=== block 1 ===
==> block_1/placed.png <==
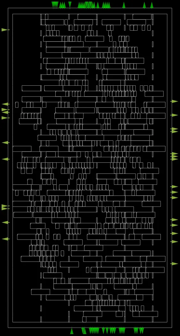

`src/rtl/cam_capture_pkg.sv`:
```
// Shared types and defaults for the camera capture engine: FSM states,
// default frame geometry and the decimation-factor check.
package cam_capture_pkg;

  typedef enum logic [1:0] {
    SYNC   = 2'd0,
    VBLANK = 2'd1,
    FRAME  = 2'd2,
    LINE   = 2'd3
  } cap_state_e;

  localparam int unsigned DEF_DATA_W        = 8;
  localparam int unsigned DEF_BYTES_PER_PIX = 2;
  localparam int unsigned DEF_H_ACTIVE      = 640;
  localparam int unsigned DEF_V_ACTIVE      = 480;
  localparam int unsigned DEF_DECIM         = 1;
  localparam int unsigned DEF_ADDR_W        = 20;
  localparam int unsigned DEF_FCNT_W        = 16;

  function automatic bit decim_legal(input int unsigned decim);
    return (decim == 1) || (decim == 2);
  endfunction

endpackage

```
`src/rtl/cam_capture_gen2_if.sv`:
```
// Frame-buffer write port: one pixel per cycle while we is high.
interface cam_capture_gen2_if #(
  parameter int unsigned ADDR_W = 20,
  parameter int unsigned PIX_W  = 16
);

  logic [ADDR_W-1:0] addr;
  logic [PIX_W-1:0]  dout;
  logic              we;

  modport master (output addr, output dout, output we);
  modport slave  (input  addr, input  dout, input  we);

endinterface

```
`src/rtl/cam_byte_packer.sv`:
```
// Collects BYTES_PER_PIX consecutive bus beats into one pixel, first beat in
// the MSBs. pix_valid_o is combinational on the beat that completes a pixel.
module cam_byte_packer #(
  parameter int unsigned DATA_W        = 8,
  parameter int unsigned BYTES_PER_PIX = 2
) (
  input  logic                              pclk,
  input  logic                              rst,
  input  logic                              clr_i,
  input  logic                              en_i,
  input  logic [DATA_W-1:0]                 din_i,
  output logic                              pix_valid_o,
  output logic [DATA_W*BYTES_PER_PIX-1:0]   pix_data_o
);

  localparam int unsigned PH_W = (BYTES_PER_PIX > 1) ? $clog2(BYTES_PER_PIX) : 1;
  localparam logic [PH_W-1:0] LAST_PH = PH_W'(BYTES_PER_PIX - 1);

  logic [PH_W-1:0] phase_q, phase_d;

  assign pix_valid_o = en_i && (phase_q == LAST_PH);

  // NOTE: every variable assigned in always_comb gets a default first, so no
  // path leaves it unassigned and no latch is inferred.
  always_comb begin
    phase_d = phase_q;
    if (clr_i) begin
      phase_d = '0;
    end else if (en_i) begin
      phase_d = pix_valid_o ? '0 : phase_q + PH_W'(1);
    end
  end

  // NOTE: sequential state uses non-blocking assignments only, so every
  // register samples the pre-edge values of the others.
  always_ff @(posedge pclk or posedge rst) begin
    if (rst) begin
      phase_q <= '0;
    end else begin
      phase_q <= phase_d;
    end
  end

  generate
    if (BYTES_PER_PIX == 1) begin : g_single
      assign pix_data_o = din_i;
    end else begin : g_multi
      localparam int unsigned SH_W = DATA_W * (BYTES_PER_PIX - 1);
      logic [SH_W-1:0] shift_q;

      // The completing beat goes straight to the output, so only the earlier
      // beats need storage.
      assign pix_data_o = {shift_q, din_i};

      always_ff @(posedge pclk or posedge rst) begin
        if (rst) begin
          shift_q <= '0;
        end else if (en_i) begin
          shift_q <= pix_data_o[SH_W-1:0];
        end
      end
    end
  endgenerate

endmodule

```
`src/rtl/cam_capture_gen2.sv`:
```
// DVP camera capture engine: frame/line tracking, pixel assembly, optional 2:1
// decimation, geometry checks and linear frame-buffer writes, all on pclk.
module cam_capture_gen2
  import cam_capture_pkg::*;
#(
  parameter int unsigned DATA_W        = DEF_DATA_W,
  parameter int unsigned BYTES_PER_PIX = DEF_BYTES_PER_PIX,
  parameter int unsigned H_ACTIVE      = DEF_H_ACTIVE,
  parameter int unsigned V_ACTIVE      = DEF_V_ACTIVE,
  parameter int unsigned DECIM         = DEF_DECIM,
  parameter int unsigned ADDR_W        = DEF_ADDR_W,
  parameter int unsigned FCNT_W        = DEF_FCNT_W
) (
  input  logic                 pclk,
  input  logic                 rst,
  input  logic                 vsync_i,
  input  logic                 href_i,
  input  logic [DATA_W-1:0]    din_i,
  input  logic                 arm_i,
  cam_capture_gen2_if.master   fb,
  output logic                 capture_end_o,
  output logic                 frame_active_o,
  output logic [FCNT_W-1:0]    frame_cnt_o,
  output logic                 err_hlen_o,
  output logic                 err_vlen_o
);

  localparam int unsigned PIX_W = DATA_W * BYTES_PER_PIX;
  // An illegal decimation factor falls back to full resolution.
  localparam int unsigned DEC   = decim_legal(DECIM) ? DECIM : 1;
  localparam int unsigned COL_W = $clog2(H_ACTIVE + 1);
  localparam int unsigned ROW_W = $clog2(V_ACTIVE + 1);
  localparam logic [COL_W-1:0] H_LIM = COL_W'(H_ACTIVE);
  localparam logic [ROW_W-1:0] V_LIM = ROW_W'(V_ACTIVE);

  cap_state_e state_q, state_d;
  logic frame_start, frame_end, line_end;

  logic             sample_en;
  logic             pix_valid;
  logic [PIX_W-1:0] pix_data;

  logic              armed_q, armed_d;
  logic [COL_W-1:0]  col_q, col_d;
  logic [ROW_W-1:0]  row_q, row_d;
  logic [ADDR_W-1:0] waddr_q, waddr_d;
  logic              we_q, we_d;
  logic [ADDR_W-1:0] addr_q, addr_d;
  logic [PIX_W-1:0]  dout_q, dout_d;
  logic              err_hlen_q, err_hlen_d;
  logic              err_vlen_q, err_vlen_d;
  logic              frame_active_q, frame_active_d;
  logic [FCNT_W-1:0] frame_cnt_q, frame_cnt_d;
  logic              end_pend_q, end_pend_d;
  logic              capture_end_q, capture_end_d;

  logic col_lim, row_lim, decim_ok, keep;

  always_comb begin
    state_d     = state_q;
    frame_start = 1'b0;
    frame_end   = 1'b0;
    line_end    = 1'b0;
    case (state_q)
      SYNC: begin
        if (vsync_i) state_d = VBLANK;
      end
      VBLANK: begin
        if (!vsync_i) begin
          state_d     = FRAME;
          frame_start = 1'b1;
        end
      end
      FRAME: begin
        if (vsync_i) begin
          state_d   = VBLANK;
          frame_end = 1'b1;
        end else if (href_i) begin
          state_d = LINE;
        end
      end
      LINE: begin
        if (vsync_i) begin
          state_d   = VBLANK;
          frame_end = 1'b1;
          line_end  = 1'b1;
        end else if (!href_i) begin
          state_d  = FRAME;
          line_end = 1'b1;
        end
      end
      default: state_d = SYNC;
    endcase
  end

  always_ff @(posedge pclk or posedge rst) begin
    if (rst) state_q <= SYNC;
    else     state_q <= state_d;
  end

  // The beat that raises href is sampled on the FRAME->LINE edge itself.
  assign sample_en = href_i && ((state_q == FRAME) || (state_q == LINE));

  cam_byte_packer #(
    .DATA_W        (DATA_W),
    .BYTES_PER_PIX (BYTES_PER_PIX)
  ) u_packer (
    .pclk        (pclk),
    .rst         (rst),
    .clr_i       (frame_start || line_end),
    .en_i        (sample_en),
    .din_i       (din_i),
    .pix_valid_o (pix_valid),
    .pix_data_o  (pix_data)
  );

  assign col_lim  = (col_q >= H_LIM);
  assign row_lim  = (row_q >= V_LIM);
  assign decim_ok = (DEC == 1) || (!col_q[0] && !row_q[0]);
  assign keep     = pix_valid && armed_q && !col_lim && !row_lim && decim_ok;

  always_comb begin
    armed_d        = armed_q;
    col_d          = col_q;
    row_d          = row_q;
    waddr_d        = waddr_q;
    we_d           = 1'b0;
    addr_d         = addr_q;
    dout_d         = dout_q;
    err_hlen_d     = err_hlen_q;
    err_vlen_d     = err_vlen_q;
    frame_active_d = frame_active_q;
    frame_cnt_d    = frame_cnt_q;
    end_pend_d     = 1'b0;
    capture_end_d  = 1'b0;

    // col saturates at H_ACTIVE so an overlong line cannot wrap back in range.
    if (pix_valid) begin
      if (col_lim) err_hlen_d = 1'b1;
      else         col_d      = col_q + COL_W'(1);
    end
    if (sample_en && row_lim) err_vlen_d = 1'b1;

    if (keep) begin
      we_d    = 1'b1;
      addr_d  = waddr_q;
      dout_d  = pix_data;
      waddr_d = waddr_q + ADDR_W'(1);
    end

    if (line_end) begin
      col_d = '0;
      if ((col_q != '0) && !row_lim) row_d = row_q + ROW_W'(1);
    end

    // End-of-frame status trails by one cycle so a pixel completed on the
    // vsync edge is written before capture_end.
    if (frame_end && armed_q) end_pend_d = 1'b1;
    if (end_pend_q) begin
      capture_end_d  = 1'b1;
      frame_cnt_d    = frame_cnt_q + FCNT_W'(1);
      frame_active_d = 1'b0;
    end

    if (frame_start) begin
      armed_d        = arm_i;
      col_d          = '0;
      row_d          = '0;
      waddr_d        = '0;
      err_hlen_d     = 1'b0;
      err_vlen_d     = 1'b0;
      frame_active_d = arm_i;
    end
  end

  always_ff @(posedge pclk or posedge rst) begin
    if (rst) begin
      armed_q        <= 1'b0;
      col_q          <= '0;
      row_q          <= '0;
      waddr_q        <= '0;
      we_q           <= 1'b0;
      addr_q         <= '0;
      dout_q         <= '0;
      err_hlen_q     <= 1'b0;
      err_vlen_q     <= 1'b0;
      frame_active_q <= 1'b0;
      frame_cnt_q    <= '0;
      end_pend_q     <= 1'b0;
      capture_end_q  <= 1'b0;
    end else begin
      armed_q        <= armed_d;
      col_q          <= col_d;
      row_q          <= row_d;
      waddr_q        <= waddr_d;
      we_q           <= we_d;
      addr_q         <= addr_d;
      dout_q         <= dout_d;
      err_hlen_q     <= err_hlen_d;
      err_vlen_q     <= err_vlen_d;
      frame_active_q <= frame_active_d;
      frame_cnt_q    <= frame_cnt_d;
      end_pend_q     <= end_pend_d;
      capture_end_q  <= capture_end_d;
    end
  end

  assign fb.we          = we_q;
  assign fb.addr        = addr_q;
  assign fb.dout        = dout_q;
  assign capture_end_o  = capture_end_q;
  assign frame_active_o = frame_active_q;
  assign frame_cnt_o    = frame_cnt_q;
  assign err_hlen_o     = err_hlen_q;
  assign err_vlen_o     = err_vlen_q;

endmodule

```
`src/flat_wrapper.sv`:
```
// flat-port wrapper written by rule: the top's interface ports become plain ports
module cam_capture_gen2_flat import cam_capture_pkg::*;
#(
  parameter int unsigned DATA_W        = DEF_DATA_W,
  parameter int unsigned BYTES_PER_PIX = DEF_BYTES_PER_PIX,
  parameter int unsigned H_ACTIVE      = DEF_H_ACTIVE,
  parameter int unsigned V_ACTIVE      = DEF_V_ACTIVE,
  parameter int unsigned DECIM         = DEF_DECIM,
  parameter int unsigned ADDR_W        = DEF_ADDR_W,
  parameter int unsigned FCNT_W        = DEF_FCNT_W
)
  (pclk, rst, vsync_i, href_i, din_i, arm_i, capture_end_o, frame_active_o, frame_cnt_o, err_hlen_o, err_vlen_o, fb_addr, fb_dout, fb_we);
  cam_capture_gen2_if #(.ADDR_W(ADDR_W), .PIX_W(16)) fb_i ();
  input  logic pclk;
  input  logic rst;
  input  logic vsync_i;
  input  logic href_i;
  input  logic [DATA_W-1:0] din_i;
  input  logic arm_i;
  output logic capture_end_o;
  output logic frame_active_o;
  output logic [FCNT_W-1:0] frame_cnt_o;
  output logic err_hlen_o;
  output logic err_vlen_o;
  output wire logic [$bits(fb_i.addr)-1:0] fb_addr;
  output wire logic [$bits(fb_i.dout)-1:0] fb_dout;
  output wire logic [$bits(fb_i.we)-1:0] fb_we;
  assign fb_addr = fb_i.addr;
  assign fb_dout = fb_i.dout;
  assign fb_we = fb_i.we;
  cam_capture_gen2 #(.DATA_W(DATA_W), .BYTES_PER_PIX(BYTES_PER_PIX), .H_ACTIVE(H_ACTIVE), .V_ACTIVE(V_ACTIVE), .DECIM(DECIM), .ADDR_W(ADDR_W), .FCNT_W(FCNT_W)) u_core (.pclk(pclk), .rst(rst), .vsync_i(vsync_i), .href_i(href_i), .din_i(din_i), .arm_i(arm_i), .fb(fb_i), .capture_end_o(capture_end_o), .frame_active_o(frame_active_o), .frame_cnt_o(frame_cnt_o), .err_hlen_o(err_hlen_o), .err_vlen_o(err_vlen_o));
endmodule
```
`config.mk`:
```
export PLATFORM = sky130hd
export DESIGN_NAME = cam_capture_gen2_flat
export DESIGN_NICKNAME = d
export VERILOG_FILES = /design/src/rtl/cam_capture_pkg.sv /design/src/rtl/cam_capture_gen2_if.sv /design/src/rtl/cam_byte_packer.sv /design/src/rtl/cam_capture_gen2.sv /design/src/flat_wrapper.sv
export SDC_FILE = /design/constraint.sdc
export NUM_CORES = 1
export LEC_CHECK = 0
export ABC_AREA = 1
export ABC_CLOCK_PERIOD_IN_PS = 3780
export CAP_MARGIN = 20
export CORE_AREA = 2 2 79 156
export DETAILED_ROUTE_END_ITERATION = 8
export DIE_AREA = 0 0 81 158
export DONT_BUFFER_PORTS = 1
export PLACE_DENSITY = 0.63
export RECOVER_POWER = 25
export SYNTH_ARGS = -nofsm -noshare
export SYNTH_HDL_FRONTEND = slang
export SYNTH_SLANG_ARGS = --single-unit
export TNS_END_PERCENT = 50
```
`constraint.sdc`:
```
create_clock -name pclk -period 3.78 [get_ports pclk]
set_input_delay 0.756 -clock pclk [delete_from_list [all_inputs] [get_ports pclk]]
set_output_delay 0.756 -clock pclk [all_outputs]
set_load 0.03 [all_outputs]
```
=== block 2 ===
[config.mk]
export PLATFORM = sky130hd
export DESIGN_NAME = uart_tx_fifo_drain
export DESIGN_NICKNAME = d
export VERILOG_FILES = /design/src/rtl/uart_tx_fifo_drain.sv
export SDC_FILE = /design/constraint.sdc
export NUM_CORES = 1
export LEC_CHECK = 0
export ABC_AREA = 1
export CAP_MARGIN = 20
export CORE_ASPECT_RATIO = 2
export CORE_MARGIN = 5
export CORE_UTILIZATION = 56
export DETAILED_ROUTE_END_ITERATION = 8
export PLACE_DENSITY = 0.81
export SLEW_MARGIN = 20
export SYNTH_ARGS = -nofsm -noshare
export SYNTH_HDL_FRONTEND = slang
export SYNTH_SLANG_ARGS = --single-unit
[constraint.sdc]
create_clock -name clk -period 2.7 [get_ports clk]
set_input_delay 0.675 -clock clk [delete_from_list [all_inputs] [get_ports clk]]
set_output_delay 0.675 -clock clk [all_outputs]
set_load 0.03 [all_outputs]
[src/rtl/uart_tx_fifo_drain.sv]
// UART transmitter draining a first-word-fall-through byte FIFO onto the TX pin.
// Frames are start, DATA_BITS data bits LSB first, optional parity, then STOP_BITS stop bits.
module uart_tx_fifo_drain #(
  parameter int CLK_FREQ   = 27000000,
  parameter int BAUD_RATE  = 115200,
  parameter int DATA_BITS  = 8,
  parameter int DATA_WIDTH = 8,
  parameter int PARITY     = 0,
  parameter int STOP_BITS  = 1
) (
  input  logic                  clk,
  input  logic                  reset,
  input  logic                  tx_enable,
  input  logic                  fifo_empty,
  input  logic [DATA_WIDTH-1:0] fifo_data,
  output logic                  fifo_read_en,
  output logic                  tx,
  output logic                  busy,
  output logic                  frame_done
);

  localparam int CLKS_PER_BIT = CLK_FREQ / BAUD_RATE;
  localparam int BAUD_W       = (CLKS_PER_BIT > 1) ? $clog2(CLKS_PER_BIT) : 1;
  localparam int IDX_W        = $clog2(DATA_BITS + 1);

  localparam logic [BAUD_W-1:0] BAUD_LAST = BAUD_W'(CLKS_PER_BIT - 1);
  localparam logic [IDX_W-1:0]  DATA_LAST = IDX_W'(DATA_BITS - 1);
  localparam logic [IDX_W-1:0]  STOP_LAST = IDX_W'(STOP_BITS - 1);
  localparam logic              ODD_PAR   = (PARITY == 1);

  // Handshake: fifo_read_en is a pop strobe; the FIFO head word is consumed on
  // the rising clock edge where fifo_read_en=1, and fifo_data must be valid
  // (fifo_empty=0) in that cycle. The FIFO has no backpressure on this side.

  typedef enum logic [2:0] {
    S_IDLE   = 3'd0,
    S_START  = 3'd1,
    S_DATA   = 3'd2,
    S_PARITY = 3'd3,
    S_STOP   = 3'd4
  } state_t;

  state_t                 state_q, state_d;
  logic [BAUD_W-1:0]      baud_q, baud_d;
  logic [IDX_W-1:0]       idx_q, idx_d;
  logic [DATA_BITS-1:0]   shift_q, shift_d;
  logic                   parity_q, parity_d;
  logic                   tx_q, tx_d;

  logic baud_last;
  logic stop_end;
  logic pop;

  always_comb begin
    baud_last = (baud_q == BAUD_LAST);
    stop_end  = (state_q == S_STOP) && baud_last && (idx_q == STOP_LAST);
    pop       = ~reset & tx_enable & ~fifo_empty & ((state_q == S_IDLE) | stop_end);

    state_d  = state_q;
    idx_d    = idx_q;
    shift_d  = shift_q;
    parity_d = parity_q;
    baud_d   = '0;
    tx_d     = 1'b1;

    if (state_q != S_IDLE) begin
      baud_d = baud_last ? '0 : baud_q + 1'b1;
    end

    unique case (state_q)
      S_IDLE: begin
      end
      S_START: begin
        if (baud_last) begin
          state_d = S_DATA;
          idx_d   = '0;
        end
      end
      S_DATA: begin
        if (baud_last) begin
          shift_d = shift_q >> 1;
          if (idx_q == DATA_LAST) begin
            idx_d   = '0;
            state_d = (PARITY != 0) ? S_PARITY : S_STOP;
          end else begin
            idx_d = idx_q + 1'b1;
          end
        end
      end
      S_PARITY: begin
        if (baud_last) begin
          state_d = S_STOP;
          idx_d   = '0;
        end
      end
      S_STOP: begin
        if (baud_last) begin
          if (idx_q == STOP_LAST) begin
            state_d = S_IDLE;
            idx_d   = '0;
          end else begin
            idx_d = idx_q + 1'b1;
          end
        end
      end
      default: begin
        state_d = S_IDLE;
        idx_d   = '0;
      end
    endcase

    // A pop overrides the end-of-frame return to IDLE, giving back-to-back frames.
    if (pop) begin
      state_d  = S_START;
      baud_d   = '0;
      idx_d    = '0;
      shift_d  = fifo_data[DATA_BITS-1:0];
      parity_d = (^fifo_data[DATA_BITS-1:0]) ^ ODD_PAR;
    end

    // tx is registered, so it is derived from where the FSM is headed.
    unique case (state_d)
      S_START:  tx_d = 1'b0;
      S_DATA:   tx_d = shift_d[0];
      S_PARITY: tx_d = parity_d;
      default:  tx_d = 1'b1;
    endcase
  end

  always_ff @(posedge clk or posedge reset) begin
    if (reset) begin
      state_q  <= S_IDLE;
      baud_q   <= '0;
      idx_q    <= '0;
      shift_q  <= '0;
      parity_q <= 1'b0;
      tx_q     <= 1'b1;
    end else begin
      state_q  <= state_d;
      baud_q   <= baud_d;
      idx_q    <= idx_d;
      shift_q  <= shift_d;
      parity_q <= parity_d;
      tx_q     <= tx_d;
    end
  end

  assign fifo_read_en = pop;
  assign tx           = tx_q;
  assign busy         = (state_q != S_IDLE);
  assign frame_done   = stop_end;

endmodule

=== block 3 ===
$ cat src/rtl/inst_mem_sync.sv
// Synchronous instruction memory for the fetch stage: registered read, loader write
// port, and a post-reset sweep that clears every word to NOP before accepting traffic.
module inst_mem_sync #(
  parameter int DATA_W = 32,
  parameter int DEPTH  = 32,
  parameter int ADDR_W = 32
) (
  input  logic              Clk,
  input  logic              Reset,
  input  logic              FetchReq,
  input  logic [ADDR_W-1:0] Addr,
  input  logic              Stall,
  output logic              Ready,
  output logic [DATA_W-1:0] Inst,
  output logic              InstValid,
  output logic              Fault,
  input  logic              LoadEn,
  input  logic [ADDR_W-1:0] LoadAddr,
  input  logic [DATA_W-1:0] LoadData,
  output logic              LoadErr,
  output logic              dbg_state
);

  localparam int IDX_W = $clog2(DEPTH);

  typedef enum logic {
    ST_INIT  = 1'b0,
    ST_READY = 1'b1
  } state_t;

  state_t            state_q, state_d;
  logic [IDX_W-1:0]  cnt_q, cnt_d;
  logic [DATA_W-1:0] mem [DEPTH];

  logic              mem_we;
  logic [IDX_W-1:0]  mem_waddr;
  logic [DATA_W-1:0] mem_wdata;

  // Fetch handshake: a request is taken on an edge where FetchReq & Ready & ~Stall;
  // its result (Inst/Fault) appears with InstValid=1 after that edge and, while Stall
  // is high, every fetch output holds unchanged.
  logic [IDX_W-1:0] fetch_idx, load_idx;
  logic             fetch_ok, load_ok, accept;

  // Range check on the high bits keeps out-of-range PCs from aliasing onto low words.
  assign fetch_idx = Addr[IDX_W+1:2];
  assign fetch_ok  = (Addr[1:0] == 2'b00) && (Addr[ADDR_W-1:IDX_W+2] == '0);
  assign load_idx  = LoadAddr[IDX_W+1:2];
  assign load_ok   = LoadEn && Ready && (LoadAddr[1:0] == 2'b00)
                     && (LoadAddr[ADDR_W-1:IDX_W+2] == '0);
  assign accept    = FetchReq && Ready && !Stall;

  assign Ready     = (state_q == ST_READY);
  assign dbg_state = state_q;

  always_comb begin
    state_d   = state_q;
    cnt_d     = cnt_q;
    mem_we    = 1'b0;
    mem_waddr = cnt_q;
    mem_wdata = '0;
    case (state_q)
      ST_INIT: begin
        mem_we = 1'b1;
        cnt_d  = cnt_q + 1'b1;
        if (cnt_q == IDX_W'(DEPTH - 1)) state_d = ST_READY;
      end
      ST_READY: begin
        if (load_ok) begin
          mem_we    = 1'b1;
          mem_waddr = load_idx;
          mem_wdata = LoadData;
        end
      end
      default: state_d = ST_INIT;
    endcase
  end

  always_ff @(posedge Clk or posedge Reset) begin
    if (Reset) begin
      state_q   <= ST_INIT;
      cnt_q     <= '0;
      Inst      <= '0;
      InstValid <= 1'b0;
      Fault     <= 1'b0;
      LoadErr   <= 1'b0;
    end else begin
      state_q <= state_d;
      cnt_q   <= cnt_d;
      LoadErr <= LoadEn && !load_ok;
      if (!Stall) begin
        if (accept) begin
          InstValid <= 1'b1;
          if (fetch_ok) begin
            Fault <= 1'b0;
            Inst  <= mem[fetch_idx];
          end else begin
            Fault <= 1'b1;
            Inst  <= '0;
          end
        end else begin
          InstValid <= 1'b0;
          Fault     <= 1'b0;
        end
      end
    end
  end

  // Read above samples the old word, so a same-edge load is seen by the next fetch.
  always_ff @(posedge Clk) begin
    if (mem_we) mem[mem_waddr] <= mem_wdata;
  end

endmodule

$ cat config.mk
export PLATFORM = sky130hd
export DESIGN_NAME = inst_mem_sync
export DESIGN_NICKNAME = d
export VERILOG_FILES = /design/src/rtl/inst_mem_sync.sv
export SDC_FILE = /design/constraint.sdc
export NUM_CORES = 1
export LEC_CHECK = 0
export ABC_CLOCK_PERIOD_IN_PS = 10090
export CAP_MARGIN = 20
export CORE_ASPECT_RATIO = 1.1
export CORE_MARGIN = 3
export CORE_UTILIZATION = 30
export DETAILED_ROUTE_END_ITERATION = 16
export GPL_ROUTABILITY_DRIVEN = 0
export HOLD_SLACK_MARGIN = 0.15
export MAX_ROUTING_LAYER = met4
export PLACE_DENSITY = 0.56
export SYNTH_ARGS = -nofsm -noshare
export SYNTH_HDL_FRONTEND = slang
export SYNTH_SLANG_ARGS = --single-unit
$ cat constraint.sdc
create_clock -name Clk -period 10.09 [get_ports Clk]
set_input_delay 1.009 -clock Clk [delete_from_list [all_inputs] [get_ports Clk]]
set_output_delay 1.009 -clock Clk [all_outputs]
set_load 0.005 [all_outputs]
=== block 4 ===
**config.mk**
```make
export PLATFORM = sky130hd
export DESIGN_NAME = bcd_counter_n
export DESIGN_NICKNAME = d
export VERILOG_FILES = /design/src/rtl/bcd_pkg.sv /design/src/rtl/bcd_digit.sv /design/src/rtl/bcd_counter_n.sv
export SDC_FILE = /design/constraint.sdc
export NUM_CORES = 1
export LEC_CHECK = 0
export CORE_ASPECT_RATIO = 1.5
export CORE_UTILIZATION = 55
export CTS_BUF_LIST = sky130_fd_sc_hd__clkbuf_4 sky130_fd_sc_hd__clkbuf_8
export CTS_CLUSTER_DIAMETER = 60
export CTS_CLUSTER_SIZE = 14
export DETAILED_ROUTE_END_ITERATION = 8
export PLACE_DENSITY = 0.87
export SLEW_MARGIN = 5
export SYNTH_ARGS = -nofsm -noshare
export SYNTH_HDL_FRONTEND = slang
export SYNTH_HIERARCHICAL = 1
export SYNTH_SLANG_ARGS = --single-unit
```
**constraint.sdc**
```tcl
create_clock -name CLK -period 6.56 [get_ports CLK]
set_input_delay 0.656 -clock CLK [delete_from_list [all_inputs] [get_ports CLK]]
set_output_delay 0.656 -clock CLK [all_outputs]
set_load 0.02 [all_outputs]
```
**src/rtl/bcd_pkg.sv**
```systemverilog
// Shared BCD digit constants and the load-value clamp helper.
package bcd_pkg;

    localparam logic [3:0] BCD_MAX  = 4'd9;
    localparam logic [3:0] BCD_ZERO = 4'd0;

    // Non-decimal nibbles (A..F) are forced to 9 so no illegal digit is stored.
    function automatic logic [3:0] bcd_clamp(input logic [3:0] nibble);
        return (nibble > BCD_MAX) ? BCD_MAX : nibble;
    endfunction

endpackage

```
**src/rtl/bcd_digit.sv**
```systemverilog
// One BCD decade: clear/load/increment/decrement with ripple carry and borrow.
module bcd_digit
    import bcd_pkg::*;
(
    input  logic       CLK,
    input  logic       RST,
    input  logic       inc,
    input  logic       dec,
    input  logic       cin,
    input  logic       bin,
    input  logic       clr,
    input  logic       ld,
    input  logic [3:0] ld_val,
    output logic [3:0] digit,
    output logic       cout,
    output logic       bout
);

    logic [3:0] r_digit;

    // Carry/borrow ripple out only when this digit is at its limit and the
    // lower digits are also rolling over.
    assign cout  = cin & (r_digit == BCD_MAX);
    assign bout  = bin & (r_digit == BCD_ZERO);
    assign digit = r_digit;

    // Digit register; clear beats load beats count.
    always_ff @(posedge CLK or posedge RST) begin
        if (RST) begin
            r_digit <= BCD_ZERO;
        end else if (clr) begin
            r_digit <= BCD_ZERO;
        end else if (ld) begin
            r_digit <= bcd_clamp(ld_val);
        end else if (inc && cin) begin
            r_digit <= (r_digit == BCD_MAX) ? BCD_ZERO : r_digit + 4'd1;
        end else if (dec && bin) begin
            r_digit <= (r_digit == BCD_ZERO) ? BCD_MAX : r_digit - 4'd1;
        end
    end

endmodule

```
**src/rtl/bcd_counter_n.sv**
```systemverilog
// N-digit BCD up/down counter with load, wrap/saturate, limit pulses and
// leading-zero blank mask for the 7-segment display path.
module bcd_counter_n
    import bcd_pkg::*;
#(
    parameter int unsigned DIGITS   = 4,
    parameter int unsigned SATURATE = 0,
    parameter int unsigned BLANK_LZ = 1
) (
    input  logic                  CLK,
    input  logic                  RST,
    input  logic                  en,
    input  logic                  up,
    input  logic                  down,
    input  logic                  clear,
    input  logic                  load,
    input  logic [4*DIGITS-1:0]   load_value,
    output logic [4*DIGITS-1:0]   count,
    output logic                  ovf,
    output logic                  unf,
    output logic                  is_zero,
    output logic [DIGITS-1:0]     blank
);

    localparam logic SAT_EN   = (SATURATE != 0);
    localparam logic BLANK_EN = (BLANK_LZ != 0);

    logic [DIGITS:0] w_carry;
    logic [DIGITS:0] w_borrow;
    logic            w_clr;
    logic            w_ld;
    logic            w_inc_req;
    logic            w_dec_req;
    logic            w_inc;
    logic            w_dec;
    logic            w_hi_zero;
    logic            r_ovf;
    logic            r_unf;

    assign w_carry[0]  = 1'b1;
    assign w_borrow[0] = 1'b1;

    // Request priority: clear > load > (up & down cancel) > up > down.
    always_comb begin
        w_clr     = clear;
        w_ld      = load & ~clear;
        w_inc_req = en & up & ~down & ~clear & ~load;
        w_dec_req = en & down & ~up & ~clear & ~load;
    end

    // In saturate mode a top-level carry/borrow suppresses the whole update,
    // so the count holds at all-9s or zero instead of wrapping.
    assign w_inc = w_inc_req & ~(SAT_EN & w_carry[DIGITS]);
    assign w_dec = w_dec_req & ~(SAT_EN & w_borrow[DIGITS]);

    for (genvar g = 0; g < DIGITS; g++) begin : g_digit
        bcd_digit u_digit (
            .CLK    (CLK),
            .RST    (RST),
            .inc    (w_inc),
            .dec    (w_dec),
            .cin    (w_carry[g]),
            .bin    (w_borrow[g]),
            .clr    (w_clr),
            .ld     (w_ld),
            .ld_val (load_value[4*g +: 4]),
            .digit  (count[4*g +: 4]),
            .cout   (w_carry[g+1]),
            .bout   (w_borrow[g+1])
        );
    end

    // Limit pulses: one cycle after an increment/decrement crosses a limit.
    always_ff @(posedge CLK or posedge RST) begin
        if (RST) begin
            r_ovf <= 1'b0;
            r_unf <= 1'b0;
        end else begin
            r_ovf <= w_inc_req & w_carry[DIGITS];
            r_unf <= w_dec_req & w_borrow[DIGITS];
        end
    end

    assign ovf     = r_ovf;
    assign unf     = r_unf;
    assign is_zero = (count == '0);

    // Blank mask: scan from the top digit down while digits stay zero; units never blank.
    always_comb begin
        blank     = '0;
        w_hi_zero = 1'b1;
        for (int unsigned k = 0; k + 1 < DIGITS; k++) begin
            w_hi_zero             = w_hi_zero & (count[4*(DIGITS-1-k) +: 4] == BCD_ZERO);
            blank[DIGITS-1-k]     = w_hi_zero & BLANK_EN;
        end
    end

endmodule

```
==> block_2/placed.png <==
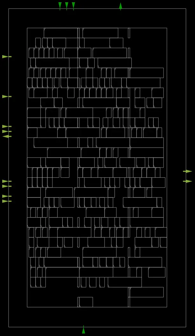
core box area: 2910 µm²
# rows: 28
# Taps: 30

==> block_2/m3.png <==
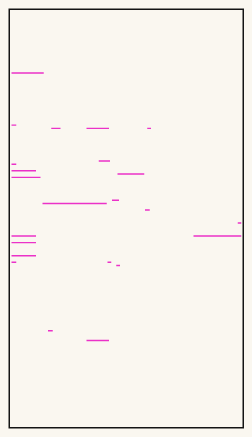
16 nets have wire on it. The longest straight run is 13.1 µm. The wires run mostly horizontal.
met3 Use GR: 1.37%
Via Count: 1,436

==> flow_summary.json, block 2 <==
{
  "cp_num_buf_inv": 5,
  "whs_endpoint": "baud_q[0]",
  "ys_area_um2": 1660,
  "h-tree-depth": 1,
  "yosysCellCount": 224,
  "seqAreaFraction_pct": 33.0,
  "dominant_cells": "logic gates",
  "drc": 0,
  "critPathTopFamily": "buffers and inverters",
  "clock_skew_ps": 5.46,
  "floorplan.core_util_pct": 56.9,
  "hold_path.class": "reg -> reg",
  "hold_start": "baud_q[0]",
  "cts_buffer_depth": 2,
  "die_w_um": 48.4,
  "postPlaceCellArea_um2": 1860,
  "cpMostUsedCell": "buf_4",
  "period_minus_slack_ps": 2520,
  "avgSynthCellArea_um2": 7.39,
  "rrSetupSlack_ps": 1030,
  "worstReg2RegStart": "idx_q[0]",
  "vias_per_cell": 5.22,
  "required_ps": 2030,
  "regArea_um2": 627,
  "die_h_um": 86.9,
  "worstSetupEndpointType": "output pin",
  "rr_endpoint": "shift_q[5]",
  "slowest_delay_ps": 400,
  "status": "complete, no violations",
  "layout_top_cell": "nand2_1",
  "pre_cts_ws_ps": 189,
  "cp.arrival_ps": 1850,
  "comb_cells": 160,
  "met1_length_mm": 1.13,
  "p_seq_share_pct": 56.6,
  "slowest_stage": "clkdlybuf4s50_1",
  "powerDensity_nw_per_um2": 348,
  "worstSetupStartpoint": "reset",
  "path_max_fanout": 9,
  "drive_gt1_share_pct": 17.1,
  "ant_nets": 0,
  "finalSetupViolCount": 0
}
==> block 2: cells by family after synthesis <==
group,after synthesis,synth area share (%)
AND-OR/OR-AND,15,5.22
AND/OR/NAND/NOR,135,41.4
adder cells (fa/ha/maj),4,3.02
flip-flops,25,37.9
buffers and inverters,39,9.30
XOR/XNOR,6,3.18
==> block 2: worst register-to-register path, delay by kind of cell, from the launching register on <==
family,cells,cell delay [ps]
adder cells (fa/ha/maj),1,150
buffers and inverters,2,190
flip-flops,1,410
AND/OR/NAND/NOR,8,810
==> block 2: Yosys cell counts (3+ instances only) <==
master and instances:
nand2_1 65, inv_1 31, dfrtp_1 24, nor2_1 24
nand3_1 13, nand2_2 10, nand3_2 9, inv_2 7
o21ai_1 6, ha_1 4, xnor2_1 3, xor2_1 3
==> block 2: per-layer routing <==
metal | vias to the layer above | global-route usage, %
li1 | 743 | -
met1 | 658 | 16.9
met2 | 22 | 37.7
met3 | 13 | 1.37
met4 | 0 | 12.1
met5 | - | 0
==> block 2: state kept, by name (all words and copies together) (netlist names) <==
signal	count
parity_q	1
state_q	3
baud_q	8
idx_q	4
shift_q	8
tx	1
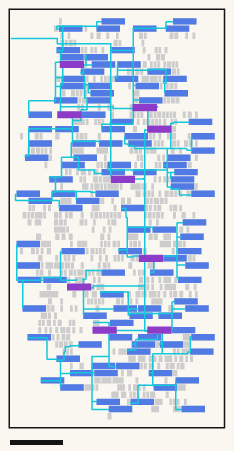
(block_1/clock_wires.png)
Bar = 20 µm.
Key: purple = clock-net drivers [count 9]; blue = flip-flops [count 109]; cyan = clock wires [length 1,280 µm]
Position of the flops: all over the die.
Setup Skew: 9.52 ps
Clk pwr share: 32.1%
Late-Pin Clk Latency: 350 ps
P_clk: 0.000929 W

## Picture notes: block_1/placed.png
# Taps: 145
flip-flops: 109
Fillers: 1,192
core box area: 11,600 µm²
fin cells: 760

==> flow_summary.json, block 1 <==
{
  "status": "finished, violations left",
  "violations": "capacitance limit, slew limit",
  "slew_violations": 56,
  "total_power_w": 0.00289,
  "whs_endpoint": "u_core.state_q[1]",
  "cts_setup_buffers": 0,
  "logic_family": "simple AND/OR/NAND/NOR gates",
  "grt_max_degree": 71,
  "synth_xor_xnor_area_share_pct": 3.95,
  "fin_crit_sh_pct": 69.6,
  "area_growth_pct": 8.19,
  "seqAreaFraction_pct": 49.4,
  "layout_top_cell": "nand2_1",
  "postPlaceCellArea_um2": 5240,
  "p_seq_share_pct": 57.9,
  "top_area_share_pct": 53.4,
  "fmax_mhz": 380,
  "powerDensity_nw_per_um2": 524,
  "regArea_um2": 2730,
  "leakage_nw": 2.69,
  "slowest_stage": "nand2_4",
  "grt_antenna_before_repair": 0,
  "grt_first_pass_wirelength_mm": 18.7,
  "cts_buffers": 9,
  "slowest_delay_ps": 490,
  "ant_nets": 0,
  "worstSetupStartpoint": "u_core.state_q[1]",
  "vdd_drop_max_v": 0.000340,
  "rr_endpoint": "u_core.waddr_q[8]",
  "maxCapViolations": 1,
  "grt_pass1_vias": 3807,
  "drc": 0,
  "bufAreaShareNonClock_pct": 0.408,
  "worstReg2RegStart": "u_core.state_q[1]",
  "wl_per_cell_um": 14.8
}
[block 1: power groups by stage]
stage          logic, W  clock network, W  registers, W
4_1_cts        0.000296          0.000952       0.00168
2_1_floorplan  0.000238                 0       0.00165
5_1_grt        0.000347          0.000990       0.00170
6_report       0.000289          0.000929       0.00168
3_5_place_dp   0.000294                 0       0.00170
3_3_place_gp   0.000279                 0       0.00170
[block 1: state kept, by name, indices dropped and copies added, names as in the netlist]
| name | flops |
|---|---|
| u_core.fb.dout | 16 |
| u_core.capture_end_o | 1 |
| u_core.state_q | 2 |
| u_core.frame_active_o | 1 |
| u_core.u_packer.phase_q | 1 |
| u_core.end_pend_q | 1 |
| u_core.fb.we | 1 |
| u_core.err_vlen_o | 1 |
| u_core.waddr_q | 20 |
| u_core.u_packer.g_multi.shift_q | 8 |
| u_core.armed_q | 1 |
| u_core.row_q | 9 |
| u_core.col_q | 10 |
| u_core.fb.addr | 20 |
| u_core.err_hlen_o | 1 |
| u_core.frame_cnt_o | 16 |
[block 1: metal layers]
metal	up-vias	track usage, %	share of wire (%)
met5	-	0	0
met4	0	6.78	2.2
met3	17	3.53	3.3
met2	70	34.6	56
met1	1863	21.6	39
li1	1934	-	-
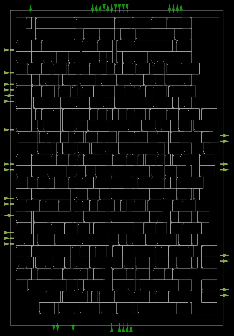
(block_4/placed.png)
core box area: 3420 µm²
Fillers: 269

==> block_4/pinout.png <==
Pins as bars across the die edge, other pins in grey.
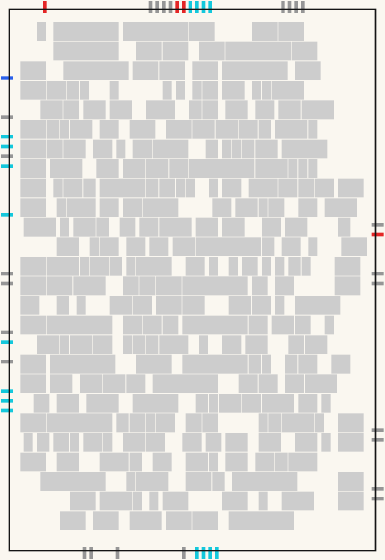
Key: cyan = `load_value` [pins 16, direction input, edge 8 west, 4 north, 4 south]; red = `blank` [pins 4, direction output, edge 3 north, 1 east]; blue = `clear` [pins 1, direction input, edge west]
Die Ht: 75.1 µm
die width: 50.7 µm
Port Buffer Count: 44

==> flow_summary.json, block 4 <==
{
  "status": "complete, no violations",
  "grt_usage_pct": 26.6,
  "slew_violations": 0,
  "grt_pass1_vias": 1770,
  "logic_family": "AND-OR/OR-AND gates",
  "top_layer_used": "met4",
  "clk_pin_slew_ps": 70,
  "p_comb_share_pct": 39.5,
  "met1_usage_pct": 29.7,
  "edf_count": 0,
  "gp_congestion": 0.839,
  "grt_setup_unrepaired": "false",
  "hpwl_mm": 3.68,
  "numSynthFlops": 18,
  "synth_warnings": 6,
  "yosysCellCount": 226,
  "crit_end": "g_digit[3].u_digit/digit[2]",
  "ys.flop_type": "dfrtp_1",
  "period_minus_slack_ps": 3530,
  "maxCapViolations": 0,
  "most_common_cell": "inv_1",
  "ctsHoldBuffers": 0,
  "fmax_mhz": 283,
  "cts_buffers": 3,
  "leakage_nw": 1.12,
  "ys_area_um2": 1960,
  "final_net_count": 322,
  "clock_net_power_w": 0.0000901,
  "internal-power_w": 0.000244,
  "worstSetupStartpoint": "clear",
  "drt_iter0_drc": 101,
  "ant_nets": 0,
  "hold_viol": 0,
  "drive_gt1_share_pct": 11.0,
  "whs_endpoint": "g_digit[0].u_digit/digit[2]",
  "path_max_fanout": 24,
  "worst_slew_pin_slew_ps": 1210
}
## block 4: metrics by stage
step | std cells | power [W] | setup slack [ps] | util [%] | instance area (µm²)
final | 324 | 0.000367 | 3030 | 74.4 | 2540
after global routing | 324 | 0.000389 | 2880 | 74.4 | 2540
after CTS | 324 | 0.000369 | 3110 | 74.4 | 2540
after detailed placement | 320 | 0.000278 | 2850 | 72.8 | 2490
after global placement | 320 | 0.000275 | 2860 | 72.8 | 2490
after floorplan | 234 | 0.000221 | 3260 | - | 1990
## block 4: layout make-up
| type | instances | area [µm²] |
|---|---|---|
| multi-input combinational | 188 | 1430 |
| fill | 269 | 875 |
| timing repair buffer | 46 | 455 |
| sequential | 18 | 450 |
| inverter | 26 | 97.6 |
| clock buffer | 4 | 55.1 |
| tap | 42 | 52.6 |
## block 4: critical path, stage by stage
cell and delay, ps:
clkdlybuf4s50_1 390, buf_4 210, or3b_2 480, nor3b_2 970
a21boi_0 330, a311o_2 420, o211ai_1 100, a221oi_1 100
## block 4: state kept, by name, indices dropped and copies added, names as in the netlist
signal and flops:
g_digit.u_digit/digit 16, ovf 1, unf 1
==> block_3/clock_wires.png <==
Bar = 100 µm.
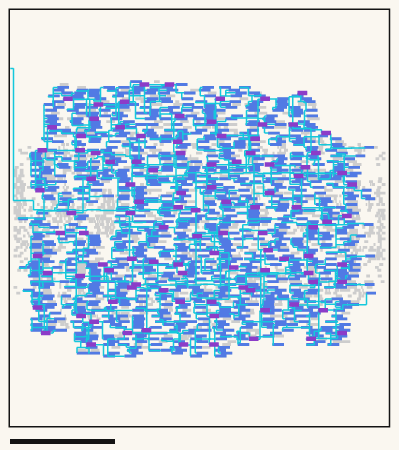
Key: blue = flip-flops [count 1,065]; cyan = clock wires [length 12,100 µm]; purple = clock-net drivers [count 103]
There are 104 routed clock nets.

==> flow_summary.json, block 3 <==
{
  "clk_pin_slew_ps": 60,
  "avgSynthCellArea_um2": 21.8,
  "rr_endpoint": "mem[27][10]",
  "ys_sh_mux_pct": 17.9,
  "whs_ps": 498,
  "fin_cells": 4001,
  "synthesis.area_um2": 41500,
  "reg2reg_depth": 8,
  "ys.flop_type": "edfxtp_1",
  "largest-register": "mem",
  "total_power_w": 0.00864,
  "synth_xor_xnor_area_share_pct": 0.0634,
  "worstReg2RegStart": "Ready",
  "vias_per_cell": 5.00,
  "most_common_cell": "edfxtp_1",
  "required_ps": 10390,
  "grt_first_pass_wirelength_mm": 148,
  "async_flop_share_pct": 3.85,
  "edf_count": 1024,
  "drc": 0,
  "ys_seq_share_pct": 76.6,
  "path_max_fanout": 31,
  "cts_resized": 0,
  "drt_iter0_drc": 2020,
  "crit_end": "mem[27][10]",
  "fillers": 12537,
  "top_area_share_pct": 74.2,
  "holdPathStages": 2,
  "powerDensity_nw_per_um2": 176,
  "firstDrtPassIters": 5,
  "setup_tns_ps": 0,
  "status": "complete, no violations",
  "largestRegisters": "mem: 1024 flops, Inst: 32 flops, cnt_q: 5 flops",
  "slew_headroom_pct": 23.7,
  "worstSetupStartpoint": "LoadAddr[1]",
  "cts_setup_buffers": 0,
  "area_growth_pct": 18.1,
  "design_area_um2": 49000,
  "topCellsByArea": "edfxtp_1 (74%), mux4_2 (14%), mux2i_1 (2.9%), dfrtp_1 (2.5%), mux2_2 (1.0%)",
  "maxCapViolations": 0,
  "period_minus_slack_ps": 4360,
  "fin_crit_sh_pct": 43.2,
  "critical_path.startpoint_type": "input port",
  "cts_root_buf": "clkbuf_16",
  "num_vias": 20015
}
block 3: layout make-up:
cell class              count  area, µm²  area share (%)
clock inverters            40        259           0.529
well taps                1800       2250            4.60
flip-flops and latches   1065      31800            64.9
multi-input cells         731       9370            19.1
clock buffers             147       2920            5.95
repair buffers            214       2400            4.90
inverters                   4       15.0          0.0307
block 3: power breakdown:
| part | leakage, nW | internal, W | switching (W) |
|---|---|---|---|
| Combinational | 4.05 | 0.000105 | 0.000117 |
| Sequential | 12.3 | 0.00477 | 0.000000447 |
| Clock | 1.56 | 0.00205 | 0.00159 |
block 3: critical path, cell delays in order:
cell,delay (ps)
clkdlybuf4s50_1,400
nor4_1,320
nand4b_1,350
nor2_4,410
buf_4,460
a32oi_1,340
buf_4,270
nor3_2,510
buf_4,550
block 3: routing by layer:
metal	track usage [%]	part of all wire, %
met1	20.3	44
met2	22.1	47
met3	3.21	7.5
met4	3.40	2.0
met5	-	0
block 3: logic make-up (layout without fill, tap and decap cells):
logic type,Yosys count,count (layout)
compound gates,114,114
xor+xnor,3,3
fa+ha+maj,2,2
buf+inv,109,405
flops,1065,1065
mux,415,415
simple gates,197,197

=== block 5 ===
==> block_5/placed.png <==
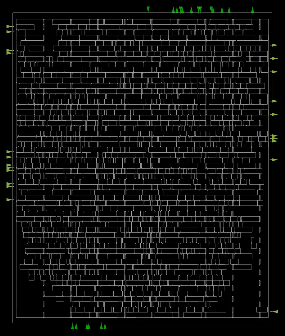

<file path="config.mk">
export PLATFORM = sky130hd
export DESIGN_NAME = dds_voice_bank
export DESIGN_NICKNAME = d
export VERILOG_FILES = /design/src/rtl/dds_voice_bank.sv
export SDC_FILE = /design/constraint.sdc
export NUM_CORES = 1
export LEC_CHECK = 0
export CAP_MARGIN = 30
export CORE_ASPECT_RATIO = 1.2
export CORE_MARGIN = 1.5
export CORE_UTILIZATION = 65
export CTS_BUF_LIST = sky130_fd_sc_hd__clkbuf_4
export DETAILED_ROUTE_END_ITERATION = 10
export PLACE_DENSITY_LB_ADDON = 0.3
export SETUP_SLACK_MARGIN = 0.5
export SLEW_MARGIN = 20
export SYNTH_ARGS = -nofsm -noshare
export SYNTH_HDL_FRONTEND = slang
export SYNTH_SLANG_ARGS = --single-unit
</file>
<file path="constraint.sdc">
create_clock -name clk -period 13.83 [get_ports clk]
set_clock_uncertainty 0.2 [all_clocks]
set_input_delay 2.766 -clock clk [delete_from_list [all_inputs] [get_ports clk]]
set_output_delay 2.766 -clock clk [all_outputs]
set_load 0.01 [all_outputs]
</file>
<file path="src/rtl/dds_voice_bank.sv">
`default_nettype none
// ============================================================================
// Module   : dds_voice_bank
// Purpose  : Time-multiplexed N-voice DDS. One shared phase adder and waveform
//            stage visit one voice slot per clock; each frame's summed mix is
//            presented with a one-cycle valid strobe.
// Revision : 1.0 - initial release
// ============================================================================
module dds_voice_bank #(
   parameter  int NUM_VOICES = 4,
   parameter  int TUNE_W     = 16,
   parameter  int ACC_W      = 16,
   parameter  int WAVE_W     = 12,
   localparam int VW         = $clog2(NUM_VOICES),
   localparam int MIX_W      = WAVE_W + VW
) (
   input  logic              clk,
   input  logic              rst_n,
   input  logic              sample_en,
   input  logic              cfg_we,
   input  logic [VW-1:0]     cfg_voice,
   input  logic [1:0]        cfg_field,
   input  logic [TUNE_W-1:0] cfg_data,
   output logic [MIX_W-1:0]  mix_out,
   output logic              mix_valid,
   output logic              busy,
   output logic              overrun
);

   typedef enum logic [1:0] {
      IDLE = 2'd0,
      RUN  = 2'd1,
      DONE = 2'd2
   } state_t;

   state_t              state;
   state_t              state_nxt;
   logic [VW-1:0]       slot;
   logic [MIX_W-1:0]    sum;
   logic [MIX_W-1:0]    sum_nxt;
   logic                last_slot;
   logic                cfg_hit;

   // Per-voice views gathered for the shared waveform stage
   logic [WAVE_W-1:0]     p_a  [NUM_VOICES];
   logic [WAVE_W-1:0]     t_a  [NUM_VOICES];
   logic [WAVE_W-1:0]     pw_a [NUM_VOICES];
   logic [1:0]            sel_a[NUM_VOICES];
   logic [NUM_VOICES-1:0] en_v;

   logic [WAVE_W-1:0]   phase_p;
   logic [WAVE_W-1:0]   phase_t;
   logic [WAVE_W-1:0]   wave;

   // Writes addressed to a non-existent voice are dropped entirely
   assign cfg_hit   = cfg_we && (32'(cfg_voice) < NUM_VOICES);
   assign last_slot = (slot == VW'(NUM_VOICES - 1));

   for (genvar k = 0; k < NUM_VOICES; k++) begin : g_voice
      logic [TUNE_W-1:0] tune_q;
      logic [ACC_W-1:0]  acc_q;
      logic [WAVE_W-1:0] pw_q;
      logic [1:0]        sel_q;
      logic              en_q;
      logic              wr;
      logic              in_slot;

      assign wr      = cfg_hit && (cfg_voice == VW'(k));
      assign in_slot = (state == RUN) && (slot == VW'(k));

      // Voice configuration registers; a write in the voice's own slot
      // lands after the slot has already consumed the old value
      always_ff @(posedge clk or negedge rst_n) begin
         if (!rst_n) begin
            tune_q <= '0;
            sel_q  <= 2'd0;
            en_q   <= 1'b0;
            pw_q   <= {1'b1, {(WAVE_W-1){1'b0}}};
         end else if (wr) begin
            case (cfg_field)
               2'd0:    tune_q <= cfg_data;
               2'd1: begin
                  sel_q <= cfg_data[1:0];
                  en_q  <= cfg_data[TUNE_W-1];
               end
               2'd2:    pw_q   <= cfg_data[WAVE_W-1:0];
               default: ;
            endcase
         end
      end

      // Phase accumulator: a phase-reset write beats the slot's advance
      always_ff @(posedge clk or negedge rst_n) begin
         if (!rst_n)
            acc_q <= '0;
         else if (wr && (cfg_field == 2'd3) && cfg_data[0])
            acc_q <= '0;
         else if (in_slot && en_q)
            acc_q <= acc_q + ACC_W'(tune_q);
      end

      assign p_a[k]   = acc_q[ACC_W-1 -: WAVE_W];
      assign t_a[k]   = acc_q[ACC_W-2 -: WAVE_W];
      assign pw_a[k]  = pw_q;
      assign sel_a[k] = sel_q;
      assign en_v[k]  = en_q;
   end

   assign phase_p = p_a[slot];
   assign phase_t = t_a[slot];

   // Shared waveform generator, fed by the pre-update accumulator of the slot
   always_comb begin
      wave = '0;
      case (sel_a[slot])
         2'd0:    wave = phase_p;
         2'd1:    wave = (phase_p < pw_a[slot]) ? '1 : '0;
         2'd2:    wave = phase_p[WAVE_W-1] ? ~phase_t : phase_t;
         default: wave = '0;
      endcase
   end

   assign sum_nxt = sum + (en_v[slot] ? MIX_W'(wave) : '0);

   // Frame state register
   always_ff @(posedge clk or negedge rst_n) begin
      if (!rst_n)
         state <= IDLE;
      else
         state <= state_nxt;
   end

   // Frame sequencing and busy flag
   always_comb begin
      state_nxt = state;
      busy      = 1'b0;
      case (state)
         IDLE: if (sample_en) state_nxt = RUN;
         RUN: begin
            busy = 1'b1;
            if (last_slot) state_nxt = DONE;
         end
         DONE:    state_nxt = IDLE;
         default: state_nxt = IDLE;
      endcase
   end

   // Slot counter, running sum and mix output register
   always_ff @(posedge clk or negedge rst_n) begin
      if (!rst_n) begin
         slot      <= '0;
         sum       <= '0;
         mix_out   <= '0;
         mix_valid <= 1'b0;
      end else begin
         mix_valid <= 1'b0;
         case (state)
            IDLE: begin
               if (sample_en) begin
                  slot <= '0;
                  sum  <= '0;
               end
            end
            RUN: begin
               sum  <= sum_nxt;
               slot <= slot + VW'(1);
               if (last_slot) begin
                  mix_out   <= sum_nxt;
                  mix_valid <= 1'b1;
               end
            end
            default: ;
         endcase
      end
   end

   // Sticky overrun; a new overrun outranks a simultaneous clear
   always_ff @(posedge clk or negedge rst_n) begin
      if (!rst_n)
         overrun <= 1'b0;
      else if (sample_en && (state != IDLE))
         overrun <= 1'b1;
      else if (cfg_hit && (cfg_field == 2'd3) && cfg_data[TUNE_W-1])
         overrun <= 1'b0;
   end

endmodule
`default_nettype wire

</file>
=== block 6 ===
==> config.mk <==
export PLATFORM = sky130hd
export DESIGN_NAME = mem_arbiter
export DESIGN_NICKNAME = d
export VERILOG_FILES = /design/src/rtl/mem_arb_pkg.sv /design/src/rtl/mem_arb_pick.sv /design/src/rtl/mem_arbiter.sv
export SDC_FILE = /design/constraint.sdc
export NUM_CORES = 1
export LEC_CHECK = 0
export CORE_MARGIN = 10
export CORE_UTILIZATION = 39
export DETAILED_ROUTE_END_ITERATION = 10
export PLACE_DENSITY = 0.75
export SLEW_MARGIN = 10
export SYNTH_ARGS = -nofsm -noshare
export SYNTH_HDL_FRONTEND = slang
export SYNTH_SLANG_ARGS = --single-unit
==> constraint.sdc <==
create_clock -name clk -period 3.6 [get_ports clk]
set_input_delay 0.36 -clock clk [delete_from_list [all_inputs] [get_ports clk]]
set_output_delay 0.36 -clock clk [all_outputs]
set_load 0.01 [all_outputs]
==> src/rtl/mem_arb_pkg.sv <==
// Shared types and constants for the two-requester single-port RAM arbiter.
// Latency: none (types and constants only).
// Backpressure: none (types and constants only).
package mem_arb_pkg;

    typedef enum logic [1:0] {
        IDLE = 2'd0,
        WAIT = 2'd1,
        RESP = 2'd2
    } state_e;

    typedef enum logic {
        OWN_IF = 1'b0,
        OWN_D  = 1'b1
    } owner_e;

    // Consecutive data grants tolerated while a fetch is pending.
    localparam logic [1:0] STARVE_MAX = 2'd2;

endpackage

==> src/rtl/mem_arb_pick.sv <==
// Fixed-priority pick between fetch and data requesters with starvation override.
// Latency: purely combinational.
// Backpressure: none here; the parent gates the picks with its grant window.
module mem_arb_pick
    import mem_arb_pkg::*;
(
    input  logic       if_req,
    input  logic       d_req,
    input  logic [1:0] starve_cnt,
    output logic       grant_if,
    output logic       grant_d
);

    // Data normally wins a tie; fetch wins once it has been passed over STARVE_MAX times.
    always_comb begin
        grant_if = 1'b0;
        grant_d  = 1'b0;
        if (if_req && d_req) begin
            if (starve_cnt == STARVE_MAX) begin
                grant_if = 1'b1;
            end else begin
                grant_d = 1'b1;
            end
        end else begin
            grant_if = if_req;
            grant_d  = d_req;
        end
    end

endmodule

==> src/rtl/mem_arbiter.sv <==
// Arbitrates fetch and data ports onto one single-port RAM, one access in flight.
// Latency: read response RAM_LAT+1 cycles after grant; write acknowledge 1 cycle after grant.
// Backpressure: requesters hold req until a one-cycle gnt; no grants while a read is outstanding.
module mem_arbiter
    import mem_arb_pkg::*;
#(
    parameter int ADDR_W  = 11,
    parameter int DATA_W  = 32,
    parameter int RAM_LAT = 1
) (
    input  logic              clk,
    input  logic              rst,
    input  logic              if_req,
    input  logic [ADDR_W-1:0] if_addr,
    output logic              if_gnt,
    output logic              if_valid,
    output logic [DATA_W-1:0] if_rdata,
    input  logic              d_req,
    input  logic              d_we,
    input  logic [ADDR_W-1:0] d_addr,
    input  logic [DATA_W-1:0] d_wdata,
    output logic              d_gnt,
    output logic              d_valid,
    output logic [DATA_W-1:0] d_rdata,
    output logic [ADDR_W-1:0] ram_addr,
    output logic [DATA_W-1:0] ram_wdata,
    output logic              ram_w_en,
    input  logic [DATA_W-1:0] ram_rdata,
    output logic              busy
);

    // WAIT runs from LAT_INIT down to 0, i.e. RAM_LAT cycles.
    localparam logic [1:0] LAT_INIT = 2'(RAM_LAT - 1);

    state_e            state_q, state_d;
    owner_e            owner_q, owner_d;
    logic [1:0]        starve_q, starve_d;
    logic [1:0]        lat_q, lat_d;
    logic [ADDR_W-1:0] addr_q, addr_d;
    logic [DATA_W-1:0] wdata_q, wdata_d;
    logic [DATA_W-1:0] if_rdata_q, if_rdata_d;
    logic [DATA_W-1:0] d_rdata_q, d_rdata_d;
    logic              pick_if, pick_d;
    logic              can_grant, gnt_if, gnt_d;

    mem_arb_pick u_pick (
        .if_req     (if_req),
        .d_req      (d_req),
        .starve_cnt (starve_q),
        .grant_if   (pick_if),
        .grant_d    (pick_d)
    );

    // Grants only open between accesses; reset masks them so every output reads 0 in reset.
    assign can_grant = !rst && ((state_q == IDLE) || (state_q == RESP));
    assign gnt_if    = can_grant && pick_if;
    assign gnt_d     = can_grant && pick_d;

    // Next-state: finish the outstanding access, then let a new grant override the target state.
    always_comb begin
        state_d    = state_q;
        owner_d    = owner_q;
        starve_d   = starve_q;
        lat_d      = lat_q;
        addr_d     = addr_q;
        wdata_d    = wdata_q;
        if_rdata_d = if_rdata_q;
        d_rdata_d  = d_rdata_q;

        case (state_q)
            WAIT: begin
                if (lat_q == 2'd0) begin
                    state_d = RESP;
                    if (owner_q == OWN_IF) begin
                        if_rdata_d = ram_rdata;
                    end else begin
                        d_rdata_d = ram_rdata;
                    end
                end else begin
                    lat_d = lat_q - 2'd1;
                end
            end
            default: state_d = IDLE;
        endcase

        if (gnt_if) begin
            owner_d  = OWN_IF;
            addr_d   = if_addr;
            starve_d = 2'd0;
            state_d  = WAIT;
            lat_d    = LAT_INIT;
        end else if (gnt_d) begin
            owner_d = OWN_D;
            addr_d  = d_addr;
            wdata_d = d_wdata;
            if (!if_req) begin
                starve_d = 2'd0;
            end else if (starve_q != STARVE_MAX) begin
                starve_d = starve_q + 2'd1;
            end
            if (d_we) begin
                state_d = RESP;
            end else begin
                state_d = WAIT;
                lat_d   = LAT_INIT;
            end
        end
    end

    // State and datapath registers, cleared asynchronously so an in-flight read is dropped.
    always_ff @(posedge clk or posedge rst) begin
        if (rst) begin
            state_q    <= IDLE;
            owner_q    <= OWN_IF;
            starve_q   <= 2'd0;
            lat_q      <= 2'd0;
            addr_q     <= '0;
            wdata_q    <= '0;
            if_rdata_q <= '0;
            d_rdata_q  <= '0;
        end else begin
            state_q    <= state_d;
            owner_q    <= owner_d;
            starve_q   <= starve_d;
            lat_q      <= lat_d;
            addr_q     <= addr_d;
            wdata_q    <= wdata_d;
            if_rdata_q <= if_rdata_d;
            d_rdata_q  <= d_rdata_d;
        end
    end

    // RAM controls follow the winner in the grant cycle, otherwise the last granted access.
    assign ram_addr  = gnt_if ? if_addr : (gnt_d ? d_addr : addr_q);
    assign ram_wdata = gnt_d ? d_wdata : wdata_q;
    assign ram_w_en  = gnt_d && d_we;

    assign if_gnt   = gnt_if;
    assign d_gnt    = gnt_d;
    assign if_valid = (state_q == RESP) && (owner_q == OWN_IF);
    assign d_valid  = (state_q == RESP) && (owner_q == OWN_D);
    assign if_rdata = if_rdata_q;
    assign d_rdata  = d_rdata_q;
    assign busy     = (state_q == WAIT);

endmodule

==> block_6/pinout.png <==
Pins as bars across the die edge, other pins in grey.
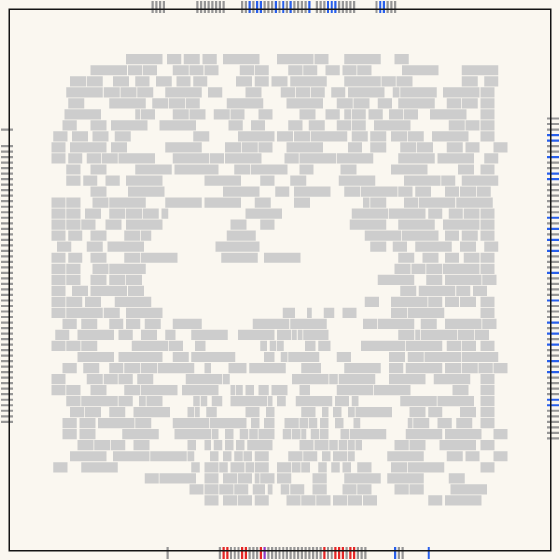
Key: blue = `ram_rdata` [pins 32, direction input, edge 18 east, 12 north, 2 south]; purple = `rst` [pins 1, direction input, edge south]; red = `ram_addr` [pins 11, direction output, edge south]
die width: 133 µm
Port Buffer Count: 203
Die Ht: 133 µm

==> block_6/placed.png <==
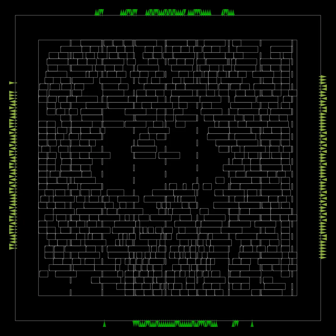
fin cells: 738
# Taps: 172
fraction of area in registers: 36.6%
Fillers: 993

==> flow_summary.json, block 6 <==
{
  "status": "complete, no violations",
  "dominant_cells": "flip-flops and latches",
  "rr_endpoint": "wdata_q[26]",
  "total_power_w": 0.00606,
  "cp.arrival_ps": 2830,
  "grt_usage_pct": 15.5,
  "grt-busiest-layer": "met2",
  "core_um2": 12600,
  "vdd_drop_max_v": 0.000345,
  "synth_warnings": 0,
  "drive_gt1_share_pct": 29.9,
  "cts_buffers": 17,
  "grt_pass1_vias": 4089,
  "synth_cell_types": 36,
  "ys_sh_simple_pct": 5.79
}
## block 6: registers in the layout (all words and copies together), names as in the netlist
name and flops:
if_rdata 32, starve_q 2, addr_q 11, wdata_q 32, lat_q 2, d_rdata 32
owner_q 1, state_q 2
## block 6: worst max-delay path, cell delays in order, from the launching register on
cell and delay, ps:
dfrtp_1 380, inv_1 60, ha_1 200, nand2_1 280
nand3_4 380, buf_12 240, mux2_2 360, clkdlybuf4s50_1 490
## block 6: power by group
part	leakage [nW]	internal (W)	total, W	switching, W
Sequential	1.35	0.00180	0.00205	0.000256
Combinational	1.52	0.00140	0.00223	0.000829
Clock	0.307	0.00122	0.00178	0.000561
## block 6: synthesized netlist by cell type, types with 2 or more instances
| master | number |
|---|---|
| nand4_1 | 11 |
| clkbuf_1 | 7 |
| inv_1 | 6 |
| o21ai_0 | 14 |
| mux2_2 | 125 |
| a21oi_1 | 5 |
| buf_6 | 11 |
| or4_1 | 2 |
| nand2_1 | 2 |
| mux2_1 | 3 |
| dfrtp_1 | 114 |
| buf_2 | 2 |
| nor4_1 | 11 |
| a31oi_1 | 11 |
==> block_5/m3.png <==
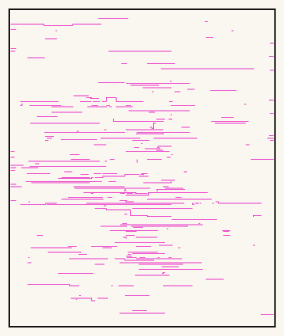
The wires run mostly horizontal. The longest straight run is 62.1 µm.

## Picture notes: block_5/placed.png
Fillers: 1,384
# rows: 56
# Taps: 261

==> flow_summary.json, block 5 <==
{
  "status": "complete, no violations",
  "most_common_cell": "dfrtp_1",
  "dp.cells": 1492,
  "fin_util_pct": 73.6,
  "die_h_um": 158,
  "flop-count": 222,
  "pre_cts_ws_ps": 8290,
  "ys_sh_simple_pct": 10.1,
  "num_io_pins": 41,
  "synth_xor_xnor_area_share_pct": 4.22,
  "dieArea_um2": 21000,
  "ys_area_um2": 13100,
  "num_vias": 10055,
  "grt_pass1_vias": 9945,
  "grt_setup_unrepaired": "false",
  "met3_length_mm": 2.29,
  "gp_congestion": 0.942,
  "topCellsByArea": "dfrtp_1 (42%), mux2_2 (11%), ha_1 (8.3%), mux4_2 (4.8%), nand2_1 (3.9%)",
  "setup_tns_ps": 0,
  "cts_setup_buffers": 0,
  "cts_root_buf": "clkbuf_4",
  "maxCapViolations": 0,
  "path_cells": "nand2b_1, inv_1, clkdlybuf4s50_1",
  "grt-busiest-layer": "met2",
  "bufAreaShareNonClock_pct": 3.89,
  "powerDensity_nw_per_um2": 243,
  "cts_tree": "built",
  "clk_pin_slew_ps": 60,
  "routed-wl-met2_mm": 15.7,
  "openroad.warnings": 30,
  "async_flop_share_pct": 100,
  "wl_mm": 32.7,
  "cp.arrival_ps": 2600,
  "slew_headroom_pct": 36.6,
  "leakage_nw": 6.47,
  "worst_slew_pin_slew_ps": 948,
  "drt_iter0_drc": 640,
  "seqAreaFraction_pct": 38.5,
  "edf_count": 0,
  "inv_count": 33,
  "cts_buffer_depth": 3,
  "vias_per_cell": 6.33,
  "gr-total-overflow": 0,
  "path_max_fanout": 15,
  "numClockSinks": 222,
  "critical_path.startpoint_type": "flop",
  "required_ps": 10860,
  "clock_cell_area_share_pct": 4.91,
  "grt_max_degree": 142,
  "whs_endpoint": "mix_out[5]",
  "comb_cells": 923,
  "cts_resized": 0,
  "ctsHoldBuffers": 0
}
-- block 5: report_power, final --
group | internal [W] | leakage, nW | switching [W]
logic | 0.000847 | 3.33 | 0.00104
registers | 0.000866 | 2.73 | 0.000182
clock network | 0.000302 | 0.415 | 0.000265
-- block 5: cell usage in the layout (no fill, tap or decap), types with 11 or more instances in the layout --
cell type | netlist | routed
a21o_1 | 28 | 28
nand2b_1 | 11 | 11
buf_4 | 0 | 11
inv_1 | 33 | 33
nand2_1 | 137 | 137
ha_1 | 87 | 87
nand3_1 | 17 | 17
nor2_1 | 70 | 69
xnor2_1 | 42 | 42
o21ai_0 | 63 | 63
a21oi_1 | 97 | 97
xor2_1 | 21 | 21
dfrtp_1 | 218 | 217
mux2_2 | 127 | 127
clkbuf_4 | 0 | 81
mux4_2 | 28 | 28
a211oi_1 | 35 | 35
clkdlybuf4s50_1 | 0 | 39
o21a_1 | 22 | 22
nor3_1 | 14 | 13
-- block 5: metrics by stage --
stage               power [W]  hold WS (ps)
global placement      0.00282           262
detailed placement    0.00291           270
global route          0.00376           306
CTS                   0.00349           284
floorplan             0.00245           256
finish                0.00350           275

==> notes/layouts.md <==
Pictures saved along the way, in no particular order.

Local utilization.
Plate I
13 x 16 tiles, from white (low) to dark blue (high), 0 to 100% covered.
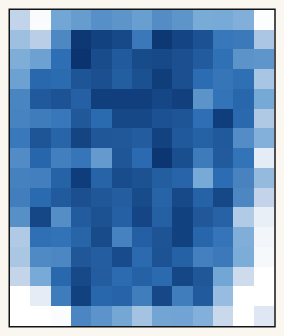
Plate II
13 x 13 tiles, from white (low) to dark blue (high), 0 to 100% covered.
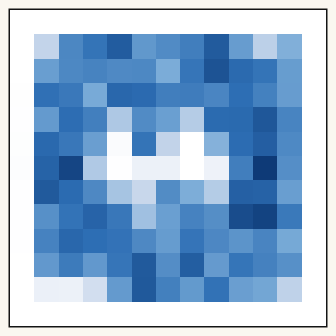
The one with the highest utilization is Plate I.
| picture | from |
|---|---|
| Plate II | block 6 |
| Plate I | block 5 |


=== block 7 ===
==> block_7/clock_wires.png <==
Bar = 50 µm.
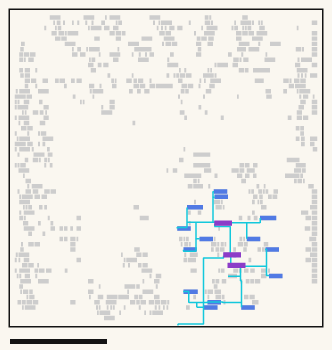

**src/rtl/ram_round_robin_arbiter.sv**
```systemverilog
// Round-robin arbiter that shares one RAM port among NREQ requesters.
// A grant is held until the RAM completes, errors, the request is withdrawn,
// or the timeout expires. The priority pointer then moves past the owner.

package cpu_types_pkg;
  typedef enum logic [1:0] {
    FREE   = 2'd0,
    BUSY   = 2'd1,
    ACCESS = 2'd2,
    ERROR  = 2'd3
  } ramstate_t;
endpackage

module ram_round_robin_arbiter #(
  parameter int unsigned NREQ    = 4,
  parameter int unsigned TIMEOUT = 255,
  parameter int unsigned IDXW    = 2
) (
  input  logic                     CLK,
  input  logic                     nRST,
  input  logic [NREQ-1:0]          req,
  input  logic [NREQ-1:0]          wen,
  input  logic [NREQ*32-1:0]       addr,
  input  logic [NREQ*32-1:0]       store,
  output logic [NREQ-1:0]          rwait,
  output logic [31:0]              rload,
  input  cpu_types_pkg::ramstate_t ramstate,
  input  logic [31:0]              ramload,
  output logic [31:0]              ramaddr,
  output logic [31:0]              ramstore,
  output logic                     ramREN,
  output logic                     ramWEN,
  output logic [IDXW-1:0]          owner,
  output logic                     busy,
  output logic                     timeout_flag
);
  import cpu_types_pkg::*;

  localparam int unsigned TW = 8;

  typedef enum logic {IDLE, GRANT} state_t;

  state_t          state, next_state;
  logic [IDXW-1:0] ptr, next_ptr, next_owner;
  logic [IDXW-1:0] pick, cand, owner_inc;
  logic [TW-1:0]   timer, next_timer;
  logic            found, set_timeout;
  logic            sel_req, sel_wen;
  logic [31:0]     sel_addr, sel_store;

  // Reduce an index in [0, 2*NREQ) back into [0, NREQ).
  function automatic logic [IDXW-1:0] wrap_idx(input int unsigned v);
    return (v >= NREQ) ? IDXW'(v - NREQ) : IDXW'(v);
  endfunction

  // First requester at or after ptr, scanning circularly.
  always_comb begin
    found = 1'b0;
    pick  = ptr;
    cand  = '0;
    for (int unsigned k = 0; k < NREQ; k++) begin
      cand = wrap_idx(32'(ptr) + k);
      if (!found && req[cand]) begin
        pick  = cand;
        found = 1'b1;
      end
    end
  end

  // Mux the current owner's request fields.
  always_comb begin
    sel_req   = 1'b0;
    sel_wen   = 1'b0;
    sel_addr  = '0;
    sel_store = '0;
    for (int unsigned i = 0; i < NREQ; i++) begin
      if (owner == IDXW'(i)) begin
        sel_req   = req[i];
        sel_wen   = wen[i];
        sel_addr  = addr[32*i +: 32];
        sel_store = store[32*i +: 32];
      end
    end
  end

  // Explicit wrap so non-power-of-two NREQ rotates correctly.
  assign owner_inc = (owner == IDXW'(NREQ - 1)) ? '0 : owner + IDXW'(1);

  // Next-state and RAM-side outputs.
  always_comb begin
    next_state  = state;
    next_ptr    = ptr;
    next_owner  = owner;
    next_timer  = timer;
    set_timeout = 1'b0;
    rwait       = '1;
    rload       = '0;
    ramaddr     = '0;
    ramstore    = '0;
    ramREN      = 1'b0;
    ramWEN      = 1'b0;
    busy        = 1'b0;
    case (state)
      IDLE: begin
        if (found) begin
          next_owner = pick;
          next_timer = '0;
          next_state = GRANT;
        end
      end
      GRANT: begin
        busy     = 1'b1;
        ramaddr  = sel_addr;
        ramWEN   = sel_wen & sel_req;
        ramREN   = ~sel_wen & sel_req;
        ramstore = (sel_wen & sel_req) ? sel_store : '0;
        if (ramstate == ACCESS && sel_req) begin
          rwait[owner] = 1'b0;
          rload        = sel_wen ? '0 : ramload;
          next_state   = IDLE;
          next_ptr     = owner_inc;
        end else if (ramstate == ERROR) begin
          next_state = IDLE;
          next_ptr   = owner_inc;
        end else if (!sel_req) begin
          next_state = IDLE;
          next_ptr   = owner_inc;
        end else if (timer == TW'(TIMEOUT - 1)) begin
          next_state  = IDLE;
          next_ptr    = owner_inc;
          set_timeout = 1'b1;
        end else begin
          next_timer = timer + TW'(1);
        end
      end
      default: next_state = IDLE;
    endcase
  end

  // State, pointer, owner, timer and sticky timeout flag.
  always_ff @(posedge CLK) begin
    if (!nRST) begin
      state        <= IDLE;
      ptr          <= '0;
      owner        <= '0;
      timer        <= '0;
      timeout_flag <= 1'b0;
    end else begin
      state  <= next_state;
      ptr    <= next_ptr;
      owner  <= next_owner;
      timer  <= next_timer;
      if (set_timeout) timeout_flag <= 1'b1;
    end
  end

endmodule

```
**config.mk**
```make
export PLATFORM = sky130hd
export DESIGN_NAME = ram_round_robin_arbiter
export DESIGN_NICKNAME = d
export VERILOG_FILES = /design/src/rtl/ram_round_robin_arbiter.sv
export SDC_FILE = /design/constraint.sdc
export NUM_CORES = 1
export LEC_CHECK = 0
export CORE_AREA = 2 2 159 161
export DETAILED_ROUTE_END_ITERATION = 8
export DIE_AREA = 0 0 161 163
export DONT_BUFFER_PORTS = 1
export GPL_TIMING_DRIVEN = 0
export PLACE_DENSITY_LB_ADDON = 0.05
export SLEW_MARGIN = 20
export SYNTH_ARGS = -nofsm -noshare
export SYNTH_HDL_FRONTEND = slang
export SYNTH_SLANG_ARGS = --single-unit
```
**constraint.sdc**
```tcl
create_clock -name CLK -period 3.2 [get_ports CLK]
set_input_delay 0.8 -clock CLK [delete_from_list [all_inputs] [get_ports CLK]]
set_output_delay 0.8 -clock CLK [all_outputs]
set_load 0.03 [all_outputs]
```
=== block 8 ===
File: src/rtl/count_scheduler_if.sv
// count_scheduler_if: requester and shared-counter bundle for count_scheduler
interface count_scheduler_if #(
  parameter int NREQ = 4,
  parameter int CW = 4,
  parameter int IDW = $clog2(NREQ)
);
  logic [NREQ-1:0] req;
  logic [NREQ*CW-1:0] len;
  logic [NREQ-1:0] gnt;
  logic [IDW-1:0] gnt_id;
  logic busy;
  logic [NREQ-1:0] done;
  logic cnt_clr;
  logic cnt_en;
  logic [CW-1:0] cnt_q;
  modport master (output req, len, cnt_q, input gnt, gnt_id, busy, done, cnt_clr, cnt_en);
  modport slave (input req, len, cnt_q, output gnt, gnt_id, busy, done, cnt_clr, cnt_en);
endinterface

File: src/rtl/count_scheduler.sv
// count_scheduler: round-robin arbiter sharing one external up-counter among NREQ requesters
module count_scheduler #(
  parameter int NREQ = 4,
  parameter int CW = 4,
  parameter int IDW = $clog2(NREQ)
) (
  input logic Clk,
  input logic Reset_n,
  count_scheduler_if.slave bus
);
  localparam logic [1:0] IDLE = 2'd0;
  localparam logic [1:0] LOAD = 2'd1;
  localparam logic [1:0] RUN = 2'd2;
  localparam logic [1:0] DONE = 2'd3;
  logic [1:0] state_q, state_d;
  logic [NREQ-1:0] gnt_q, gnt_d, done_q, done_d;
  logic [IDW-1:0] gnt_id_q, gnt_id_d, ptr_q, ptr_d, win, idx;
  logic [CW-1:0] tgt_q, tgt_d;
  logic alive, hit;
  assign alive = bus.req[gnt_id_q];
  assign hit = bus.cnt_q == tgt_q;
  // descending scan so the nearest requester after ptr is written last
  always_comb begin
    win = ptr_q;
    idx = ptr_q;
    for (int k = NREQ; k >= 1; k--) begin
      idx = IDW'((int'(ptr_q) + k) % NREQ);
      if (bus.req[idx]) win = idx;
    end
  end
  always_comb begin
    state_d = state_q;
    gnt_d = gnt_q;
    gnt_id_d = gnt_id_q;
    ptr_d = ptr_q;
    tgt_d = tgt_q;
    case (state_q)
      IDLE: if (|bus.req) begin
        state_d = LOAD;
        gnt_d = NREQ'(1) << win;
        gnt_id_d = win;
        tgt_d = bus.len[int'(win)*CW +: CW];
      end
      LOAD: state_d = alive ? RUN : IDLE;
      RUN: state_d = !alive ? IDLE : hit ? DONE : RUN;
      default: state_d = IDLE;
    endcase
    done_d = (state_q == RUN && alive && hit) ? gnt_q : '0;
    // leaving a run, whether completed or withdrawn, drops the grant and rotates priority
    if (state_d == IDLE && state_q != IDLE) begin
      gnt_d = '0;
      ptr_d = gnt_id_q;
    end
  end
  always_ff @(posedge Clk or negedge Reset_n) begin
    if (!Reset_n) begin
      state_q <= IDLE;
      gnt_q <= '0;
      gnt_id_q <= '0;
      done_q <= '0;
      ptr_q <= IDW'(NREQ - 1);
      tgt_q <= '0;
    end else begin
      state_q <= state_d;
      gnt_q <= gnt_d;
      gnt_id_q <= gnt_id_d;
      done_q <= done_d;
      ptr_q <= ptr_d;
      tgt_q <= tgt_d;
    end
  end
  assign bus.gnt = gnt_q;
  assign bus.gnt_id = gnt_id_q;
  assign bus.done = done_q;
  assign bus.busy = state_q != IDLE;
  assign bus.cnt_clr = state_q == LOAD;
  assign bus.cnt_en = state_q == RUN && alive && !hit;
endmodule

File: src/flat_wrapper.sv
// flat-port wrapper written by rule: the top's interface ports become plain ports
module count_scheduler_flat 
#(
  parameter int NREQ = 4,
  parameter int CW = 4,
  parameter int IDW = $clog2(NREQ)
)
  (Clk, Reset_n, bus_req, bus_len, bus_cnt_q, bus_gnt, bus_gnt_id, bus_busy, bus_done, bus_cnt_clr, bus_cnt_en);
  count_scheduler_if #(.NREQ(NREQ), .CW(CW), .IDW(IDW)) bus_i ();
  input logic Clk;
  input logic Reset_n;
  input wire logic [$bits(bus_i.req)-1:0] bus_req;
  input wire logic [$bits(bus_i.len)-1:0] bus_len;
  input wire logic [$bits(bus_i.cnt_q)-1:0] bus_cnt_q;
  output wire logic [$bits(bus_i.gnt)-1:0] bus_gnt;
  output wire logic [$bits(bus_i.gnt_id)-1:0] bus_gnt_id;
  output wire logic [$bits(bus_i.busy)-1:0] bus_busy;
  output wire logic [$bits(bus_i.done)-1:0] bus_done;
  output wire logic [$bits(bus_i.cnt_clr)-1:0] bus_cnt_clr;
  output wire logic [$bits(bus_i.cnt_en)-1:0] bus_cnt_en;
  assign bus_i.req = bus_req;
  assign bus_i.len = bus_len;
  assign bus_i.cnt_q = bus_cnt_q;
  assign bus_gnt = bus_i.gnt;
  assign bus_gnt_id = bus_i.gnt_id;
  assign bus_busy = bus_i.busy;
  assign bus_done = bus_i.done;
  assign bus_cnt_clr = bus_i.cnt_clr;
  assign bus_cnt_en = bus_i.cnt_en;
  count_scheduler #(.NREQ(NREQ), .CW(CW), .IDW(IDW)) u_core (.Clk(Clk), .Reset_n(Reset_n), .bus(bus_i));
endmodule
File: config.mk
export PLATFORM = sky130hd
export DESIGN_NAME = count_scheduler_flat
export DESIGN_NICKNAME = d
export VERILOG_FILES = /design/src/rtl/count_scheduler_if.sv /design/src/rtl/count_scheduler.sv /design/src/flat_wrapper.sv
export SDC_FILE = /design/constraint.sdc
export NUM_CORES = 1
export LEC_CHECK = 0
export CAP_MARGIN = 15
export CORE_MARGIN = 3
export CORE_UTILIZATION = 43
export DETAILED_ROUTE_END_ITERATION = 6
export PLACE_DENSITY = 0.89
export SKIP_LAST_GASP = 1
export SLEW_MARGIN = 30
export SYNTH_ARGS = -nofsm -noshare
export SYNTH_HDL_FRONTEND = slang
export SYNTH_SLANG_ARGS = --single-unit
File: constraint.sdc
create_clock -name Clk -period 2.33 [get_ports Clk]
set_clock_uncertainty 0.15 [all_clocks]
set_input_delay 0.466 -clock Clk [delete_from_list [all_inputs] [get_ports Clk]]
set_output_delay 0.466 -clock Clk [all_outputs]
set_load 0.02 [all_outputs]
=== block 9 ===
--- src/rtl/serial_twos_comp_mc_if.sv ---
// Bit-serial lane bundle for serial_twos_comp_mc: per-beat framing and input bits in,
// registered result bits, word marker and overflow flags out.
interface serial_twos_comp_mc_if #(
    parameter int LANES = 2
);
    logic             start;
    logic             bit_vld;
    logic [LANES-1:0] din;
    logic [LANES-1:0] neg;
    logic [LANES-1:0] dout;
    logic             dout_vld;
    logic             last;
    logic [LANES-1:0] ovf;

    modport master (
        output start, bit_vld, din, neg,
        input  dout, dout_vld, last, ovf
    );

    modport slave (
        input  start, bit_vld, din, neg,
        output dout, dout_vld, last, ovf
    );
endinterface

--- src/rtl/serial_twos_comp_mc.sv ---
// Multi-lane word-framed bit-serial two's-complement negate/pass unit, LSB first, 1-cycle latency.
// Optional overflow detection (input == -2^(WIDTH-1) on a negate lane) is built when SERIAL_TC_OVF_EN is defined.
module serial_twos_comp_mc #(
    parameter int WIDTH = 8,
    parameter int LANES = 2
) (
    input  logic                  clk,
    input  logic                  reset,
    serial_twos_comp_mc_if.slave  bus
);
    localparam int            CW      = $clog2(WIDTH);
    localparam logic [CW-1:0] CNT_MSB = CW'(WIDTH - 1);

    typedef enum logic [0:0] {
        IDLE = 1'b0,
        RUN  = 1'b1
    } state_t;

    state_t           state_q, state_d;
    logic [CW-1:0]    cnt_q, cnt_d;
    logic [LANES-1:0] mode_q, mode_d;
    logic [LANES-1:0] seen_q, seen_d;
    logic [LANES-1:0] dout_q, dout_d;
    logic             dout_vld_q, dout_vld_d;
    logic             last_q, last_d;

    logic             accept;
    logic             msb_beat;
    logic [LANES-1:0] s_eff;
    logic [LANES-1:0] m_eff;
    logic [LANES-1:0] result;

    // A start beat behaves as bit 0 of a fresh word: seen history is ignored and neg is used directly.
    always_comb begin
        s_eff    = bus.start ? '0 : seen_q;
        m_eff    = bus.start ? bus.neg : mode_q;
        result   = bus.din ^ (m_eff & s_eff);
        accept   = bus.bit_vld & (bus.start | (state_q == RUN));
        msb_beat = accept & ~bus.start & (cnt_q == CNT_MSB);
    end

    always_comb begin
        state_d    = state_q;
        cnt_d      = cnt_q;
        mode_d     = mode_q;
        seen_d     = seen_q;
        dout_d     = dout_q;
        dout_vld_d = 1'b0;
        last_d     = 1'b0;
        if (accept) begin
            dout_d     = result;
            dout_vld_d = 1'b1;
            last_d     = msb_beat;
            mode_d     = m_eff;
            seen_d     = s_eff | (m_eff & bus.din);
            case (state_q)
                IDLE: begin
                    state_d = RUN;
                    cnt_d   = CW'(1);
                end
                RUN: begin
                    if (bus.start) begin
                        cnt_d = CW'(1);
                    end else if (msb_beat) begin
                        state_d = IDLE;
                        cnt_d   = '0;
                    end else begin
                        cnt_d = cnt_q + CW'(1);
                    end
                end
                default: begin
                    state_d = IDLE;
                    cnt_d   = '0;
                end
            endcase
        end
    end

    always_ff @(posedge clk or posedge reset) begin
        if (reset) begin
            state_q    <= IDLE;
            cnt_q      <= '0;
            mode_q     <= '0;
            seen_q     <= '0;
            dout_q     <= '0;
            dout_vld_q <= 1'b0;
            last_q     <= 1'b0;
        end else begin
            state_q    <= state_d;
            cnt_q      <= cnt_d;
            mode_q     <= mode_d;
            seen_q     <= seen_d;
            dout_q     <= dout_d;
            dout_vld_q <= dout_vld_d;
            last_q     <= last_d;
        end
    end

`ifdef SERIAL_TC_OVF_EN
    logic [LANES-1:0] ovf_q, ovf_d;

    // No 1 below the MSB plus a set MSB means the word is exactly -2^(WIDTH-1).
    always_comb begin
        ovf_d = '0;
        if (msb_beat) begin
            ovf_d = m_eff & ~s_eff & bus.din;
        end
    end

    always_ff @(posedge clk or posedge reset) begin
        if (reset) begin
            ovf_q <= '0;
        end else begin
            ovf_q <= ovf_d;
        end
    end

    assign bus.ovf = ovf_q;
`else
    assign bus.ovf = '0;
`endif

    assign bus.dout     = dout_q;
    assign bus.dout_vld = dout_vld_q;
    assign bus.last     = last_q;
endmodule

--- src/flat_wrapper.sv ---
// flat-port wrapper written by rule: the top's interface ports become plain ports
module serial_twos_comp_mc_flat 
#(
    parameter int WIDTH = 8,
    parameter int LANES = 2
)
  (clk, reset, bus_start, bus_bit_vld, bus_din, bus_neg, bus_dout, bus_dout_vld, bus_last, bus_ovf);
  serial_twos_comp_mc_if #(.LANES(LANES)) bus_i ();
  input  logic clk;
  input  logic reset;
  input wire logic [$bits(bus_i.start)-1:0] bus_start;
  input wire logic [$bits(bus_i.bit_vld)-1:0] bus_bit_vld;
  input wire logic [$bits(bus_i.din)-1:0] bus_din;
  input wire logic [$bits(bus_i.neg)-1:0] bus_neg;
  output wire logic [$bits(bus_i.dout)-1:0] bus_dout;
  output wire logic [$bits(bus_i.dout_vld)-1:0] bus_dout_vld;
  output wire logic [$bits(bus_i.last)-1:0] bus_last;
  output wire logic [$bits(bus_i.ovf)-1:0] bus_ovf;
  assign bus_i.start = bus_start;
  assign bus_i.bit_vld = bus_bit_vld;
  assign bus_i.din = bus_din;
  assign bus_i.neg = bus_neg;
  assign bus_dout = bus_i.dout;
  assign bus_dout_vld = bus_i.dout_vld;
  assign bus_last = bus_i.last;
  assign bus_ovf = bus_i.ovf;
  serial_twos_comp_mc #(.WIDTH(WIDTH), .LANES(LANES)) u_core (.clk(clk), .reset(reset), .bus(bus_i));
endmodule
--- config.mk ---
export PLATFORM = sky130hd
export DESIGN_NAME = serial_twos_comp_mc_flat
export DESIGN_NICKNAME = d
export VERILOG_FILES = /design/src/rtl/serial_twos_comp_mc_if.sv /design/src/rtl/serial_twos_comp_mc.sv /design/src/flat_wrapper.sv
export SDC_FILE = /design/constraint.sdc
export NUM_CORES = 1
export LEC_CHECK = 0
export CELL_PAD_IN_SITES_DETAIL_PLACEMENT = 1
export CELL_PAD_IN_SITES_GLOBAL_PLACEMENT = 1
export CORE_MARGIN = 2
export CORE_UTILIZATION = 30
export CTS_CLUSTER_DIAMETER = 60
export CTS_CLUSTER_SIZE = 20
export DETAILED_ROUTE_END_ITERATION = 8
export GPL_TIMING_DRIVEN = 0
export PLACE_DENSITY = 0.74
export SLEW_MARGIN = 10
export SYNTH_ARGS = -nofsm -noshare
export SYNTH_HDL_FRONTEND = slang
export SYNTH_SLANG_ARGS = --single-unit
--- constraint.sdc ---
create_clock -name clk -period 1.5 [get_ports clk]
set_input_delay 0.45 -clock clk [delete_from_list [all_inputs] [get_ports clk]]
set_output_delay 0.45 -clock clk [all_outputs]
set_load 0.05 [all_outputs]
==> block_7/util_map.png <==
16 x 16 tiles, from white (low) to dark blue (high), 0 to 100% covered.
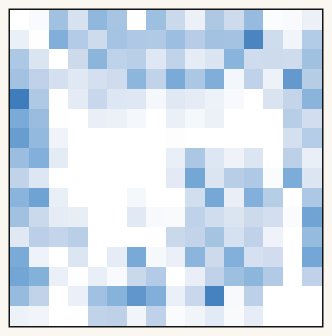
The fullest tile reaches 69%. The mean over all tiles is 19%. 25% of the tiles are nearly empty. The emptiest ninth of the die: centre.

Notes on block_7/clock_wires.png above:
Key: cyan = clock wires [length 293 µm]; purple = clock-net drivers [count 3]; blue = flip-flops [count 14]
There are 4 routed clock nets.

==> flow_summary.json, block 7 <==
{
  "yosysCellCount": 604,
  "postPlaceCellArea_um2": 4220,
  "seq-power_w": 0.000205,
  "grt_setup_unrepaired": "true",
  "fillers": 2793,
  "violations": "setup timing",
  "finalSetupViolCount": 34,
  "largest-register": "timer",
  "avgSynthCellArea_um2": 6.24,
  "met1_length_mm": 8.36,
  "hold_start": "timer[5]",
  "leakage_nw": 1.95,
  "setup_ws_ps": -93.4,
  "hold_viol": 0,
  "fin_crit_sh_pct": 103,
  "worstSetupStartpoint": "owner[0]",
  "fin_util_pct": 22.0,
  "status": "finished, violations left",
  "synth-compound-area-share_pct": 46.1,
  "bufAreaShareNonClock_pct": 9.42,
  "clock_net_power_w": 0.000267,
  "p_clk_share_pct": 15.2,
  "p_comb_share_pct": 73.2
}
block 7: synthesized netlist by cell type (2+ instances only):
library cell	number	area, µm²
a21oi_1	70	350
buf_2	13	65.1
nor2_1	6	22.5
a211oi_1	3	22.5
o21bai_1	2	15.0
o21ai_0	9	45.0
a311oi_1	3	26.3
nand3_1	3	15.0
o21ba_2	2	20.0
inv_1	73	274
a211o_1	65	569
nor2b_1	69	432
dfxtp_1	14	280
nand3b_1	2	15.0
a221oi_1	65	569
o31ai_1	3	22.5
o22ai_1	2	12.5
or4_1	2	15.0
clkbuf_1	50	188
nand2b_1	3	18.8
or3_1	3	18.8
nand4_1	4	25.0
o2111ai_1	2	17.5
mux2i_1	2	20.0
and2_1	34	213
nand2_1	80	300
ha_1	6	75.1
block 7: timing repair:
item / in CTS / in global routing
gates cloned: 2 / 3
setup endpoints to repair: 102 / 101
setup buffers: 4 / 1
pin swaps: 18 / 35
resized: 246 / 26
block 7: stage by stage:
stage / hold slack (ps) / setup WS (ps) / setup TNS, ps
global route: 532 / -177 / -6110
detailed placement: 492 / -1030 / -69960
CTS: 499 / -87.6 / -2050
finish: 499 / -93.4 / -1800
floorplan: 449 / -131 / -3810
global placement: 487 / -1040 / -70250
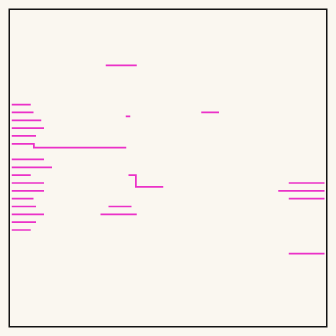
(block_8/m3.png)
The longest straight run is 15.9 µm. 25 nets have wire on it. The wires run mostly horizontal. The layer holds 5.2% of the routed length.

==> flow_summary.json, block 8 <==
{
  "comb_cells": 74,
  "avgSynthCellArea_um2": 10.3,
  "gr-total-overflow": 0,
  "gp_congestion": 0.859,
  "grt_usage_pct": 19.5,
  "inv_count": 7,
  "regArea_um2": 453,
  "h-tree-depth": 1,
  "numSynthFlops": 18,
  "grt_pass1_vias": 942,
  "ys_area_um2": 1030,
  "vdd_drop_max_v": 0.000661,
  "status": "complete, no violations",
  "hold_viol": 0,
  "n_antenna_cell": 0,
  "worstSetupStartpoint": "bus_cnt_q[0]",
  "grt_setup_unrepaired": "false",
  "rrSetupSlack_ps": 330,
  "bufAreaShareNonClock_pct": 31.2,
  "vias_per_cell": 5.20,
  "slowest_stage": "clkdlybuf4s50_1",
  "tap_cells": 28,
  "leakage_nw": 0.752
}
==> block 8: synth_stat cells, drive strengths merged <==
master,number,area share [%]
inv,7,2.6
nand3,1,0.49
maj3,1,1.1
dfstp,2,5.1
a21oi,8,5.7
a21boi,1,1.1
mux2i,2,2.0
o21a,2,1.5
a211oi,4,4.4
or3,1,1.1
buf,1,1.1
dfrtp,16,39
xor2,4,3.4
o211a,4,3.9
nor4,1,0.61
o31ai,4,2.9
nand2b,3,1.8
and2,5,3.0
or2,2,1.2
nand2,8,2.9
o21ai,3,1.5
and3,1,0.61
mux4,1,2.2
a22o,2,1.7
mux2,2,2.2
a22oi,1,0.73
nor2b,1,1.3
nor3,1,0.49
nor2,11,4.3
==> block 8: power by group <==
| group | internal (W) | switching [W] |
|---|---|---|
| clock | 0.0000951 | 0.0000901 |
| sequential | 0.000438 | 0.000101 |
| combinational | 0.000558 | 0.000538 |
| total | 0.00109 | 0.000730 |
==> block 8: layer usage <==
| layer | up-vias | track usage, % | wire [µm] |
|---|---|---|---|
| met3 | 2 | 3.54 | 136 |
| met5 | - | 0 | 0 |
| met4 | 0 | 6.64 | 10 |
| met2 | 31 | 35.8 | 1480 |
| li1 | 468 | - | - |
| met1 | 461 | 22.2 | 999 |
==> block_9/util_map.png <==
10 x 10 tiles, from white (low) to dark blue (high), 0 to 100% covered.
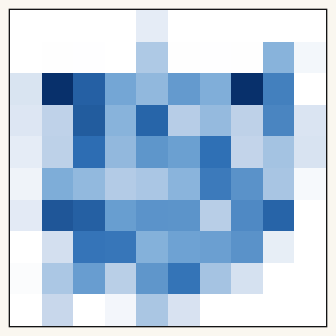
29% of the tiles are nearly empty. The densest ninth of the die: centre. The emptiest ninth of the die: south-east. The fullest tile reaches 100%. The mean over all tiles is 32%. 9.0% of the tiles are over 75% full.
core box area: 1760 µm²
fp util: 32.3%

==> flow_summary.json, block 9 <==
{
  "status": "complete, no violations",
  "met3_usage_pct": 5.66,
  "leakage_nw": 0.338,
  "dieArea_um2": 2260,
  "drive_gt1_share_pct": 26.5,
  "cts_root_buf": "clkbuf_4",
  "grt_antenna_before_repair": 0,
  "die_h_um": 47.6,
  "path_cells": "clkdlybuf4s15_2",
  "met1_length_um": 517,
  "hpwl_um": 900,
  "logic_family": "AND-OR/OR-AND gates",
  "most_common_cell": "dfrtp_1",
  "vias_per_cell": 4.59,
  "required_ps": 1050,
  "setup_ws_ps": 66.3,
  "sw_frac_of_total_pct": 28.6,
  "num_io_pins": 14,
  "synth-compound-area-share_pct": 12.7,
  "cp.depth": 1,
  "hold_path.class": "reg -> reg",
  "port_buffers": 10,
  "layout_top_cell": "dfrtp_1",
  "rrSetupSlack_ps": 90,
  "synthTopCellsByCount": "dfrtp_1 (12), nand2_1 (6), nor2_1 (5)",
  "synth_warnings": 0,
  "ys_seq_share_pct": 52.7,
  "reg2reg_depth": 5,
  "p_seq_share_pct": 46.8,
  "gr-total-overflow": 0,
  "worstReg2RegStart": "u_core.cnt_q[0]",
  "critical_path.startpoint_type": "flop",
  "powerDensity_nw_per_um2": 1100,
  "crit_type": "reg -> out",
  "seq-power_w": 0.000387,
  "die_w_um": 47.6,
  "met1_usage_pct": 15.4,
  "fmax_mhz": 698,
  "top_area_share_pct": 52.7,
  "top_layer_used": "met3",
  "final_net_count": 79,
  "cts_setup_buffers": 0,
  "pre_cts_ws_ps": -180,
  "clock_net_power_w": 0.000252,
  "slowest_delay_ps": 370,
  "grt_usage_pct": 13.1,
  "adder_share_pct": 4.40
}
==> block 9: registers in the layout, indices dropped and copies added (netlist names) <==
register / flops
u_core.bus.dout_vld: 1
u_core.bus.last: 1
u_core.mode_q: 2
u_core.seen_q: 2
u_core.cnt_q: 3
u_core.bus.dout: 2
u_core.state_q: 1
==> block 9: area by class of cell <==
class / instances / area (µm²)
multi-input cells: 35 / 246
plain buffers: 3 / 20.0
repair buffers: 10 / 105
well taps: 25 / 31.3
inverters: 4 / 15.0
flip-flops and latches: 12 / 300
fillers: 216 / 1010
clock buffers: 4 / 36.3
==> block 9: metrics by stage <==
| stage | instance area (µm²) | hold WS (ps) | std cells | power, W |
|---|---|---|---|---|
| after global placement | 704 | 468 | 89 | 0.000570 |
| after detailed placement | 704 | 474 | 89 | 0.000580 |
| final | 754 | 485 | 93 | 0.000826 |
| after floorplan | 573 | 315 | 54 | 0.000517 |
| after global routing | 754 | 517 | 93 | 0.000879 |
| after CTS | 746 | 497 | 93 | 0.000837 |
==> block 9: worst reg2reg max path, stage by stage, from the launching register on <==
cell     delay [ps]
dfrtp_1         410
ha_2            190
ha_1            260
inv_1            40
o32a_1          330
o22ai_2         120

==> layout pictures side by side <==
Pin map.
Pins as bars across the die edge, other pins in grey.
picture 1
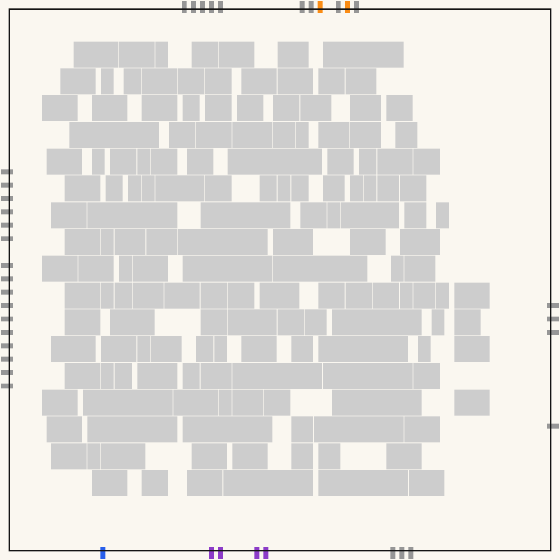
picture 2
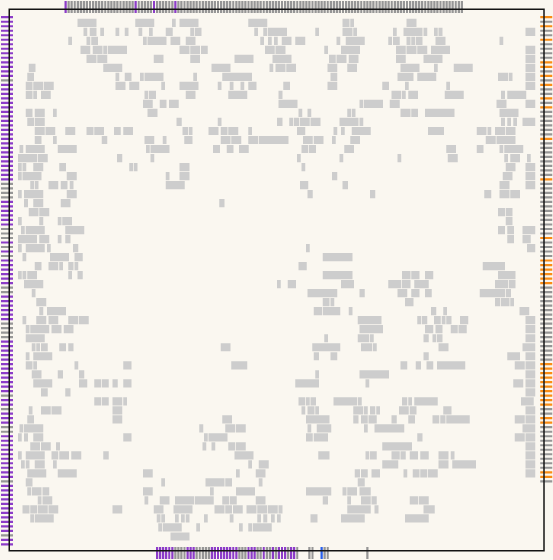
picture 3
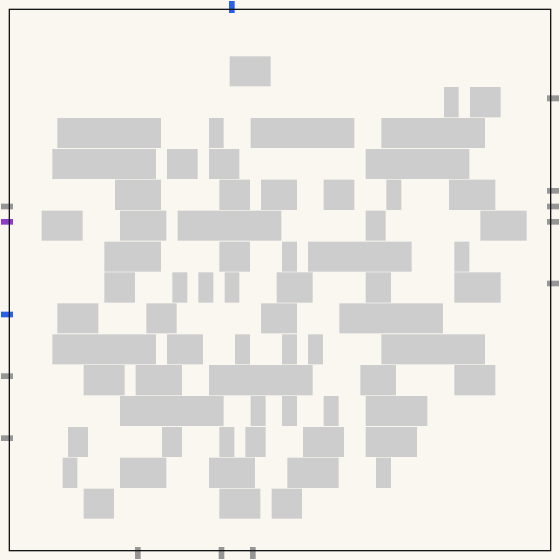
| picture | from |
|---|---|
| picture 1 | block 8 |
| picture 3 | block 9 |
| picture 2 | block 7 |
Of these, most pins: picture 2

Key to picture 2:
Key: blue = `busy` [pins 1, direction output, edge south]; orange = `ramload` [pins 32, direction input, edge east]; purple = `addr` [pins 128, direction input, edge 96 west, 28 south, 4 north]
All pins by edge: 131 north, 118 west, 104 east, 53 south.


=== block 10 ===
==> block_10/clock_wires.png <==
Bar = 50 µm.
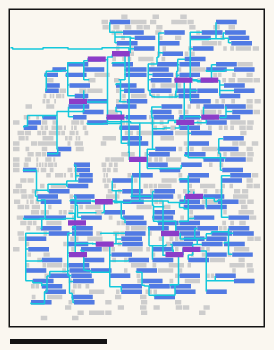

**src/rtl/iz_sched_pkg.sv**
```systemverilog
// iz_sched_pkg: shared types and reset defaults for the Izhikevich neuron scheduler
package iz_sched_pkg;
  typedef enum logic [1:0] {SCHED_IDLE, SCHED_REQ, SCHED_DONE} sched_state_t;
  localparam logic [15:0] V_INIT_DEF = 16'hBF00;
  localparam logic [15:0] U_INIT_DEF = 16'hF300;
  typedef logic signed [15:0] q8_8_t;
endpackage

```
**src/rtl/iz_spike_fifo.sv**
```systemverilog
// iz_spike_fifo: synchronous FIFO; push/pop in, din/dout data, full/empty flags; a push on full succeeds only alongside a pop
module iz_spike_fifo #(
  parameter int W = 2,
  parameter int DEPTH = 4
) (
  input  logic         clk,
  input  logic         reset,
  input  logic         push,
  input  logic         pop,
  input  logic [W-1:0] din,
  output logic [W-1:0] dout,
  output logic         full,
  output logic         empty
);
  localparam int AW = $clog2(DEPTH);
  logic [W-1:0] mem [DEPTH];
  logic [AW:0] wr, rd;
  logic do_push, do_pop;
  assign empty = wr == rd;
  assign full = wr == {~rd[AW], rd[AW-1:0]};
  assign do_pop = pop & !empty;
  assign do_push = push & (!full | do_pop);
  assign dout = mem[rd[AW-1:0]];
  always_ff @(posedge clk) begin
    if (reset) begin
      wr <= '0;
      rd <= '0;
    end else begin
      if (do_push) wr <= wr + (AW+1)'(1);
      if (do_pop) rd <= rd + (AW+1)'(1);
    end
  end
  always_ff @(posedge clk)
    if (do_push) mem[wr[AW-1:0]] <= din;
endmodule

```
**src/rtl/iz_neuron_scheduler.sv**
```systemverilog
// iz_neuron_scheduler: sweeps N virtual neurons through one shared Izhikevich engine per tick
// Ports: control (enable, params_ready, tick), stimulus writes (stim_*), engine handshake (upd_*),
// spike event stream (evt_*), status (busy, sweep_done, overrun, evt_overflow, clear_flags).
module iz_neuron_scheduler
  import iz_sched_pkg::*;
#(
  parameter int N_NEURONS = 4,
  parameter int IDX_W = 2,
  parameter int STATE_W = 16,
  parameter logic [STATE_W-1:0] V_INIT = STATE_W'(V_INIT_DEF),
  parameter logic [STATE_W-1:0] U_INIT = STATE_W'(U_INIT_DEF),
  parameter int FIFO_DEPTH = 4
) (
  input  logic               clk,
  input  logic               reset,
  input  logic               enable,
  input  logic               params_ready,
  input  logic               tick,
  input  logic               stim_we,
  input  logic [IDX_W-1:0]   stim_idx,
  input  logic [7:0]         stim_data,
  output logic               upd_req,
  output logic [IDX_W-1:0]   upd_idx,
  output logic [STATE_W-1:0] upd_v,
  output logic [STATE_W-1:0] upd_u,
  output logic [7:0]         upd_i,
  input  logic               upd_ack,
  input  logic [STATE_W-1:0] upd_v_next,
  input  logic [STATE_W-1:0] upd_u_next,
  input  logic               upd_spike,
  output logic               evt_valid,
  output logic [IDX_W-1:0]   evt_idx,
  input  logic               evt_ready,
  output logic               busy,
  output logic               sweep_done,
  output logic               overrun,
  output logic               evt_overflow,
  input  logic               clear_flags
);
  sched_state_t state, state_n;
  logic [IDX_W-1:0] idx, idx_n;
  logic [STATE_W-1:0] v [N_NEURONS];
  logic [STATE_W-1:0] u [N_NEURONS];
  logic [7:0] stim [N_NEURONS];
  logic ack, last, push, pop, full, empty;
  assign upd_req = state == SCHED_REQ;
  assign busy = upd_req;
  assign sweep_done = state == SCHED_DONE;
  assign upd_idx = idx;
  assign upd_v = v[idx];
  assign upd_u = u[idx];
  assign upd_i = stim[idx];
  assign ack = enable & upd_req & upd_ack;
  assign last = idx == IDX_W'(N_NEURONS - 1);
  assign push = ack & upd_spike;
  assign pop = enable & evt_valid & evt_ready;
  assign evt_valid = !empty;
  // idx wraps to 0 after the last neuron since N_NEURONS is a power of two
  always_comb begin
    state_n = state;
    idx_n = idx;
    if (enable) begin
      if (state == SCHED_IDLE && tick && params_ready) begin
        state_n = SCHED_REQ;
        idx_n = '0;
      end else if (ack) begin
        state_n = last ? SCHED_DONE : SCHED_REQ;
        idx_n = idx + IDX_W'(1);
      end else if (state == SCHED_DONE) begin
        state_n = SCHED_IDLE;
      end
    end
  end
  always_ff @(posedge clk) begin
    if (reset) begin
      state <= SCHED_IDLE;
      idx <= '0;
      overrun <= 1'b0;
      evt_overflow <= 1'b0;
      for (int i = 0; i < N_NEURONS; i++) begin
        v[i] <= V_INIT;
        u[i] <= U_INIT;
        stim[i] <= '0;
      end
    end else begin
      state <= state_n;
      idx <= idx_n;
      if (ack) begin
        v[idx] <= upd_v_next;
        u[idx] <= upd_u_next;
      end
      if (stim_we) stim[stim_idx] <= stim_data;
      overrun <= !clear_flags && (overrun || (enable && tick && state != SCHED_IDLE));
      // a pop in the same cycle frees the slot, so only a push on full without pop is a drop
      evt_overflow <= !clear_flags && (evt_overflow || (push && full && !pop));
    end
  end
  iz_spike_fifo #(.W(IDX_W), .DEPTH(FIFO_DEPTH)) u_fifo (
    .clk   (clk),
    .reset (reset),
    .push  (push),
    .pop   (pop),
    .din   (idx),
    .dout  (evt_idx),
    .full  (full),
    .empty (empty)
  );
endmodule
```
**config.mk**
```make
export PLATFORM = sky130hd
export DESIGN_NAME = iz_neuron_scheduler
export DESIGN_NICKNAME = d
export VERILOG_FILES = /design/src/rtl/iz_sched_pkg.sv /design/src/rtl/iz_spike_fifo.sv /design/src/rtl/iz_neuron_scheduler.sv
export SDC_FILE = /design/constraint.sdc
export NUM_CORES = 1
export LEC_CHECK = 0
export ABC_CLOCK_PERIOD_IN_PS = 3300
export CORE_ASPECT_RATIO = 1.25
export CORE_UTILIZATION = 39
export CTS_BUF_LIST = sky130_fd_sc_hd__clkbuf_4 sky130_fd_sc_hd__clkbuf_8 sky130_fd_sc_hd__clkbuf_16
export CTS_CLUSTER_SIZE = 30
export DETAILED_ROUTE_END_ITERATION = 10
export PLACE_DENSITY = 0.61
export SLEW_MARGIN = 15
export SYNTH_ARGS = -nofsm -noshare
export SYNTH_HDL_FRONTEND = slang
export SYNTH_SLANG_ARGS = --single-unit
export TNS_END_PERCENT = 10
```
**constraint.sdc**
```tcl
create_clock -name clk -period 3.3 [get_ports clk]
set_input_delay 0.66 -clock clk [delete_from_list [all_inputs] [get_ports clk]]
set_output_delay 0.66 -clock clk [all_outputs]
set_load 0.005 [all_outputs]
```
=== block 11 ===
`src/rtl/acc_core_param_if.sv`:
```
// Host-side bus of acc_core_param: program load port, run handshake and output channels.
interface acc_core_param_if #(
  parameter int DATA_W = 8,
  parameter int PC_W   = 4,
  parameter int OUT_CH = 2
);
  localparam int IW = 4 + DATA_W;

  logic                     run;
  logic                     prog_we;
  logic [PC_W-1:0]          prog_addr;
  logic [IW-1:0]            prog_data;
  logic [OUT_CH*DATA_W-1:0] out_data;
  logic [OUT_CH-1:0]        out_valid;
  logic                     busy;
  logic                     halted;
  logic [PC_W-1:0]          pc_dbg;

  modport master (
    output run, prog_we, prog_addr, prog_data,
    input  out_data, out_valid, busy, halted, pc_dbg
  );

  modport slave (
    input  run, prog_we, prog_addr, prog_data,
    output out_data, out_valid, busy, halted, pc_dbg
  );
endinterface

```
`src/rtl/acc_core_param.sv`:
```
// Parametrised accumulator core: loadable program RAM, C/Z flags, branches, multi-channel OUT.
// Define ACC_CORE_MUL_EN to turn opcode B into a single-cycle MUL; otherwise B is a NOP.
module acc_core_param #(
  parameter int DATA_W = 8,
  parameter int PC_W   = 4,
  parameter int OUT_CH = 2
)(
  input  logic           clk,
  input  logic           rst,
  acc_core_param_if.slave bus
);
  localparam int IW = 4 + DATA_W;

  localparam logic [3:0] OP_LDI = 4'h1, OP_ADD = 4'h2, OP_SUB = 4'h3, OP_AND = 4'h4,
                         OP_OR  = 4'h5, OP_XOR = 4'h6, OP_SHL = 4'h7, OP_SHR = 4'h8,
                         OP_OUT = 4'h9, OP_JMP = 4'hA, OP_JZ  = 4'hC, OP_JC  = 4'hD,
                         OP_HLT = 4'hF;
`ifdef ACC_CORE_MUL_EN
  localparam logic [3:0] OP_MUL = 4'hB;
`endif

  typedef enum logic [1:0] {S_IDLE, S_FETCH, S_EXEC, S_HALT} state_e;

  state_e                       state, state_nx;
  logic [IW-1:0]                mem [2**PC_W];
  logic [IW-1:0]                ir;
  logic [PC_W-1:0]              pc, pc_nx;
  logic [DATA_W-1:0]            acc, acc_nx;
  logic                         z_flag, z_nx, c_flag, c_nx, wr_acc;
  logic [OUT_CH-1:0][DATA_W-1:0] od, od_nx;
  logic [OUT_CH-1:0]            ov, ov_nx;
  logic [3:0]                   op;
  logic [DATA_W-1:0]            imm;
  logic [PC_W-1:0]              tgt;
  logic [DATA_W:0]              sum;

  assign op  = ir[IW-1:DATA_W];
  assign imm = ir[DATA_W-1:0];
  assign tgt = imm[PC_W-1:0];

`ifdef ACC_CORE_MUL_EN
  logic [2*DATA_W-1:0] prod;
  assign prod = acc * imm;
`endif

  // Program RAM and instruction register are deliberately not reset.
  always_ff @(posedge clk) begin
    if (state == S_IDLE && bus.prog_we) mem[bus.prog_addr] <= bus.prog_data;
    if (state == S_FETCH) ir <= mem[pc];
  end

  always_comb begin
    state_nx = state;
    pc_nx    = pc;
    acc_nx   = acc;
    z_nx     = z_flag;
    c_nx     = c_flag;
    od_nx    = od;
    ov_nx    = '0;
    wr_acc   = 1'b0;
    sum      = '0;
    unique case (state)
      S_IDLE:  if (bus.run) state_nx = S_FETCH;
      S_FETCH: state_nx = S_EXEC;
      S_EXEC: begin
        pc_nx    = pc + 1'b1;
        state_nx = bus.run ? S_FETCH : S_IDLE;
        case (op)
          OP_LDI: begin acc_nx = imm; wr_acc = 1'b1; end
          OP_ADD: begin
            sum = {1'b0, acc} + {1'b0, imm};
            {c_nx, acc_nx} = sum;
            wr_acc = 1'b1;
          end
          OP_SUB: begin
            sum = {1'b0, acc} - {1'b0, imm};
            {c_nx, acc_nx} = sum;
            wr_acc = 1'b1;
          end
          OP_AND: begin acc_nx = acc & imm; wr_acc = 1'b1; end
          OP_OR:  begin acc_nx = acc | imm; wr_acc = 1'b1; end
          OP_XOR: begin acc_nx = acc ^ imm; wr_acc = 1'b1; end
          OP_SHL: begin {c_nx, acc_nx} = {acc, 1'b0}; wr_acc = 1'b1; end
          OP_SHR: begin {acc_nx, c_nx} = {1'b0, acc}; wr_acc = 1'b1; end
          OP_OUT: begin
            for (int k = 0; k < OUT_CH; k++) begin
              if (32'(imm) % OUT_CH == k) begin
                od_nx[k] = acc;
                ov_nx[k] = 1'b1;
              end
            end
          end
          OP_JMP: pc_nx = tgt;
`ifdef ACC_CORE_MUL_EN
          OP_MUL: begin
            acc_nx = prod[DATA_W-1:0];
            c_nx   = |prod[2*DATA_W-1:DATA_W];
            wr_acc = 1'b1;
          end
`endif
          OP_JZ:  if (z_flag) pc_nx = tgt;
          OP_JC:  if (c_flag) pc_nx = tgt;
          OP_HLT: state_nx = S_HALT;
          default: ;
        endcase
        if (wr_acc) z_nx = (acc_nx == '0);
      end
      S_HALT: if (!bus.run) begin
        state_nx = S_IDLE;
        pc_nx    = '0;
      end
      default: state_nx = S_IDLE;
    endcase
  end

  // The strobe is registered with the channel data so both are seen on the same cycle.
  always_ff @(posedge clk or posedge rst) begin
    if (rst) begin
      state  <= S_IDLE;
      pc     <= '0;
      acc    <= '0;
      z_flag <= 1'b0;
      c_flag <= 1'b0;
      od     <= '0;
      ov     <= '0;
    end else begin
      state  <= state_nx;
      pc     <= pc_nx;
      acc    <= acc_nx;
      z_flag <= z_nx;
      c_flag <= c_nx;
      od     <= od_nx;
      ov     <= ov_nx;
    end
  end

  assign bus.out_data  = od;
  assign bus.out_valid = ov;
  assign bus.busy      = (state == S_FETCH) || (state == S_EXEC);
  assign bus.halted    = (state == S_HALT);
  assign bus.pc_dbg    = pc;
endmodule

```
`src/flat_wrapper.sv`:
```
// flat-port wrapper written by rule: the top's interface ports become plain ports
module acc_core_param_flat 
#(
  parameter int DATA_W = 8,
  parameter int PC_W   = 4,
  parameter int OUT_CH = 2
)
  (clk, rst, bus_run, bus_prog_we, bus_prog_addr, bus_prog_data, bus_out_data, bus_out_valid, bus_busy, bus_halted, bus_pc_dbg);
  acc_core_param_if #(.DATA_W(DATA_W), .PC_W(PC_W), .OUT_CH(OUT_CH)) bus_i ();
  input  logic clk;
  input  logic rst;
  input wire logic [$bits(bus_i.run)-1:0] bus_run;
  input wire logic [$bits(bus_i.prog_we)-1:0] bus_prog_we;
  input wire logic [$bits(bus_i.prog_addr)-1:0] bus_prog_addr;
  input wire logic [$bits(bus_i.prog_data)-1:0] bus_prog_data;
  output wire logic [$bits(bus_i.out_data)-1:0] bus_out_data;
  output wire logic [$bits(bus_i.out_valid)-1:0] bus_out_valid;
  output wire logic [$bits(bus_i.busy)-1:0] bus_busy;
  output wire logic [$bits(bus_i.halted)-1:0] bus_halted;
  output wire logic [$bits(bus_i.pc_dbg)-1:0] bus_pc_dbg;
  assign bus_i.run = bus_run;
  assign bus_i.prog_we = bus_prog_we;
  assign bus_i.prog_addr = bus_prog_addr;
  assign bus_i.prog_data = bus_prog_data;
  assign bus_out_data = bus_i.out_data;
  assign bus_out_valid = bus_i.out_valid;
  assign bus_busy = bus_i.busy;
  assign bus_halted = bus_i.halted;
  assign bus_pc_dbg = bus_i.pc_dbg;
  acc_core_param #(.DATA_W(DATA_W), .PC_W(PC_W), .OUT_CH(OUT_CH)) u_core (.clk(clk), .rst(rst), .bus(bus_i));
endmodule
```
`config.mk`:
```
export PLATFORM = sky130hd
export DESIGN_NAME = acc_core_param_flat
export DESIGN_NICKNAME = d
export VERILOG_FILES = /design/src/rtl/acc_core_param_if.sv /design/src/rtl/acc_core_param.sv /design/src/flat_wrapper.sv
export SDC_FILE = /design/constraint.sdc
export NUM_CORES = 1
export LEC_CHECK = 0
export CAP_MARGIN = 40
export CORE_UTILIZATION = 55
export CTS_CLUSTER_DIAMETER = 200
export CTS_CLUSTER_SIZE = 16
export DETAILED_ROUTE_END_ITERATION = 6
export PLACE_DENSITY = 0.73
export SETUP_SLACK_MARGIN = 0.02
export SKIP_LAST_GASP = 1
export SLEW_MARGIN = 0
export SYNTH_ARGS = -nofsm -noshare
export SYNTH_HDL_FRONTEND = slang
export SYNTH_SLANG_ARGS = --single-unit
```
`constraint.sdc`:
```
create_clock -name clk -period 3.6 [get_ports clk]
set_input_delay 0.9 -clock clk [delete_from_list [all_inputs] [get_ports clk]]
set_output_delay 0.9 -clock clk [all_outputs]
set_load 0.005 [all_outputs]
```
=== block 12 ===
File: config.mk
export PLATFORM = sky130hd
export DESIGN_NAME = fmap_addr_ctrl
export DESIGN_NICKNAME = d
export VERILOG_FILES = /design/src/rtl/fmap_pkg.sv /design/src/rtl/fmap_rd_pipe.sv /design/src/rtl/fmap_addr_ctrl.sv
export SDC_FILE = /design/constraint.sdc
export NUM_CORES = 1
export LEC_CHECK = 0
export ABC_AREA = 1
export CORE_MARGIN = 2
export CORE_UTILIZATION = 28
export DETAILED_ROUTE_END_ITERATION = 10
export GPL_TIMING_DRIVEN = 0
export SYNTH_ARGS = -nofsm -noshare
export SYNTH_HDL_FRONTEND = slang
export SYNTH_HIERARCHICAL = 1
export SYNTH_SLANG_ARGS = --single-unit
File: constraint.sdc
create_clock -name clk -period 4.1 [get_ports clk]
set_input_delay 0.615 -clock clk [delete_from_list [all_inputs] [get_ports clk]]
set_output_delay 0.615 -clock clk [all_outputs]
set_load 0.01 [all_outputs]
File: src/rtl/fmap_pkg.sv
// fmap_pkg: shared state encoding, bank sizing and length clamp for the feature-map controller
package fmap_pkg;
    localparam int FMAP_BANK_DEPTH = 4096;
    localparam int FMAP_ADDR_WIDTH = 13;
    typedef enum logic [1:0] {
        IDLE  = 2'd0,
        READ  = 2'd1,
        DRAIN = 2'd2,
        DONE  = 2'd3
    } fmap_state_t;
    function automatic logic [12:0] clamp_len(input logic [12:0] len);
        return (len > 13'(FMAP_BANK_DEPTH)) ? 13'(FMAP_BANK_DEPTH) : len;
    endfunction
endpackage

File: src/rtl/fmap_rd_pipe.sv
// fmap_rd_pipe: read-latency valid shift register with synchronous flush and empty flag
module fmap_rd_pipe #(
    parameter int LAT = 1
) (
    input  logic clk,
    input  logic rstn,
    input  logic flush,
    input  logic issue,
    output logic valid,
    output logic empty
);
    logic [LAT-1:0] sr;
    always_ff @(posedge clk or negedge rstn) begin
        if (!rstn) sr <= '0;
        else       sr <= flush ? '0 : (sr << 1) | LAT'(issue);
    end
    // a flushed word must not appear even in the flush cycle itself
    assign valid = sr[LAT-1] & ~flush;
    assign empty = ~|sr;
endmodule

File: src/rtl/fmap_addr_ctrl.sv
// fmap_addr_ctrl: ping-pong read/write address sequencer for the 2x4096-word feature-map memory
// Define FMAP_STALL_CNT_EN to add the stall_cnt output.
module fmap_addr_ctrl
    import fmap_pkg::*;
#(
    parameter int ADDR_WIDTH = FMAP_ADDR_WIDTH,
    parameter int RD_LATENCY = 1
) (
    input  logic                  clk,
    input  logic                  rstn,
    input  logic                  state_rst,
    input  logic [2:0]            current_state,
    input  logic [12:0]           rd_len,
    input  logic [12:0]           wr_len,
    input  logic                  rd_ready,
    input  logic                  wr_en,
    output logic [ADDR_WIDTH-1:0] rd_addr,
    output logic                  rd_en,
    output logic                  rd_valid,
    output logic [ADDR_WIDTH-1:0] wr_addr,
    output logic                  layer_done,
    output logic [2:0]            layer_tag,
    output logic                  err_overflow,
    output logic                  bank
`ifdef FMAP_STALL_CNT_EN
    ,
    output logic [15:0]           stall_cnt
`endif
);
    fmap_state_t state, state_nxt;
    logic [12:0] rd_cnt, wr_cnt, rd_lim, wr_lim, rd_cnt_nxt, wr_cnt_nxt;
    logic [ADDR_WIDTH-2:0] wr_off;
    logic active, wr_acc, pipe_empty;

    assign active     = state == READ || state == DRAIN;
    assign wr_acc     = wr_en && active && wr_cnt < wr_lim;
    assign rd_cnt_nxt = rd_cnt + 13'(rd_en);
    assign wr_cnt_nxt = wr_cnt + 13'(wr_acc);
    // once the write count is exhausted the address stays on the last word written
    assign wr_off  = (wr_cnt < wr_lim || wr_cnt == '0) ? wr_cnt[ADDR_WIDTH-2:0]
                                                       : wr_cnt[ADDR_WIDTH-2:0] - (ADDR_WIDTH-1)'(1);
    assign rd_addr = {bank, rd_cnt[ADDR_WIDTH-2:0]};
    assign wr_addr = {~bank, wr_off};

    always_ff @(posedge clk or negedge rstn) begin
        if (!rstn) state <= IDLE;
        else       state <= state_nxt;
    end

    always_comb begin
        state_nxt = state_rst ? (clamp_len(rd_len) == '0 ? DRAIN : READ) :
                    (state == READ && rd_cnt_nxt >= rd_lim) ? DRAIN :
                    (state == DRAIN && pipe_empty && wr_cnt_nxt == wr_lim) ? DONE :
                    (state == DONE) ? IDLE : state;
    end

    always_comb begin
        rd_en      = state == READ && !state_rst && rd_ready && rd_cnt < rd_lim;
        layer_done = state == DONE && !state_rst;
    end

    always_ff @(posedge clk or negedge rstn) begin
        if (!rstn) begin
            rd_cnt       <= '0;
            wr_cnt       <= '0;
            rd_lim       <= '0;
            wr_lim       <= '0;
            layer_tag    <= '0;
            bank         <= 1'b0;
            err_overflow <= 1'b0;
        end else begin
            err_overflow <= err_overflow | (wr_en & ~wr_acc);
            bank         <= bank ^ layer_done;
            if (state_rst) begin
                rd_cnt    <= '0;
                wr_cnt    <= '0;
                rd_lim    <= clamp_len(rd_len);
                wr_lim    <= clamp_len(wr_len);
                layer_tag <= current_state;
            end else begin
                rd_cnt <= rd_cnt_nxt;
                wr_cnt <= wr_cnt_nxt;
            end
        end
    end

    fmap_rd_pipe #(.LAT(RD_LATENCY)) u_rd_pipe (
        .clk   (clk),
        .rstn  (rstn),
        .flush (state_rst),
        .issue (rd_en),
        .valid (rd_valid),
        .empty (pipe_empty)
    );

`ifdef FMAP_STALL_CNT_EN
    always_ff @(posedge clk or negedge rstn) begin
        if (!rstn)          stall_cnt <= '0;
        else if (state_rst) stall_cnt <= '0;
        else if (state == READ && !rd_ready && rd_cnt < rd_lim && stall_cnt != 16'hFFFF)
            stall_cnt <= stall_cnt + 16'd1;
    end
`endif
endmodule

=== block 13 ===
**config.mk**
```make
export PLATFORM = sky130hd
export DESIGN_NAME = mac_engine
export DESIGN_NICKNAME = d
export VERILOG_FILES = /design/src/rtl/mac_engine_pkg.sv /design/src/rtl/mac_engine_column.sv /design/src/rtl/mac_engine.sv
export SDC_FILE = /design/constraint.sdc
export NUM_CORES = 1
export LEC_CHECK = 0
export CAP_MARGIN = 40
export CORE_UTILIZATION = 25
export CTS_BUF_LIST = sky130_fd_sc_hd__clkbuf_8
export CTS_CLUSTER_DIAMETER = 200
export DETAILED_ROUTE_END_ITERATION = 8
export SYNTH_ARGS = -nofsm -noshare
export SYNTH_HDL_FRONTEND = slang
export SYNTH_SLANG_ARGS = --single-unit
export TNS_END_PERCENT = 5
```
**constraint.sdc**
```tcl
create_clock -name clk -period 11.39 [get_ports clk]
set_input_delay 2.278 -clock clk [delete_from_list [all_inputs] [get_ports clk]]
set_output_delay 2.278 -clock clk [all_outputs]
set_load 0.1 [all_outputs]
```
**src/rtl/mac_engine_pkg.sv**
```systemverilog
// mac_engine_pkg
//   Shared defaults and types for the binary-weight MAC engine.
//   N_IN   : number of activation rows
//   N_OUT  : number of output columns
//   ACT_W  : unsigned activation width
//   OUT_W  : unsigned quantized result width
//   SHIFT  : right shift applied to each column sum before saturation
//   ACC_W  : signed accumulator width. It holds +/- N_IN * (2^ACT_W - 1)
//            with no overflow.
package mac_engine_pkg;

  localparam int unsigned N_IN  = 8;
  localparam int unsigned N_OUT = 8;
  localparam int unsigned ACT_W = 4;
  localparam int unsigned OUT_W = 4;
  localparam int unsigned SHIFT = 3;
  localparam int unsigned ACC_W = ACT_W + $clog2(N_IN) + 1;

  typedef logic [N_IN-1:0][ACT_W-1:0] act_vec_t;
  typedef logic [N_IN-1:0][N_OUT-1:0] w_mat_t;
  typedef logic [N_OUT-1:0][OUT_W-1:0] res_vec_t;

endpackage

```
**src/rtl/mac_engine_column.sv**
```systemverilog
// mac_column
//   Combinational datapath for one output column.
//   It forms the signed sum of +/-act_i[i], where weight bit 1 means +1 and
//   weight bit 0 means -1. It then floor-shifts the sum right by SHIFT and
//   clamps the result to the range [0, 2^OUT_W - 1].
// Ports
//   act_i   : packed activations, unsigned, zero-extended before summing
//   w_col_i : one weight column; w_col_i[i] applies to act_i[i]
//   q_o     : quantized column result (combinational)
module mac_column
  import mac_engine_pkg::*;
#(
  parameter int unsigned N_IN  = mac_engine_pkg::N_IN,
  parameter int unsigned ACT_W = mac_engine_pkg::ACT_W,
  parameter int unsigned OUT_W = mac_engine_pkg::OUT_W,
  parameter int unsigned SHIFT = mac_engine_pkg::SHIFT,
  parameter int unsigned ACC_W = ACT_W + $clog2(N_IN) + 1
) (
  input  logic [N_IN-1:0][ACT_W-1:0] act_i,
  input  logic [N_IN-1:0]            w_col_i,
  output logic [OUT_W-1:0]           q_o
);

  localparam logic signed [ACC_W-1:0] Q_MAX = ACC_W'((1 << OUT_W) - 1);

  logic signed [ACC_W-1:0] acc_d;
  logic signed [ACC_W-1:0] term_d;
  logic signed [ACC_W-1:0] shifted_d;

  always_comb begin
    acc_d  = '0;
    term_d = '0;
    for (int unsigned i = 0; i < N_IN; i++) begin
      term_d = $signed({{(ACC_W-ACT_W){1'b0}}, act_i[i]});
      if (w_col_i[i]) acc_d = acc_d + term_d;
      else            acc_d = acc_d - term_d;
    end
  end

  // An arithmetic shift of a non-negative value is a floor divide by 2^SHIFT.
  // Negative sums are forced to zero before the shift result matters.
  always_comb begin
    shifted_d = acc_d >>> SHIFT;
    q_o       = '0;
    if (acc_d < 0)              q_o = '0;
    else if (shifted_d > Q_MAX) q_o = '1;
    else                        q_o = shifted_d[OUT_W-1:0];
  end

endmodule

```
**src/rtl/mac_engine.sv**
```systemverilog
// mac_engine
//   Binary-weight matrix-vector MAC with per-column requantization.
//   All N_OUT columns are computed in parallel from the same activation
//   vector. The results are registered, so latency is one clock and
//   throughput is one vector per clock.
// Ports
//   clk   : clock; all state updates occur on its rising edge
//   nrst  : synchronous reset, active-high, clears every result
//   act_i : packed activations; act_i[i] is activation i
//   w_i   : binary weights; w_i[i][k] links activation i to column k
//   res_o : registered quantized results; res_o[k] is column k
module mac_engine
  import mac_engine_pkg::*;
#(
  parameter int unsigned N_IN  = mac_engine_pkg::N_IN,
  parameter int unsigned N_OUT = mac_engine_pkg::N_OUT,
  parameter int unsigned ACT_W = mac_engine_pkg::ACT_W,
  parameter int unsigned OUT_W = mac_engine_pkg::OUT_W,
  parameter int unsigned SHIFT = mac_engine_pkg::SHIFT
) (
  input  logic                        clk,
  input  logic                        nrst,
  input  logic [N_IN-1:0][ACT_W-1:0]  act_i,
  input  logic [N_IN-1:0][N_OUT-1:0]  w_i,
  output logic [N_OUT-1:0][OUT_W-1:0] res_o
);

  localparam int unsigned ACC_W_L = ACT_W + $clog2(N_IN) + 1;

  logic [N_OUT-1:0][OUT_W-1:0] res_d;
  logic [N_OUT-1:0][OUT_W-1:0] res_q;

  for (genvar k = 0; k < N_OUT; k++) begin : g_col
    logic [N_IN-1:0] w_col;

    // Gather column k from the row-major weight matrix.
    always_comb begin
      w_col = '0;
      for (int unsigned i = 0; i < N_IN; i++) begin
        w_col[i] = w_i[i][k];
      end
    end

    mac_column #(
      .N_IN  (N_IN),
      .ACT_W (ACT_W),
      .OUT_W (OUT_W),
      .SHIFT (SHIFT),
      .ACC_W (ACC_W_L)
    ) u_col (
      .act_i   (act_i),
      .w_col_i (w_col),
      .q_o     (res_d[k])
    );
  end

  always_ff @(posedge clk) begin
    if (nrst) res_q <= '0;
    else      res_q <= res_d;
  end

  assign res_o = res_q;

endmodule

```
==> block_10/m3.png <==
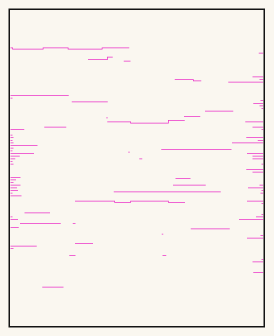
The layer carries 731 µm of wire. The wires run mostly horizontal.
met3 Use GR: 3.75%
final WL: 16.8 mm

Notes on block_10/clock_wires.png above:
Key: blue = flip-flops [count 184]; cyan = clock wires [length 2,000 µm]; purple = clock-net drivers [count 17]
There are 18 routed clock nets. Position of the flops: all over the die.
Late-Pin Clk Latency: 430 ps
Setup Skew: 14.8 ps

==> flow_summary.json, block 10 <==
{
  "ctsHoldBuffers": 0,
  "period_minus_slack_ps": 3010,
  "cts_tree": "built",
  "synth_warnings": 0,
  "row_count": 58,
  "regArea_um2": 5370,
  "fin_crit_sh_pct": 91.2,
  "path_max_fanout": 18,
  "setup_tns_ps": 0,
  "dieArea_um2": 21200,
  "ys_seq_share_pct": 66.7,
  "logic_area_um2": 2520,
  "hold_viol": 0,
  "fillers": 1793,
  "core_um2": 20200,
  "critical_path.startpoint_type": "flop",
  "grt_first_pass_wirelength_mm": 26.2,
  "grt_pass1_vias": 4807,
  "status": "complete, no violations",
  "cp_num_buf_inv": 2,
  "numSynthFlops": 184
}
==> block 10: cell families (layout without fill, tap and decap cells) <==
group | count (synthesis) | in the layout | synth area share (%)
xor gates and xnor gates | 5 | 5 | 0.638
muxes | 43 | 43 | 11.9
buffers and inverters | 34 | 155 | 1.96
adders and majority gates | 6 | 6 | 0.933
AOI/OAI and AO/OA | 21 | 21 | 2.04
and+or+nand+nor | 205 | 205 | 15.9
DFF | 184 | 184 | 66.7
==> block 10: through the flow <==
step	setup WS, ps	instance area (µm²)
after floorplan	655	8050
after global placement	629	9460
after detailed placement	581	9460
after CTS	219	10000
after global routing	156	10000
final	289	10000
==> block 10: registers in the layout (all words and copies together) (netlist names), named ones only <==
signal        cells
evt_overflow      1
u                64
upd_idx           2
state             2
u_fifo.wr         3
u_fifo.mem        8
overrun           1
stim             32
v                64
u_fifo.rd         3
==> block 10: metal layers <==
layer | share of wire (%) | wire, µm
met1 | 39 | 6620
met2 | 55 | 9220
met3 | 4.4 | 731
met4 | 1.2 | 202
met5 | 0 | 0
==> block 10: worst register-to-register path: cells and delay by family (launching register included) <==
kind,cells,cell delay (ps)
and+or+nand+nor,3,800
buffers and inverters,1,370
DFF,1,420
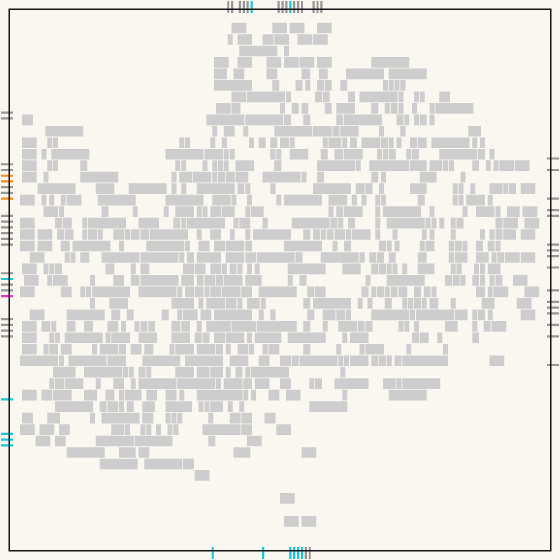
(block_12/pinout.png)
Pins as bars across the die edge, other pins in grey.
Key: cyan = `rd_addr` [pins 13, direction output, edge 6 south, 5 west, 2 north]; orange = `current_state` [pins 3, direction input, edge west]; magenta = `rd_ready` [pins 1, direction input, edge west]

==> flow_summary.json, block 12 <==
{
  "cts_buffer_depth": 2,
  "setup_ws_ps": 117,
  "cp.arrival_ps": 4250,
  "path_max_fanout": 8,
  "regArea_um2": 1500,
  "cts_resized": 23,
  "status": "complete, no violations",
  "grt_antenna_before_repair": 0,
  "cts_tree": "built",
  "grt_usage_pct": 14.8,
  "floorplan.nets": 644,
  "comb-cell-share_pct": 42.2,
  "period_minus_slack_ps": 3980,
  "slew_headroom_pct": 47.5,
  "dominant_cells": "logic gates",
  "critPathTopFamily": "simple AND/OR/NAND/NOR gates",
  "pre_cts_ws_ps": -1000,
  "synth_warnings": 6,
  "finalSetupViolCount": 0,
  "fin_crit_sh_pct": 97.1,
  "logic_area_um2": 2510,
  "ys_area_um2": 4310,
  "async_flop_share_pct": 100,
  "ctsHoldBuffers": 0,
  "gp_congestion": 0.854,
  "n_all_buffers": 122,
  "n_antenna_cell": 0,
  "crit_type": "in -> reg",
  "rrSetupSlack_ps": 160,
  "ys.flop_type": "dfrtp_1",
  "ant_nets": 0,
  "fillers": 1542,
  "required_ps": 4370,
  "cpMostUsedCell": "nand2_1",
  "comb_cells": 387,
  "seqAreaFraction_pct": 25.2,
  "dieArea_um2": 16400
}
==> block 12: sequential cells by signal, indices dropped and copies added (netlist names) <==
| register | count |
|---|---|
| u_rd_pipe/sr | 1 |
| rd_lim | 13 |
| err_overflow | 1 |
| rd_cnt | 13 |
| wr_lim | 13 |
| wr_cnt | 13 |
| state | 2 |
| layer_tag | 3 |
| bank | 1 |
==> block 12: layer usage <==
| metal | GRT usage [%] | part of all wire, % | vias up |
|---|---|---|---|
| li1 | - | - | 2065 |
| met1 | 18.7 | 46 | 1820 |
| met2 | 23.7 | 48 | 93 |
| met3 | 3.17 | 3.8 | 18 |
| met4 | 7.82 | 2.6 | 0 |
| met5 | 0 | 0 | - |
==> block 12: logic make-up after synthesis <==
logic type,count (synthesis),share of synthesized area [%]
buffers and inverters,117,11.7
DFF,60,34.9
adders and majority gates,46,13.4
xor gates and xnor gates,23,5.40
AOI/OAI and AO/OA,80,10.2
and+or+nand+nor,238,24.5
==> block 12: metrics by stage <==
step,std cells,setup TNS [ps],util [%],cell area [µm²]
final,863,0,39.5,5960
after floorplan,564,0,-,4310
after global placement,819,-2020,34.6,5220
after detailed placement,819,-2000,34.6,5220
after CTS,855,0,38.3,5780
after global routing,863,-116,39.5,5960
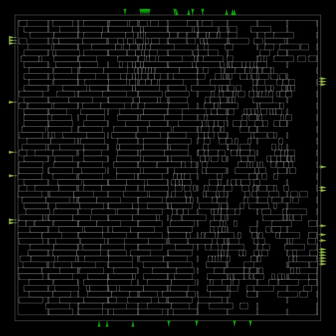
(block_11/placed.png)
flip-flops: 238
Final Util: 64.1%

==> flow_summary.json, block 11 <==
{
  "required_ps": 3990,
  "yosysCellCount": 659,
  "clock_cell_area_share_pct": 4.42,
  "worstSetupStartpoint": "u_core.acc[0]",
  "tap_cells": 260,
  "firstDrtPassIters": 5,
  "status": "complete, no violations",
  "clk_pin_slew_ps": 80,
  "numClockSinks": 238,
  "final_net_count": 770,
  "grt-busiest-layer": "met2",
  "cp.arrival_ps": 3460,
  "grt_usage_pct": 25.9,
  "gp_congestion": 0.944,
  "reg2reg_depth": 10,
  "slew_headroom_pct": 46.0,
  "setup_tns_ps": 0,
  "layout_top_cell": "edfxtp_1",
  "synth_cell_types": 60,
  "inv_count": 28,
  "cpMostUsedCell": "inv_1",
  "fillers": 1327,
  "path_max_fanout": 5,
  "dieArea_um2": 20000,
  "comb-cell-share_pct": 28.6,
  "path_cells": "inv_1, ha_1, inv_1, fa_1, xnor2_1, a22oi_1, nand4_1, or4_1, or4b_1, o41ai_2",
  "synthesis.area_um2": 10700,
  "met3_usage_pct": 3.58,
  "vias_per_cell": 6.30,
  "synth-compound-area-share_pct": 5.97
}
-- block 11: registers in the layout, summed over array words and instances (netlist names) --
| name | count |
|---|---|
| u_core.bus.out_data | 16 |
| u_core.state | 2 |
| u_core.bus.out_valid | 2 |
| u_core.z_flag | 1 |
| u_core.acc | 8 |
| u_core.bus.pc_dbg | 4 |
| u_core.mem | 192 |
| u_core.c_flag | 1 |
| u_core.ir | 12 |
-- block 11: synthesized netlist by cell type, drive strengths merged (3+ instances only) --
master,n
nand2,33
a21o,3
a32oi,3
nor3,14
dfrtp,34
mux4,61
xnor2,4
buf,13
a31oi,6
or4b,4
nor2b,6
or3,3
mux2,13
inv,28
and3,5
mux2i,5
edfxtp,204
and3b,6
nand3,9
a21oi,14
nand2b,14
clkbuf,25
o21ai,29
ha,31
nor3b,4
o211ai,4
a22oi,4
nor2,35
o31ai,4
a211o,5
a211oi,3
-- block 11: stage by stage --
stage	hold slack, ps	utilization, %	instance area [µm²]
final	493	64.1	12100
after global routing	527	64.1	12100
after CTS	501	64.1	12100
after detailed placement	477	61.3	11500
after global placement	466	61.3	11500
after floorplan	441	-	10700
==> block_13/m3.png <==
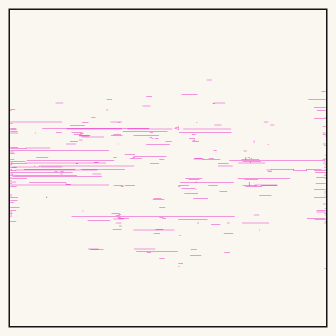
The longest straight run is 140 µm. The layer carries 2,880 µm of wire.

==> flow_summary.json, block 13 <==
{
  "comb-cell-share_pct": 78.2,
  "setup_ws_ps": 1110,
  "inv_count": 149,
  "cp.depth": 35,
  "logic_area_um2": 16800,
  "comb_cells": 2135,
  "grt_max_degree": 22,
  "hold_path.class": "in -> reg",
  "gr-total-overflow": 0,
  "flop-count": 32,
  "dp.cells": 3450,
  "slowest_delay_ps": 690,
  "drt_iter0_drc": 1102,
  "firstDrtPassIters": 5,
  "tap_cells": 950,
  "hpwl_mm": 49.2,
  "whs_ps": 2810,
  "synth_xor_xnor_area_share_pct": 19.7,
  "cp.arrival_ps": 10480,
  "core_um2": 71900,
  "vias_per_cell": 4.68,
  "drc": 0,
  "ys.flop_type": "dfxtp_1",
  "required_ps": 11580,
  "hold_start": "nrst",
  "fmax_mhz": 97.2,
  "met3_usage_pct": 1.72,
  "wl_per_cell_um": 16.2,
  "critPathTopFamily": "adder cells",
  "fin_crit_sh_pct": 90.3,
  "largest_reg_flops": 32,
  "h-tree-depth": 2,
  "status": "complete, no violations"
}
==> block 13: cells in the final DEF, fill, tap and decap left out, drive strengths merged, types with 5 or more instances in the layout <==
master	netlist	routed
buf	7	55
o22ai	16	16
nor2b	51	51
inv	149	149
clkdlybuf4s50	0	129
a21boi	6	6
o21a	53	53
mux2	120	120
o21bai	52	52
nand2b	41	41
nor4	21	21
nor3	40	40
ha	365	365
a31oi	18	18
dfxtp	32	32
clkbuf	43	5
nand4	6	6
nand2	71	71
nor3b	12	12
a21oi	182	182
xnor2	234	234
or3	7	7
a211oi	12	12
fa	48	48
xnor3	19	19
a21o	56	56
nor2	409	409
o21ai	120	120
xor2	128	128
or4	23	23
==> block 13: routing by layer <==
layer | vias up | wire length [µm] | share of wire (%)
met5 | - | 108 | 0.19
met3 | 43 | 2880 | 5.1
met4 | 16 | 406 | 0.72
li1 | 8515 | - | -
met1 | 7230 | 30100 | 54
met2 | 377 | 22700 | 40

==> gallery <==
Routed clock nets over the placement.
shot_01.png
Bar = 50 µm.
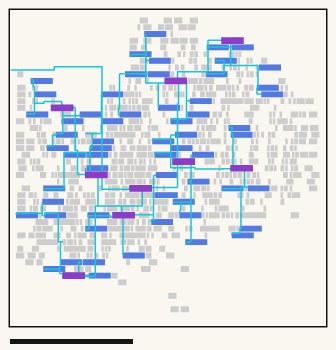
shot_02.png
Bar = 50 µm.
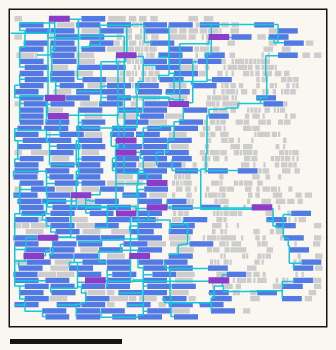
shot_03.png
Bar = 100 µm.
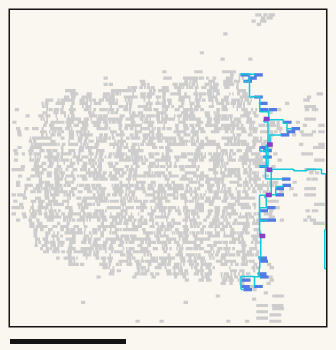
- block 11 = shot_02.png
- block 13 = shot_03.png
- block 12 = shot_01.png
- smallest die: shot_01.png
- largest die: shot_03.png

Key to shot_02.png:
Key: blue = flip-flops [count 238]; purple = clock-net drivers [count 18]; cyan = clock wires [length 2,510 µm]
There are 19 routed clock nets.


=== block 14 ===
==> block_14/clock_wires.png <==
Bar = 50 µm.
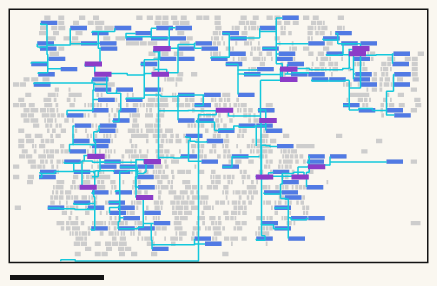

[src/rtl/ov_capture_ctrl.sv]
// Capture sequencer for the OV camera path: arms on command, waits for a frame
// boundary, extracts a byte window and writes packed 16-bit words to the frame buffer.
module ov_capture_ctrl #(
  parameter int AW = 18
) (
  input  logic          clk_sys,
  input  logic          rst_n,
  input  logic          cmd_start,
  input  logic          cmd_abort,
  input  logic [11:0]   cfg_x_start,
  input  logic [11:0]   cfg_x_len,
  input  logic [10:0]   cfg_y_start,
  input  logic [10:0]   cfg_y_len,
  input  logic          ov_vs,
  input  logic          ov_href,
  input  logic [7:0]    data_pclk,
  input  logic          data_vld,
  output logic          wr_en,
  output logic [AW-1:0] wr_addr,
  output logic [15:0]   wr_data,
  output logic          busy,
  output logic          done,
  output logic          frame_err,
  output logic [AW-1:0] word_cnt
);

  localparam logic [2:0] IDLE       = 3'd0;
  localparam logic [2:0] WAIT_BLANK = 3'd1;
  localparam logic [2:0] WAIT_SOF   = 3'd2;
  localparam logic [2:0] CAPTURE    = 3'd3;
  localparam logic [2:0] DONE       = 3'd4;

  logic [2:0]    r_state;
  logic          r_vs_d, r_href_d;
  logic          r_busy, r_done, r_frame_err, r_wr_en;
  logic [AW-1:0] r_wr_addr, r_word_cnt;
  logic [15:0]   r_wr_data;
  logic [7:0]    r_pair;
  logic          r_pair_vld;
  logic [11:0]   r_x_start;
  logic [12:0]   r_x_end;
  logic [10:0]   r_y_start;
  logic [11:0]   r_y_end;
  logic [12:0]   r_byte_cnt;
  logic [11:0]   r_line_cnt;

  logic [2:0]  w_state_nxt;
  logic        w_write, w_pair_load, w_err_set, w_accept;
  logic        w_vs_rise, w_vs_fall, w_href_rise, w_href_fall;
  logic [12:0] w_byte_idx;
  logic        w_in_win, w_last_line;
  logic [11:0] w_cfg_x_start, w_cfg_x_len;

  assign w_vs_rise   = ov_vs & ~r_vs_d;
  assign w_vs_fall   = ~ov_vs & r_vs_d;
  assign w_href_rise = ov_href & ~r_href_d;
  assign w_href_fall = ~ov_href & r_href_d;

  // Horizontal window is always pair-aligned; odd start/length bits are dropped.
  assign w_cfg_x_start = cfg_x_start & ~12'd1;
  assign w_cfg_x_len   = cfg_x_len & ~12'd1;

  // A byte arriving in the same cycle as the href rise is byte 0 of the new line.
  assign w_byte_idx  = w_href_rise ? 13'd0 : r_byte_cnt;
  assign w_in_win    = ov_href && data_vld
                    && (w_byte_idx >= {1'b0, r_x_start}) && (w_byte_idx < r_x_end)
                    && (r_line_cnt >= {1'b0, r_y_start}) && (r_line_cnt < r_y_end);
  assign w_last_line = (r_line_cnt == r_y_end - 12'd1);
  assign w_accept    = (r_state == IDLE) && cmd_start && !cmd_abort;

  // NOTE: every always_comb output gets a default first so no latch is inferred.
  always_comb begin
    w_state_nxt = r_state;
    w_write     = 1'b0;
    w_pair_load = 1'b0;
    w_err_set   = 1'b0;
    case (r_state)
      IDLE:       if (cmd_start) w_state_nxt = WAIT_BLANK;
      WAIT_BLANK: if (ov_vs) w_state_nxt = WAIT_SOF;
      WAIT_SOF:   if (w_vs_fall)
                    w_state_nxt = (r_y_end == {1'b0, r_y_start}) ? DONE : CAPTURE;
      CAPTURE: begin
        if (w_in_win) begin
          w_write     = r_pair_vld;
          w_pair_load = !r_pair_vld;
        end
        if (w_href_fall && w_last_line) begin
          w_state_nxt = DONE;
        end else if (w_vs_rise) begin
          w_state_nxt = DONE;
          w_err_set   = 1'b1;
        end
      end
      DONE:       w_state_nxt = IDLE;
      default:    w_state_nxt = IDLE;
    endcase
    if (cmd_abort) begin
      w_state_nxt = IDLE;
      w_write     = 1'b0;
      w_pair_load = 1'b0;
      w_err_set   = 1'b0;
    end
  end

  // NOTE: sequential state uses non-blocking assignments so all registers update together.
  always_ff @(posedge clk_sys or negedge rst_n) begin
    if (!rst_n) begin
      r_state     <= IDLE;
      r_vs_d      <= 1'b0;
      r_href_d    <= 1'b0;
      r_busy      <= 1'b0;
      r_done      <= 1'b0;
      r_frame_err <= 1'b0;
      r_wr_en     <= 1'b0;
      r_wr_addr   <= '0;
      r_word_cnt  <= '0;
      r_wr_data   <= '0;
      r_pair      <= '0;
      r_pair_vld  <= 1'b0;
      r_x_start   <= '0;
      r_x_end     <= '0;
      r_y_start   <= '0;
      r_y_end     <= '0;
      r_byte_cnt  <= '0;
      r_line_cnt  <= '0;
    end else begin
      r_state  <= w_state_nxt;
      r_vs_d   <= ov_vs;
      r_href_d <= ov_href;
      // busy drops in the same cycle done is shown.
      r_busy   <= (w_state_nxt != IDLE) && (w_state_nxt != DONE);
      r_done   <= (w_state_nxt == DONE);
      r_wr_en  <= w_write;
      if (w_write)     r_wr_data <= {r_pair, data_pclk};
      if (w_pair_load) r_pair    <= data_pclk;

      if (w_accept) begin
        r_wr_addr   <= '0;
        r_word_cnt  <= '0;
        r_frame_err <= 1'b0;
        r_x_start   <= w_cfg_x_start;
        r_x_end     <= {1'b0, w_cfg_x_start} + {1'b0, w_cfg_x_len};
        r_y_start   <= cfg_y_start;
        r_y_end     <= {1'b0, cfg_y_start} + {1'b0, cfg_y_len};
      end else begin
        if (r_wr_en) begin
          r_wr_addr  <= r_wr_addr + 1'b1;
          r_word_cnt <= r_word_cnt + 1'b1;
        end
        if (w_err_set) r_frame_err <= 1'b1;
      end

      if (r_state == WAIT_SOF && w_vs_fall) begin
        r_line_cnt <= '0;
        r_byte_cnt <= '0;
        r_pair_vld <= 1'b0;
      end else if (r_state == CAPTURE) begin
        if (w_href_fall) r_line_cnt <= r_line_cnt + 12'd1;
        r_byte_cnt <= (data_vld && ov_href) ? w_byte_idx + 13'd1 : w_byte_idx;
        // A half pair never survives a line boundary.
        if (w_pair_load)                    r_pair_vld <= 1'b1;
        else if (w_write)                   r_pair_vld <= 1'b0;
        else if (w_href_rise || w_href_fall) r_pair_vld <= 1'b0;
      end
    end
  end

  assign wr_en     = r_wr_en;
  assign wr_addr   = r_wr_addr;
  assign wr_data   = r_wr_data;
  assign busy      = r_busy;
  assign done      = r_done;
  assign frame_err = r_frame_err;
  assign word_cnt  = r_word_cnt;

endmodule
[config.mk]
export PLATFORM = sky130hd
export DESIGN_NAME = ov_capture_ctrl
export DESIGN_NICKNAME = d
export VERILOG_FILES = /design/src/rtl/ov_capture_ctrl.sv
export SDC_FILE = /design/constraint.sdc
export NUM_CORES = 1
export LEC_CHECK = 0
export CORE_ASPECT_RATIO = 0.6
export CORE_UTILIZATION = 30
export CTS_CLUSTER_SIZE = 8
export DETAILED_ROUTE_END_ITERATION = 7
export GPL_TIMING_DRIVEN = 0
export HOLD_SLACK_MARGIN = 0.05
export SETUP_SLACK_MARGIN = 0.2
export SLEW_MARGIN = 20
export SYNTH_ARGS = -nofsm -noshare
export SYNTH_HDL_FRONTEND = slang
export SYNTH_SLANG_ARGS = --single-unit
[constraint.sdc]
create_clock -name clk_sys -period 6.3 [get_ports clk_sys]
set_input_delay 1.575 -clock clk_sys [delete_from_list [all_inputs] [get_ports clk_sys]]
set_output_delay 1.575 -clock clk_sys [all_outputs]
set_load 0.1 [all_outputs]
=== block 15 ===
===== config.mk =====
export PLATFORM = sky130hd
export DESIGN_NAME = dota_channel_sequencer
export DESIGN_NICKNAME = d
export VERILOG_FILES = /design/src/rtl/dota_channel_sequencer_pkg.sv /design/src/rtl/dota_channel_sequencer_rr_arbiter.sv /design/src/rtl/dota_channel_sequencer.sv
export SDC_FILE = /design/constraint.sdc
export NUM_CORES = 1
export LEC_CHECK = 0
export CORE_ASPECT_RATIO = 0.9
export CORE_UTILIZATION = 35
export CTS_CLUSTER_DIAMETER = 200
export DETAILED_ROUTE_END_ITERATION = 7
export PLACE_DENSITY = 0.62
export SYNTH_ARGS = -nofsm -noshare
export SYNTH_HDL_FRONTEND = slang
export SYNTH_SLANG_ARGS = --single-unit

===== constraint.sdc =====
create_clock -name clk -period 6.1 [get_ports clk]
set_clock_uncertainty 0.1 [all_clocks]
set_input_delay 1.525 -clock clk [delete_from_list [all_inputs] [get_ports clk]]
set_output_delay 1.525 -clock clk [all_outputs]
set_load 0.1 [all_outputs]

===== src/rtl/dota_channel_sequencer_pkg.sv =====
`default_nettype none
// ============================================================================
// Module   : dota_pkg
// Brief    : Shared types and constants for the OTA channel sequencer.
// Revision : 1.0 - initial release
// ============================================================================
package dota_pkg;

  // Conversion FSM states
  typedef enum logic [1:0] {
    ST_IDLE   = 2'd0,
    ST_SETTLE = 2'd1,
    ST_SAMPLE = 2'd2,
    ST_RESULT = 2'd3
  } state_t;

  // Width of sample and ones counters; N_SAMP is at most 15
  localparam int SAMP_CNT_W = 4;

  // Channel index width for a given channel count
  function automatic int ch_width(input int n);
    return (n <= 2) ? 1 : $clog2(n);
  endfunction

endpackage
`default_nettype wire


===== src/rtl/dota_channel_sequencer_rr_arbiter.sv =====
`default_nettype none
// ============================================================================
// Module   : dota_rr_arbiter
// Brief    : Combinational round-robin pick: first requesting channel at or
//            after the pointer, wrapping modulo N_CH.
// Revision : 1.0 - initial release
// ============================================================================
module dota_rr_arbiter #(
  parameter int N_CH = 4,
  parameter int CH_W = 2
) (
  input  logic [N_CH-1:0] req,
  input  logic [CH_W-1:0] ptr,
  output logic [CH_W-1:0] grant,
  output logic            any
);

  logic [CH_W:0]   w_sum;
  logic [CH_W-1:0] w_idx;

  // Scan channels starting at the pointer; the first hit wins
  always_comb begin
    grant = '0;
    any   = 1'b0;
    w_sum = '0;
    w_idx = '0;
    for (int i = 0; i < N_CH; i++) begin
      w_sum = {1'b0, ptr} + (CH_W + 1)'(i);
      if (w_sum >= (CH_W + 1)'(N_CH)) begin
        w_sum = w_sum - (CH_W + 1)'(N_CH);
      end
      w_idx = w_sum[CH_W-1:0];
      if (!any && req[w_idx]) begin
        any   = 1'b1;
        grant = w_idx;
      end
    end
  end

endmodule
`default_nettype wire


===== src/rtl/dota_channel_sequencer.sv =====
`default_nettype none
// ============================================================================
// Module   : dota_channel_sequencer
// Brief    : Time-multiplexes one OTA comparator across N_CH channels:
//            round-robin grant, settle, majority-vote N_SAMP synchronized
//            samples, and present the decision over valid/ready.
// Revision : 1.0 - initial release
// ============================================================================
module dota_channel_sequencer
  import dota_pkg::*;
#(
  parameter int N_CH       = 4,
  parameter int SETTLE_CYC = 8,
  parameter int N_SAMP     = 5
) (
  input  logic                    clk,
  input  logic                    rst_n,
  input  logic                    ena,
  input  logic [N_CH-1:0]         req,
  output logic [N_CH-1:0]         sel,
  output logic                    ota_en,
  input  logic                    ota_out,
  output logic                    res_valid,
  input  logic                    res_ready,
  output logic [$clog2(N_CH)-1:0] res_ch,
  output logic                    res_bit,
  output logic                    busy
);

  localparam int c_ch_w  = $clog2(N_CH);
  localparam int c_set_w = $clog2(SETTLE_CYC);

  state_t                r_state;
  state_t                w_state_nxt;
  logic [c_ch_w-1:0]     r_ptr;
  logic [c_ch_w-1:0]     r_grant;
  logic [c_ch_w-1:0]     w_arb_idx;
  logic                  w_arb_any;
  logic [c_ch_w-1:0]     w_grant_nxt;
  logic [N_CH-1:0]       w_sel_nxt;
  logic                  w_busy_nxt;
  logic                  w_valid_nxt;
  logic                  r_sync1;
  logic                  r_sync2;
  logic [c_set_w-1:0]    r_set_cnt;
  logic [SAMP_CNT_W-1:0] r_smp_cnt;
  logic [SAMP_CNT_W-1:0] r_ones;
  logic [SAMP_CNT_W:0]   w_ones_total;
  logic                  w_settle_done;
  logic                  w_sample_done;
  logic                  w_majority;

  dota_rr_arbiter #(
    .N_CH (N_CH),
    .CH_W (c_ch_w)
  ) u_arb (
    .req   (req),
    .ptr   (r_ptr),
    .grant (w_arb_idx),
    .any   (w_arb_any)
  );

  assign w_settle_done = (r_set_cnt == c_set_w'(SETTLE_CYC - 1));
  assign w_sample_done = (r_smp_cnt == SAMP_CNT_W'(N_SAMP - 1));
  // The current cycle's sample is folded in so the vote includes the last one
  assign w_ones_total  = {1'b0, r_ones} + {{SAMP_CNT_W{1'b0}}, r_sync2};
  assign w_majority    = (w_ones_total > (SAMP_CNT_W + 1)'(N_SAMP / 2));

  // State register
  always_ff @(posedge clk or negedge rst_n) begin
    if (!rst_n) begin
      r_state <= ST_IDLE;
    end else begin
      r_state <= w_state_nxt;
    end
  end

  // Next-state decode; ena only aborts the analog phases, never a pending result
  always_comb begin
    w_state_nxt = r_state;
    case (r_state)
      ST_IDLE:   if (ena && w_arb_any) w_state_nxt = ST_SETTLE;
      ST_SETTLE: begin
        if (!ena)               w_state_nxt = ST_IDLE;
        else if (w_settle_done) w_state_nxt = ST_SAMPLE;
      end
      ST_SAMPLE: begin
        if (!ena)               w_state_nxt = ST_IDLE;
        else if (w_sample_done) w_state_nxt = ST_RESULT;
      end
      ST_RESULT: if (res_ready) w_state_nxt = ST_IDLE;
      default:   w_state_nxt = ST_IDLE;
    endcase
  end

  // Output decode from the next state so every output can be registered
  always_comb begin
    w_grant_nxt = (r_state == ST_IDLE) ? w_arb_idx : r_grant;
    w_sel_nxt   = '0;
    if (w_state_nxt == ST_SETTLE || w_state_nxt == ST_SAMPLE) begin
      w_sel_nxt = N_CH'(1) << w_grant_nxt;
    end
    w_busy_nxt  = (w_state_nxt != ST_IDLE);
    w_valid_nxt = (w_state_nxt == ST_RESULT);
  end

  // Registered outputs
  always_ff @(posedge clk or negedge rst_n) begin
    if (!rst_n) begin
      sel       <= '0;
      ota_en    <= 1'b0;
      busy      <= 1'b0;
      res_valid <= 1'b0;
    end else begin
      sel       <= w_sel_nxt;
      ota_en    <= (w_sel_nxt != '0);
      busy      <= w_busy_nxt;
      res_valid <= w_valid_nxt;
    end
  end

  // Grant latch and round-robin pointer advance on each new grant
  always_ff @(posedge clk or negedge rst_n) begin
    if (!rst_n) begin
      r_grant <= '0;
      r_ptr   <= '0;
    end else if (r_state == ST_IDLE && w_state_nxt == ST_SETTLE) begin
      r_grant <= w_arb_idx;
      r_ptr   <= (w_arb_idx == c_ch_w'(N_CH - 1)) ? '0 : w_arb_idx + c_ch_w'(1);
    end
  end

  // Two-flop synchronizer for the asynchronous OTA output
  always_ff @(posedge clk or negedge rst_n) begin
    if (!rst_n) begin
      r_sync1 <= 1'b0;
      r_sync2 <= 1'b0;
    end else begin
      r_sync1 <= ota_out;
      r_sync2 <= r_sync1;
    end
  end

  // Settle/sample counters and ones accumulator; all idle at zero outside their phase
  always_ff @(posedge clk or negedge rst_n) begin
    if (!rst_n) begin
      r_set_cnt <= '0;
      r_smp_cnt <= '0;
      r_ones    <= '0;
    end else begin
      r_set_cnt <= (r_state == ST_SETTLE) ? r_set_cnt + c_set_w'(1) : '0;
      r_smp_cnt <= (r_state == ST_SAMPLE) ? r_smp_cnt + SAMP_CNT_W'(1) : '0;
      r_ones    <= (r_state == ST_SAMPLE) ? w_ones_total[SAMP_CNT_W-1:0] : '0;
    end
  end

  // Capture the decision when the last sample completes
  always_ff @(posedge clk or negedge rst_n) begin
    if (!rst_n) begin
      res_ch  <= '0;
      res_bit <= 1'b0;
    end else if (r_state == ST_SAMPLE && w_state_nxt == ST_RESULT) begin
      res_ch  <= r_grant;
      res_bit <= w_majority;
    end
  end

endmodule
`default_nettype wire


=== block 16 ===
--- src/rtl/adc_seq_pkg.sv ---
// Shared types and constants for the ADC frame sequencer and its flag synchroniser.
package adc_seq_pkg;

  localparam int         DATA_WIDTH_DEF = 16;
  localparam logic [7:0] CNT_MAX        = 8'hFF;

  typedef enum logic [1:0] {
    IDLE,
    SETTLE,
    CAPTURE,
    VERIFY
  } seq_state_t;

  // Event counters stick at CNT_MAX instead of wrapping.
  function automatic logic [7:0] sat_inc(input logic [7:0] value);
    return (value == CNT_MAX) ? value : value + 8'd1;
  endfunction

endpackage

--- src/rtl/adc_flag_sync.sv ---
// Multi-flop synchroniser for the receiver's frame flag, with single-cycle rise/fall pulses.
module adc_flag_sync #(
  parameter int SYNC_STAGES = 2
) (
  input  logic clock,
  input  logic reset_n,
  input  logic async_flag,
  output logic synced,
  output logic rise,
  output logic fall
);

  logic [SYNC_STAGES-1:0] chain;
  logic                   synced_d;

  always_ff @(posedge clock or negedge reset_n) begin
    if (!reset_n) begin
      chain    <= '0;
      synced_d <= 1'b0;
    end else begin
      chain    <= {chain[SYNC_STAGES-2:0], async_flag};
      synced_d <= chain[SYNC_STAGES-1];
    end
  end

  assign synced = chain[SYNC_STAGES-1];
  assign rise   = synced & ~synced_d;
  assign fall   = ~synced & synced_d;

endmodule

--- src/rtl/adc_frame_sequencer.sv ---
// Settle/capture/verify sequencer delivering coherent ADC sample pairs over a valid/ack handshake.
// Define ADC_SMOOTH_EN to pass committed samples through a first-order IIR filter.
module adc_frame_sequencer
  import adc_seq_pkg::*;
#(
  parameter int DATA_WIDTH     = DATA_WIDTH_DEF,
  parameter int SYNC_STAGES    = 2,
  parameter int SETTLE_CYCLES  = 2,
  parameter int TIMEOUT_CYCLES = 2000000,
  parameter int SMOOTH_SHIFT   = 3
) (
  input  logic                  clock,
  input  logic                  reset_n,
  input  logic                  enable,
  input  logic                  rx_flag,
  input  logic [DATA_WIDTH-1:0] rx_data0,
  input  logic [DATA_WIDTH-1:0] rx_data1,
  output logic [DATA_WIDTH-1:0] sample0,
  output logic [DATA_WIDTH-1:0] sample1,
  output logic                  sample_valid,
  input  logic                  sample_ack,
  output logic                  stale,
  output logic [7:0]            overrun_cnt,
  output logic [7:0]            error_cnt
);

  localparam int             SCW         = $clog2(SETTLE_CYCLES + 1);
  localparam int             TW          = $clog2(TIMEOUT_CYCLES + 1);
  localparam logic [SCW-1:0] SETTLE_LOAD = SCW'(SETTLE_CYCLES - 1);
  localparam logic [TW-1:0]  TIMEOUT_MAX = TW'(TIMEOUT_CYCLES);

  seq_state_t            state, state_nxt;
  logic [SCW-1:0]        settle_cnt, settle_cnt_nxt;
  logic [DATA_WIDTH-1:0] shadow0, shadow1;
  logic [DATA_WIDTH-1:0] commit0, commit1;
  logic [TW-1:0]         timeout_cnt;
  logic                  flag_synced, flag_rise, flag_fall;
  logic                  capture, commit, abort;

  adc_flag_sync #(
    .SYNC_STAGES(SYNC_STAGES)
  ) u_flag_sync (
    .clock      (clock),
    .reset_n    (reset_n),
    .async_flag (rx_flag),
    .synced     (flag_synced),
    .rise       (flag_rise),
    .fall       (flag_fall)
  );

  always_ff @(posedge clock or negedge reset_n) begin
    if (!reset_n) begin
      state      <= IDLE;
      settle_cnt <= '0;
    end else begin
      state      <= state_nxt;
      settle_cnt <= settle_cnt_nxt;
    end
  end

  always_comb begin
    state_nxt      = state;
    settle_cnt_nxt = settle_cnt;
    capture        = 1'b0;
    commit         = 1'b0;
    abort          = 1'b0;
    if (!enable) begin
      state_nxt = IDLE;
    end else begin
      case (state)
        IDLE: begin
          if (flag_rise) begin
            state_nxt      = SETTLE;
            settle_cnt_nxt = SETTLE_LOAD;
          end
        end
        SETTLE: begin
          if (flag_fall) begin
            abort     = 1'b1;
            state_nxt = IDLE;
          end else if (settle_cnt == '0) begin
            state_nxt = CAPTURE;
          end else begin
            settle_cnt_nxt = settle_cnt - 1'b1;
          end
        end
        CAPTURE: begin
          capture   = 1'b1;
          state_nxt = VERIFY;
        end
        VERIFY: begin
          // A word that moved between capture and verify means the receiver was mid-update.
          if (flag_synced && (shadow0 == rx_data0) && (shadow1 == rx_data1)) begin
            commit = 1'b1;
          end else begin
            abort = 1'b1;
          end
          state_nxt = IDLE;
        end
        default: state_nxt = IDLE;
      endcase
    end
  end

`ifdef ADC_SMOOTH_EN
  logic have_sample;

  function automatic logic [DATA_WIDTH-1:0] smooth(input logic [DATA_WIDTH-1:0] old_v,
                                                   input logic [DATA_WIDTH-1:0] new_v);
    logic signed [DATA_WIDTH:0] diff;
    diff = $signed({1'b0, new_v}) - $signed({1'b0, old_v});
    diff = diff >>> SMOOTH_SHIFT;
    return old_v + diff[DATA_WIDTH-1:0];
  endfunction

  // The filter only starts once a real sample exists; the first one loads directly.
  always_ff @(posedge clock or negedge reset_n) begin
    if (!reset_n) begin
      have_sample <= 1'b0;
    end else if (!enable) begin
      have_sample <= 1'b0;
    end else if (commit) begin
      have_sample <= 1'b1;
    end
  end

  assign commit0 = have_sample ? smooth(sample0, shadow0) : shadow0;
  assign commit1 = have_sample ? smooth(sample1, shadow1) : shadow1;
`else
  assign commit0 = shadow0;
  assign commit1 = shadow1;
`endif

  always_ff @(posedge clock or negedge reset_n) begin
    if (!reset_n) begin
      shadow0      <= '0;
      shadow1      <= '0;
      sample0      <= '0;
      sample1      <= '0;
      sample_valid <= 1'b0;
      overrun_cnt  <= '0;
      error_cnt    <= '0;
      timeout_cnt  <= '0;
    end else begin
      if (capture) begin
        shadow0 <= rx_data0;
        shadow1 <= rx_data1;
      end
      if (!enable) begin
        sample_valid <= 1'b0;
        timeout_cnt  <= '0;
      end else begin
        if (commit) begin
          sample0      <= commit0;
          sample1      <= commit1;
          sample_valid <= 1'b1;
          timeout_cnt  <= '0;
          if (sample_valid && !sample_ack) begin
            overrun_cnt <= sat_inc(overrun_cnt);
          end
        end else begin
          if (sample_ack) begin
            sample_valid <= 1'b0;
          end
          if (timeout_cnt != TIMEOUT_MAX) begin
            timeout_cnt <= timeout_cnt + 1'b1;
          end
        end
        if (abort) begin
          error_cnt <= sat_inc(error_cnt);
        end
      end
    end
  end

  assign stale = (timeout_cnt == TIMEOUT_MAX);

endmodule
--- config.mk ---
export PLATFORM = sky130hd
export DESIGN_NAME = adc_frame_sequencer
export DESIGN_NICKNAME = d
export VERILOG_FILES = /design/src/rtl/adc_seq_pkg.sv /design/src/rtl/adc_flag_sync.sv /design/src/rtl/adc_frame_sequencer.sv
export SDC_FILE = /design/constraint.sdc
export NUM_CORES = 1
export LEC_CHECK = 0
export CAP_MARGIN = 20
export CORE_ASPECT_RATIO = 1.2
export CORE_MARGIN = 2
export CORE_UTILIZATION = 35
export DETAILED_ROUTE_END_ITERATION = 8
export MAX_ROUTING_LAYER = met4
export SETUP_SLACK_MARGIN = 0.2
export SLEW_MARGIN = 20
export SYNTH_ARGS = -nofsm -noshare
export SYNTH_HDL_FRONTEND = slang
export SYNTH_SLANG_ARGS = --single-unit
export TNS_END_PERCENT = 5
--- constraint.sdc ---
create_clock -name clock -period 2.6 [get_ports clock]
set_input_delay 0.52 -clock clock [delete_from_list [all_inputs] [get_ports clock]]
set_output_delay 0.52 -clock clock [all_outputs]
set_load 0.03 [all_outputs]
==> block_16/clock_wires.png <==
Bar = 20 µm.
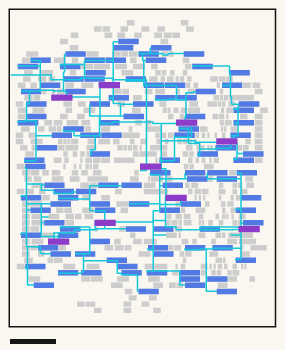
Key: cyan = clock wires [length 1,420 µm]; blue = flip-flops [count 109]; purple = clock-net drivers [count 9]
There are 10 routed clock nets. Position of the flops: all over the die.
Late-Pin Clk Latency: 350 ps
Clk pwr share: 34.7%
P_clk: 0.00150 W
Setup Skew: 8.63 ps

==> flow_summary.json, block 16 <==
{
  "status": "complete, no violations",
  "seq-power_w": 0.00207,
  "fmax_mhz": 421,
  "pre_cts_ws_ps": -238,
  "comb-cell-share_pct": 35.4,
  "comb_cells": 279,
  "power_leader": "registers",
  "n_all_buffers": 111,
  "ys_sh_mux_pct": 16.6,
  "cts_buffers": 9,
  "n_antenna_cell": 0,
  "seqAreaFraction_pct": 39.4,
  "slew_violations": 0,
  "grt_usage_pct": 15.9,
  "whs_ps": 187,
  "ys.flop_type": "dfrtp_1",
  "dp.cells": 704,
  "ys_seq_share_pct": 52.5,
  "clockBufferCount": 12,
  "synth-compound-area-share_pct": 1.95,
  "hold_viol": 0,
  "die_w_um": 115,
  "setup_tns_ps": 0,
  "inv_count": 9,
  "firstDrtPassIters": 4,
  "synth_cell_types": 42,
  "numSynthFlops": 109,
  "clock_cell_area_share_pct": 4.71,
  "top_layer_used": "met4",
  "logic_area_um2": 2450,
  "worstSetupEndpointType": "flop",
  "dominant_cells": "flip-flops and latches",
  "synth_warnings": 0,
  "leakage_nw": 3.32,
  "routed-wl-met2_mm": 5.98,
  "bufAreaShareNonClock_pct": 16.4,
  "hold_path.class": "in -> async",
  "fin_crit_sh_pct": 91.4,
  "drive_gt1_share_pct": 24.0,
  "worst_slew_pin_slew_ps": 652,
  "synthCells": 411,
  "cts_setup_buffers": 0,
  "p_seq_share_pct": 48.0,
  "design_area_um2": 6930,
  "total_power_w": 0.00431,
  "period_minus_slack_ps": 2380,
  "fin_util_pct": 47.9,
  "largest_reg_flops": 21
}
==> block 16: worst paths after layout <==
path,startpoint,endpoint,slack [ps],cells after the start
worst max-delay path,rx_data0[7],sample0[3],220,8
worst min-delay path,reset_n,timeout_cnt[1],190,1
worst max register to register,commit0[14],sample0[3],430,7
worst min register to register,u_flag_sync.chain[0],u_flag_sync.chain[1],350,0
max in group asynchronous,reset_n,commit0[4],1750,2
min in group clock,u_flag_sync.chain[0],u_flag_sync.chain[1],350,0
==> block 16: worst max-delay path, stage by stage <==
cell             delay (ps)
clkdlybuf4s50_1         430
xor2_1                  210
nor4_1                  310
nand2_1                 130
nor3_4                  220
nand4_4                 220
clkbuf_16               250
mux2_4                  300
==> block 16: cell usage after synthesis (all sizes together) (3+ instances only) <==
cell	number
ha	5
xnor2	35
nand3	17
and3	28
clkbuf	7
nor2b	6
buf	7
o2111ai	3
nor3	6
dfrtp	109
nor4	12
nand4	14
and2	4
xor2	29
a21oi	3
mux2	67
inv	9
nor2	12
o21ai	4
nand2	16
==> block_14/placed.png <==
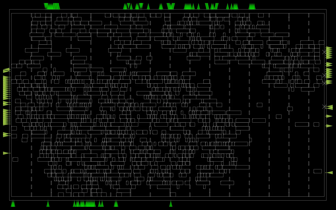
core box area: 27,900 µm²
# Taps: 367
# rows: 47

==> block_14/pinout.png <==
Pins as bars across the die edge, other pins in grey.
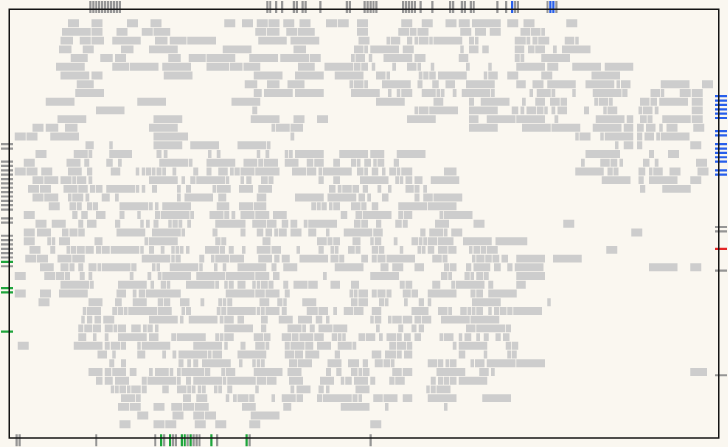
Key: blue = `wr_addr` [pins 18, direction output, edge 15 east, 3 north]; green = `cfg_y_len` [pins 11, direction input, edge 7 south, 4 west]; red = `busy` [pins 1, direction output, edge east]
Port Buffer Count: 114
Die Ht: 133 µm

## Picture notes: block_14/clock_wires.png
Key: cyan = clock wires [length 2,210 µm]; purple = clock-net drivers [count 17]; blue = flip-flops [count 141]
There are 18 routed clock nets. Position of the flops: all over the die.

==> flow_summary.json, block 14 <==
{
  "required_ps": 6610,
  "gr-total-overflow": 0,
  "numSynthFlops": 141,
  "area_growth_pct": 25.8,
  "p_clk_share_pct": 36.3,
  "reg2reg_depth": 14,
  "cts_buffers": 17,
  "sw_frac_of_total_pct": 32.7,
  "flop-count": 141,
  "fmax_mhz": 190,
  "status": "finished, violations left",
  "drc": 4,
  "path_max_fanout": 10,
  "grt_max_degree": 72,
  "violations": "DRC"
}
## block 14: per-stage QoR
step | setup TNS, ps | cell area, µm² | hold slack (ps) | utilization (%) | cells
after floorplan | 0 | 8620 | 447 | - | 914
after global placement | -356140 | 10200 | 459 | 36.7 | 1395
after detailed placement | 0 | 10300 | 465 | 36.8 | 1396
after CTS | 0 | 10800 | 479 | 38.9 | 1428
after global routing | 0 | 10800 | 481 | 38.9 | 1428
final | 0 | 10800 | 478 | 38.9 | 1428
## block 14: per-layer routing
metal	track usage, %	wire, µm	up-vias	share of wire, %
met2	21.8	9020	200	38
met5	0	0	-	0
met1	26.3	13000	3392	55
met4	4.70	219	0	0.93
li1	-	-	3471	-
met3	3.31	1360	14	5.7
## block 14: flip-flops by register name, summed over array words and instances, names as in the netlist, 11 cells and up
name        cells
r_x_end        12
wr_data        16
r_line_cnt     12
r_byte_cnt     13
r_x_start      11
r_y_start      11
word_cnt       18
wr_addr        18
r_y_end        12
==> block_15/util_map.png <==
7 x 6 tiles, from white (low) to dark blue (high), 0 to 100% covered.
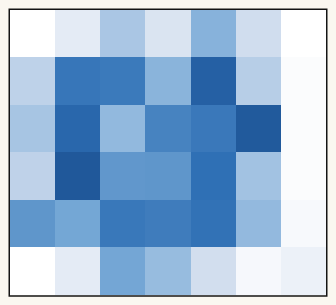
The densest ninth of the die: centre. 9.5% of the tiles are over 75% full. The fullest tile reaches 84%. The mean over all tiles is 40%.
fp util: 37.8%
core box area: 3500 µm²

==> block_15/placed.png <==
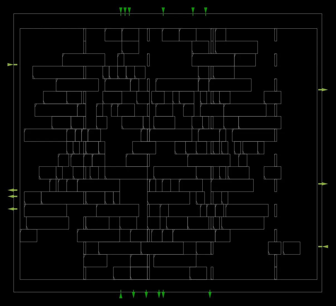
fin cells: 189
Final Util: 47.6%
# rows: 20
fraction of area in registers: 43.5%
flip-flops: 29

==> flow_summary.json, block 15 <==
{
  "status": "complete, no violations",
  "clock_latency_ps": 280,
  "num_io_pins": 19,
  "dieArea_um2": 4030,
  "cp_num_buf_inv": 1,
  "num_vias": 916,
  "fin_crit_sh_pct": 57.3,
  "powerComb_w": 0.000102,
  "ys_seq_share_pct": 54.8,
  "grt_max_degree": 30,
  "async_flop_share_pct": 100,
  "path_cells": "clkdlybuf4s50_1, or4_1, o211ai_1, mux2i_1, ha_1, nand2_1, mux2_2",
  "floorplan.nets": 139,
  "grt-busiest-layer": "met2",
  "finalSetupViolCount": 0,
  "p_switching_w": 0.000150,
  "port_buffers": 18,
  "yosysTopAreaCell": "dfrtp_1",
  "avgSynthCellArea_um2": 10.9,
  "met1_length_mm": 1.08,
  "crit_type": "in -> reg",
  "grt_usage_pct": 13.6,
  "met3_length_um": 86,
  "grt_pass1_vias": 855,
  "slowest_stage": "or4_1",
  "ys_area_um2": 1320,
  "critPathTopFamily": "simple AND/OR/NAND/NOR gates"
}
block 15: area by class of cell:
class | count | area, µm² | area share, %
Sequential cell | 29 | 726 | 43.5
Clock inverter | 1 | 30.0 | 1.80
Clock buffer | 7 | 86.3 | 5.17
Tap cell | 44 | 55.1 | 3.30
Timing Repair Buffer | 19 | 188 | 11.2
Multi-Input combinational cell | 80 | 551 | 33.0
Inverter | 9 | 33.8 | 2.02
block 15: per-stage QoR:
step / instance area (µm²) / total power [W] / hold WS [ps] / worst slack (ps) / instances
2_1_floorplan: 1320 / 0.000297 / 231 / 2870 / 121
3_3_place_gp: 1550 / 0.000326 / 235 / 2340 / 181
3_5_place_dp: 1550 / 0.000328 / 235 / 2300 / 181
4_1_cts: 1670 / 0.000533 / 246 / 2600 / 189
5_1_grt: 1670 / 0.000550 / 263 / 2500 / 189
6_report: 1670 / 0.000528 / 247 / 2610 / 189
block 15: kinds of logic after synthesis:
logic type	after synthesis	share of synthesized area, %
flops	29	54.8
compound gates	22	11.0
buf+inv	12	3.59
xor+xnor	5	3.31
fa+ha+maj	9	8.51
mux	4	3.21
simple gates	40	15.6

=== block 17 ===
==> block_17/m3.png <==
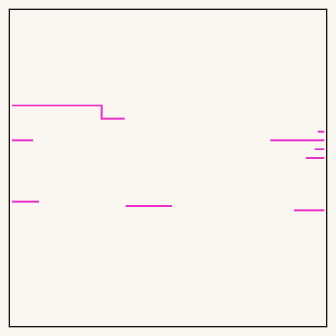

<file path="config.mk">
export PLATFORM = sky130hd
export DESIGN_NAME = wptr_handler
export DESIGN_NICKNAME = d
export VERILOG_FILES = /design/src/rtl/wptr_handler.sv
export SDC_FILE = /design/constraint.sdc
export NUM_CORES = 1
export LEC_CHECK = 0
export ABC_AREA = 1
export CELL_PAD_IN_SITES_DETAIL_PLACEMENT = 1
export CELL_PAD_IN_SITES_GLOBAL_PLACEMENT = 1
export CORE_MARGIN = 2
export CORE_UTILIZATION = 35
export DETAILED_ROUTE_END_ITERATION = 8
export PLACE_DENSITY = 0.9
export SLEW_MARGIN = 20
export SYNTH_ARGS = -nofsm -noshare
export SYNTH_HDL_FRONTEND = slang
export SYNTH_SLANG_ARGS = --single-unit
export TNS_END_PERCENT = 1
</file>
<file path="constraint.sdc">
create_clock -name wclk -period 3.2 [get_ports wclk]
set_input_delay 0.32 -clock wclk [delete_from_list [all_inputs] [get_ports wclk]]
set_output_delay 0.32 -clock wclk [all_outputs]
set_load 0.05 [all_outputs]
</file>
<file path="src/rtl/wptr_handler.sv">
// -----------------------------------------------------------------------------
// wptr_handler
// Write-domain pointer and flag controller for the dual-clock FIFO.
//
// The block keeps the binary write address and publishes a registered Gray
// write pointer for the read-domain synchroniser. It derives full, almost-full
// and fill level from the read pointer that has already been synchronised into
// wclk. Every flag is computed from the next-state pointer, so it is correct on
// the same edge that performs the write.
//
// Optional feature: define WPTR_OVERFLOW_EN to add the sticky woverflow output.
// That output is set by any write request that arrives while the FIFO is full.
// -----------------------------------------------------------------------------
module wptr_handler #(
  parameter int PTR_WIDTH    = 3,
  parameter int AFULL_THRESH = 6
) (
  input  logic                 wclk,
  input  logic                 wrst_n,
  input  logic                 winc,
  input  logic [PTR_WIDTH:0]   wq2_rptr,
  output logic [PTR_WIDTH:0]   wptr,
  output logic [PTR_WIDTH:0]   waddr,
  output logic                 wen,
  output logic                 wfull,
  output logic                 wafull,
  output logic [PTR_WIDTH:0]   wlevel
`ifdef WPTR_OVERFLOW_EN
  ,
  output logic                 woverflow
`endif
);

  // XOR-ing the synchronised read pointer with this mask inverts its two MSBs,
  // which is the Gray encoding of "read pointer plus depth". With
  // PTR_WIDTH == 1 the mask is all ones, so the compare becomes ~wq2_rptr.
  localparam logic [PTR_WIDTH:0] FULL_MASK =
    {(PTR_WIDTH+1){1'b1}} << (PTR_WIDTH-1);
  localparam logic [PTR_WIDTH:0] AFULL_LVL = (PTR_WIDTH+1)'(AFULL_THRESH);

  // Gray to binary conversion: prefix XOR from the MSB down.
  function automatic logic [PTR_WIDTH:0] gray2bin_f(input logic [PTR_WIDTH:0] g);
    logic [PTR_WIDTH:0] b;
    b[PTR_WIDTH] = g[PTR_WIDTH];
    for (int i = PTR_WIDTH - 1; i >= 0; i--) begin
      b[i] = b[i+1] ^ g[i];
    end
    return b;
  endfunction

  // Binary to Gray conversion.
  function automatic logic [PTR_WIDTH:0] bin2gray_f(input logic [PTR_WIDTH:0] b);
    return b ^ (b >> 1);
  endfunction

  logic [PTR_WIDTH:0] waddr_r;
  logic [PTR_WIDTH:0] wptr_r;
  logic [PTR_WIDTH:0] wlevel_r;
  logic               wfull_r;
  logic               wafull_r;

  logic               wen_s;
  logic [PTR_WIDTH:0] waddr_next_s;
  logic [PTR_WIDTH:0] wgray_next_s;
  logic [PTR_WIDTH:0] rbin_s;
  logic [PTR_WIDTH:0] lvl_next_s;
  logic               full_next_s;
  logic               afull_next_s;

  // Next-state pointers, level and flag conditions for the coming wclk edge.
  always_comb begin
    wen_s        = winc & ~wfull_r;
    waddr_next_s = waddr_r + {{PTR_WIDTH{1'b0}}, wen_s};
    wgray_next_s = bin2gray_f(waddr_next_s);
    rbin_s       = gray2bin_f(wq2_rptr);
    lvl_next_s   = waddr_next_s - rbin_s;
    full_next_s  = (wgray_next_s == (wq2_rptr ^ FULL_MASK));
    afull_next_s = (lvl_next_s >= AFULL_LVL);
  end

  // Pointer, level and flag registers. The reset is asynchronous.
  always_ff @(posedge wclk or negedge wrst_n) begin
    if (!wrst_n) begin
      waddr_r  <= '0;
      wptr_r   <= '0;
      wlevel_r <= '0;
      wfull_r  <= 1'b0;
      wafull_r <= 1'b0;
    end else begin
      waddr_r  <= waddr_next_s;
      wptr_r   <= wgray_next_s;
      wlevel_r <= lvl_next_s;
      wfull_r  <= full_next_s;
      wafull_r <= afull_next_s;
    end
  end

`ifdef WPTR_OVERFLOW_EN
  logic woverflow_r;

  // Sticky overflow flag. It is set after a write request arrives while full
  // and is cleared only by reset.
  always_ff @(posedge wclk or negedge wrst_n) begin
    if (!wrst_n) begin
      woverflow_r <= 1'b0;
    end else begin
      woverflow_r <= woverflow_r | (winc & wfull_r);
    end
  end

  assign woverflow = woverflow_r;
`endif

  assign wen    = wen_s;
  assign waddr  = waddr_r;
  assign wptr   = wptr_r;
  assign wlevel = wlevel_r;
  assign wfull  = wfull_r;
  assign wafull = wafull_r;

endmodule

</file>
=== block 18 ===
## src/rtl/riscv_pkg.sv

```systemverilog
// Shared RV32I definitions: ALU operation codes, funct3/funct7 constants and opcodes
// used by the instruction encoder.
package riscv_pkg;

    typedef enum logic [2:0] {
        ALU_ADD = 3'd0,
        ALU_SUB = 3'd1,
        ALU_AND = 3'd2,
        ALU_OR  = 3'd3,
        ALU_SLT = 3'd4
    } alu_op_e;

    localparam logic [2:0] F3_ADD_SUB = 3'b000;
    localparam logic [2:0] F3_SLT     = 3'b010;
    localparam logic [2:0] F3_OR      = 3'b110;
    localparam logic [2:0] F3_AND     = 3'b111;

    localparam logic [6:0]  OPC_OP     = 7'b0110011;
    localparam logic [6:0]  OPC_OP_IMM = 7'b0010011;
    localparam logic [6:0]  F7_SUB     = 7'b0100000;
    localparam logic [31:0] INSTR_NOP  = 32'h0000_0013;

    // One buffered output entry: the encoded word plus its illegal-request flag.
    typedef struct packed {
        logic        illegal;
        logic [31:0] word;
    } instr_entry_t;

endpackage

```

## src/rtl/instr_fifo2.sv

```systemverilog
// Two-entry pointer-based synchronous FIFO with full/empty flags.
module instr_fifo2 #(
    parameter int unsigned Width = 33
) (
    input  logic             clk,
    input  logic             rst,
    input  logic             push_i,
    input  logic [Width-1:0] wdata_i,
    input  logic             pop_i,
    output logic [Width-1:0] rdata_o,
    output logic             full_o,
    output logic             empty_o
);

    logic [Width-1:0] mem_q [2];
    logic             wr_ptr_q, wr_ptr_d;
    logic             rd_ptr_q, rd_ptr_d;
    logic [1:0]       cnt_q, cnt_d;

    always_comb begin
        wr_ptr_d = wr_ptr_q;
        rd_ptr_d = rd_ptr_q;
        cnt_d    = cnt_q;
        if (push_i) begin
            wr_ptr_d = ~wr_ptr_q;
        end
        if (pop_i) begin
            rd_ptr_d = ~rd_ptr_q;
        end
        if (push_i && !pop_i) begin
            cnt_d = cnt_q + 2'd1;
        end else if (pop_i && !push_i) begin
            cnt_d = cnt_q - 2'd1;
        end
    end

    always_ff @(posedge clk) begin
        if (rst) begin
            mem_q[0] <= '0;
            mem_q[1] <= '0;
            wr_ptr_q <= 1'b0;
            rd_ptr_q <= 1'b0;
            cnt_q    <= 2'd0;
        end else begin
            if (push_i) begin
                mem_q[wr_ptr_q] <= wdata_i;
            end
            wr_ptr_q <= wr_ptr_d;
            rd_ptr_q <= rd_ptr_d;
            cnt_q    <= cnt_d;
        end
    end

    assign rdata_o = mem_q[rd_ptr_q];
    assign full_o  = (cnt_q == 2'd2);
    assign empty_o = (cnt_q == 2'd0);

endmodule

```

## src/rtl/instr_enc.sv

```systemverilog
// Streaming RV32I OP/OP-IMM encoder: turns ALU requests into instruction words, buffered
// in a 2-entry FIFO, with emitted and illegal-request counters.
module instr_enc
    import riscv_pkg::*;
#(
    parameter int unsigned CNT_W = 16
) (
    input  logic             clk,
    input  logic             rst,
    input  logic             req_valid,
    output logic             req_ready,
    input  alu_op_e          req_op,
    input  logic             req_is_imm,
    input  logic [4:0]       req_rd,
    input  logic [4:0]       req_rs1,
    input  logic [4:0]       req_rs2,
    input  logic [11:0]      req_imm,
    output logic             instr_valid,
    input  logic             instr_ready,
    output logic [31:0]      instr,
    output logic             instr_illegal,
    output logic [CNT_W-1:0] emit_cnt,
    output logic [7:0]       illegal_cnt
);

    instr_entry_t     enc_entry;
    instr_entry_t     head_entry;
    logic [2:0]       funct3;
    logic [6:0]       funct7;
    logic             legal;
    logic             accept;
    logic             pop;
    logic             fifo_full;
    logic             fifo_empty;
    logic [CNT_W-1:0] emit_cnt_q, emit_cnt_d;
    logic [7:0]       illegal_cnt_q, illegal_cnt_d;

    always_comb begin
        funct3 = F3_ADD_SUB;
        funct7 = 7'b0;
        legal  = 1'b1;
        unique case (req_op)
            ALU_ADD: funct3 = F3_ADD_SUB;
            ALU_SUB: begin
                funct3 = F3_ADD_SUB;
                funct7 = F7_SUB;
                legal  = !req_is_imm;
            end
            ALU_AND: funct3 = F3_AND;
            ALU_OR:  funct3 = F3_OR;
            ALU_SLT: funct3 = F3_SLT;
            default: legal  = 1'b0;
        endcase
    end

    always_comb begin
        enc_entry.illegal = !legal;
        if (!legal) begin
            enc_entry.word = INSTR_NOP;
        end else if (req_is_imm) begin
            enc_entry.word = {req_imm, req_rs1, funct3, req_rd, OPC_OP_IMM};
        end else begin
            enc_entry.word = {funct7, req_rs2, req_rs1, funct3, req_rd, OPC_OP};
        end
    end

    // Ready depends only on registered occupancy, never on instr_ready.
    assign req_ready   = !fifo_full;
    assign accept      = req_valid && req_ready;
    assign instr_valid = !fifo_empty;
    assign pop         = instr_valid && instr_ready;

    instr_fifo2 #(
        .Width ($bits(instr_entry_t))
    ) u_fifo (
        .clk     (clk),
        .rst     (rst),
        .push_i  (accept),
        .wdata_i (enc_entry),
        .pop_i   (pop),
        .rdata_o (head_entry),
        .full_o  (fifo_full),
        .empty_o (fifo_empty)
    );

    assign instr         = head_entry.word;
    assign instr_illegal = head_entry.illegal;

    always_comb begin
        emit_cnt_d    = emit_cnt_q;
        illegal_cnt_d = illegal_cnt_q;
        if (pop) begin
            emit_cnt_d = emit_cnt_q + CNT_W'(1);
        end
        if (accept && enc_entry.illegal && (illegal_cnt_q != 8'hFF)) begin
            illegal_cnt_d = illegal_cnt_q + 8'd1;
        end
    end

    always_ff @(posedge clk) begin
        if (rst) begin
            emit_cnt_q    <= '0;
            illegal_cnt_q <= '0;
        end else begin
            emit_cnt_q    <= emit_cnt_d;
            illegal_cnt_q <= illegal_cnt_d;
        end
    end

    assign emit_cnt    = emit_cnt_q;
    assign illegal_cnt = illegal_cnt_q;

endmodule

```

## config.mk

```make
export PLATFORM = sky130hd
export DESIGN_NAME = instr_enc
export DESIGN_NICKNAME = d
export VERILOG_FILES = /design/src/rtl/riscv_pkg.sv /design/src/rtl/instr_fifo2.sv /design/src/rtl/instr_enc.sv
export SDC_FILE = /design/constraint.sdc
export NUM_CORES = 1
export LEC_CHECK = 0
export CAP_MARGIN = 15
export CORE_AREA = 10 10 100 102
export DETAILED_ROUTE_END_ITERATION = 10
export DIE_AREA = 0 0 110 112
export GPL_TIMING_DRIVEN = 1
export MAX_ROUTING_LAYER = met4
export PLACE_DENSITY = 0.9
export SLEW_MARGIN = 25
export SYNTH_ARGS = -nofsm -noshare
export SYNTH_HDL_FRONTEND = slang
export SYNTH_SLANG_ARGS = --single-unit
export TNS_END_PERCENT = 10
```

## constraint.sdc

```tcl
create_clock -name clk -period 4.1 [get_ports clk]
set_input_delay 1.025 -clock clk [delete_from_list [all_inputs] [get_ports clk]]
set_output_delay 1.025 -clock clk [all_outputs]
set_load 0.02 [all_outputs]
```


==> gallery <==
Local utilization.
panel A
11 x 11 tiles, from white (low) to dark blue (high), 0 to 100% covered.
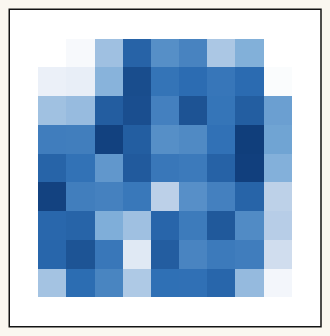
panel B
10 x 10 tiles, from white (low) to dark blue (high), 0 to 100% covered.
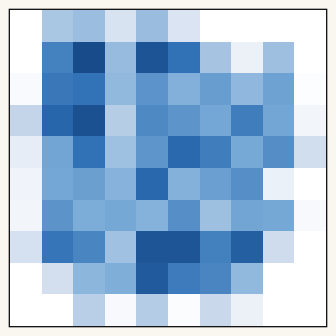
| picture | from |
|---|---|
| panel A | block 18 |
| panel B | block 17 |
The one with the highest utilization is panel A.

Key to panel B:
The fullest tile reaches 89%. 10% of the tiles are over 75% full. The emptiest ninth of the die: north-east. 17% of the tiles are nearly empty. The mean over all tiles is 39%.

==> block_18/clock_wires.png <==
Bar = 20 µm.
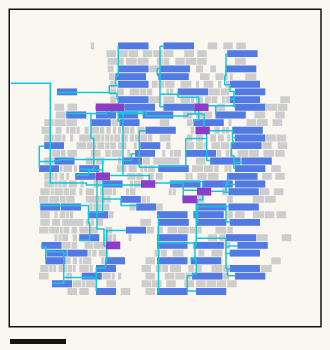
Key: purple = clock-net drivers [count 9]; cyan = clock wires [length 927 µm]; blue = flip-flops [count 85]
There are 10 routed clock nets.
Setup Skew: 7.10 ps
Late-Pin Clk Latency: 350 ps

==> block_18/placed.png <==
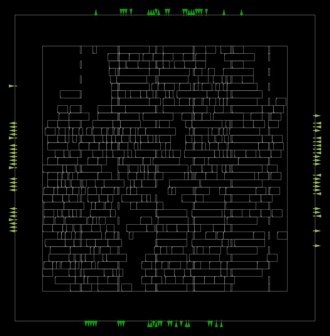
Final Util: 63.2%
Fillers: 621
fraction of area in registers: 44.0%

==> flow_summary.json, block 18 <==
{
  "num_io_pins": 94,
  "grt_max_degree": 34,
  "ant_nets": 0,
  "slowest_stage": "clkdlybuf4s50_1",
  "cp.depth": 3,
  "cp_num_buf_inv": 2,
  "grt_setup_unrepaired": "false",
  "hold_path.class": "reg -> reg",
  "synth_warnings": 0,
  "reg2reg_depth": 5,
  "finalSetupViolCount": 0,
  "holdPathStages": 2,
  "crit_type": "reg -> out",
  "path_max_fanout": 28,
  "rr_endpoint": "u_fifo.mem_q[1][11]",
  "cts_setup_buffers": 0,
  "postPlaceCellArea_um2": 4920,
  "slew_headroom_pct": 58.6,
  "crit_end": "instr[0]",
  "status": "complete, no violations",
  "numSynthFlops": 85,
  "row_count": 33,
  "topCellsByArea": "edfxtp_1 (41%), dfxtp_1 (16%), mux2_2 (8.9%), and2_1 (5.1%), nor2_1 (4.7%)",
  "rrSetupSlack_ps": 2160,
  "pre_cts_ws_ps": 1130,
  "synthesis.area_um2": 3930,
  "critPathTopFamily": "buffers and inverters",
  "cts_tree": "built",
  "synthTopCellsByCount": "edfxtp_1 (54), nor2_1 (49), and2_1 (32)",
  "met3_usage_pct": 4.73,
  "vias_per_cell": 5.15,
  "final_net_count": 468,
  "slowest_delay_ps": 550
}
==> block 18: worst register-to-register path, delay by kind of cell (launching register included) <==
family        cells  cell delay (ps)
flops             1              470
simple gates      4             1140
buf+inv           1              220
==> block 18: logic make-up (layout without fill, tap and decap cells) <==
family          after synthesis  after routing  synth area share, %
other cells                   1              3               0.0953
fa+ha+maj                     3              3                0.954
simple gates                139            139                 18.6
mux                          34             34                 9.64
flops                        85             85                 57.0
buf+inv                      25            121                 3.63
xor+xnor                     16             16                 3.56
compound gates               34             34                 6.49
==> block 18: flip-flops by register name, indices dropped and copies added (netlist names), named ones only <==
signal,flops
emit_cnt,16
u_fifo.cnt_q,2
illegal_cnt,8
u_fifo.wr_ptr_q,1
u_fifo.rd_ptr_q,1
u_fifo.mem_q,56
==> block 18: area by class of cell <==
type / instances / area (µm²) / share of cell area [%]
clock inverters: 7 / 51.3 / 1.01
flip-flops and latches: 85 / 2240 / 44.0
clock buffers: 9 / 124 / 2.43
inverters: 8 / 30.0 / 0.590
well taps: 105 / 131 / 2.58
repair buffers: 97 / 953 / 18.7
multi-input cells: 229 / 1560 / 30.6
==> block_17/placed.png <==
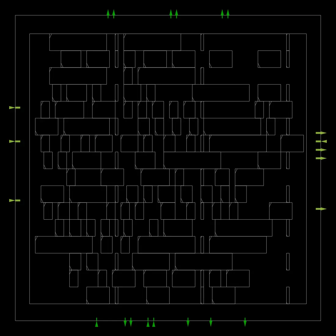
Fillers: 254
# Taps: 27
# rows: 16

Notes on block_17/m3.png above:
The layer carries 50.2 µm of wire. The wires run mostly horizontal. The longest straight run is 13.8 µm. The layer holds 2.9% of the routed length. 9 nets have wire on it.
final WL: 1.70 mm
met3 Use GR: 3.37%
Via Count: 631

==> flow_summary.json, block 17 <==
{
  "comb-cell-share_pct": 33.4,
  "slew_violations": 0,
  "top_layer_used": "met3",
  "vias_per_cell": 4.74,
  "worstReg2RegStart": "wfull",
  "slowest_stage": "clkdlybuf4s50_1",
  "n_antenna_cell": 0,
  "pre_cts_ws_ps": 618,
  "n_all_buffers": 21,
  "avgSynthCellArea_um2": 8.73,
  "final_net_count": 120,
  "openroad.warnings": 26,
  "period_minus_slack_ps": 2290,
  "slew_headroom_pct": 59.7,
  "reg2reg_depth": 11,
  "path_cells": "clkdlybuf4s50_1, inv_1, nor2_1, ha_1, ha_1, inv_1, nand2_1, nand2_1, ha_1, a21oi_1, inv_1, nand2_1, nand3_1",
  "cts_tree": "built",
  "clock_skew_ps": 9.00,
  "drt_iter0_drc": 2,
  "gr-total-overflow": 0,
  "cts_buffers": 3,
  "fin_crit_sh_pct": 71.7,
  "routed-wl-met2_um": 982,
  "finalSetupViolCount": 0,
  "synthCells": 82,
  "cts_setup_buffers": 0,
  "crit_type": "in -> reg",
  "setup_tns_ps": 0,
  "worstSetupEndpointType": "flop",
  "regArea_um2": 325,
  "status": "complete, no violations",
  "slowest_delay_ps": 450,
  "whs_ps": 415,
  "ys.flop_type": "dfrtp_1",
  "ant_nets": 0,
  "clock_latency_ps": 280,
  "final_cell_mix": "nand2_1 (22), clkdlybuf4s50_1 (21), inv_1 (15)",
  "grt_usage_pct": 17.1,
  "fmax_mhz": 436,
  "postPlaceCellArea_um2": 952,
  "die_h_um": 49.2,
  "dp.cells": 129,
  "floorplan.nets": 95,
  "grt_antenna_before_repair": 0,
  "grt_max_degree": 14,
  "clk_pin_slew_ps": 80,
  "firstDrtPassIters": 2,
  "inv_count": 15,
  "h-tree-depth": 1,
  "grt_setup_unrepaired": "false",
  "grt_first_pass_wirelength_mm": 3.15,
  "area_growth_pct": 36.7,
  "drc": 0
}
-- block 17: sequential cells by signal (all words and copies together), names as in the netlist --
register	flops
waddr	4
wfull	1
wafull	1
wptr	3
wlevel	4
-- block 17: synth_stat cells (2+ instances only) --
| cell type | number | area share [%] |
|---|---|---|
| nor2_1 | 2 | 1.0 |
| xor2_1 | 2 | 2.4 |
| nand2_1 | 22 | 12 |
| nand3_1 | 14 | 9.8 |
| inv_1 | 15 | 7.9 |
| dfrtp_1 | 13 | 45 |
| ha_1 | 5 | 8.7 |
-- block 17: worst max-delay path by stage --
stage                     slack [ps]  cells after the start  endpoint
after detailed placement         620                     13    wafull
after floorplan                  360                     11    wafull
after CTS                        900                     13    wafull
after global placement           760                     10    wafull
after global routing             720                     13    wafull
final                            910                     13    wafull

=== block 19 ===
==> block_19/m3.png <==
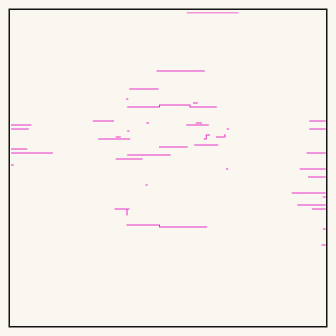

[src/rtl/div_pkg.sv]
// Shared constants and types for the 16-by-8 restoring divider.
package div_pkg;

    localparam int unsigned NW       = 16;
    localparam int unsigned DW       = 8;
    localparam int unsigned DIV_ITER = 16;
    localparam int unsigned CW       = 5;

    typedef enum logic [1:0] {
        S_IDLE = 2'd0,
        S_RUN  = 2'd1,
        S_DONE = 2'd2
    } state_e;

    typedef logic [CW-1:0] cnt_t;

endpackage

[src/rtl/div_step.sv]
// One combinational restoring-division step: shift in a dividend bit, trial-subtract the divisor.
module div_step
    import div_pkg::*;
(
    input  logic [DW-1:0] rem_i,
    input  logic          bit_i,
    input  logic [DW-1:0] d_i,
    output logic [DW-1:0] rem_o,
    output logic          qbit_o
);

    logic [DW:0] trial;
    logic [DW:0] diff;

    always_comb begin
        trial  = {rem_i, bit_i};
        diff   = trial - {1'b0, d_i};
        qbit_o = (trial >= {1'b0, d_i});
        rem_o  = qbit_o ? diff[DW-1:0] : trial[DW-1:0];
    end

endmodule

[src/rtl/div16x8.sv]
// Sequential 16-by-8 unsigned restoring divider with st/done handshake.
// Optional early exit on divide-by-zero: define DIV16X8_ZERO_EXIT_EN.
module div16x8
    import div_pkg::*;
(
    input  logic          clk,
    input  logic          rst,
    input  logic          st,
    input  logic [NW-1:0] a,
    input  logic [DW-1:0] b,
    output logic [NW-1:0] q,
    output logic [DW-1:0] r,
    output logic          busy,
    output logic          done,
    output logic          err
);

    state_e        state_q, state_d;
    cnt_t          cnt_q, cnt_d;
    logic [NW-1:0] dvd_q, dvd_d;
    logic [DW-1:0] dvs_q, dvs_d;
    logic [DW-1:0] rem_q, rem_d;
    logic [NW-1:0] quo_q, quo_d;
    logic [DW-1:0] res_q, res_d;
    logic          err_q, err_d;
    logic [DW-1:0] step_rem;
    logic          step_qbit;
    logic          zero_start;
    logic          last_iter;

`ifdef DIV16X8_ZERO_EXIT_EN
    assign zero_start = (b == '0);
`else
    assign zero_start = 1'b0;
`endif

    assign last_iter = (cnt_q == cnt_t'(DIV_ITER - 1));

    div_step u_step (
        .rem_i  (rem_q),
        .bit_i  (dvd_q[NW-1]),
        .d_i    (dvs_q),
        .rem_o  (step_rem),
        .qbit_o (step_qbit)
    );

    always_ff @(posedge clk or negedge rst) begin
        if (!rst) begin
            state_q <= S_IDLE;
        end else begin
            state_q <= state_d;
        end
    end

    always_comb begin
        state_d = state_q;
        unique case (state_q)
            S_IDLE:  if (st) state_d = zero_start ? S_DONE : S_RUN;
            S_RUN:   if (last_iter) state_d = S_DONE;
            S_DONE:  state_d = S_IDLE;
            default: state_d = S_IDLE;
        endcase
    end

    always_comb begin
        busy = (state_q != S_IDLE);
        done = (state_q == S_DONE);
    end

    // The dividend register doubles as the quotient register: dividend bits
    // leave at the MSB while quotient bits enter at the LSB.
    always_comb begin
        cnt_d = cnt_q;
        dvd_d = dvd_q;
        dvs_d = dvs_q;
        rem_d = rem_q;
        quo_d = quo_q;
        res_d = res_q;
        err_d = err_q;
        unique case (state_q)
            S_IDLE: begin
                if (st) begin
                    cnt_d = '0;
                    dvd_d = a;
                    dvs_d = b;
                    rem_d = '0;
                    if (zero_start) begin
                        quo_d = '1;
                        res_d = a[DW-1:0];
                        err_d = 1'b1;
                    end
                end
            end
            S_RUN: begin
                cnt_d = cnt_q + cnt_t'(1);
                dvd_d = {dvd_q[NW-2:0], step_qbit};
                rem_d = step_rem;
                if (last_iter) begin
                    quo_d = {dvd_q[NW-2:0], step_qbit};
                    res_d = step_rem;
                    err_d = 1'b0;
                end
            end
            default: ;
        endcase
    end

    always_ff @(posedge clk or negedge rst) begin
        if (!rst) begin
            cnt_q <= '0;
            dvd_q <= '0;
            dvs_q <= '0;
            rem_q <= '0;
            quo_q <= '0;
            res_q <= '0;
            err_q <= 1'b0;
        end else begin
            cnt_q <= cnt_d;
            dvd_q <= dvd_d;
            dvs_q <= dvs_d;
            rem_q <= rem_d;
            quo_q <= quo_d;
            res_q <= res_d;
            err_q <= err_d;
        end
    end

    assign q   = quo_q;
    assign r   = res_q;
    assign err = err_q;

endmodule

[config.mk]
export PLATFORM = sky130hd
export DESIGN_NAME = div16x8
export DESIGN_NICKNAME = d
export VERILOG_FILES = /design/src/rtl/div_pkg.sv /design/src/rtl/div_step.sv /design/src/rtl/div16x8.sv
export SDC_FILE = /design/constraint.sdc
export NUM_CORES = 1
export LEC_CHECK = 0
export ABC_AREA = 1
export ABC_CLOCK_PERIOD_IN_PS = 1600
export CAP_MARGIN = 0
export CORE_MARGIN = 3
export CORE_UTILIZATION = 30
export CTS_CLUSTER_SIZE = 16
export DETAILED_ROUTE_END_ITERATION = 8
export PLACE_DENSITY = 0.59
export SETUP_SLACK_MARGIN = 0.15
export SYNTH_ARGS = -nofsm -noshare
export SYNTH_HDL_FRONTEND = slang
export SYNTH_SLANG_ARGS = --single-unit
[constraint.sdc]
create_clock -name clk -period 1.6 [get_ports clk]
set_input_delay 0.4 -clock clk [delete_from_list [all_inputs] [get_ports clk]]
set_output_delay 0.4 -clock clk [all_outputs]
set_load 0.05 [all_outputs]
=== block 20 ===
File: src/rtl/debug_uart_tx.sv
// Purpose : snapshots the seven CPU debug bytes and sends them as one UART 8N1 frame:
//           sync byte, debug_port1..7, then the XOR of the seven payload bytes.
// Latency : tx drops to the start bit the cycle after start is accepted; busy lasts 90*CLKS_PER_BIT cycles.
// Backpr. : none; start is taken only while idle (including the done cycle) and is dropped, not queued, while busy.
//
// Ports:
//   clk                      - single clock, rising edge
//   nreset                   - synchronous reset, active HIGH despite the name
//   start                    - frame request, sampled every cycle
//   debug_port1..7 [7:0]     - payload bytes, captured when start is accepted
//   tx                       - serial line, idle high (registered)
//   busy                     - frame in flight (registered)
//   done                     - one-cycle pulse after the last stop bit (registered)

module debug_uart_tx #(
  parameter int         CLKS_PER_BIT = 16,
  parameter logic [7:0] SYNC_BYTE    = 8'hA5
) (
  input  logic       clk,
  input  logic       nreset,
  input  logic       start,
  input  logic [7:0] debug_port1,
  input  logic [7:0] debug_port2,
  input  logic [7:0] debug_port3,
  input  logic [7:0] debug_port4,
  input  logic [7:0] debug_port5,
  input  logic [7:0] debug_port6,
  input  logic [7:0] debug_port7,
  output logic       tx,
  output logic       busy,
  output logic       done
);

  localparam int            CW      = (CLKS_PER_BIT > 1) ? $clog2(CLKS_PER_BIT) : 1;
  localparam logic [CW-1:0] CNT_MAX = CW'(CLKS_PER_BIT - 1);

  typedef enum logic [1:0] {
    IDLE,
    START_BIT,
    DATA,
    STOP_BIT
  } state_t;

  state_t        state;
  logic [CW-1:0] bit_cnt;
  logic [2:0]    bit_idx;
  logic [3:0]    byte_idx;
  logic [7:0]    snap [1:7];
  logic [7:0]    chk;
  logic [7:0]    cur_byte;
  logic          bit_end;

  // Checksum is taken from the snapshot, so bus changes mid-frame cannot leak in.
  always_comb begin
    chk = snap[1] ^ snap[2] ^ snap[3] ^ snap[4] ^ snap[5] ^ snap[6] ^ snap[7];
  end

  always_comb begin
    cur_byte = SYNC_BYTE;
    case (byte_idx)
      4'd0:    cur_byte = SYNC_BYTE;
      4'd1:    cur_byte = snap[1];
      4'd2:    cur_byte = snap[2];
      4'd3:    cur_byte = snap[3];
      4'd4:    cur_byte = snap[4];
      4'd5:    cur_byte = snap[5];
      4'd6:    cur_byte = snap[6];
      4'd7:    cur_byte = snap[7];
      4'd8:    cur_byte = chk;
      default: cur_byte = SYNC_BYTE;
    endcase
  end

  assign bit_end = (bit_cnt == CNT_MAX);

  // tx is loaded with the value of the *next* bit on the edge that ends the
  // current one, so the line stays registered and each bit lasts exactly
  // CLKS_PER_BIT cycles.
  always_ff @(posedge clk) begin
    if (nreset) begin
      state    <= IDLE;
      bit_cnt  <= '0;
      bit_idx  <= '0;
      byte_idx <= '0;
      tx       <= 1'b1;
      busy     <= 1'b0;
      done     <= 1'b0;
      for (int i = 1; i <= 7; i++) begin
        snap[i] <= '0;
      end
    end else begin
      done <= 1'b0;
      case (state)
        IDLE: begin
          tx <= 1'b1;
          if (start) begin
            snap[1]  <= debug_port1;
            snap[2]  <= debug_port2;
            snap[3]  <= debug_port3;
            snap[4]  <= debug_port4;
            snap[5]  <= debug_port5;
            snap[6]  <= debug_port6;
            snap[7]  <= debug_port7;
            byte_idx <= '0;
            bit_idx  <= '0;
            bit_cnt  <= '0;
            tx       <= 1'b0;
            busy     <= 1'b1;
            state    <= START_BIT;
          end
        end

        START_BIT: begin
          if (bit_end) begin
            bit_cnt <= '0;
            bit_idx <= '0;
            tx      <= cur_byte[0];
            state   <= DATA;
          end else begin
            bit_cnt <= bit_cnt + 1'b1;
          end
        end

        DATA: begin
          if (bit_end) begin
            bit_cnt <= '0;
            if (bit_idx == 3'd7) begin
              tx    <= 1'b1;
              state <= STOP_BIT;
            end else begin
              bit_idx <= bit_idx + 3'd1;
              tx      <= cur_byte[bit_idx + 3'd1];
            end
          end else begin
            bit_cnt <= bit_cnt + 1'b1;
          end
        end

        STOP_BIT: begin
          if (bit_end) begin
            bit_cnt <= '0;
            if (byte_idx < 4'd8) begin
              byte_idx <= byte_idx + 4'd1;
              tx       <= 1'b0;
              state    <= START_BIT;
            end else begin
              // Frame complete: the done cycle is spent in IDLE, so a start
              // seen now launches the next frame on the following edge.
              byte_idx <= '0;
              busy     <= 1'b0;
              done     <= 1'b1;
              state    <= IDLE;
            end
          end else begin
            bit_cnt <= bit_cnt + 1'b1;
          end
        end

        default: begin
          tx    <= 1'b1;
          busy  <= 1'b0;
          state <= IDLE;
        end
      endcase
    end
  end

endmodule

File: config.mk
export PLATFORM = sky130hd
export DESIGN_NAME = debug_uart_tx
export DESIGN_NICKNAME = d
export VERILOG_FILES = /design/src/rtl/debug_uart_tx.sv
export SDC_FILE = /design/constraint.sdc
export NUM_CORES = 1
export LEC_CHECK = 0
export CAP_MARGIN = 20
export CORE_ASPECT_RATIO = 1.25
export CORE_UTILIZATION = 40
export CTS_BUF_LIST = sky130_fd_sc_hd__clkbuf_16
export DETAILED_ROUTE_END_ITERATION = 7
export PLACE_DENSITY = 0.68
export SLEW_MARGIN = 20
export SYNTH_ARGS = -nofsm -noshare
export SYNTH_HDL_FRONTEND = slang
export SYNTH_SLANG_ARGS = --single-unit
File: constraint.sdc
create_clock -name clk -period 3.2 [get_ports clk]
set_input_delay 0.64 -clock clk [delete_from_list [all_inputs] [get_ports clk]]
set_output_delay 0.64 -clock clk [all_outputs]
set_load 0.1 [all_outputs]
=== block 21 ===
### src/rtl/ensemble_pkg.sv
// Shared constants and helpers for the classifier-ensemble AXI-Stream front end.
package ensemble_pkg;

   localparam int unsigned MAX_CH         = 8;
   localparam int unsigned DEF_DATA_WIDTH = 32;
   localparam int unsigned DEF_CNT_WIDTH  = 16;

   typedef enum logic {
      MODE_INDEP    = 1'b0,
      MODE_LOCKSTEP = 1'b1
   } mode_e;

   // Low bit index of element idx in a flattened bus of width-bit elements.
   function automatic int unsigned slice_lo(input int unsigned idx, input int unsigned width);
      return idx * width;
   endfunction

endpackage

### src/rtl/ensemble_axis_wrapper_skid.sv
// Two-entry AXI-Stream skid buffer: registered ready, head beat held in a register,
// pop decided externally so the wrapper can gang channels together.
module axis_skid_buffer
   import ensemble_pkg::*;
#(
   parameter int unsigned DATA_WIDTH = DEF_DATA_WIDTH,
   parameter int unsigned KEEP_WIDTH = DATA_WIDTH / 32'd8
) (
   input  logic                  clk,
   input  logic                  rst_n,
   input  logic [DATA_WIDTH-1:0] s_tdata_i,
   input  logic [KEEP_WIDTH-1:0] s_tkeep_i,
   input  logic                  s_tvalid_i,
   input  logic                  s_tlast_i,
   output logic                  s_tready_o,
   output logic [DATA_WIDTH-1:0] m_tdata_o,
   output logic [KEEP_WIDTH-1:0] m_tkeep_o,
   output logic                  m_tlast_o,
   output logic                  nonempty_o,
   output logic                  nonempty_next_o,
   input  logic                  pop_i
);

   localparam int unsigned BW = DATA_WIDTH + KEEP_WIDTH + 1;

   logic [BW-1:0] head_q, head_d, tail_q, tail_d, in_beat_s;
   logic [1:0]    occ_q, occ_d;
   logic          rdy_q, rdy_d, push_s;

   assign in_beat_s = {s_tdata_i, s_tkeep_i, s_tlast_i};
   assign push_s    = s_tvalid_i & rdy_q;

   // Occupancy / storage next-state; tail only ever holds the second-oldest beat.
   always_comb begin
      occ_d  = occ_q;
      head_d = head_q;
      tail_d = tail_q;
      case (occ_q)
         2'd0: begin
            if (push_s) begin
               head_d = in_beat_s;
               occ_d  = 2'd1;
            end else begin
               occ_d  = 2'd0;
            end
         end
         2'd1: begin
            case ({push_s, pop_i})
               2'b11:   head_d = in_beat_s;
               2'b10: begin
                  tail_d = in_beat_s;
                  occ_d  = 2'd2;
               end
               2'b01:   occ_d  = 2'd0;
               default: occ_d  = 2'd1;
            endcase
         end
         2'd2: begin
            if (pop_i) begin
               head_d = tail_q;
               occ_d  = 2'd1;
            end else begin
               occ_d  = 2'd2;
            end
         end
         default: occ_d = 2'd0;
      endcase
      rdy_d = (occ_d != 2'd2);
   end

   // State registers.
   always_ff @(posedge clk or negedge rst_n) begin
      if (!rst_n) begin
         occ_q  <= 2'd0;
         rdy_q  <= 1'b0;
         head_q <= {BW{1'b0}};
         tail_q <= {BW{1'b0}};
      end else begin
         occ_q  <= occ_d;
         rdy_q  <= rdy_d;
         head_q <= head_d;
         tail_q <= tail_d;
      end
   end

   assign s_tready_o      = rdy_q;
   assign m_tdata_o       = head_q[BW-1 -: DATA_WIDTH];
   assign m_tkeep_o       = head_q[KEEP_WIDTH:1];
   assign m_tlast_o       = head_q[0];
   assign nonempty_o      = (occ_q != 2'd0);
   assign nonempty_next_o = (occ_d != 2'd0);

endmodule

### src/rtl/ensemble_axis_wrapper.sv
// N-channel AXI-Stream front end for the classifier ensemble, with an optional
// lockstep mode that keeps channels beat-aligned, plus per-channel counters.
module ensemble_axis_wrapper
   import ensemble_pkg::*;
#(
   parameter int unsigned NUM_CH     = 3,
   parameter int unsigned DATA_WIDTH = DEF_DATA_WIDTH,
   parameter int unsigned KEEP_WIDTH = DATA_WIDTH / 32'd8,
   parameter int unsigned CNT_WIDTH  = DEF_CNT_WIDTH
) (
   input  logic                           clk,
   input  logic                           rst_n,
   input  logic                           lockstep_req,
   output logic                           lockstep_active,
   input  logic [NUM_CH*DATA_WIDTH-1:0]   s_axis_tdata,
   input  logic [NUM_CH*KEEP_WIDTH-1:0]   s_axis_tkeep,
   input  logic [NUM_CH-1:0]              s_axis_tvalid,
   output logic [NUM_CH-1:0]              s_axis_tready,
   input  logic [NUM_CH-1:0]              s_axis_tlast,
   output logic [NUM_CH*DATA_WIDTH-1:0]   m_axis_tdata,
   output logic [NUM_CH*KEEP_WIDTH-1:0]   m_axis_tkeep,
   output logic [NUM_CH-1:0]              m_axis_tvalid,
   input  logic [NUM_CH-1:0]              m_axis_tready,
   output logic [NUM_CH-1:0]              m_axis_tlast,
   output logic [NUM_CH*CNT_WIDTH-1:0]    beat_count,
   output logic [NUM_CH*CNT_WIDTH-1:0]    pkt_count
);

   logic [NUM_CH-1:0]    nonempty_s, nonempty_next_s, pop_s, m_tlast_s, m_tvalid_s;
   logic                 all_avail_s, all_rdy_s, idle_s;
   mode_e                mode_q, mode_d;
   logic [CNT_WIDTH-1:0] beat_q [NUM_CH];
   logic [CNT_WIDTH-1:0] beat_d [NUM_CH];
   logic [CNT_WIDTH-1:0] pkt_q  [NUM_CH];
   logic [CNT_WIDTH-1:0] pkt_d  [NUM_CH];

   for (genvar g = 0; g < NUM_CH; g++) begin : g_ch
      axis_skid_buffer #(
         .DATA_WIDTH (DATA_WIDTH),
         .KEEP_WIDTH (KEEP_WIDTH)
      ) u_skid (
         .clk             (clk),
         .rst_n           (rst_n),
         .s_tdata_i       (s_axis_tdata[slice_lo(g, DATA_WIDTH) +: DATA_WIDTH]),
         .s_tkeep_i       (s_axis_tkeep[slice_lo(g, KEEP_WIDTH) +: KEEP_WIDTH]),
         .s_tvalid_i      (s_axis_tvalid[g]),
         .s_tlast_i       (s_axis_tlast[g]),
         .s_tready_o      (s_axis_tready[g]),
         .m_tdata_o       (m_axis_tdata[slice_lo(g, DATA_WIDTH) +: DATA_WIDTH]),
         .m_tkeep_o       (m_axis_tkeep[slice_lo(g, KEEP_WIDTH) +: KEEP_WIDTH]),
         .m_tlast_o       (m_tlast_s[g]),
         .nonempty_o      (nonempty_s[g]),
         .nonempty_next_o (nonempty_next_s[g]),
         .pop_i           (pop_s[g])
      );
      assign beat_count[slice_lo(g, CNT_WIDTH) +: CNT_WIDTH] = beat_q[g];
      assign pkt_count[slice_lo(g, CNT_WIDTH) +: CNT_WIDTH]  = pkt_q[g];
   end

   assign all_avail_s = &nonempty_s;
   assign all_rdy_s   = &m_axis_tready;
   assign idle_s      = ~|nonempty_next_s;

   // Valid/pop steering: in lockstep every channel shows and pops together.
   always_comb begin
      if (mode_q == MODE_LOCKSTEP) begin
         m_tvalid_s = {NUM_CH{all_avail_s}};
         pop_s      = {NUM_CH{all_avail_s & all_rdy_s}};
      end else begin
         m_tvalid_s = nonempty_s;
         pop_s      = nonempty_s & m_axis_tready;
      end
   end

   // Mode only changes once nothing is buffered, so no beat straddles a switch.
   always_comb begin
      if (idle_s) begin
         mode_d = lockstep_req ? MODE_LOCKSTEP : MODE_INDEP;
      end else begin
         mode_d = mode_q;
      end
   end

   // Counter next-state; free-running, wraps naturally.
   always_comb begin
      for (int i = 0; i < NUM_CH; i++) begin
         beat_d[i] = beat_q[i] + {{(CNT_WIDTH-1){1'b0}}, pop_s[i]};
         pkt_d[i]  = pkt_q[i]  + {{(CNT_WIDTH-1){1'b0}}, pop_s[i] & m_tlast_s[i]};
      end
   end

   // Mode and counter registers.
   always_ff @(posedge clk or negedge rst_n) begin
      if (!rst_n) begin
         mode_q <= MODE_INDEP;
         for (int i = 0; i < NUM_CH; i++) begin
            beat_q[i] <= {CNT_WIDTH{1'b0}};
            pkt_q[i]  <= {CNT_WIDTH{1'b0}};
         end
      end else begin
         mode_q <= mode_d;
         for (int i = 0; i < NUM_CH; i++) begin
            beat_q[i] <= beat_d[i];
            pkt_q[i]  <= pkt_d[i];
         end
      end
   end

   assign lockstep_active = (mode_q == MODE_LOCKSTEP);
   assign m_axis_tvalid   = m_tvalid_s;
   assign m_axis_tlast    = m_tlast_s;

endmodule

### config.mk
export PLATFORM = sky130hd
export DESIGN_NAME = ensemble_axis_wrapper
export DESIGN_NICKNAME = d
export VERILOG_FILES = /design/src/rtl/ensemble_pkg.sv /design/src/rtl/ensemble_axis_wrapper_skid.sv /design/src/rtl/ensemble_axis_wrapper.sv
export SDC_FILE = /design/constraint.sdc
export NUM_CORES = 1
export LEC_CHECK = 0
export CAP_MARGIN = 20
export CORE_MARGIN = 4
export CORE_UTILIZATION = 41
export DETAILED_ROUTE_END_ITERATION = 12
export GPL_TIMING_DRIVEN = 0
export HOLD_SLACK_MARGIN = 0.12
export PLACE_DENSITY = 0.68
export REMOVE_ABC_BUFFERS = 1
export SYNTH_ARGS = -nofsm -noshare
export SYNTH_HDL_FRONTEND = slang
export SYNTH_HIERARCHICAL = 1
export SYNTH_SLANG_ARGS = --single-unit
### constraint.sdc
create_clock -name clk -period 2.5 [get_ports clk]
set_clock_uncertainty 0.2 [all_clocks]
set_input_delay 0.5 -clock clk [delete_from_list [all_inputs] [get_ports clk]]
set_output_delay 0.5 -clock clk [all_outputs]
set_load 0.03 [all_outputs]
=== block 22 ===
--- src/rtl/axis_rr_packet_arbiter.sv ---
// ---------------------------------------------------------------------------
// axis_rr_packet_arbiter
// Packet-level round-robin arbiter sharing one valid/ready stream between
// N_SRC upstream AXI-stream sources. The grant is locked from the first beat
// of a packet until its last beat is accepted, so packets never interleave.
// Only arbitration state is registered; the data path is a combinational mux.
//
// Ports
//   clk, rst_n    : clock, asynchronous active-low reset
//   valid_in      : per-source valid (bit i = source i)
//   data_in       : per-source data, source i at [i*DATA_WD +: DATA_WD]
//   keep_in       : per-source byte keep, sliced like data_in
//   last_in       : per-source end-of-packet
//   ready_in      : per-source ready (only the granted source sees ready_out)
//   valid_out     : downstream valid
//   data_out      : granted source data
//   keep_out      : granted source keep
//   last_out      : granted source last
//   ready_out     : downstream ready
//   grant_o       : registered one-hot grant, zero when idle
//   busy_o        : registered, high while a packet is locked
// ---------------------------------------------------------------------------
module axis_rr_packet_arbiter #(
    parameter int unsigned N_SRC        = 4,
    parameter int unsigned DATA_WD      = 32,
    parameter int unsigned DATA_BYTE_WD = DATA_WD / 8
) (
    input  logic                            clk,
    input  logic                            rst_n,
    input  logic [N_SRC-1:0]                valid_in,
    input  logic [N_SRC*DATA_WD-1:0]        data_in,
    input  logic [N_SRC*DATA_BYTE_WD-1:0]   keep_in,
    input  logic [N_SRC-1:0]                last_in,
    output logic [N_SRC-1:0]                ready_in,
    output logic                            valid_out,
    output logic [DATA_WD-1:0]              data_out,
    output logic [DATA_BYTE_WD-1:0]         keep_out,
    output logic                            last_out,
    input  logic                            ready_out,
    output logic [N_SRC-1:0]                grant_o,
    output logic                            busy_o
);

    localparam int unsigned IDX_WD = (N_SRC > 1) ? $clog2(N_SRC) : 1;

    typedef enum logic {
        IDLE = 1'b0,
        LOCK = 1'b1
    } state_e;

    state_e              state_q, state_d;
    logic [N_SRC-1:0]    grant_q, grant_d;
    logic [IDX_WD-1:0]   gidx_q,  gidx_d;
    logic [IDX_WD-1:0]   ptr_q,   ptr_d;
    logic                busy_q,  busy_d;

    logic                req_found;
    logic [IDX_WD-1:0]   req_idx;
    int unsigned         cand;

    logic                sel_valid;
    logic [DATA_WD-1:0]  sel_data;
    logic [DATA_BYTE_WD-1:0] sel_keep;
    logic                sel_last;
    logic                xfer_last;
    logic [IDX_WD-1:0]   ptr_next;

    // Round-robin search: first requester scanning upward from ptr with wrap
    always_comb begin
        req_found = 1'b0;
        req_idx   = ptr_q;
        cand      = 0;
        for (int unsigned k = 0; k < N_SRC; k++) begin
            cand = 32'(ptr_q) + k;
            if (cand >= N_SRC) begin
                cand = cand - N_SRC;
            end
            if (!req_found && valid_in[IDX_WD'(cand)]) begin
                req_found = 1'b1;
                req_idx   = IDX_WD'(cand);
            end
        end
    end

    // Select the locked source's slice
    always_comb begin
        sel_valid = 1'b0;
        sel_data  = '0;
        sel_keep  = '0;
        sel_last  = 1'b0;
        for (int unsigned i = 0; i < N_SRC; i++) begin
            if (gidx_q == IDX_WD'(i)) begin
                sel_valid = valid_in[i];
                sel_data  = data_in[i*DATA_WD +: DATA_WD];
                sel_keep  = keep_in[i*DATA_BYTE_WD +: DATA_BYTE_WD];
                sel_last  = last_in[i];
            end
        end
    end

    // Datapath outputs are forced to zero outside LOCK (covers reset too)
    always_comb begin
        valid_out = 1'b0;
        data_out  = '0;
        keep_out  = '0;
        last_out  = 1'b0;
        ready_in  = '0;
        if (state_q == LOCK) begin
            valid_out = sel_valid;
            data_out  = sel_data;
            keep_out  = sel_keep;
            last_out  = sel_last;
            ready_in  = grant_q & {N_SRC{ready_out}};
        end
    end

    assign xfer_last = (state_q == LOCK) && sel_valid && ready_out && sel_last;
    assign ptr_next  = (gidx_q == IDX_WD'(N_SRC - 1)) ? '0 : gidx_q + IDX_WD'(1);

    // Next-state and registered-output logic
    always_comb begin
        state_d = state_q;
        grant_d = grant_q;
        gidx_d  = gidx_q;
        ptr_d   = ptr_q;
        busy_d  = busy_q;
        case (state_q)
            IDLE: begin
                if (req_found) begin
                    state_d = LOCK;
                    grant_d = N_SRC'(1) << req_idx;
                    gidx_d  = req_idx;
                    busy_d  = 1'b1;
                end
            end
            LOCK: begin
                if (xfer_last) begin
                    state_d = IDLE;
                    grant_d = '0;
                    busy_d  = 1'b0;
                    ptr_d   = ptr_next;
                end
            end
            default: begin
                state_d = IDLE;
                grant_d = '0;
                busy_d  = 1'b0;
            end
        endcase
    end

    always_ff @(posedge clk or negedge rst_n) begin
        if (!rst_n) begin
            state_q <= IDLE;
            grant_q <= '0;
            gidx_q  <= '0;
            ptr_q   <= '0;
            busy_q  <= 1'b0;
        end else begin
            state_q <= state_d;
            grant_q <= grant_d;
            gidx_q  <= gidx_d;
            ptr_q   <= ptr_d;
            busy_q  <= busy_d;
        end
    end

    assign grant_o = grant_q;
    assign busy_o  = busy_q;

endmodule

--- config.mk ---
export PLATFORM = sky130hd
export DESIGN_NAME = axis_rr_packet_arbiter
export DESIGN_NICKNAME = d
export VERILOG_FILES = /design/src/rtl/axis_rr_packet_arbiter.sv
export SDC_FILE = /design/constraint.sdc
export NUM_CORES = 1
export LEC_CHECK = 0
export CORE_UTILIZATION = 31
export CTS_CLUSTER_DIAMETER = 40
export DETAILED_ROUTE_END_ITERATION = 10
export PLACE_DENSITY = 0.87
export SETUP_SLACK_MARGIN = 0.3
export SLEW_MARGIN = 20
export SYNTH_ARGS = -nofsm -noshare
export SYNTH_HDL_FRONTEND = slang
export SYNTH_SLANG_ARGS = --single-unit
--- constraint.sdc ---
create_clock -name clk -period 4.6 [get_ports clk]
set_input_delay 0.69 -clock clk [delete_from_list [all_inputs] [get_ports clk]]
set_output_delay 0.69 -clock clk [all_outputs]
set_load 0.02 [all_outputs]
==> block_21/placed.png <==
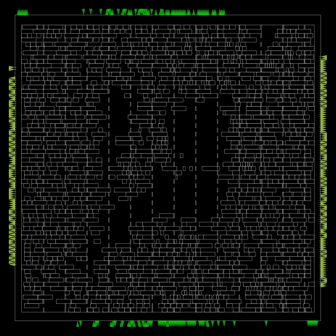
fin cells: 1,870
fraction of area in registers: 41.0%

==> flow_summary.json, block 21 <==
{
  "most_common_cell": "dfrtp_1",
  "path_cells": "or2_4, nand3_4, nor2_4, a31o_4, buf_6, or3b_4, buf_12, mux2_4",
  "drive_gt1_share_pct": 19.7,
  "vias_per_cell": 5.37,
  "grt_max_degree": 92,
  "synth-compound-area-share_pct": 14.8,
  "powerDensity_nw_per_um2": 1330,
  "finalSetupViolCount": 0,
  "worstSetupEndpointType": "flop",
  "seq-power_w": 0.00892,
  "synth_xor_xnor_area_share_pct": 5.19,
  "met1_length_mm": 16.7,
  "cts_tree": "built",
  "port_buffers": 333,
  "final_net_count": 1528,
  "total_power_w": 0.0267,
  "top_area_share_pct": 57.9,
  "final_cell_mix": "dfrtp_1 (324), clkdlybuf4s50_1 (323), o32a_1 (111), o21a_1 (111), mux2_4 (90)",
  "ys_sh_simple_pct": 6.93,
  "ant_nets": 0,
  "status": "complete, no violations",
  "topCellsByArea": "dfrtp_1 (58%), mux2_4 (9.5%), o32a_1 (7.8%), o21a_1 (5.9%), xnor2_1 (3.1%)",
  "synth_cell_types": 43,
  "drt_iter0_drc": 394,
  "ys.flop_type": "dfrtp_1",
  "worstReg2RegStart": "g_ch[0].u_skid/occ_q[1]",
  "die_h_um": 194,
  "dieArea_um2": 37600,
  "path_max_fanout": 22,
  "met1_usage_pct": 26.6,
  "whs_endpoint": "beat_count[15]",
  "required_ps": 2690,
  "area_growth_pct": 41.3,
  "grt_first_pass_wirelength_mm": 62.0,
  "met3_length_mm": 3.25,
  "grt_antenna_before_repair": 3,
  "critPathTopFamily": "simple AND/OR/NAND/NOR gates",
  "synthCells": 1024,
  "slew_headroom_pct": 59.0,
  "worstSetupStartpoint": "g_ch[0].u_skid/occ_q[1]",
  "grt_util_met2_pct": 31.6,
  "p_clk_share_pct": 20.8,
  "grt_usage_pct": 20.0,
  "firstDrtPassIters": 6
}
==> block 21: layout make-up <==
cell class              count  share of cell area (%)
well taps                 448                    2.80
clock inverters             6                   0.524
clock buffers              58                    5.74
inverters                  13                   0.243
diodes                      3                  0.0375
flip-flops and latches    328                    41.0
multi-input cells         629                    29.4
repair buffers            385                    20.3
==> block 21: sequential cells by signal (all words and copies together) (netlist names) <==
| name | cells |
|---|---|
| g_ch.u_skid/head_q | 111 |
| g_ch.u_skid/tail_q | 111 |
| pkt_count | 48 |
| beat_count | 48 |
| lockstep_active | 1 |
| g_ch.u_skid/s_tready_o | 3 |
| g_ch.u_skid/occ_q | 6 |
==> block 21: worst max path at each step <==
stage                                 to  slack [ps]  cells after the start
2_1_floorplan   g_ch[2].u_skid/head_q[0]       -1820                      7
3_3_place_gp   g_ch[2].u_skid/tail_q[31]      -13880                      1
3_5_place_dp   g_ch[1].u_skid/tail_q[35]        -900                      5
4_1_cts                 m_axis_tvalid[2]         0.2                      4
5_1_grt                    pkt_count[46]         -60                     11
6_report       g_ch[1].u_skid/tail_q[19]           4                      8
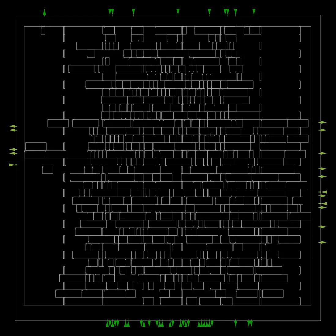
(block_19/placed.png)
flip-flops: 63
Final Util: 51.0%
Fillers: 846
fin cells: 595
core box area: 9860 µm²

==> block_19/util_map.png <==
11 x 11 tiles, from white (low) to dark blue (high), 0 to 100% covered.
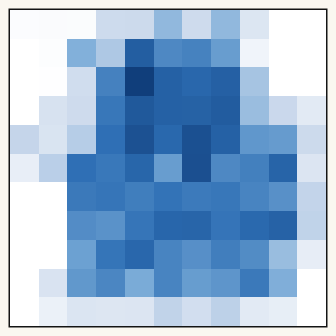
The emptiest ninth of the die: north-west. The mean over all tiles is 42%. The densest ninth of the die: centre. 18% of the tiles are nearly empty. 17% of the tiles are over 75% full.
fp util: 31.3%

## Picture notes: block_19/m3.png
31 nets have wire on it. The layer carries 279 µm of wire. The wires run mostly horizontal.

==> flow_summary.json, block 19 <==
{
  "vdd_drop_max_v": 0.000796,
  "critPathTopFamily": "simple AND/OR/NAND/NOR gates",
  "rr_endpoint": "rem_q[4]",
  "grt_usage_pct": 15.5,
  "clock_skew_ps": 10.9,
  "setup_tns_ps": -1670,
  "status": "finished, violations left",
  "gr-total-overflow": 0,
  "async_flop_share_pct": 100,
  "grt_antenna_before_repair": 0,
  "row_count": 36,
  "wl_per_cell_um": 14.3,
  "leakage_nw": 2.36,
  "synth_warnings": 0,
  "setup_ws_ps": -143,
  "finalSetupViolCount": 17,
  "wl_mm": 8.49,
  "violations": "setup timing",
  "port_buffers": 52,
  "ys_area_um2": 3090,
  "synthCells": 356,
  "ys.flop_type": "dfrtp_1",
  "synthesis.area_um2": 3090,
  "hold_viol": 0,
  "synth-compound-area-share_pct": 9.89,
  "hold_path.class": "in -> async",
  "path_max_fanout": 5,
  "ant_nets": 0,
  "gp_congestion": 0.839,
  "cts_tree": "built",
  "grt_max_degree": 38,
  "n_antenna_cell": 0
}
[block 19: routing by layer]
metal / wire length [µm] / vias to the layer above / global-route usage (%)
li1: - / 1369 / -
met1: 3810 / 1360 / 21.3
met2: 4280 / 54 / 25.2
met3: 278 / 11 / 2.76
met4: 117 / 0 / 4.51
met5: 0 / - / 0
[block 19: area by class of cell]
cell class	count	area, µm²	share of cell area, %
Clock buffer	11	141	2.81
Clock inverter	5	81.3	1.62
Inverter	46	178	3.53
Multi-Input combinational cell	235	1600	31.8
Sequential cell	63	1580	31.4
Tap cell	133	166	3.31
Timing Repair Buffer	102	1280	25.5
[block 19: cells in the mapped netlist, types with 3 or more instances]
cell type	instances	area, µm²
a21oi_1	10	50.1
buf_2	5	25.0
clkbuf_1	7	26.3
dfrtp_1	63	1580
ha_1	10	125
inv_1	44	165
nand2_1	93	349
nand2_2	4	25.0
nand3_1	39	195
nand3_2	3	30.0
nor2_1	17	63.8
o21ai_0	17	85.1
o221ai_1	15	131
[block 19: where the power goes]
part,switching [W],internal (W),leakage (nW),total (W)
combinational,0.00433,0.00373,1.49,0.00806
clock,0.000637,0.000920,0.110,0.00156
sequential,0.000556,0.00233,0.768,0.00289
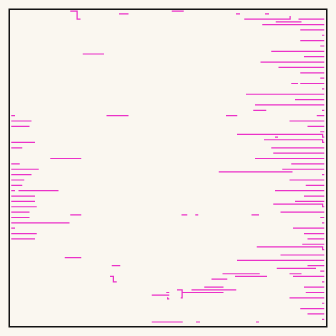
(block_22/m3.png)
The layer carries 688 µm of wire. The layer holds 7.7% of the routed length. The wires run mostly horizontal.

==> block_22/clock_wires.png <==
Bar = 20 µm.
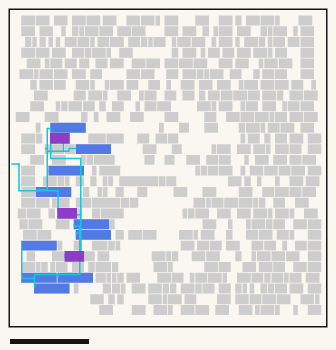
Key: cyan = clock wires [length 144 µm]; purple = clock-net drivers [count 3]; blue = flip-flops [count 10]
There are 4 routed clock nets.

==> flow_summary.json, block 22 <==
{
  "status": "complete, no violations",
  "period_minus_slack_ps": 3770,
  "synthCells": 283,
  "whs_endpoint": "busy_o",
  "grt_first_pass_wirelength_mm": 13.0,
  "port_buffers": 201,
  "grt_setup_unrepaired": "false",
  "grt_usage_pct": 25.3,
  "num_vias": 2906,
  "postPlaceCellArea_um2": 3940,
  "yosysCellCount": 283,
  "fin_cells": 541,
  "hold_viol": 0,
  "cts_buffers": 3,
  "setup_tns_ps": 0,
  "reg2reg_depth": 7,
  "edf_count": 0,
  "required_ps": 3910,
  "ant_nets": 0,
  "vdd_drop_max_v": 0.000387,
  "worstReg2RegStart": "gidx_q[1]",
  "cts_tree": "built"
}
[block 22: area by class of cell]
cell class | count | area, µm² | area share [%]
Tap cell | 75 | 93.8 | 2.35
Multi-Input combinational cell | 202 | 1370 | 34.4
Timing Repair Buffer | 208 | 2060 | 51.7
Clock buffer | 4 | 55.1 | 1.38
Inverter | 42 | 158 | 3.95
Sequential cell | 10 | 250 | 6.26
[block 22: layer usage]
metal | global-route usage [%] | wire length [µm] | up-vias
li1 | - | - | 1416
met1 | 30.3 | 3460 | 1335
met2 | 45.7 | 4610 | 134
met3 | 4.09 | 687 | 21
met4 | 7.86 | 220 | 0
met5 | 0 | 0 | -
[block 22: critical path, stage by stage, from the launching register on]
cell and delay, ps:
dfrtp_1 420, inv_1 100, ha_1 650, buf_4 400
a221oi_1 140, a211o_1 310, a21oi_1 180, clkdlybuf4s50_1 640
[block 22: where the power goes]
group	switching (W)	internal, W
logic	0.00111	0.00108
registers	0.0000393	0.000127
clock network	0.0000353	0.0000753
[block 22: flip-flops by register name, summed over array words and instances, names as in the netlist]
register,cells
grant_o,4
state_q,1
busy_o,1
gidx_q,2
ptr_q,2
==> block_20/m3.png <==
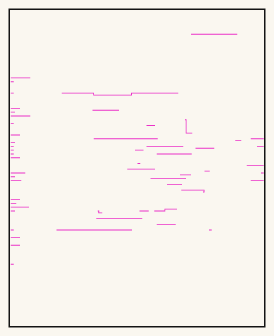
The layer carries 317 µm of wire. The layer holds 4.2% of the routed length. 45 nets have wire on it. The longest straight run is 26.7 µm. The wires run mostly horizontal.

==> flow_summary.json, block 20 <==
{
  "status": "complete, no violations",
  "whs_endpoint": "bit_idx[1]",
  "cp.depth": 8,
  "wl_per_cell_um": 13.7,
  "setup_ws_ps": 504,
  "gr-total-overflow": 0,
  "drc": 0,
  "die_h_um": 113,
  "ys_sh_mux_pct": 0.793,
  "critical_path.startpoint_type": "flop",
  "synth-compound-area-share_pct": 13.2,
  "worstSetupEndpointType": "flop",
  "rr_endpoint": "tx",
  "leakage_nw": 1.82,
  "gp_congestion": 0.875,
  "ant_nets": 0,
  "met3_usage_pct": 3.97,
  "grt_first_pass_wirelength_mm": 12.7,
  "worstSetupStartpoint": "byte_idx[0]",
  "floorplan.core_util_pct": 41.1,
  "n_antenna_cell": 0,
  "clock_net_power_w": 0.00105,
  "openroad.warnings": 32,
  "grt-busiest-layer": "met2",
  "fin_crit_sh_pct": 84.2,
  "maxCapViolations": 0
}
[block 20: worst reg2reg max path, stage by stage (launching register included)]
cell	delay [ps]
dfxtp_1	350
inv_1	110
ha_1	560
a2111oi_1	140
o21a_1	250
o41a_1	430
a311o_1	320
a221oi_1	300
a31oi_1	120
[block 20: synth_stat cells, types with 2 or more instances]
master	count
and2_1	56
edfxtp_1	56
xnor2_1	32
a21oi_1	27
nand2_1	21
nor2_1	17
clkbuf_1	16
dfxtp_1	16
o21ai_0	12
ha_1	11
nand3_1	9
xor2_1	9
a22oi_1	8
inv_1	8
a222oi_1	7
nor3_1	5
a221oi_1	4
nand2b_1	4
nor2b_1	4
xnor3_1	4
a211oi_1	3
buf_2	3
nand4_1	3
buf_1	2
mux2i_1	2
o21a_1	2
o221ai_1	2
[block 20: per-layer routing]
metal | routed length (µm) | vias up
met3 | 317 | 6
met2 | 4050 | 77
li1 | - | 1423
met4 | 80 | 0
met5 | 0 | -
met1 | 3120 | 1343
[block 20: layout make-up]
type                    instances  area (µm²)
repair buffers                 69         663
multi-input cells             262        1830
fillers                       892        4610
well taps                     126         158
clock buffers                   9         225
flip-flops and latches         72        2000
clock inverters                 7        96.3
inverters                       8        30.0

==> layout pictures side by side <==
Pin map.
Pins as bars across the die edge, other pins in grey.
image #1
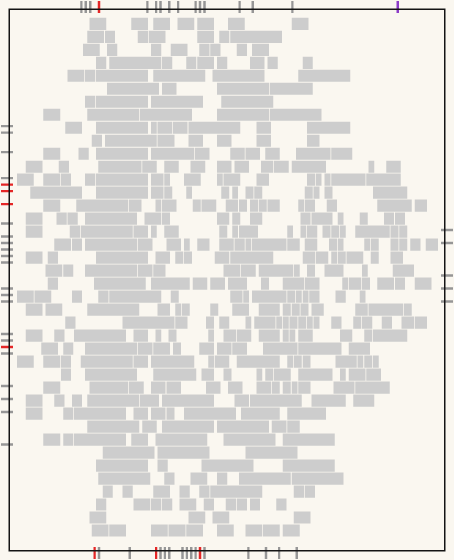
image #2
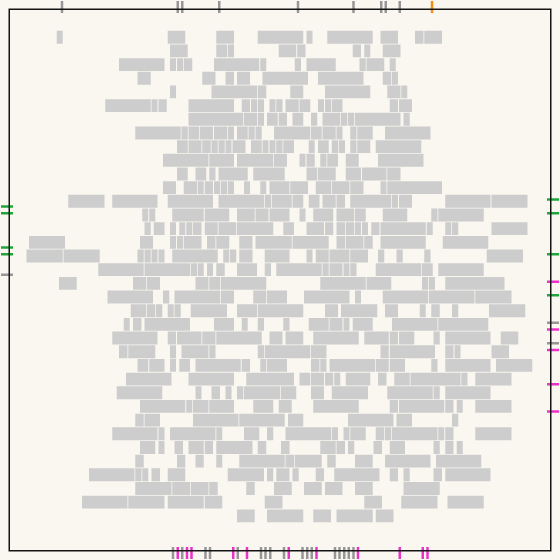
image #3
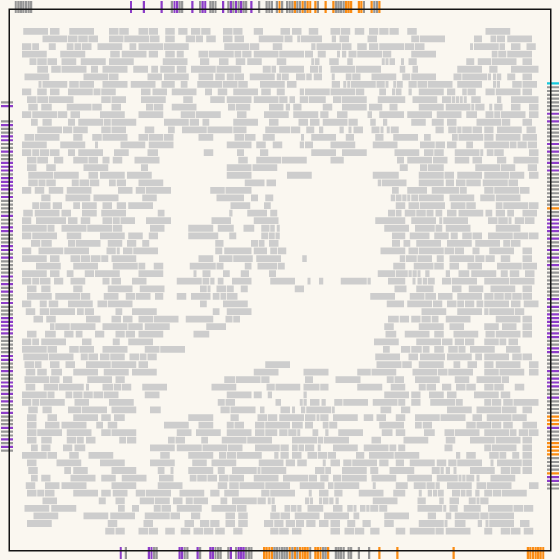
image #4
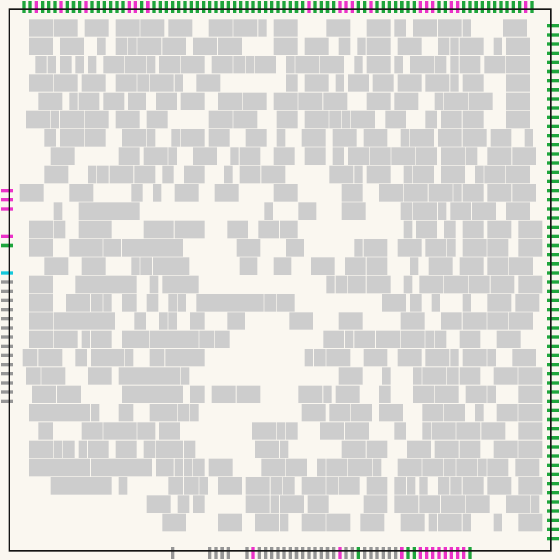
block 21 -> image #3
block 20 -> image #1
block 22 -> image #4
block 19 -> image #2

Key to image #2:
Key: magenta = `q` [pins 16, direction output, edge 11 south, 5 east]; orange = `rst` [pins 1, direction input, edge north]; green = `r` [pins 8, direction output, edge 4 east, 4 west]
All pins by edge: 28 south, 11 east, 10 north, 5 west.



==> screenshots <==
Routed clock nets over the placement.
(a)
Bar = 50 µm.
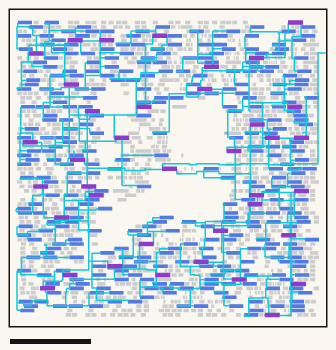
(b)
Bar = 20 µm.
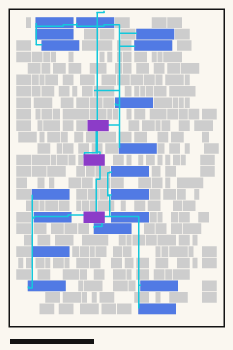
(c)
Bar = 50 µm.
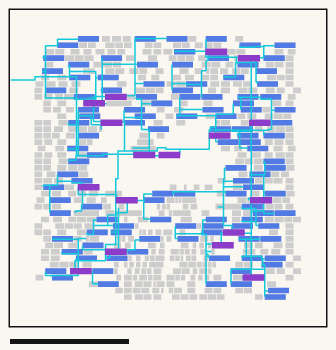
(d)
Bar = 10 µm.
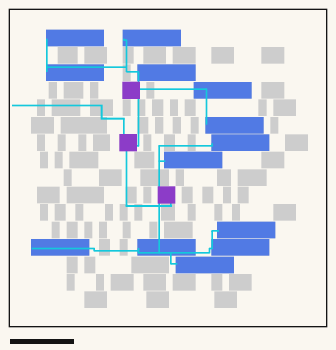
(e)
Bar = 10 µm.
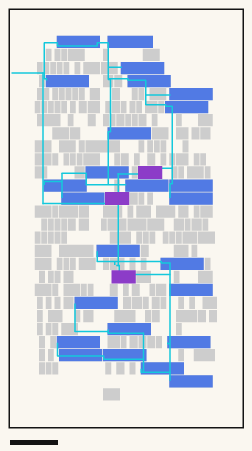
(f)
Bar = 20 µm.
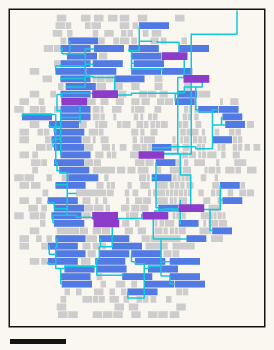
Of these, largest die: (a)
Of these, most sequential cells: (a)
(a) -> block 21
(c) -> block 6
(b) -> block 4
(f) -> block 20
(e) -> block 2
(d) -> block 17

Key to (b):
Key: purple = clock-net drivers [count 3]; cyan = clock wires [length 232 µm]; blue = flip-flops [count 18]
There are 4 routed clock nets.


==> layout pictures side by side <==
Local utilization.
Plate I
12 x 14 tiles, from white (low) to dark blue (high), 0 to 100% covered.
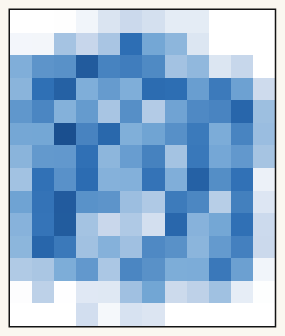
Plate II
19 x 19 tiles, from white (low) to dark blue (high), 0 to 100% covered.
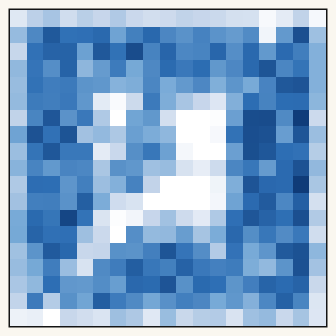
Plate III
22 x 13 tiles, from white (low) to dark blue (high), 0 to 100% covered.
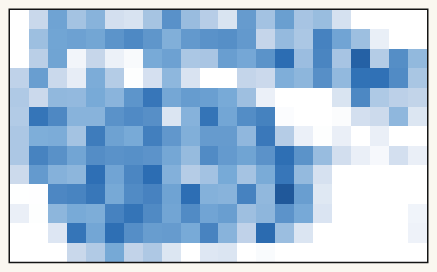
Plate IV
36 x 40 tiles, from white (low) to dark blue (high), 0 to 100% covered.
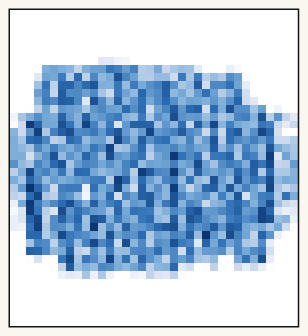
Plate V
5 x 9 tiles, from white (low) to dark blue (high), 0 to 100% covered.
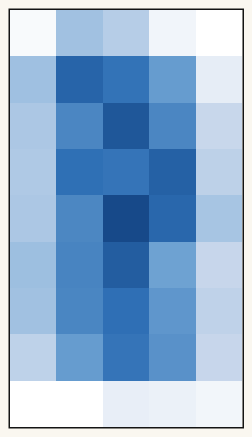
Plate VI
13 x 13 tiles, from white (low) to dark blue (high), 0 to 100% covered.
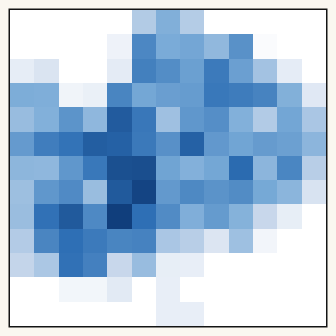
block 2: Plate V
block 21: Plate II
block 16: Plate I
block 12: Plate VI
block 14: Plate III
block 3: Plate IV

Power is estimated from default activity; no workload was simulated.
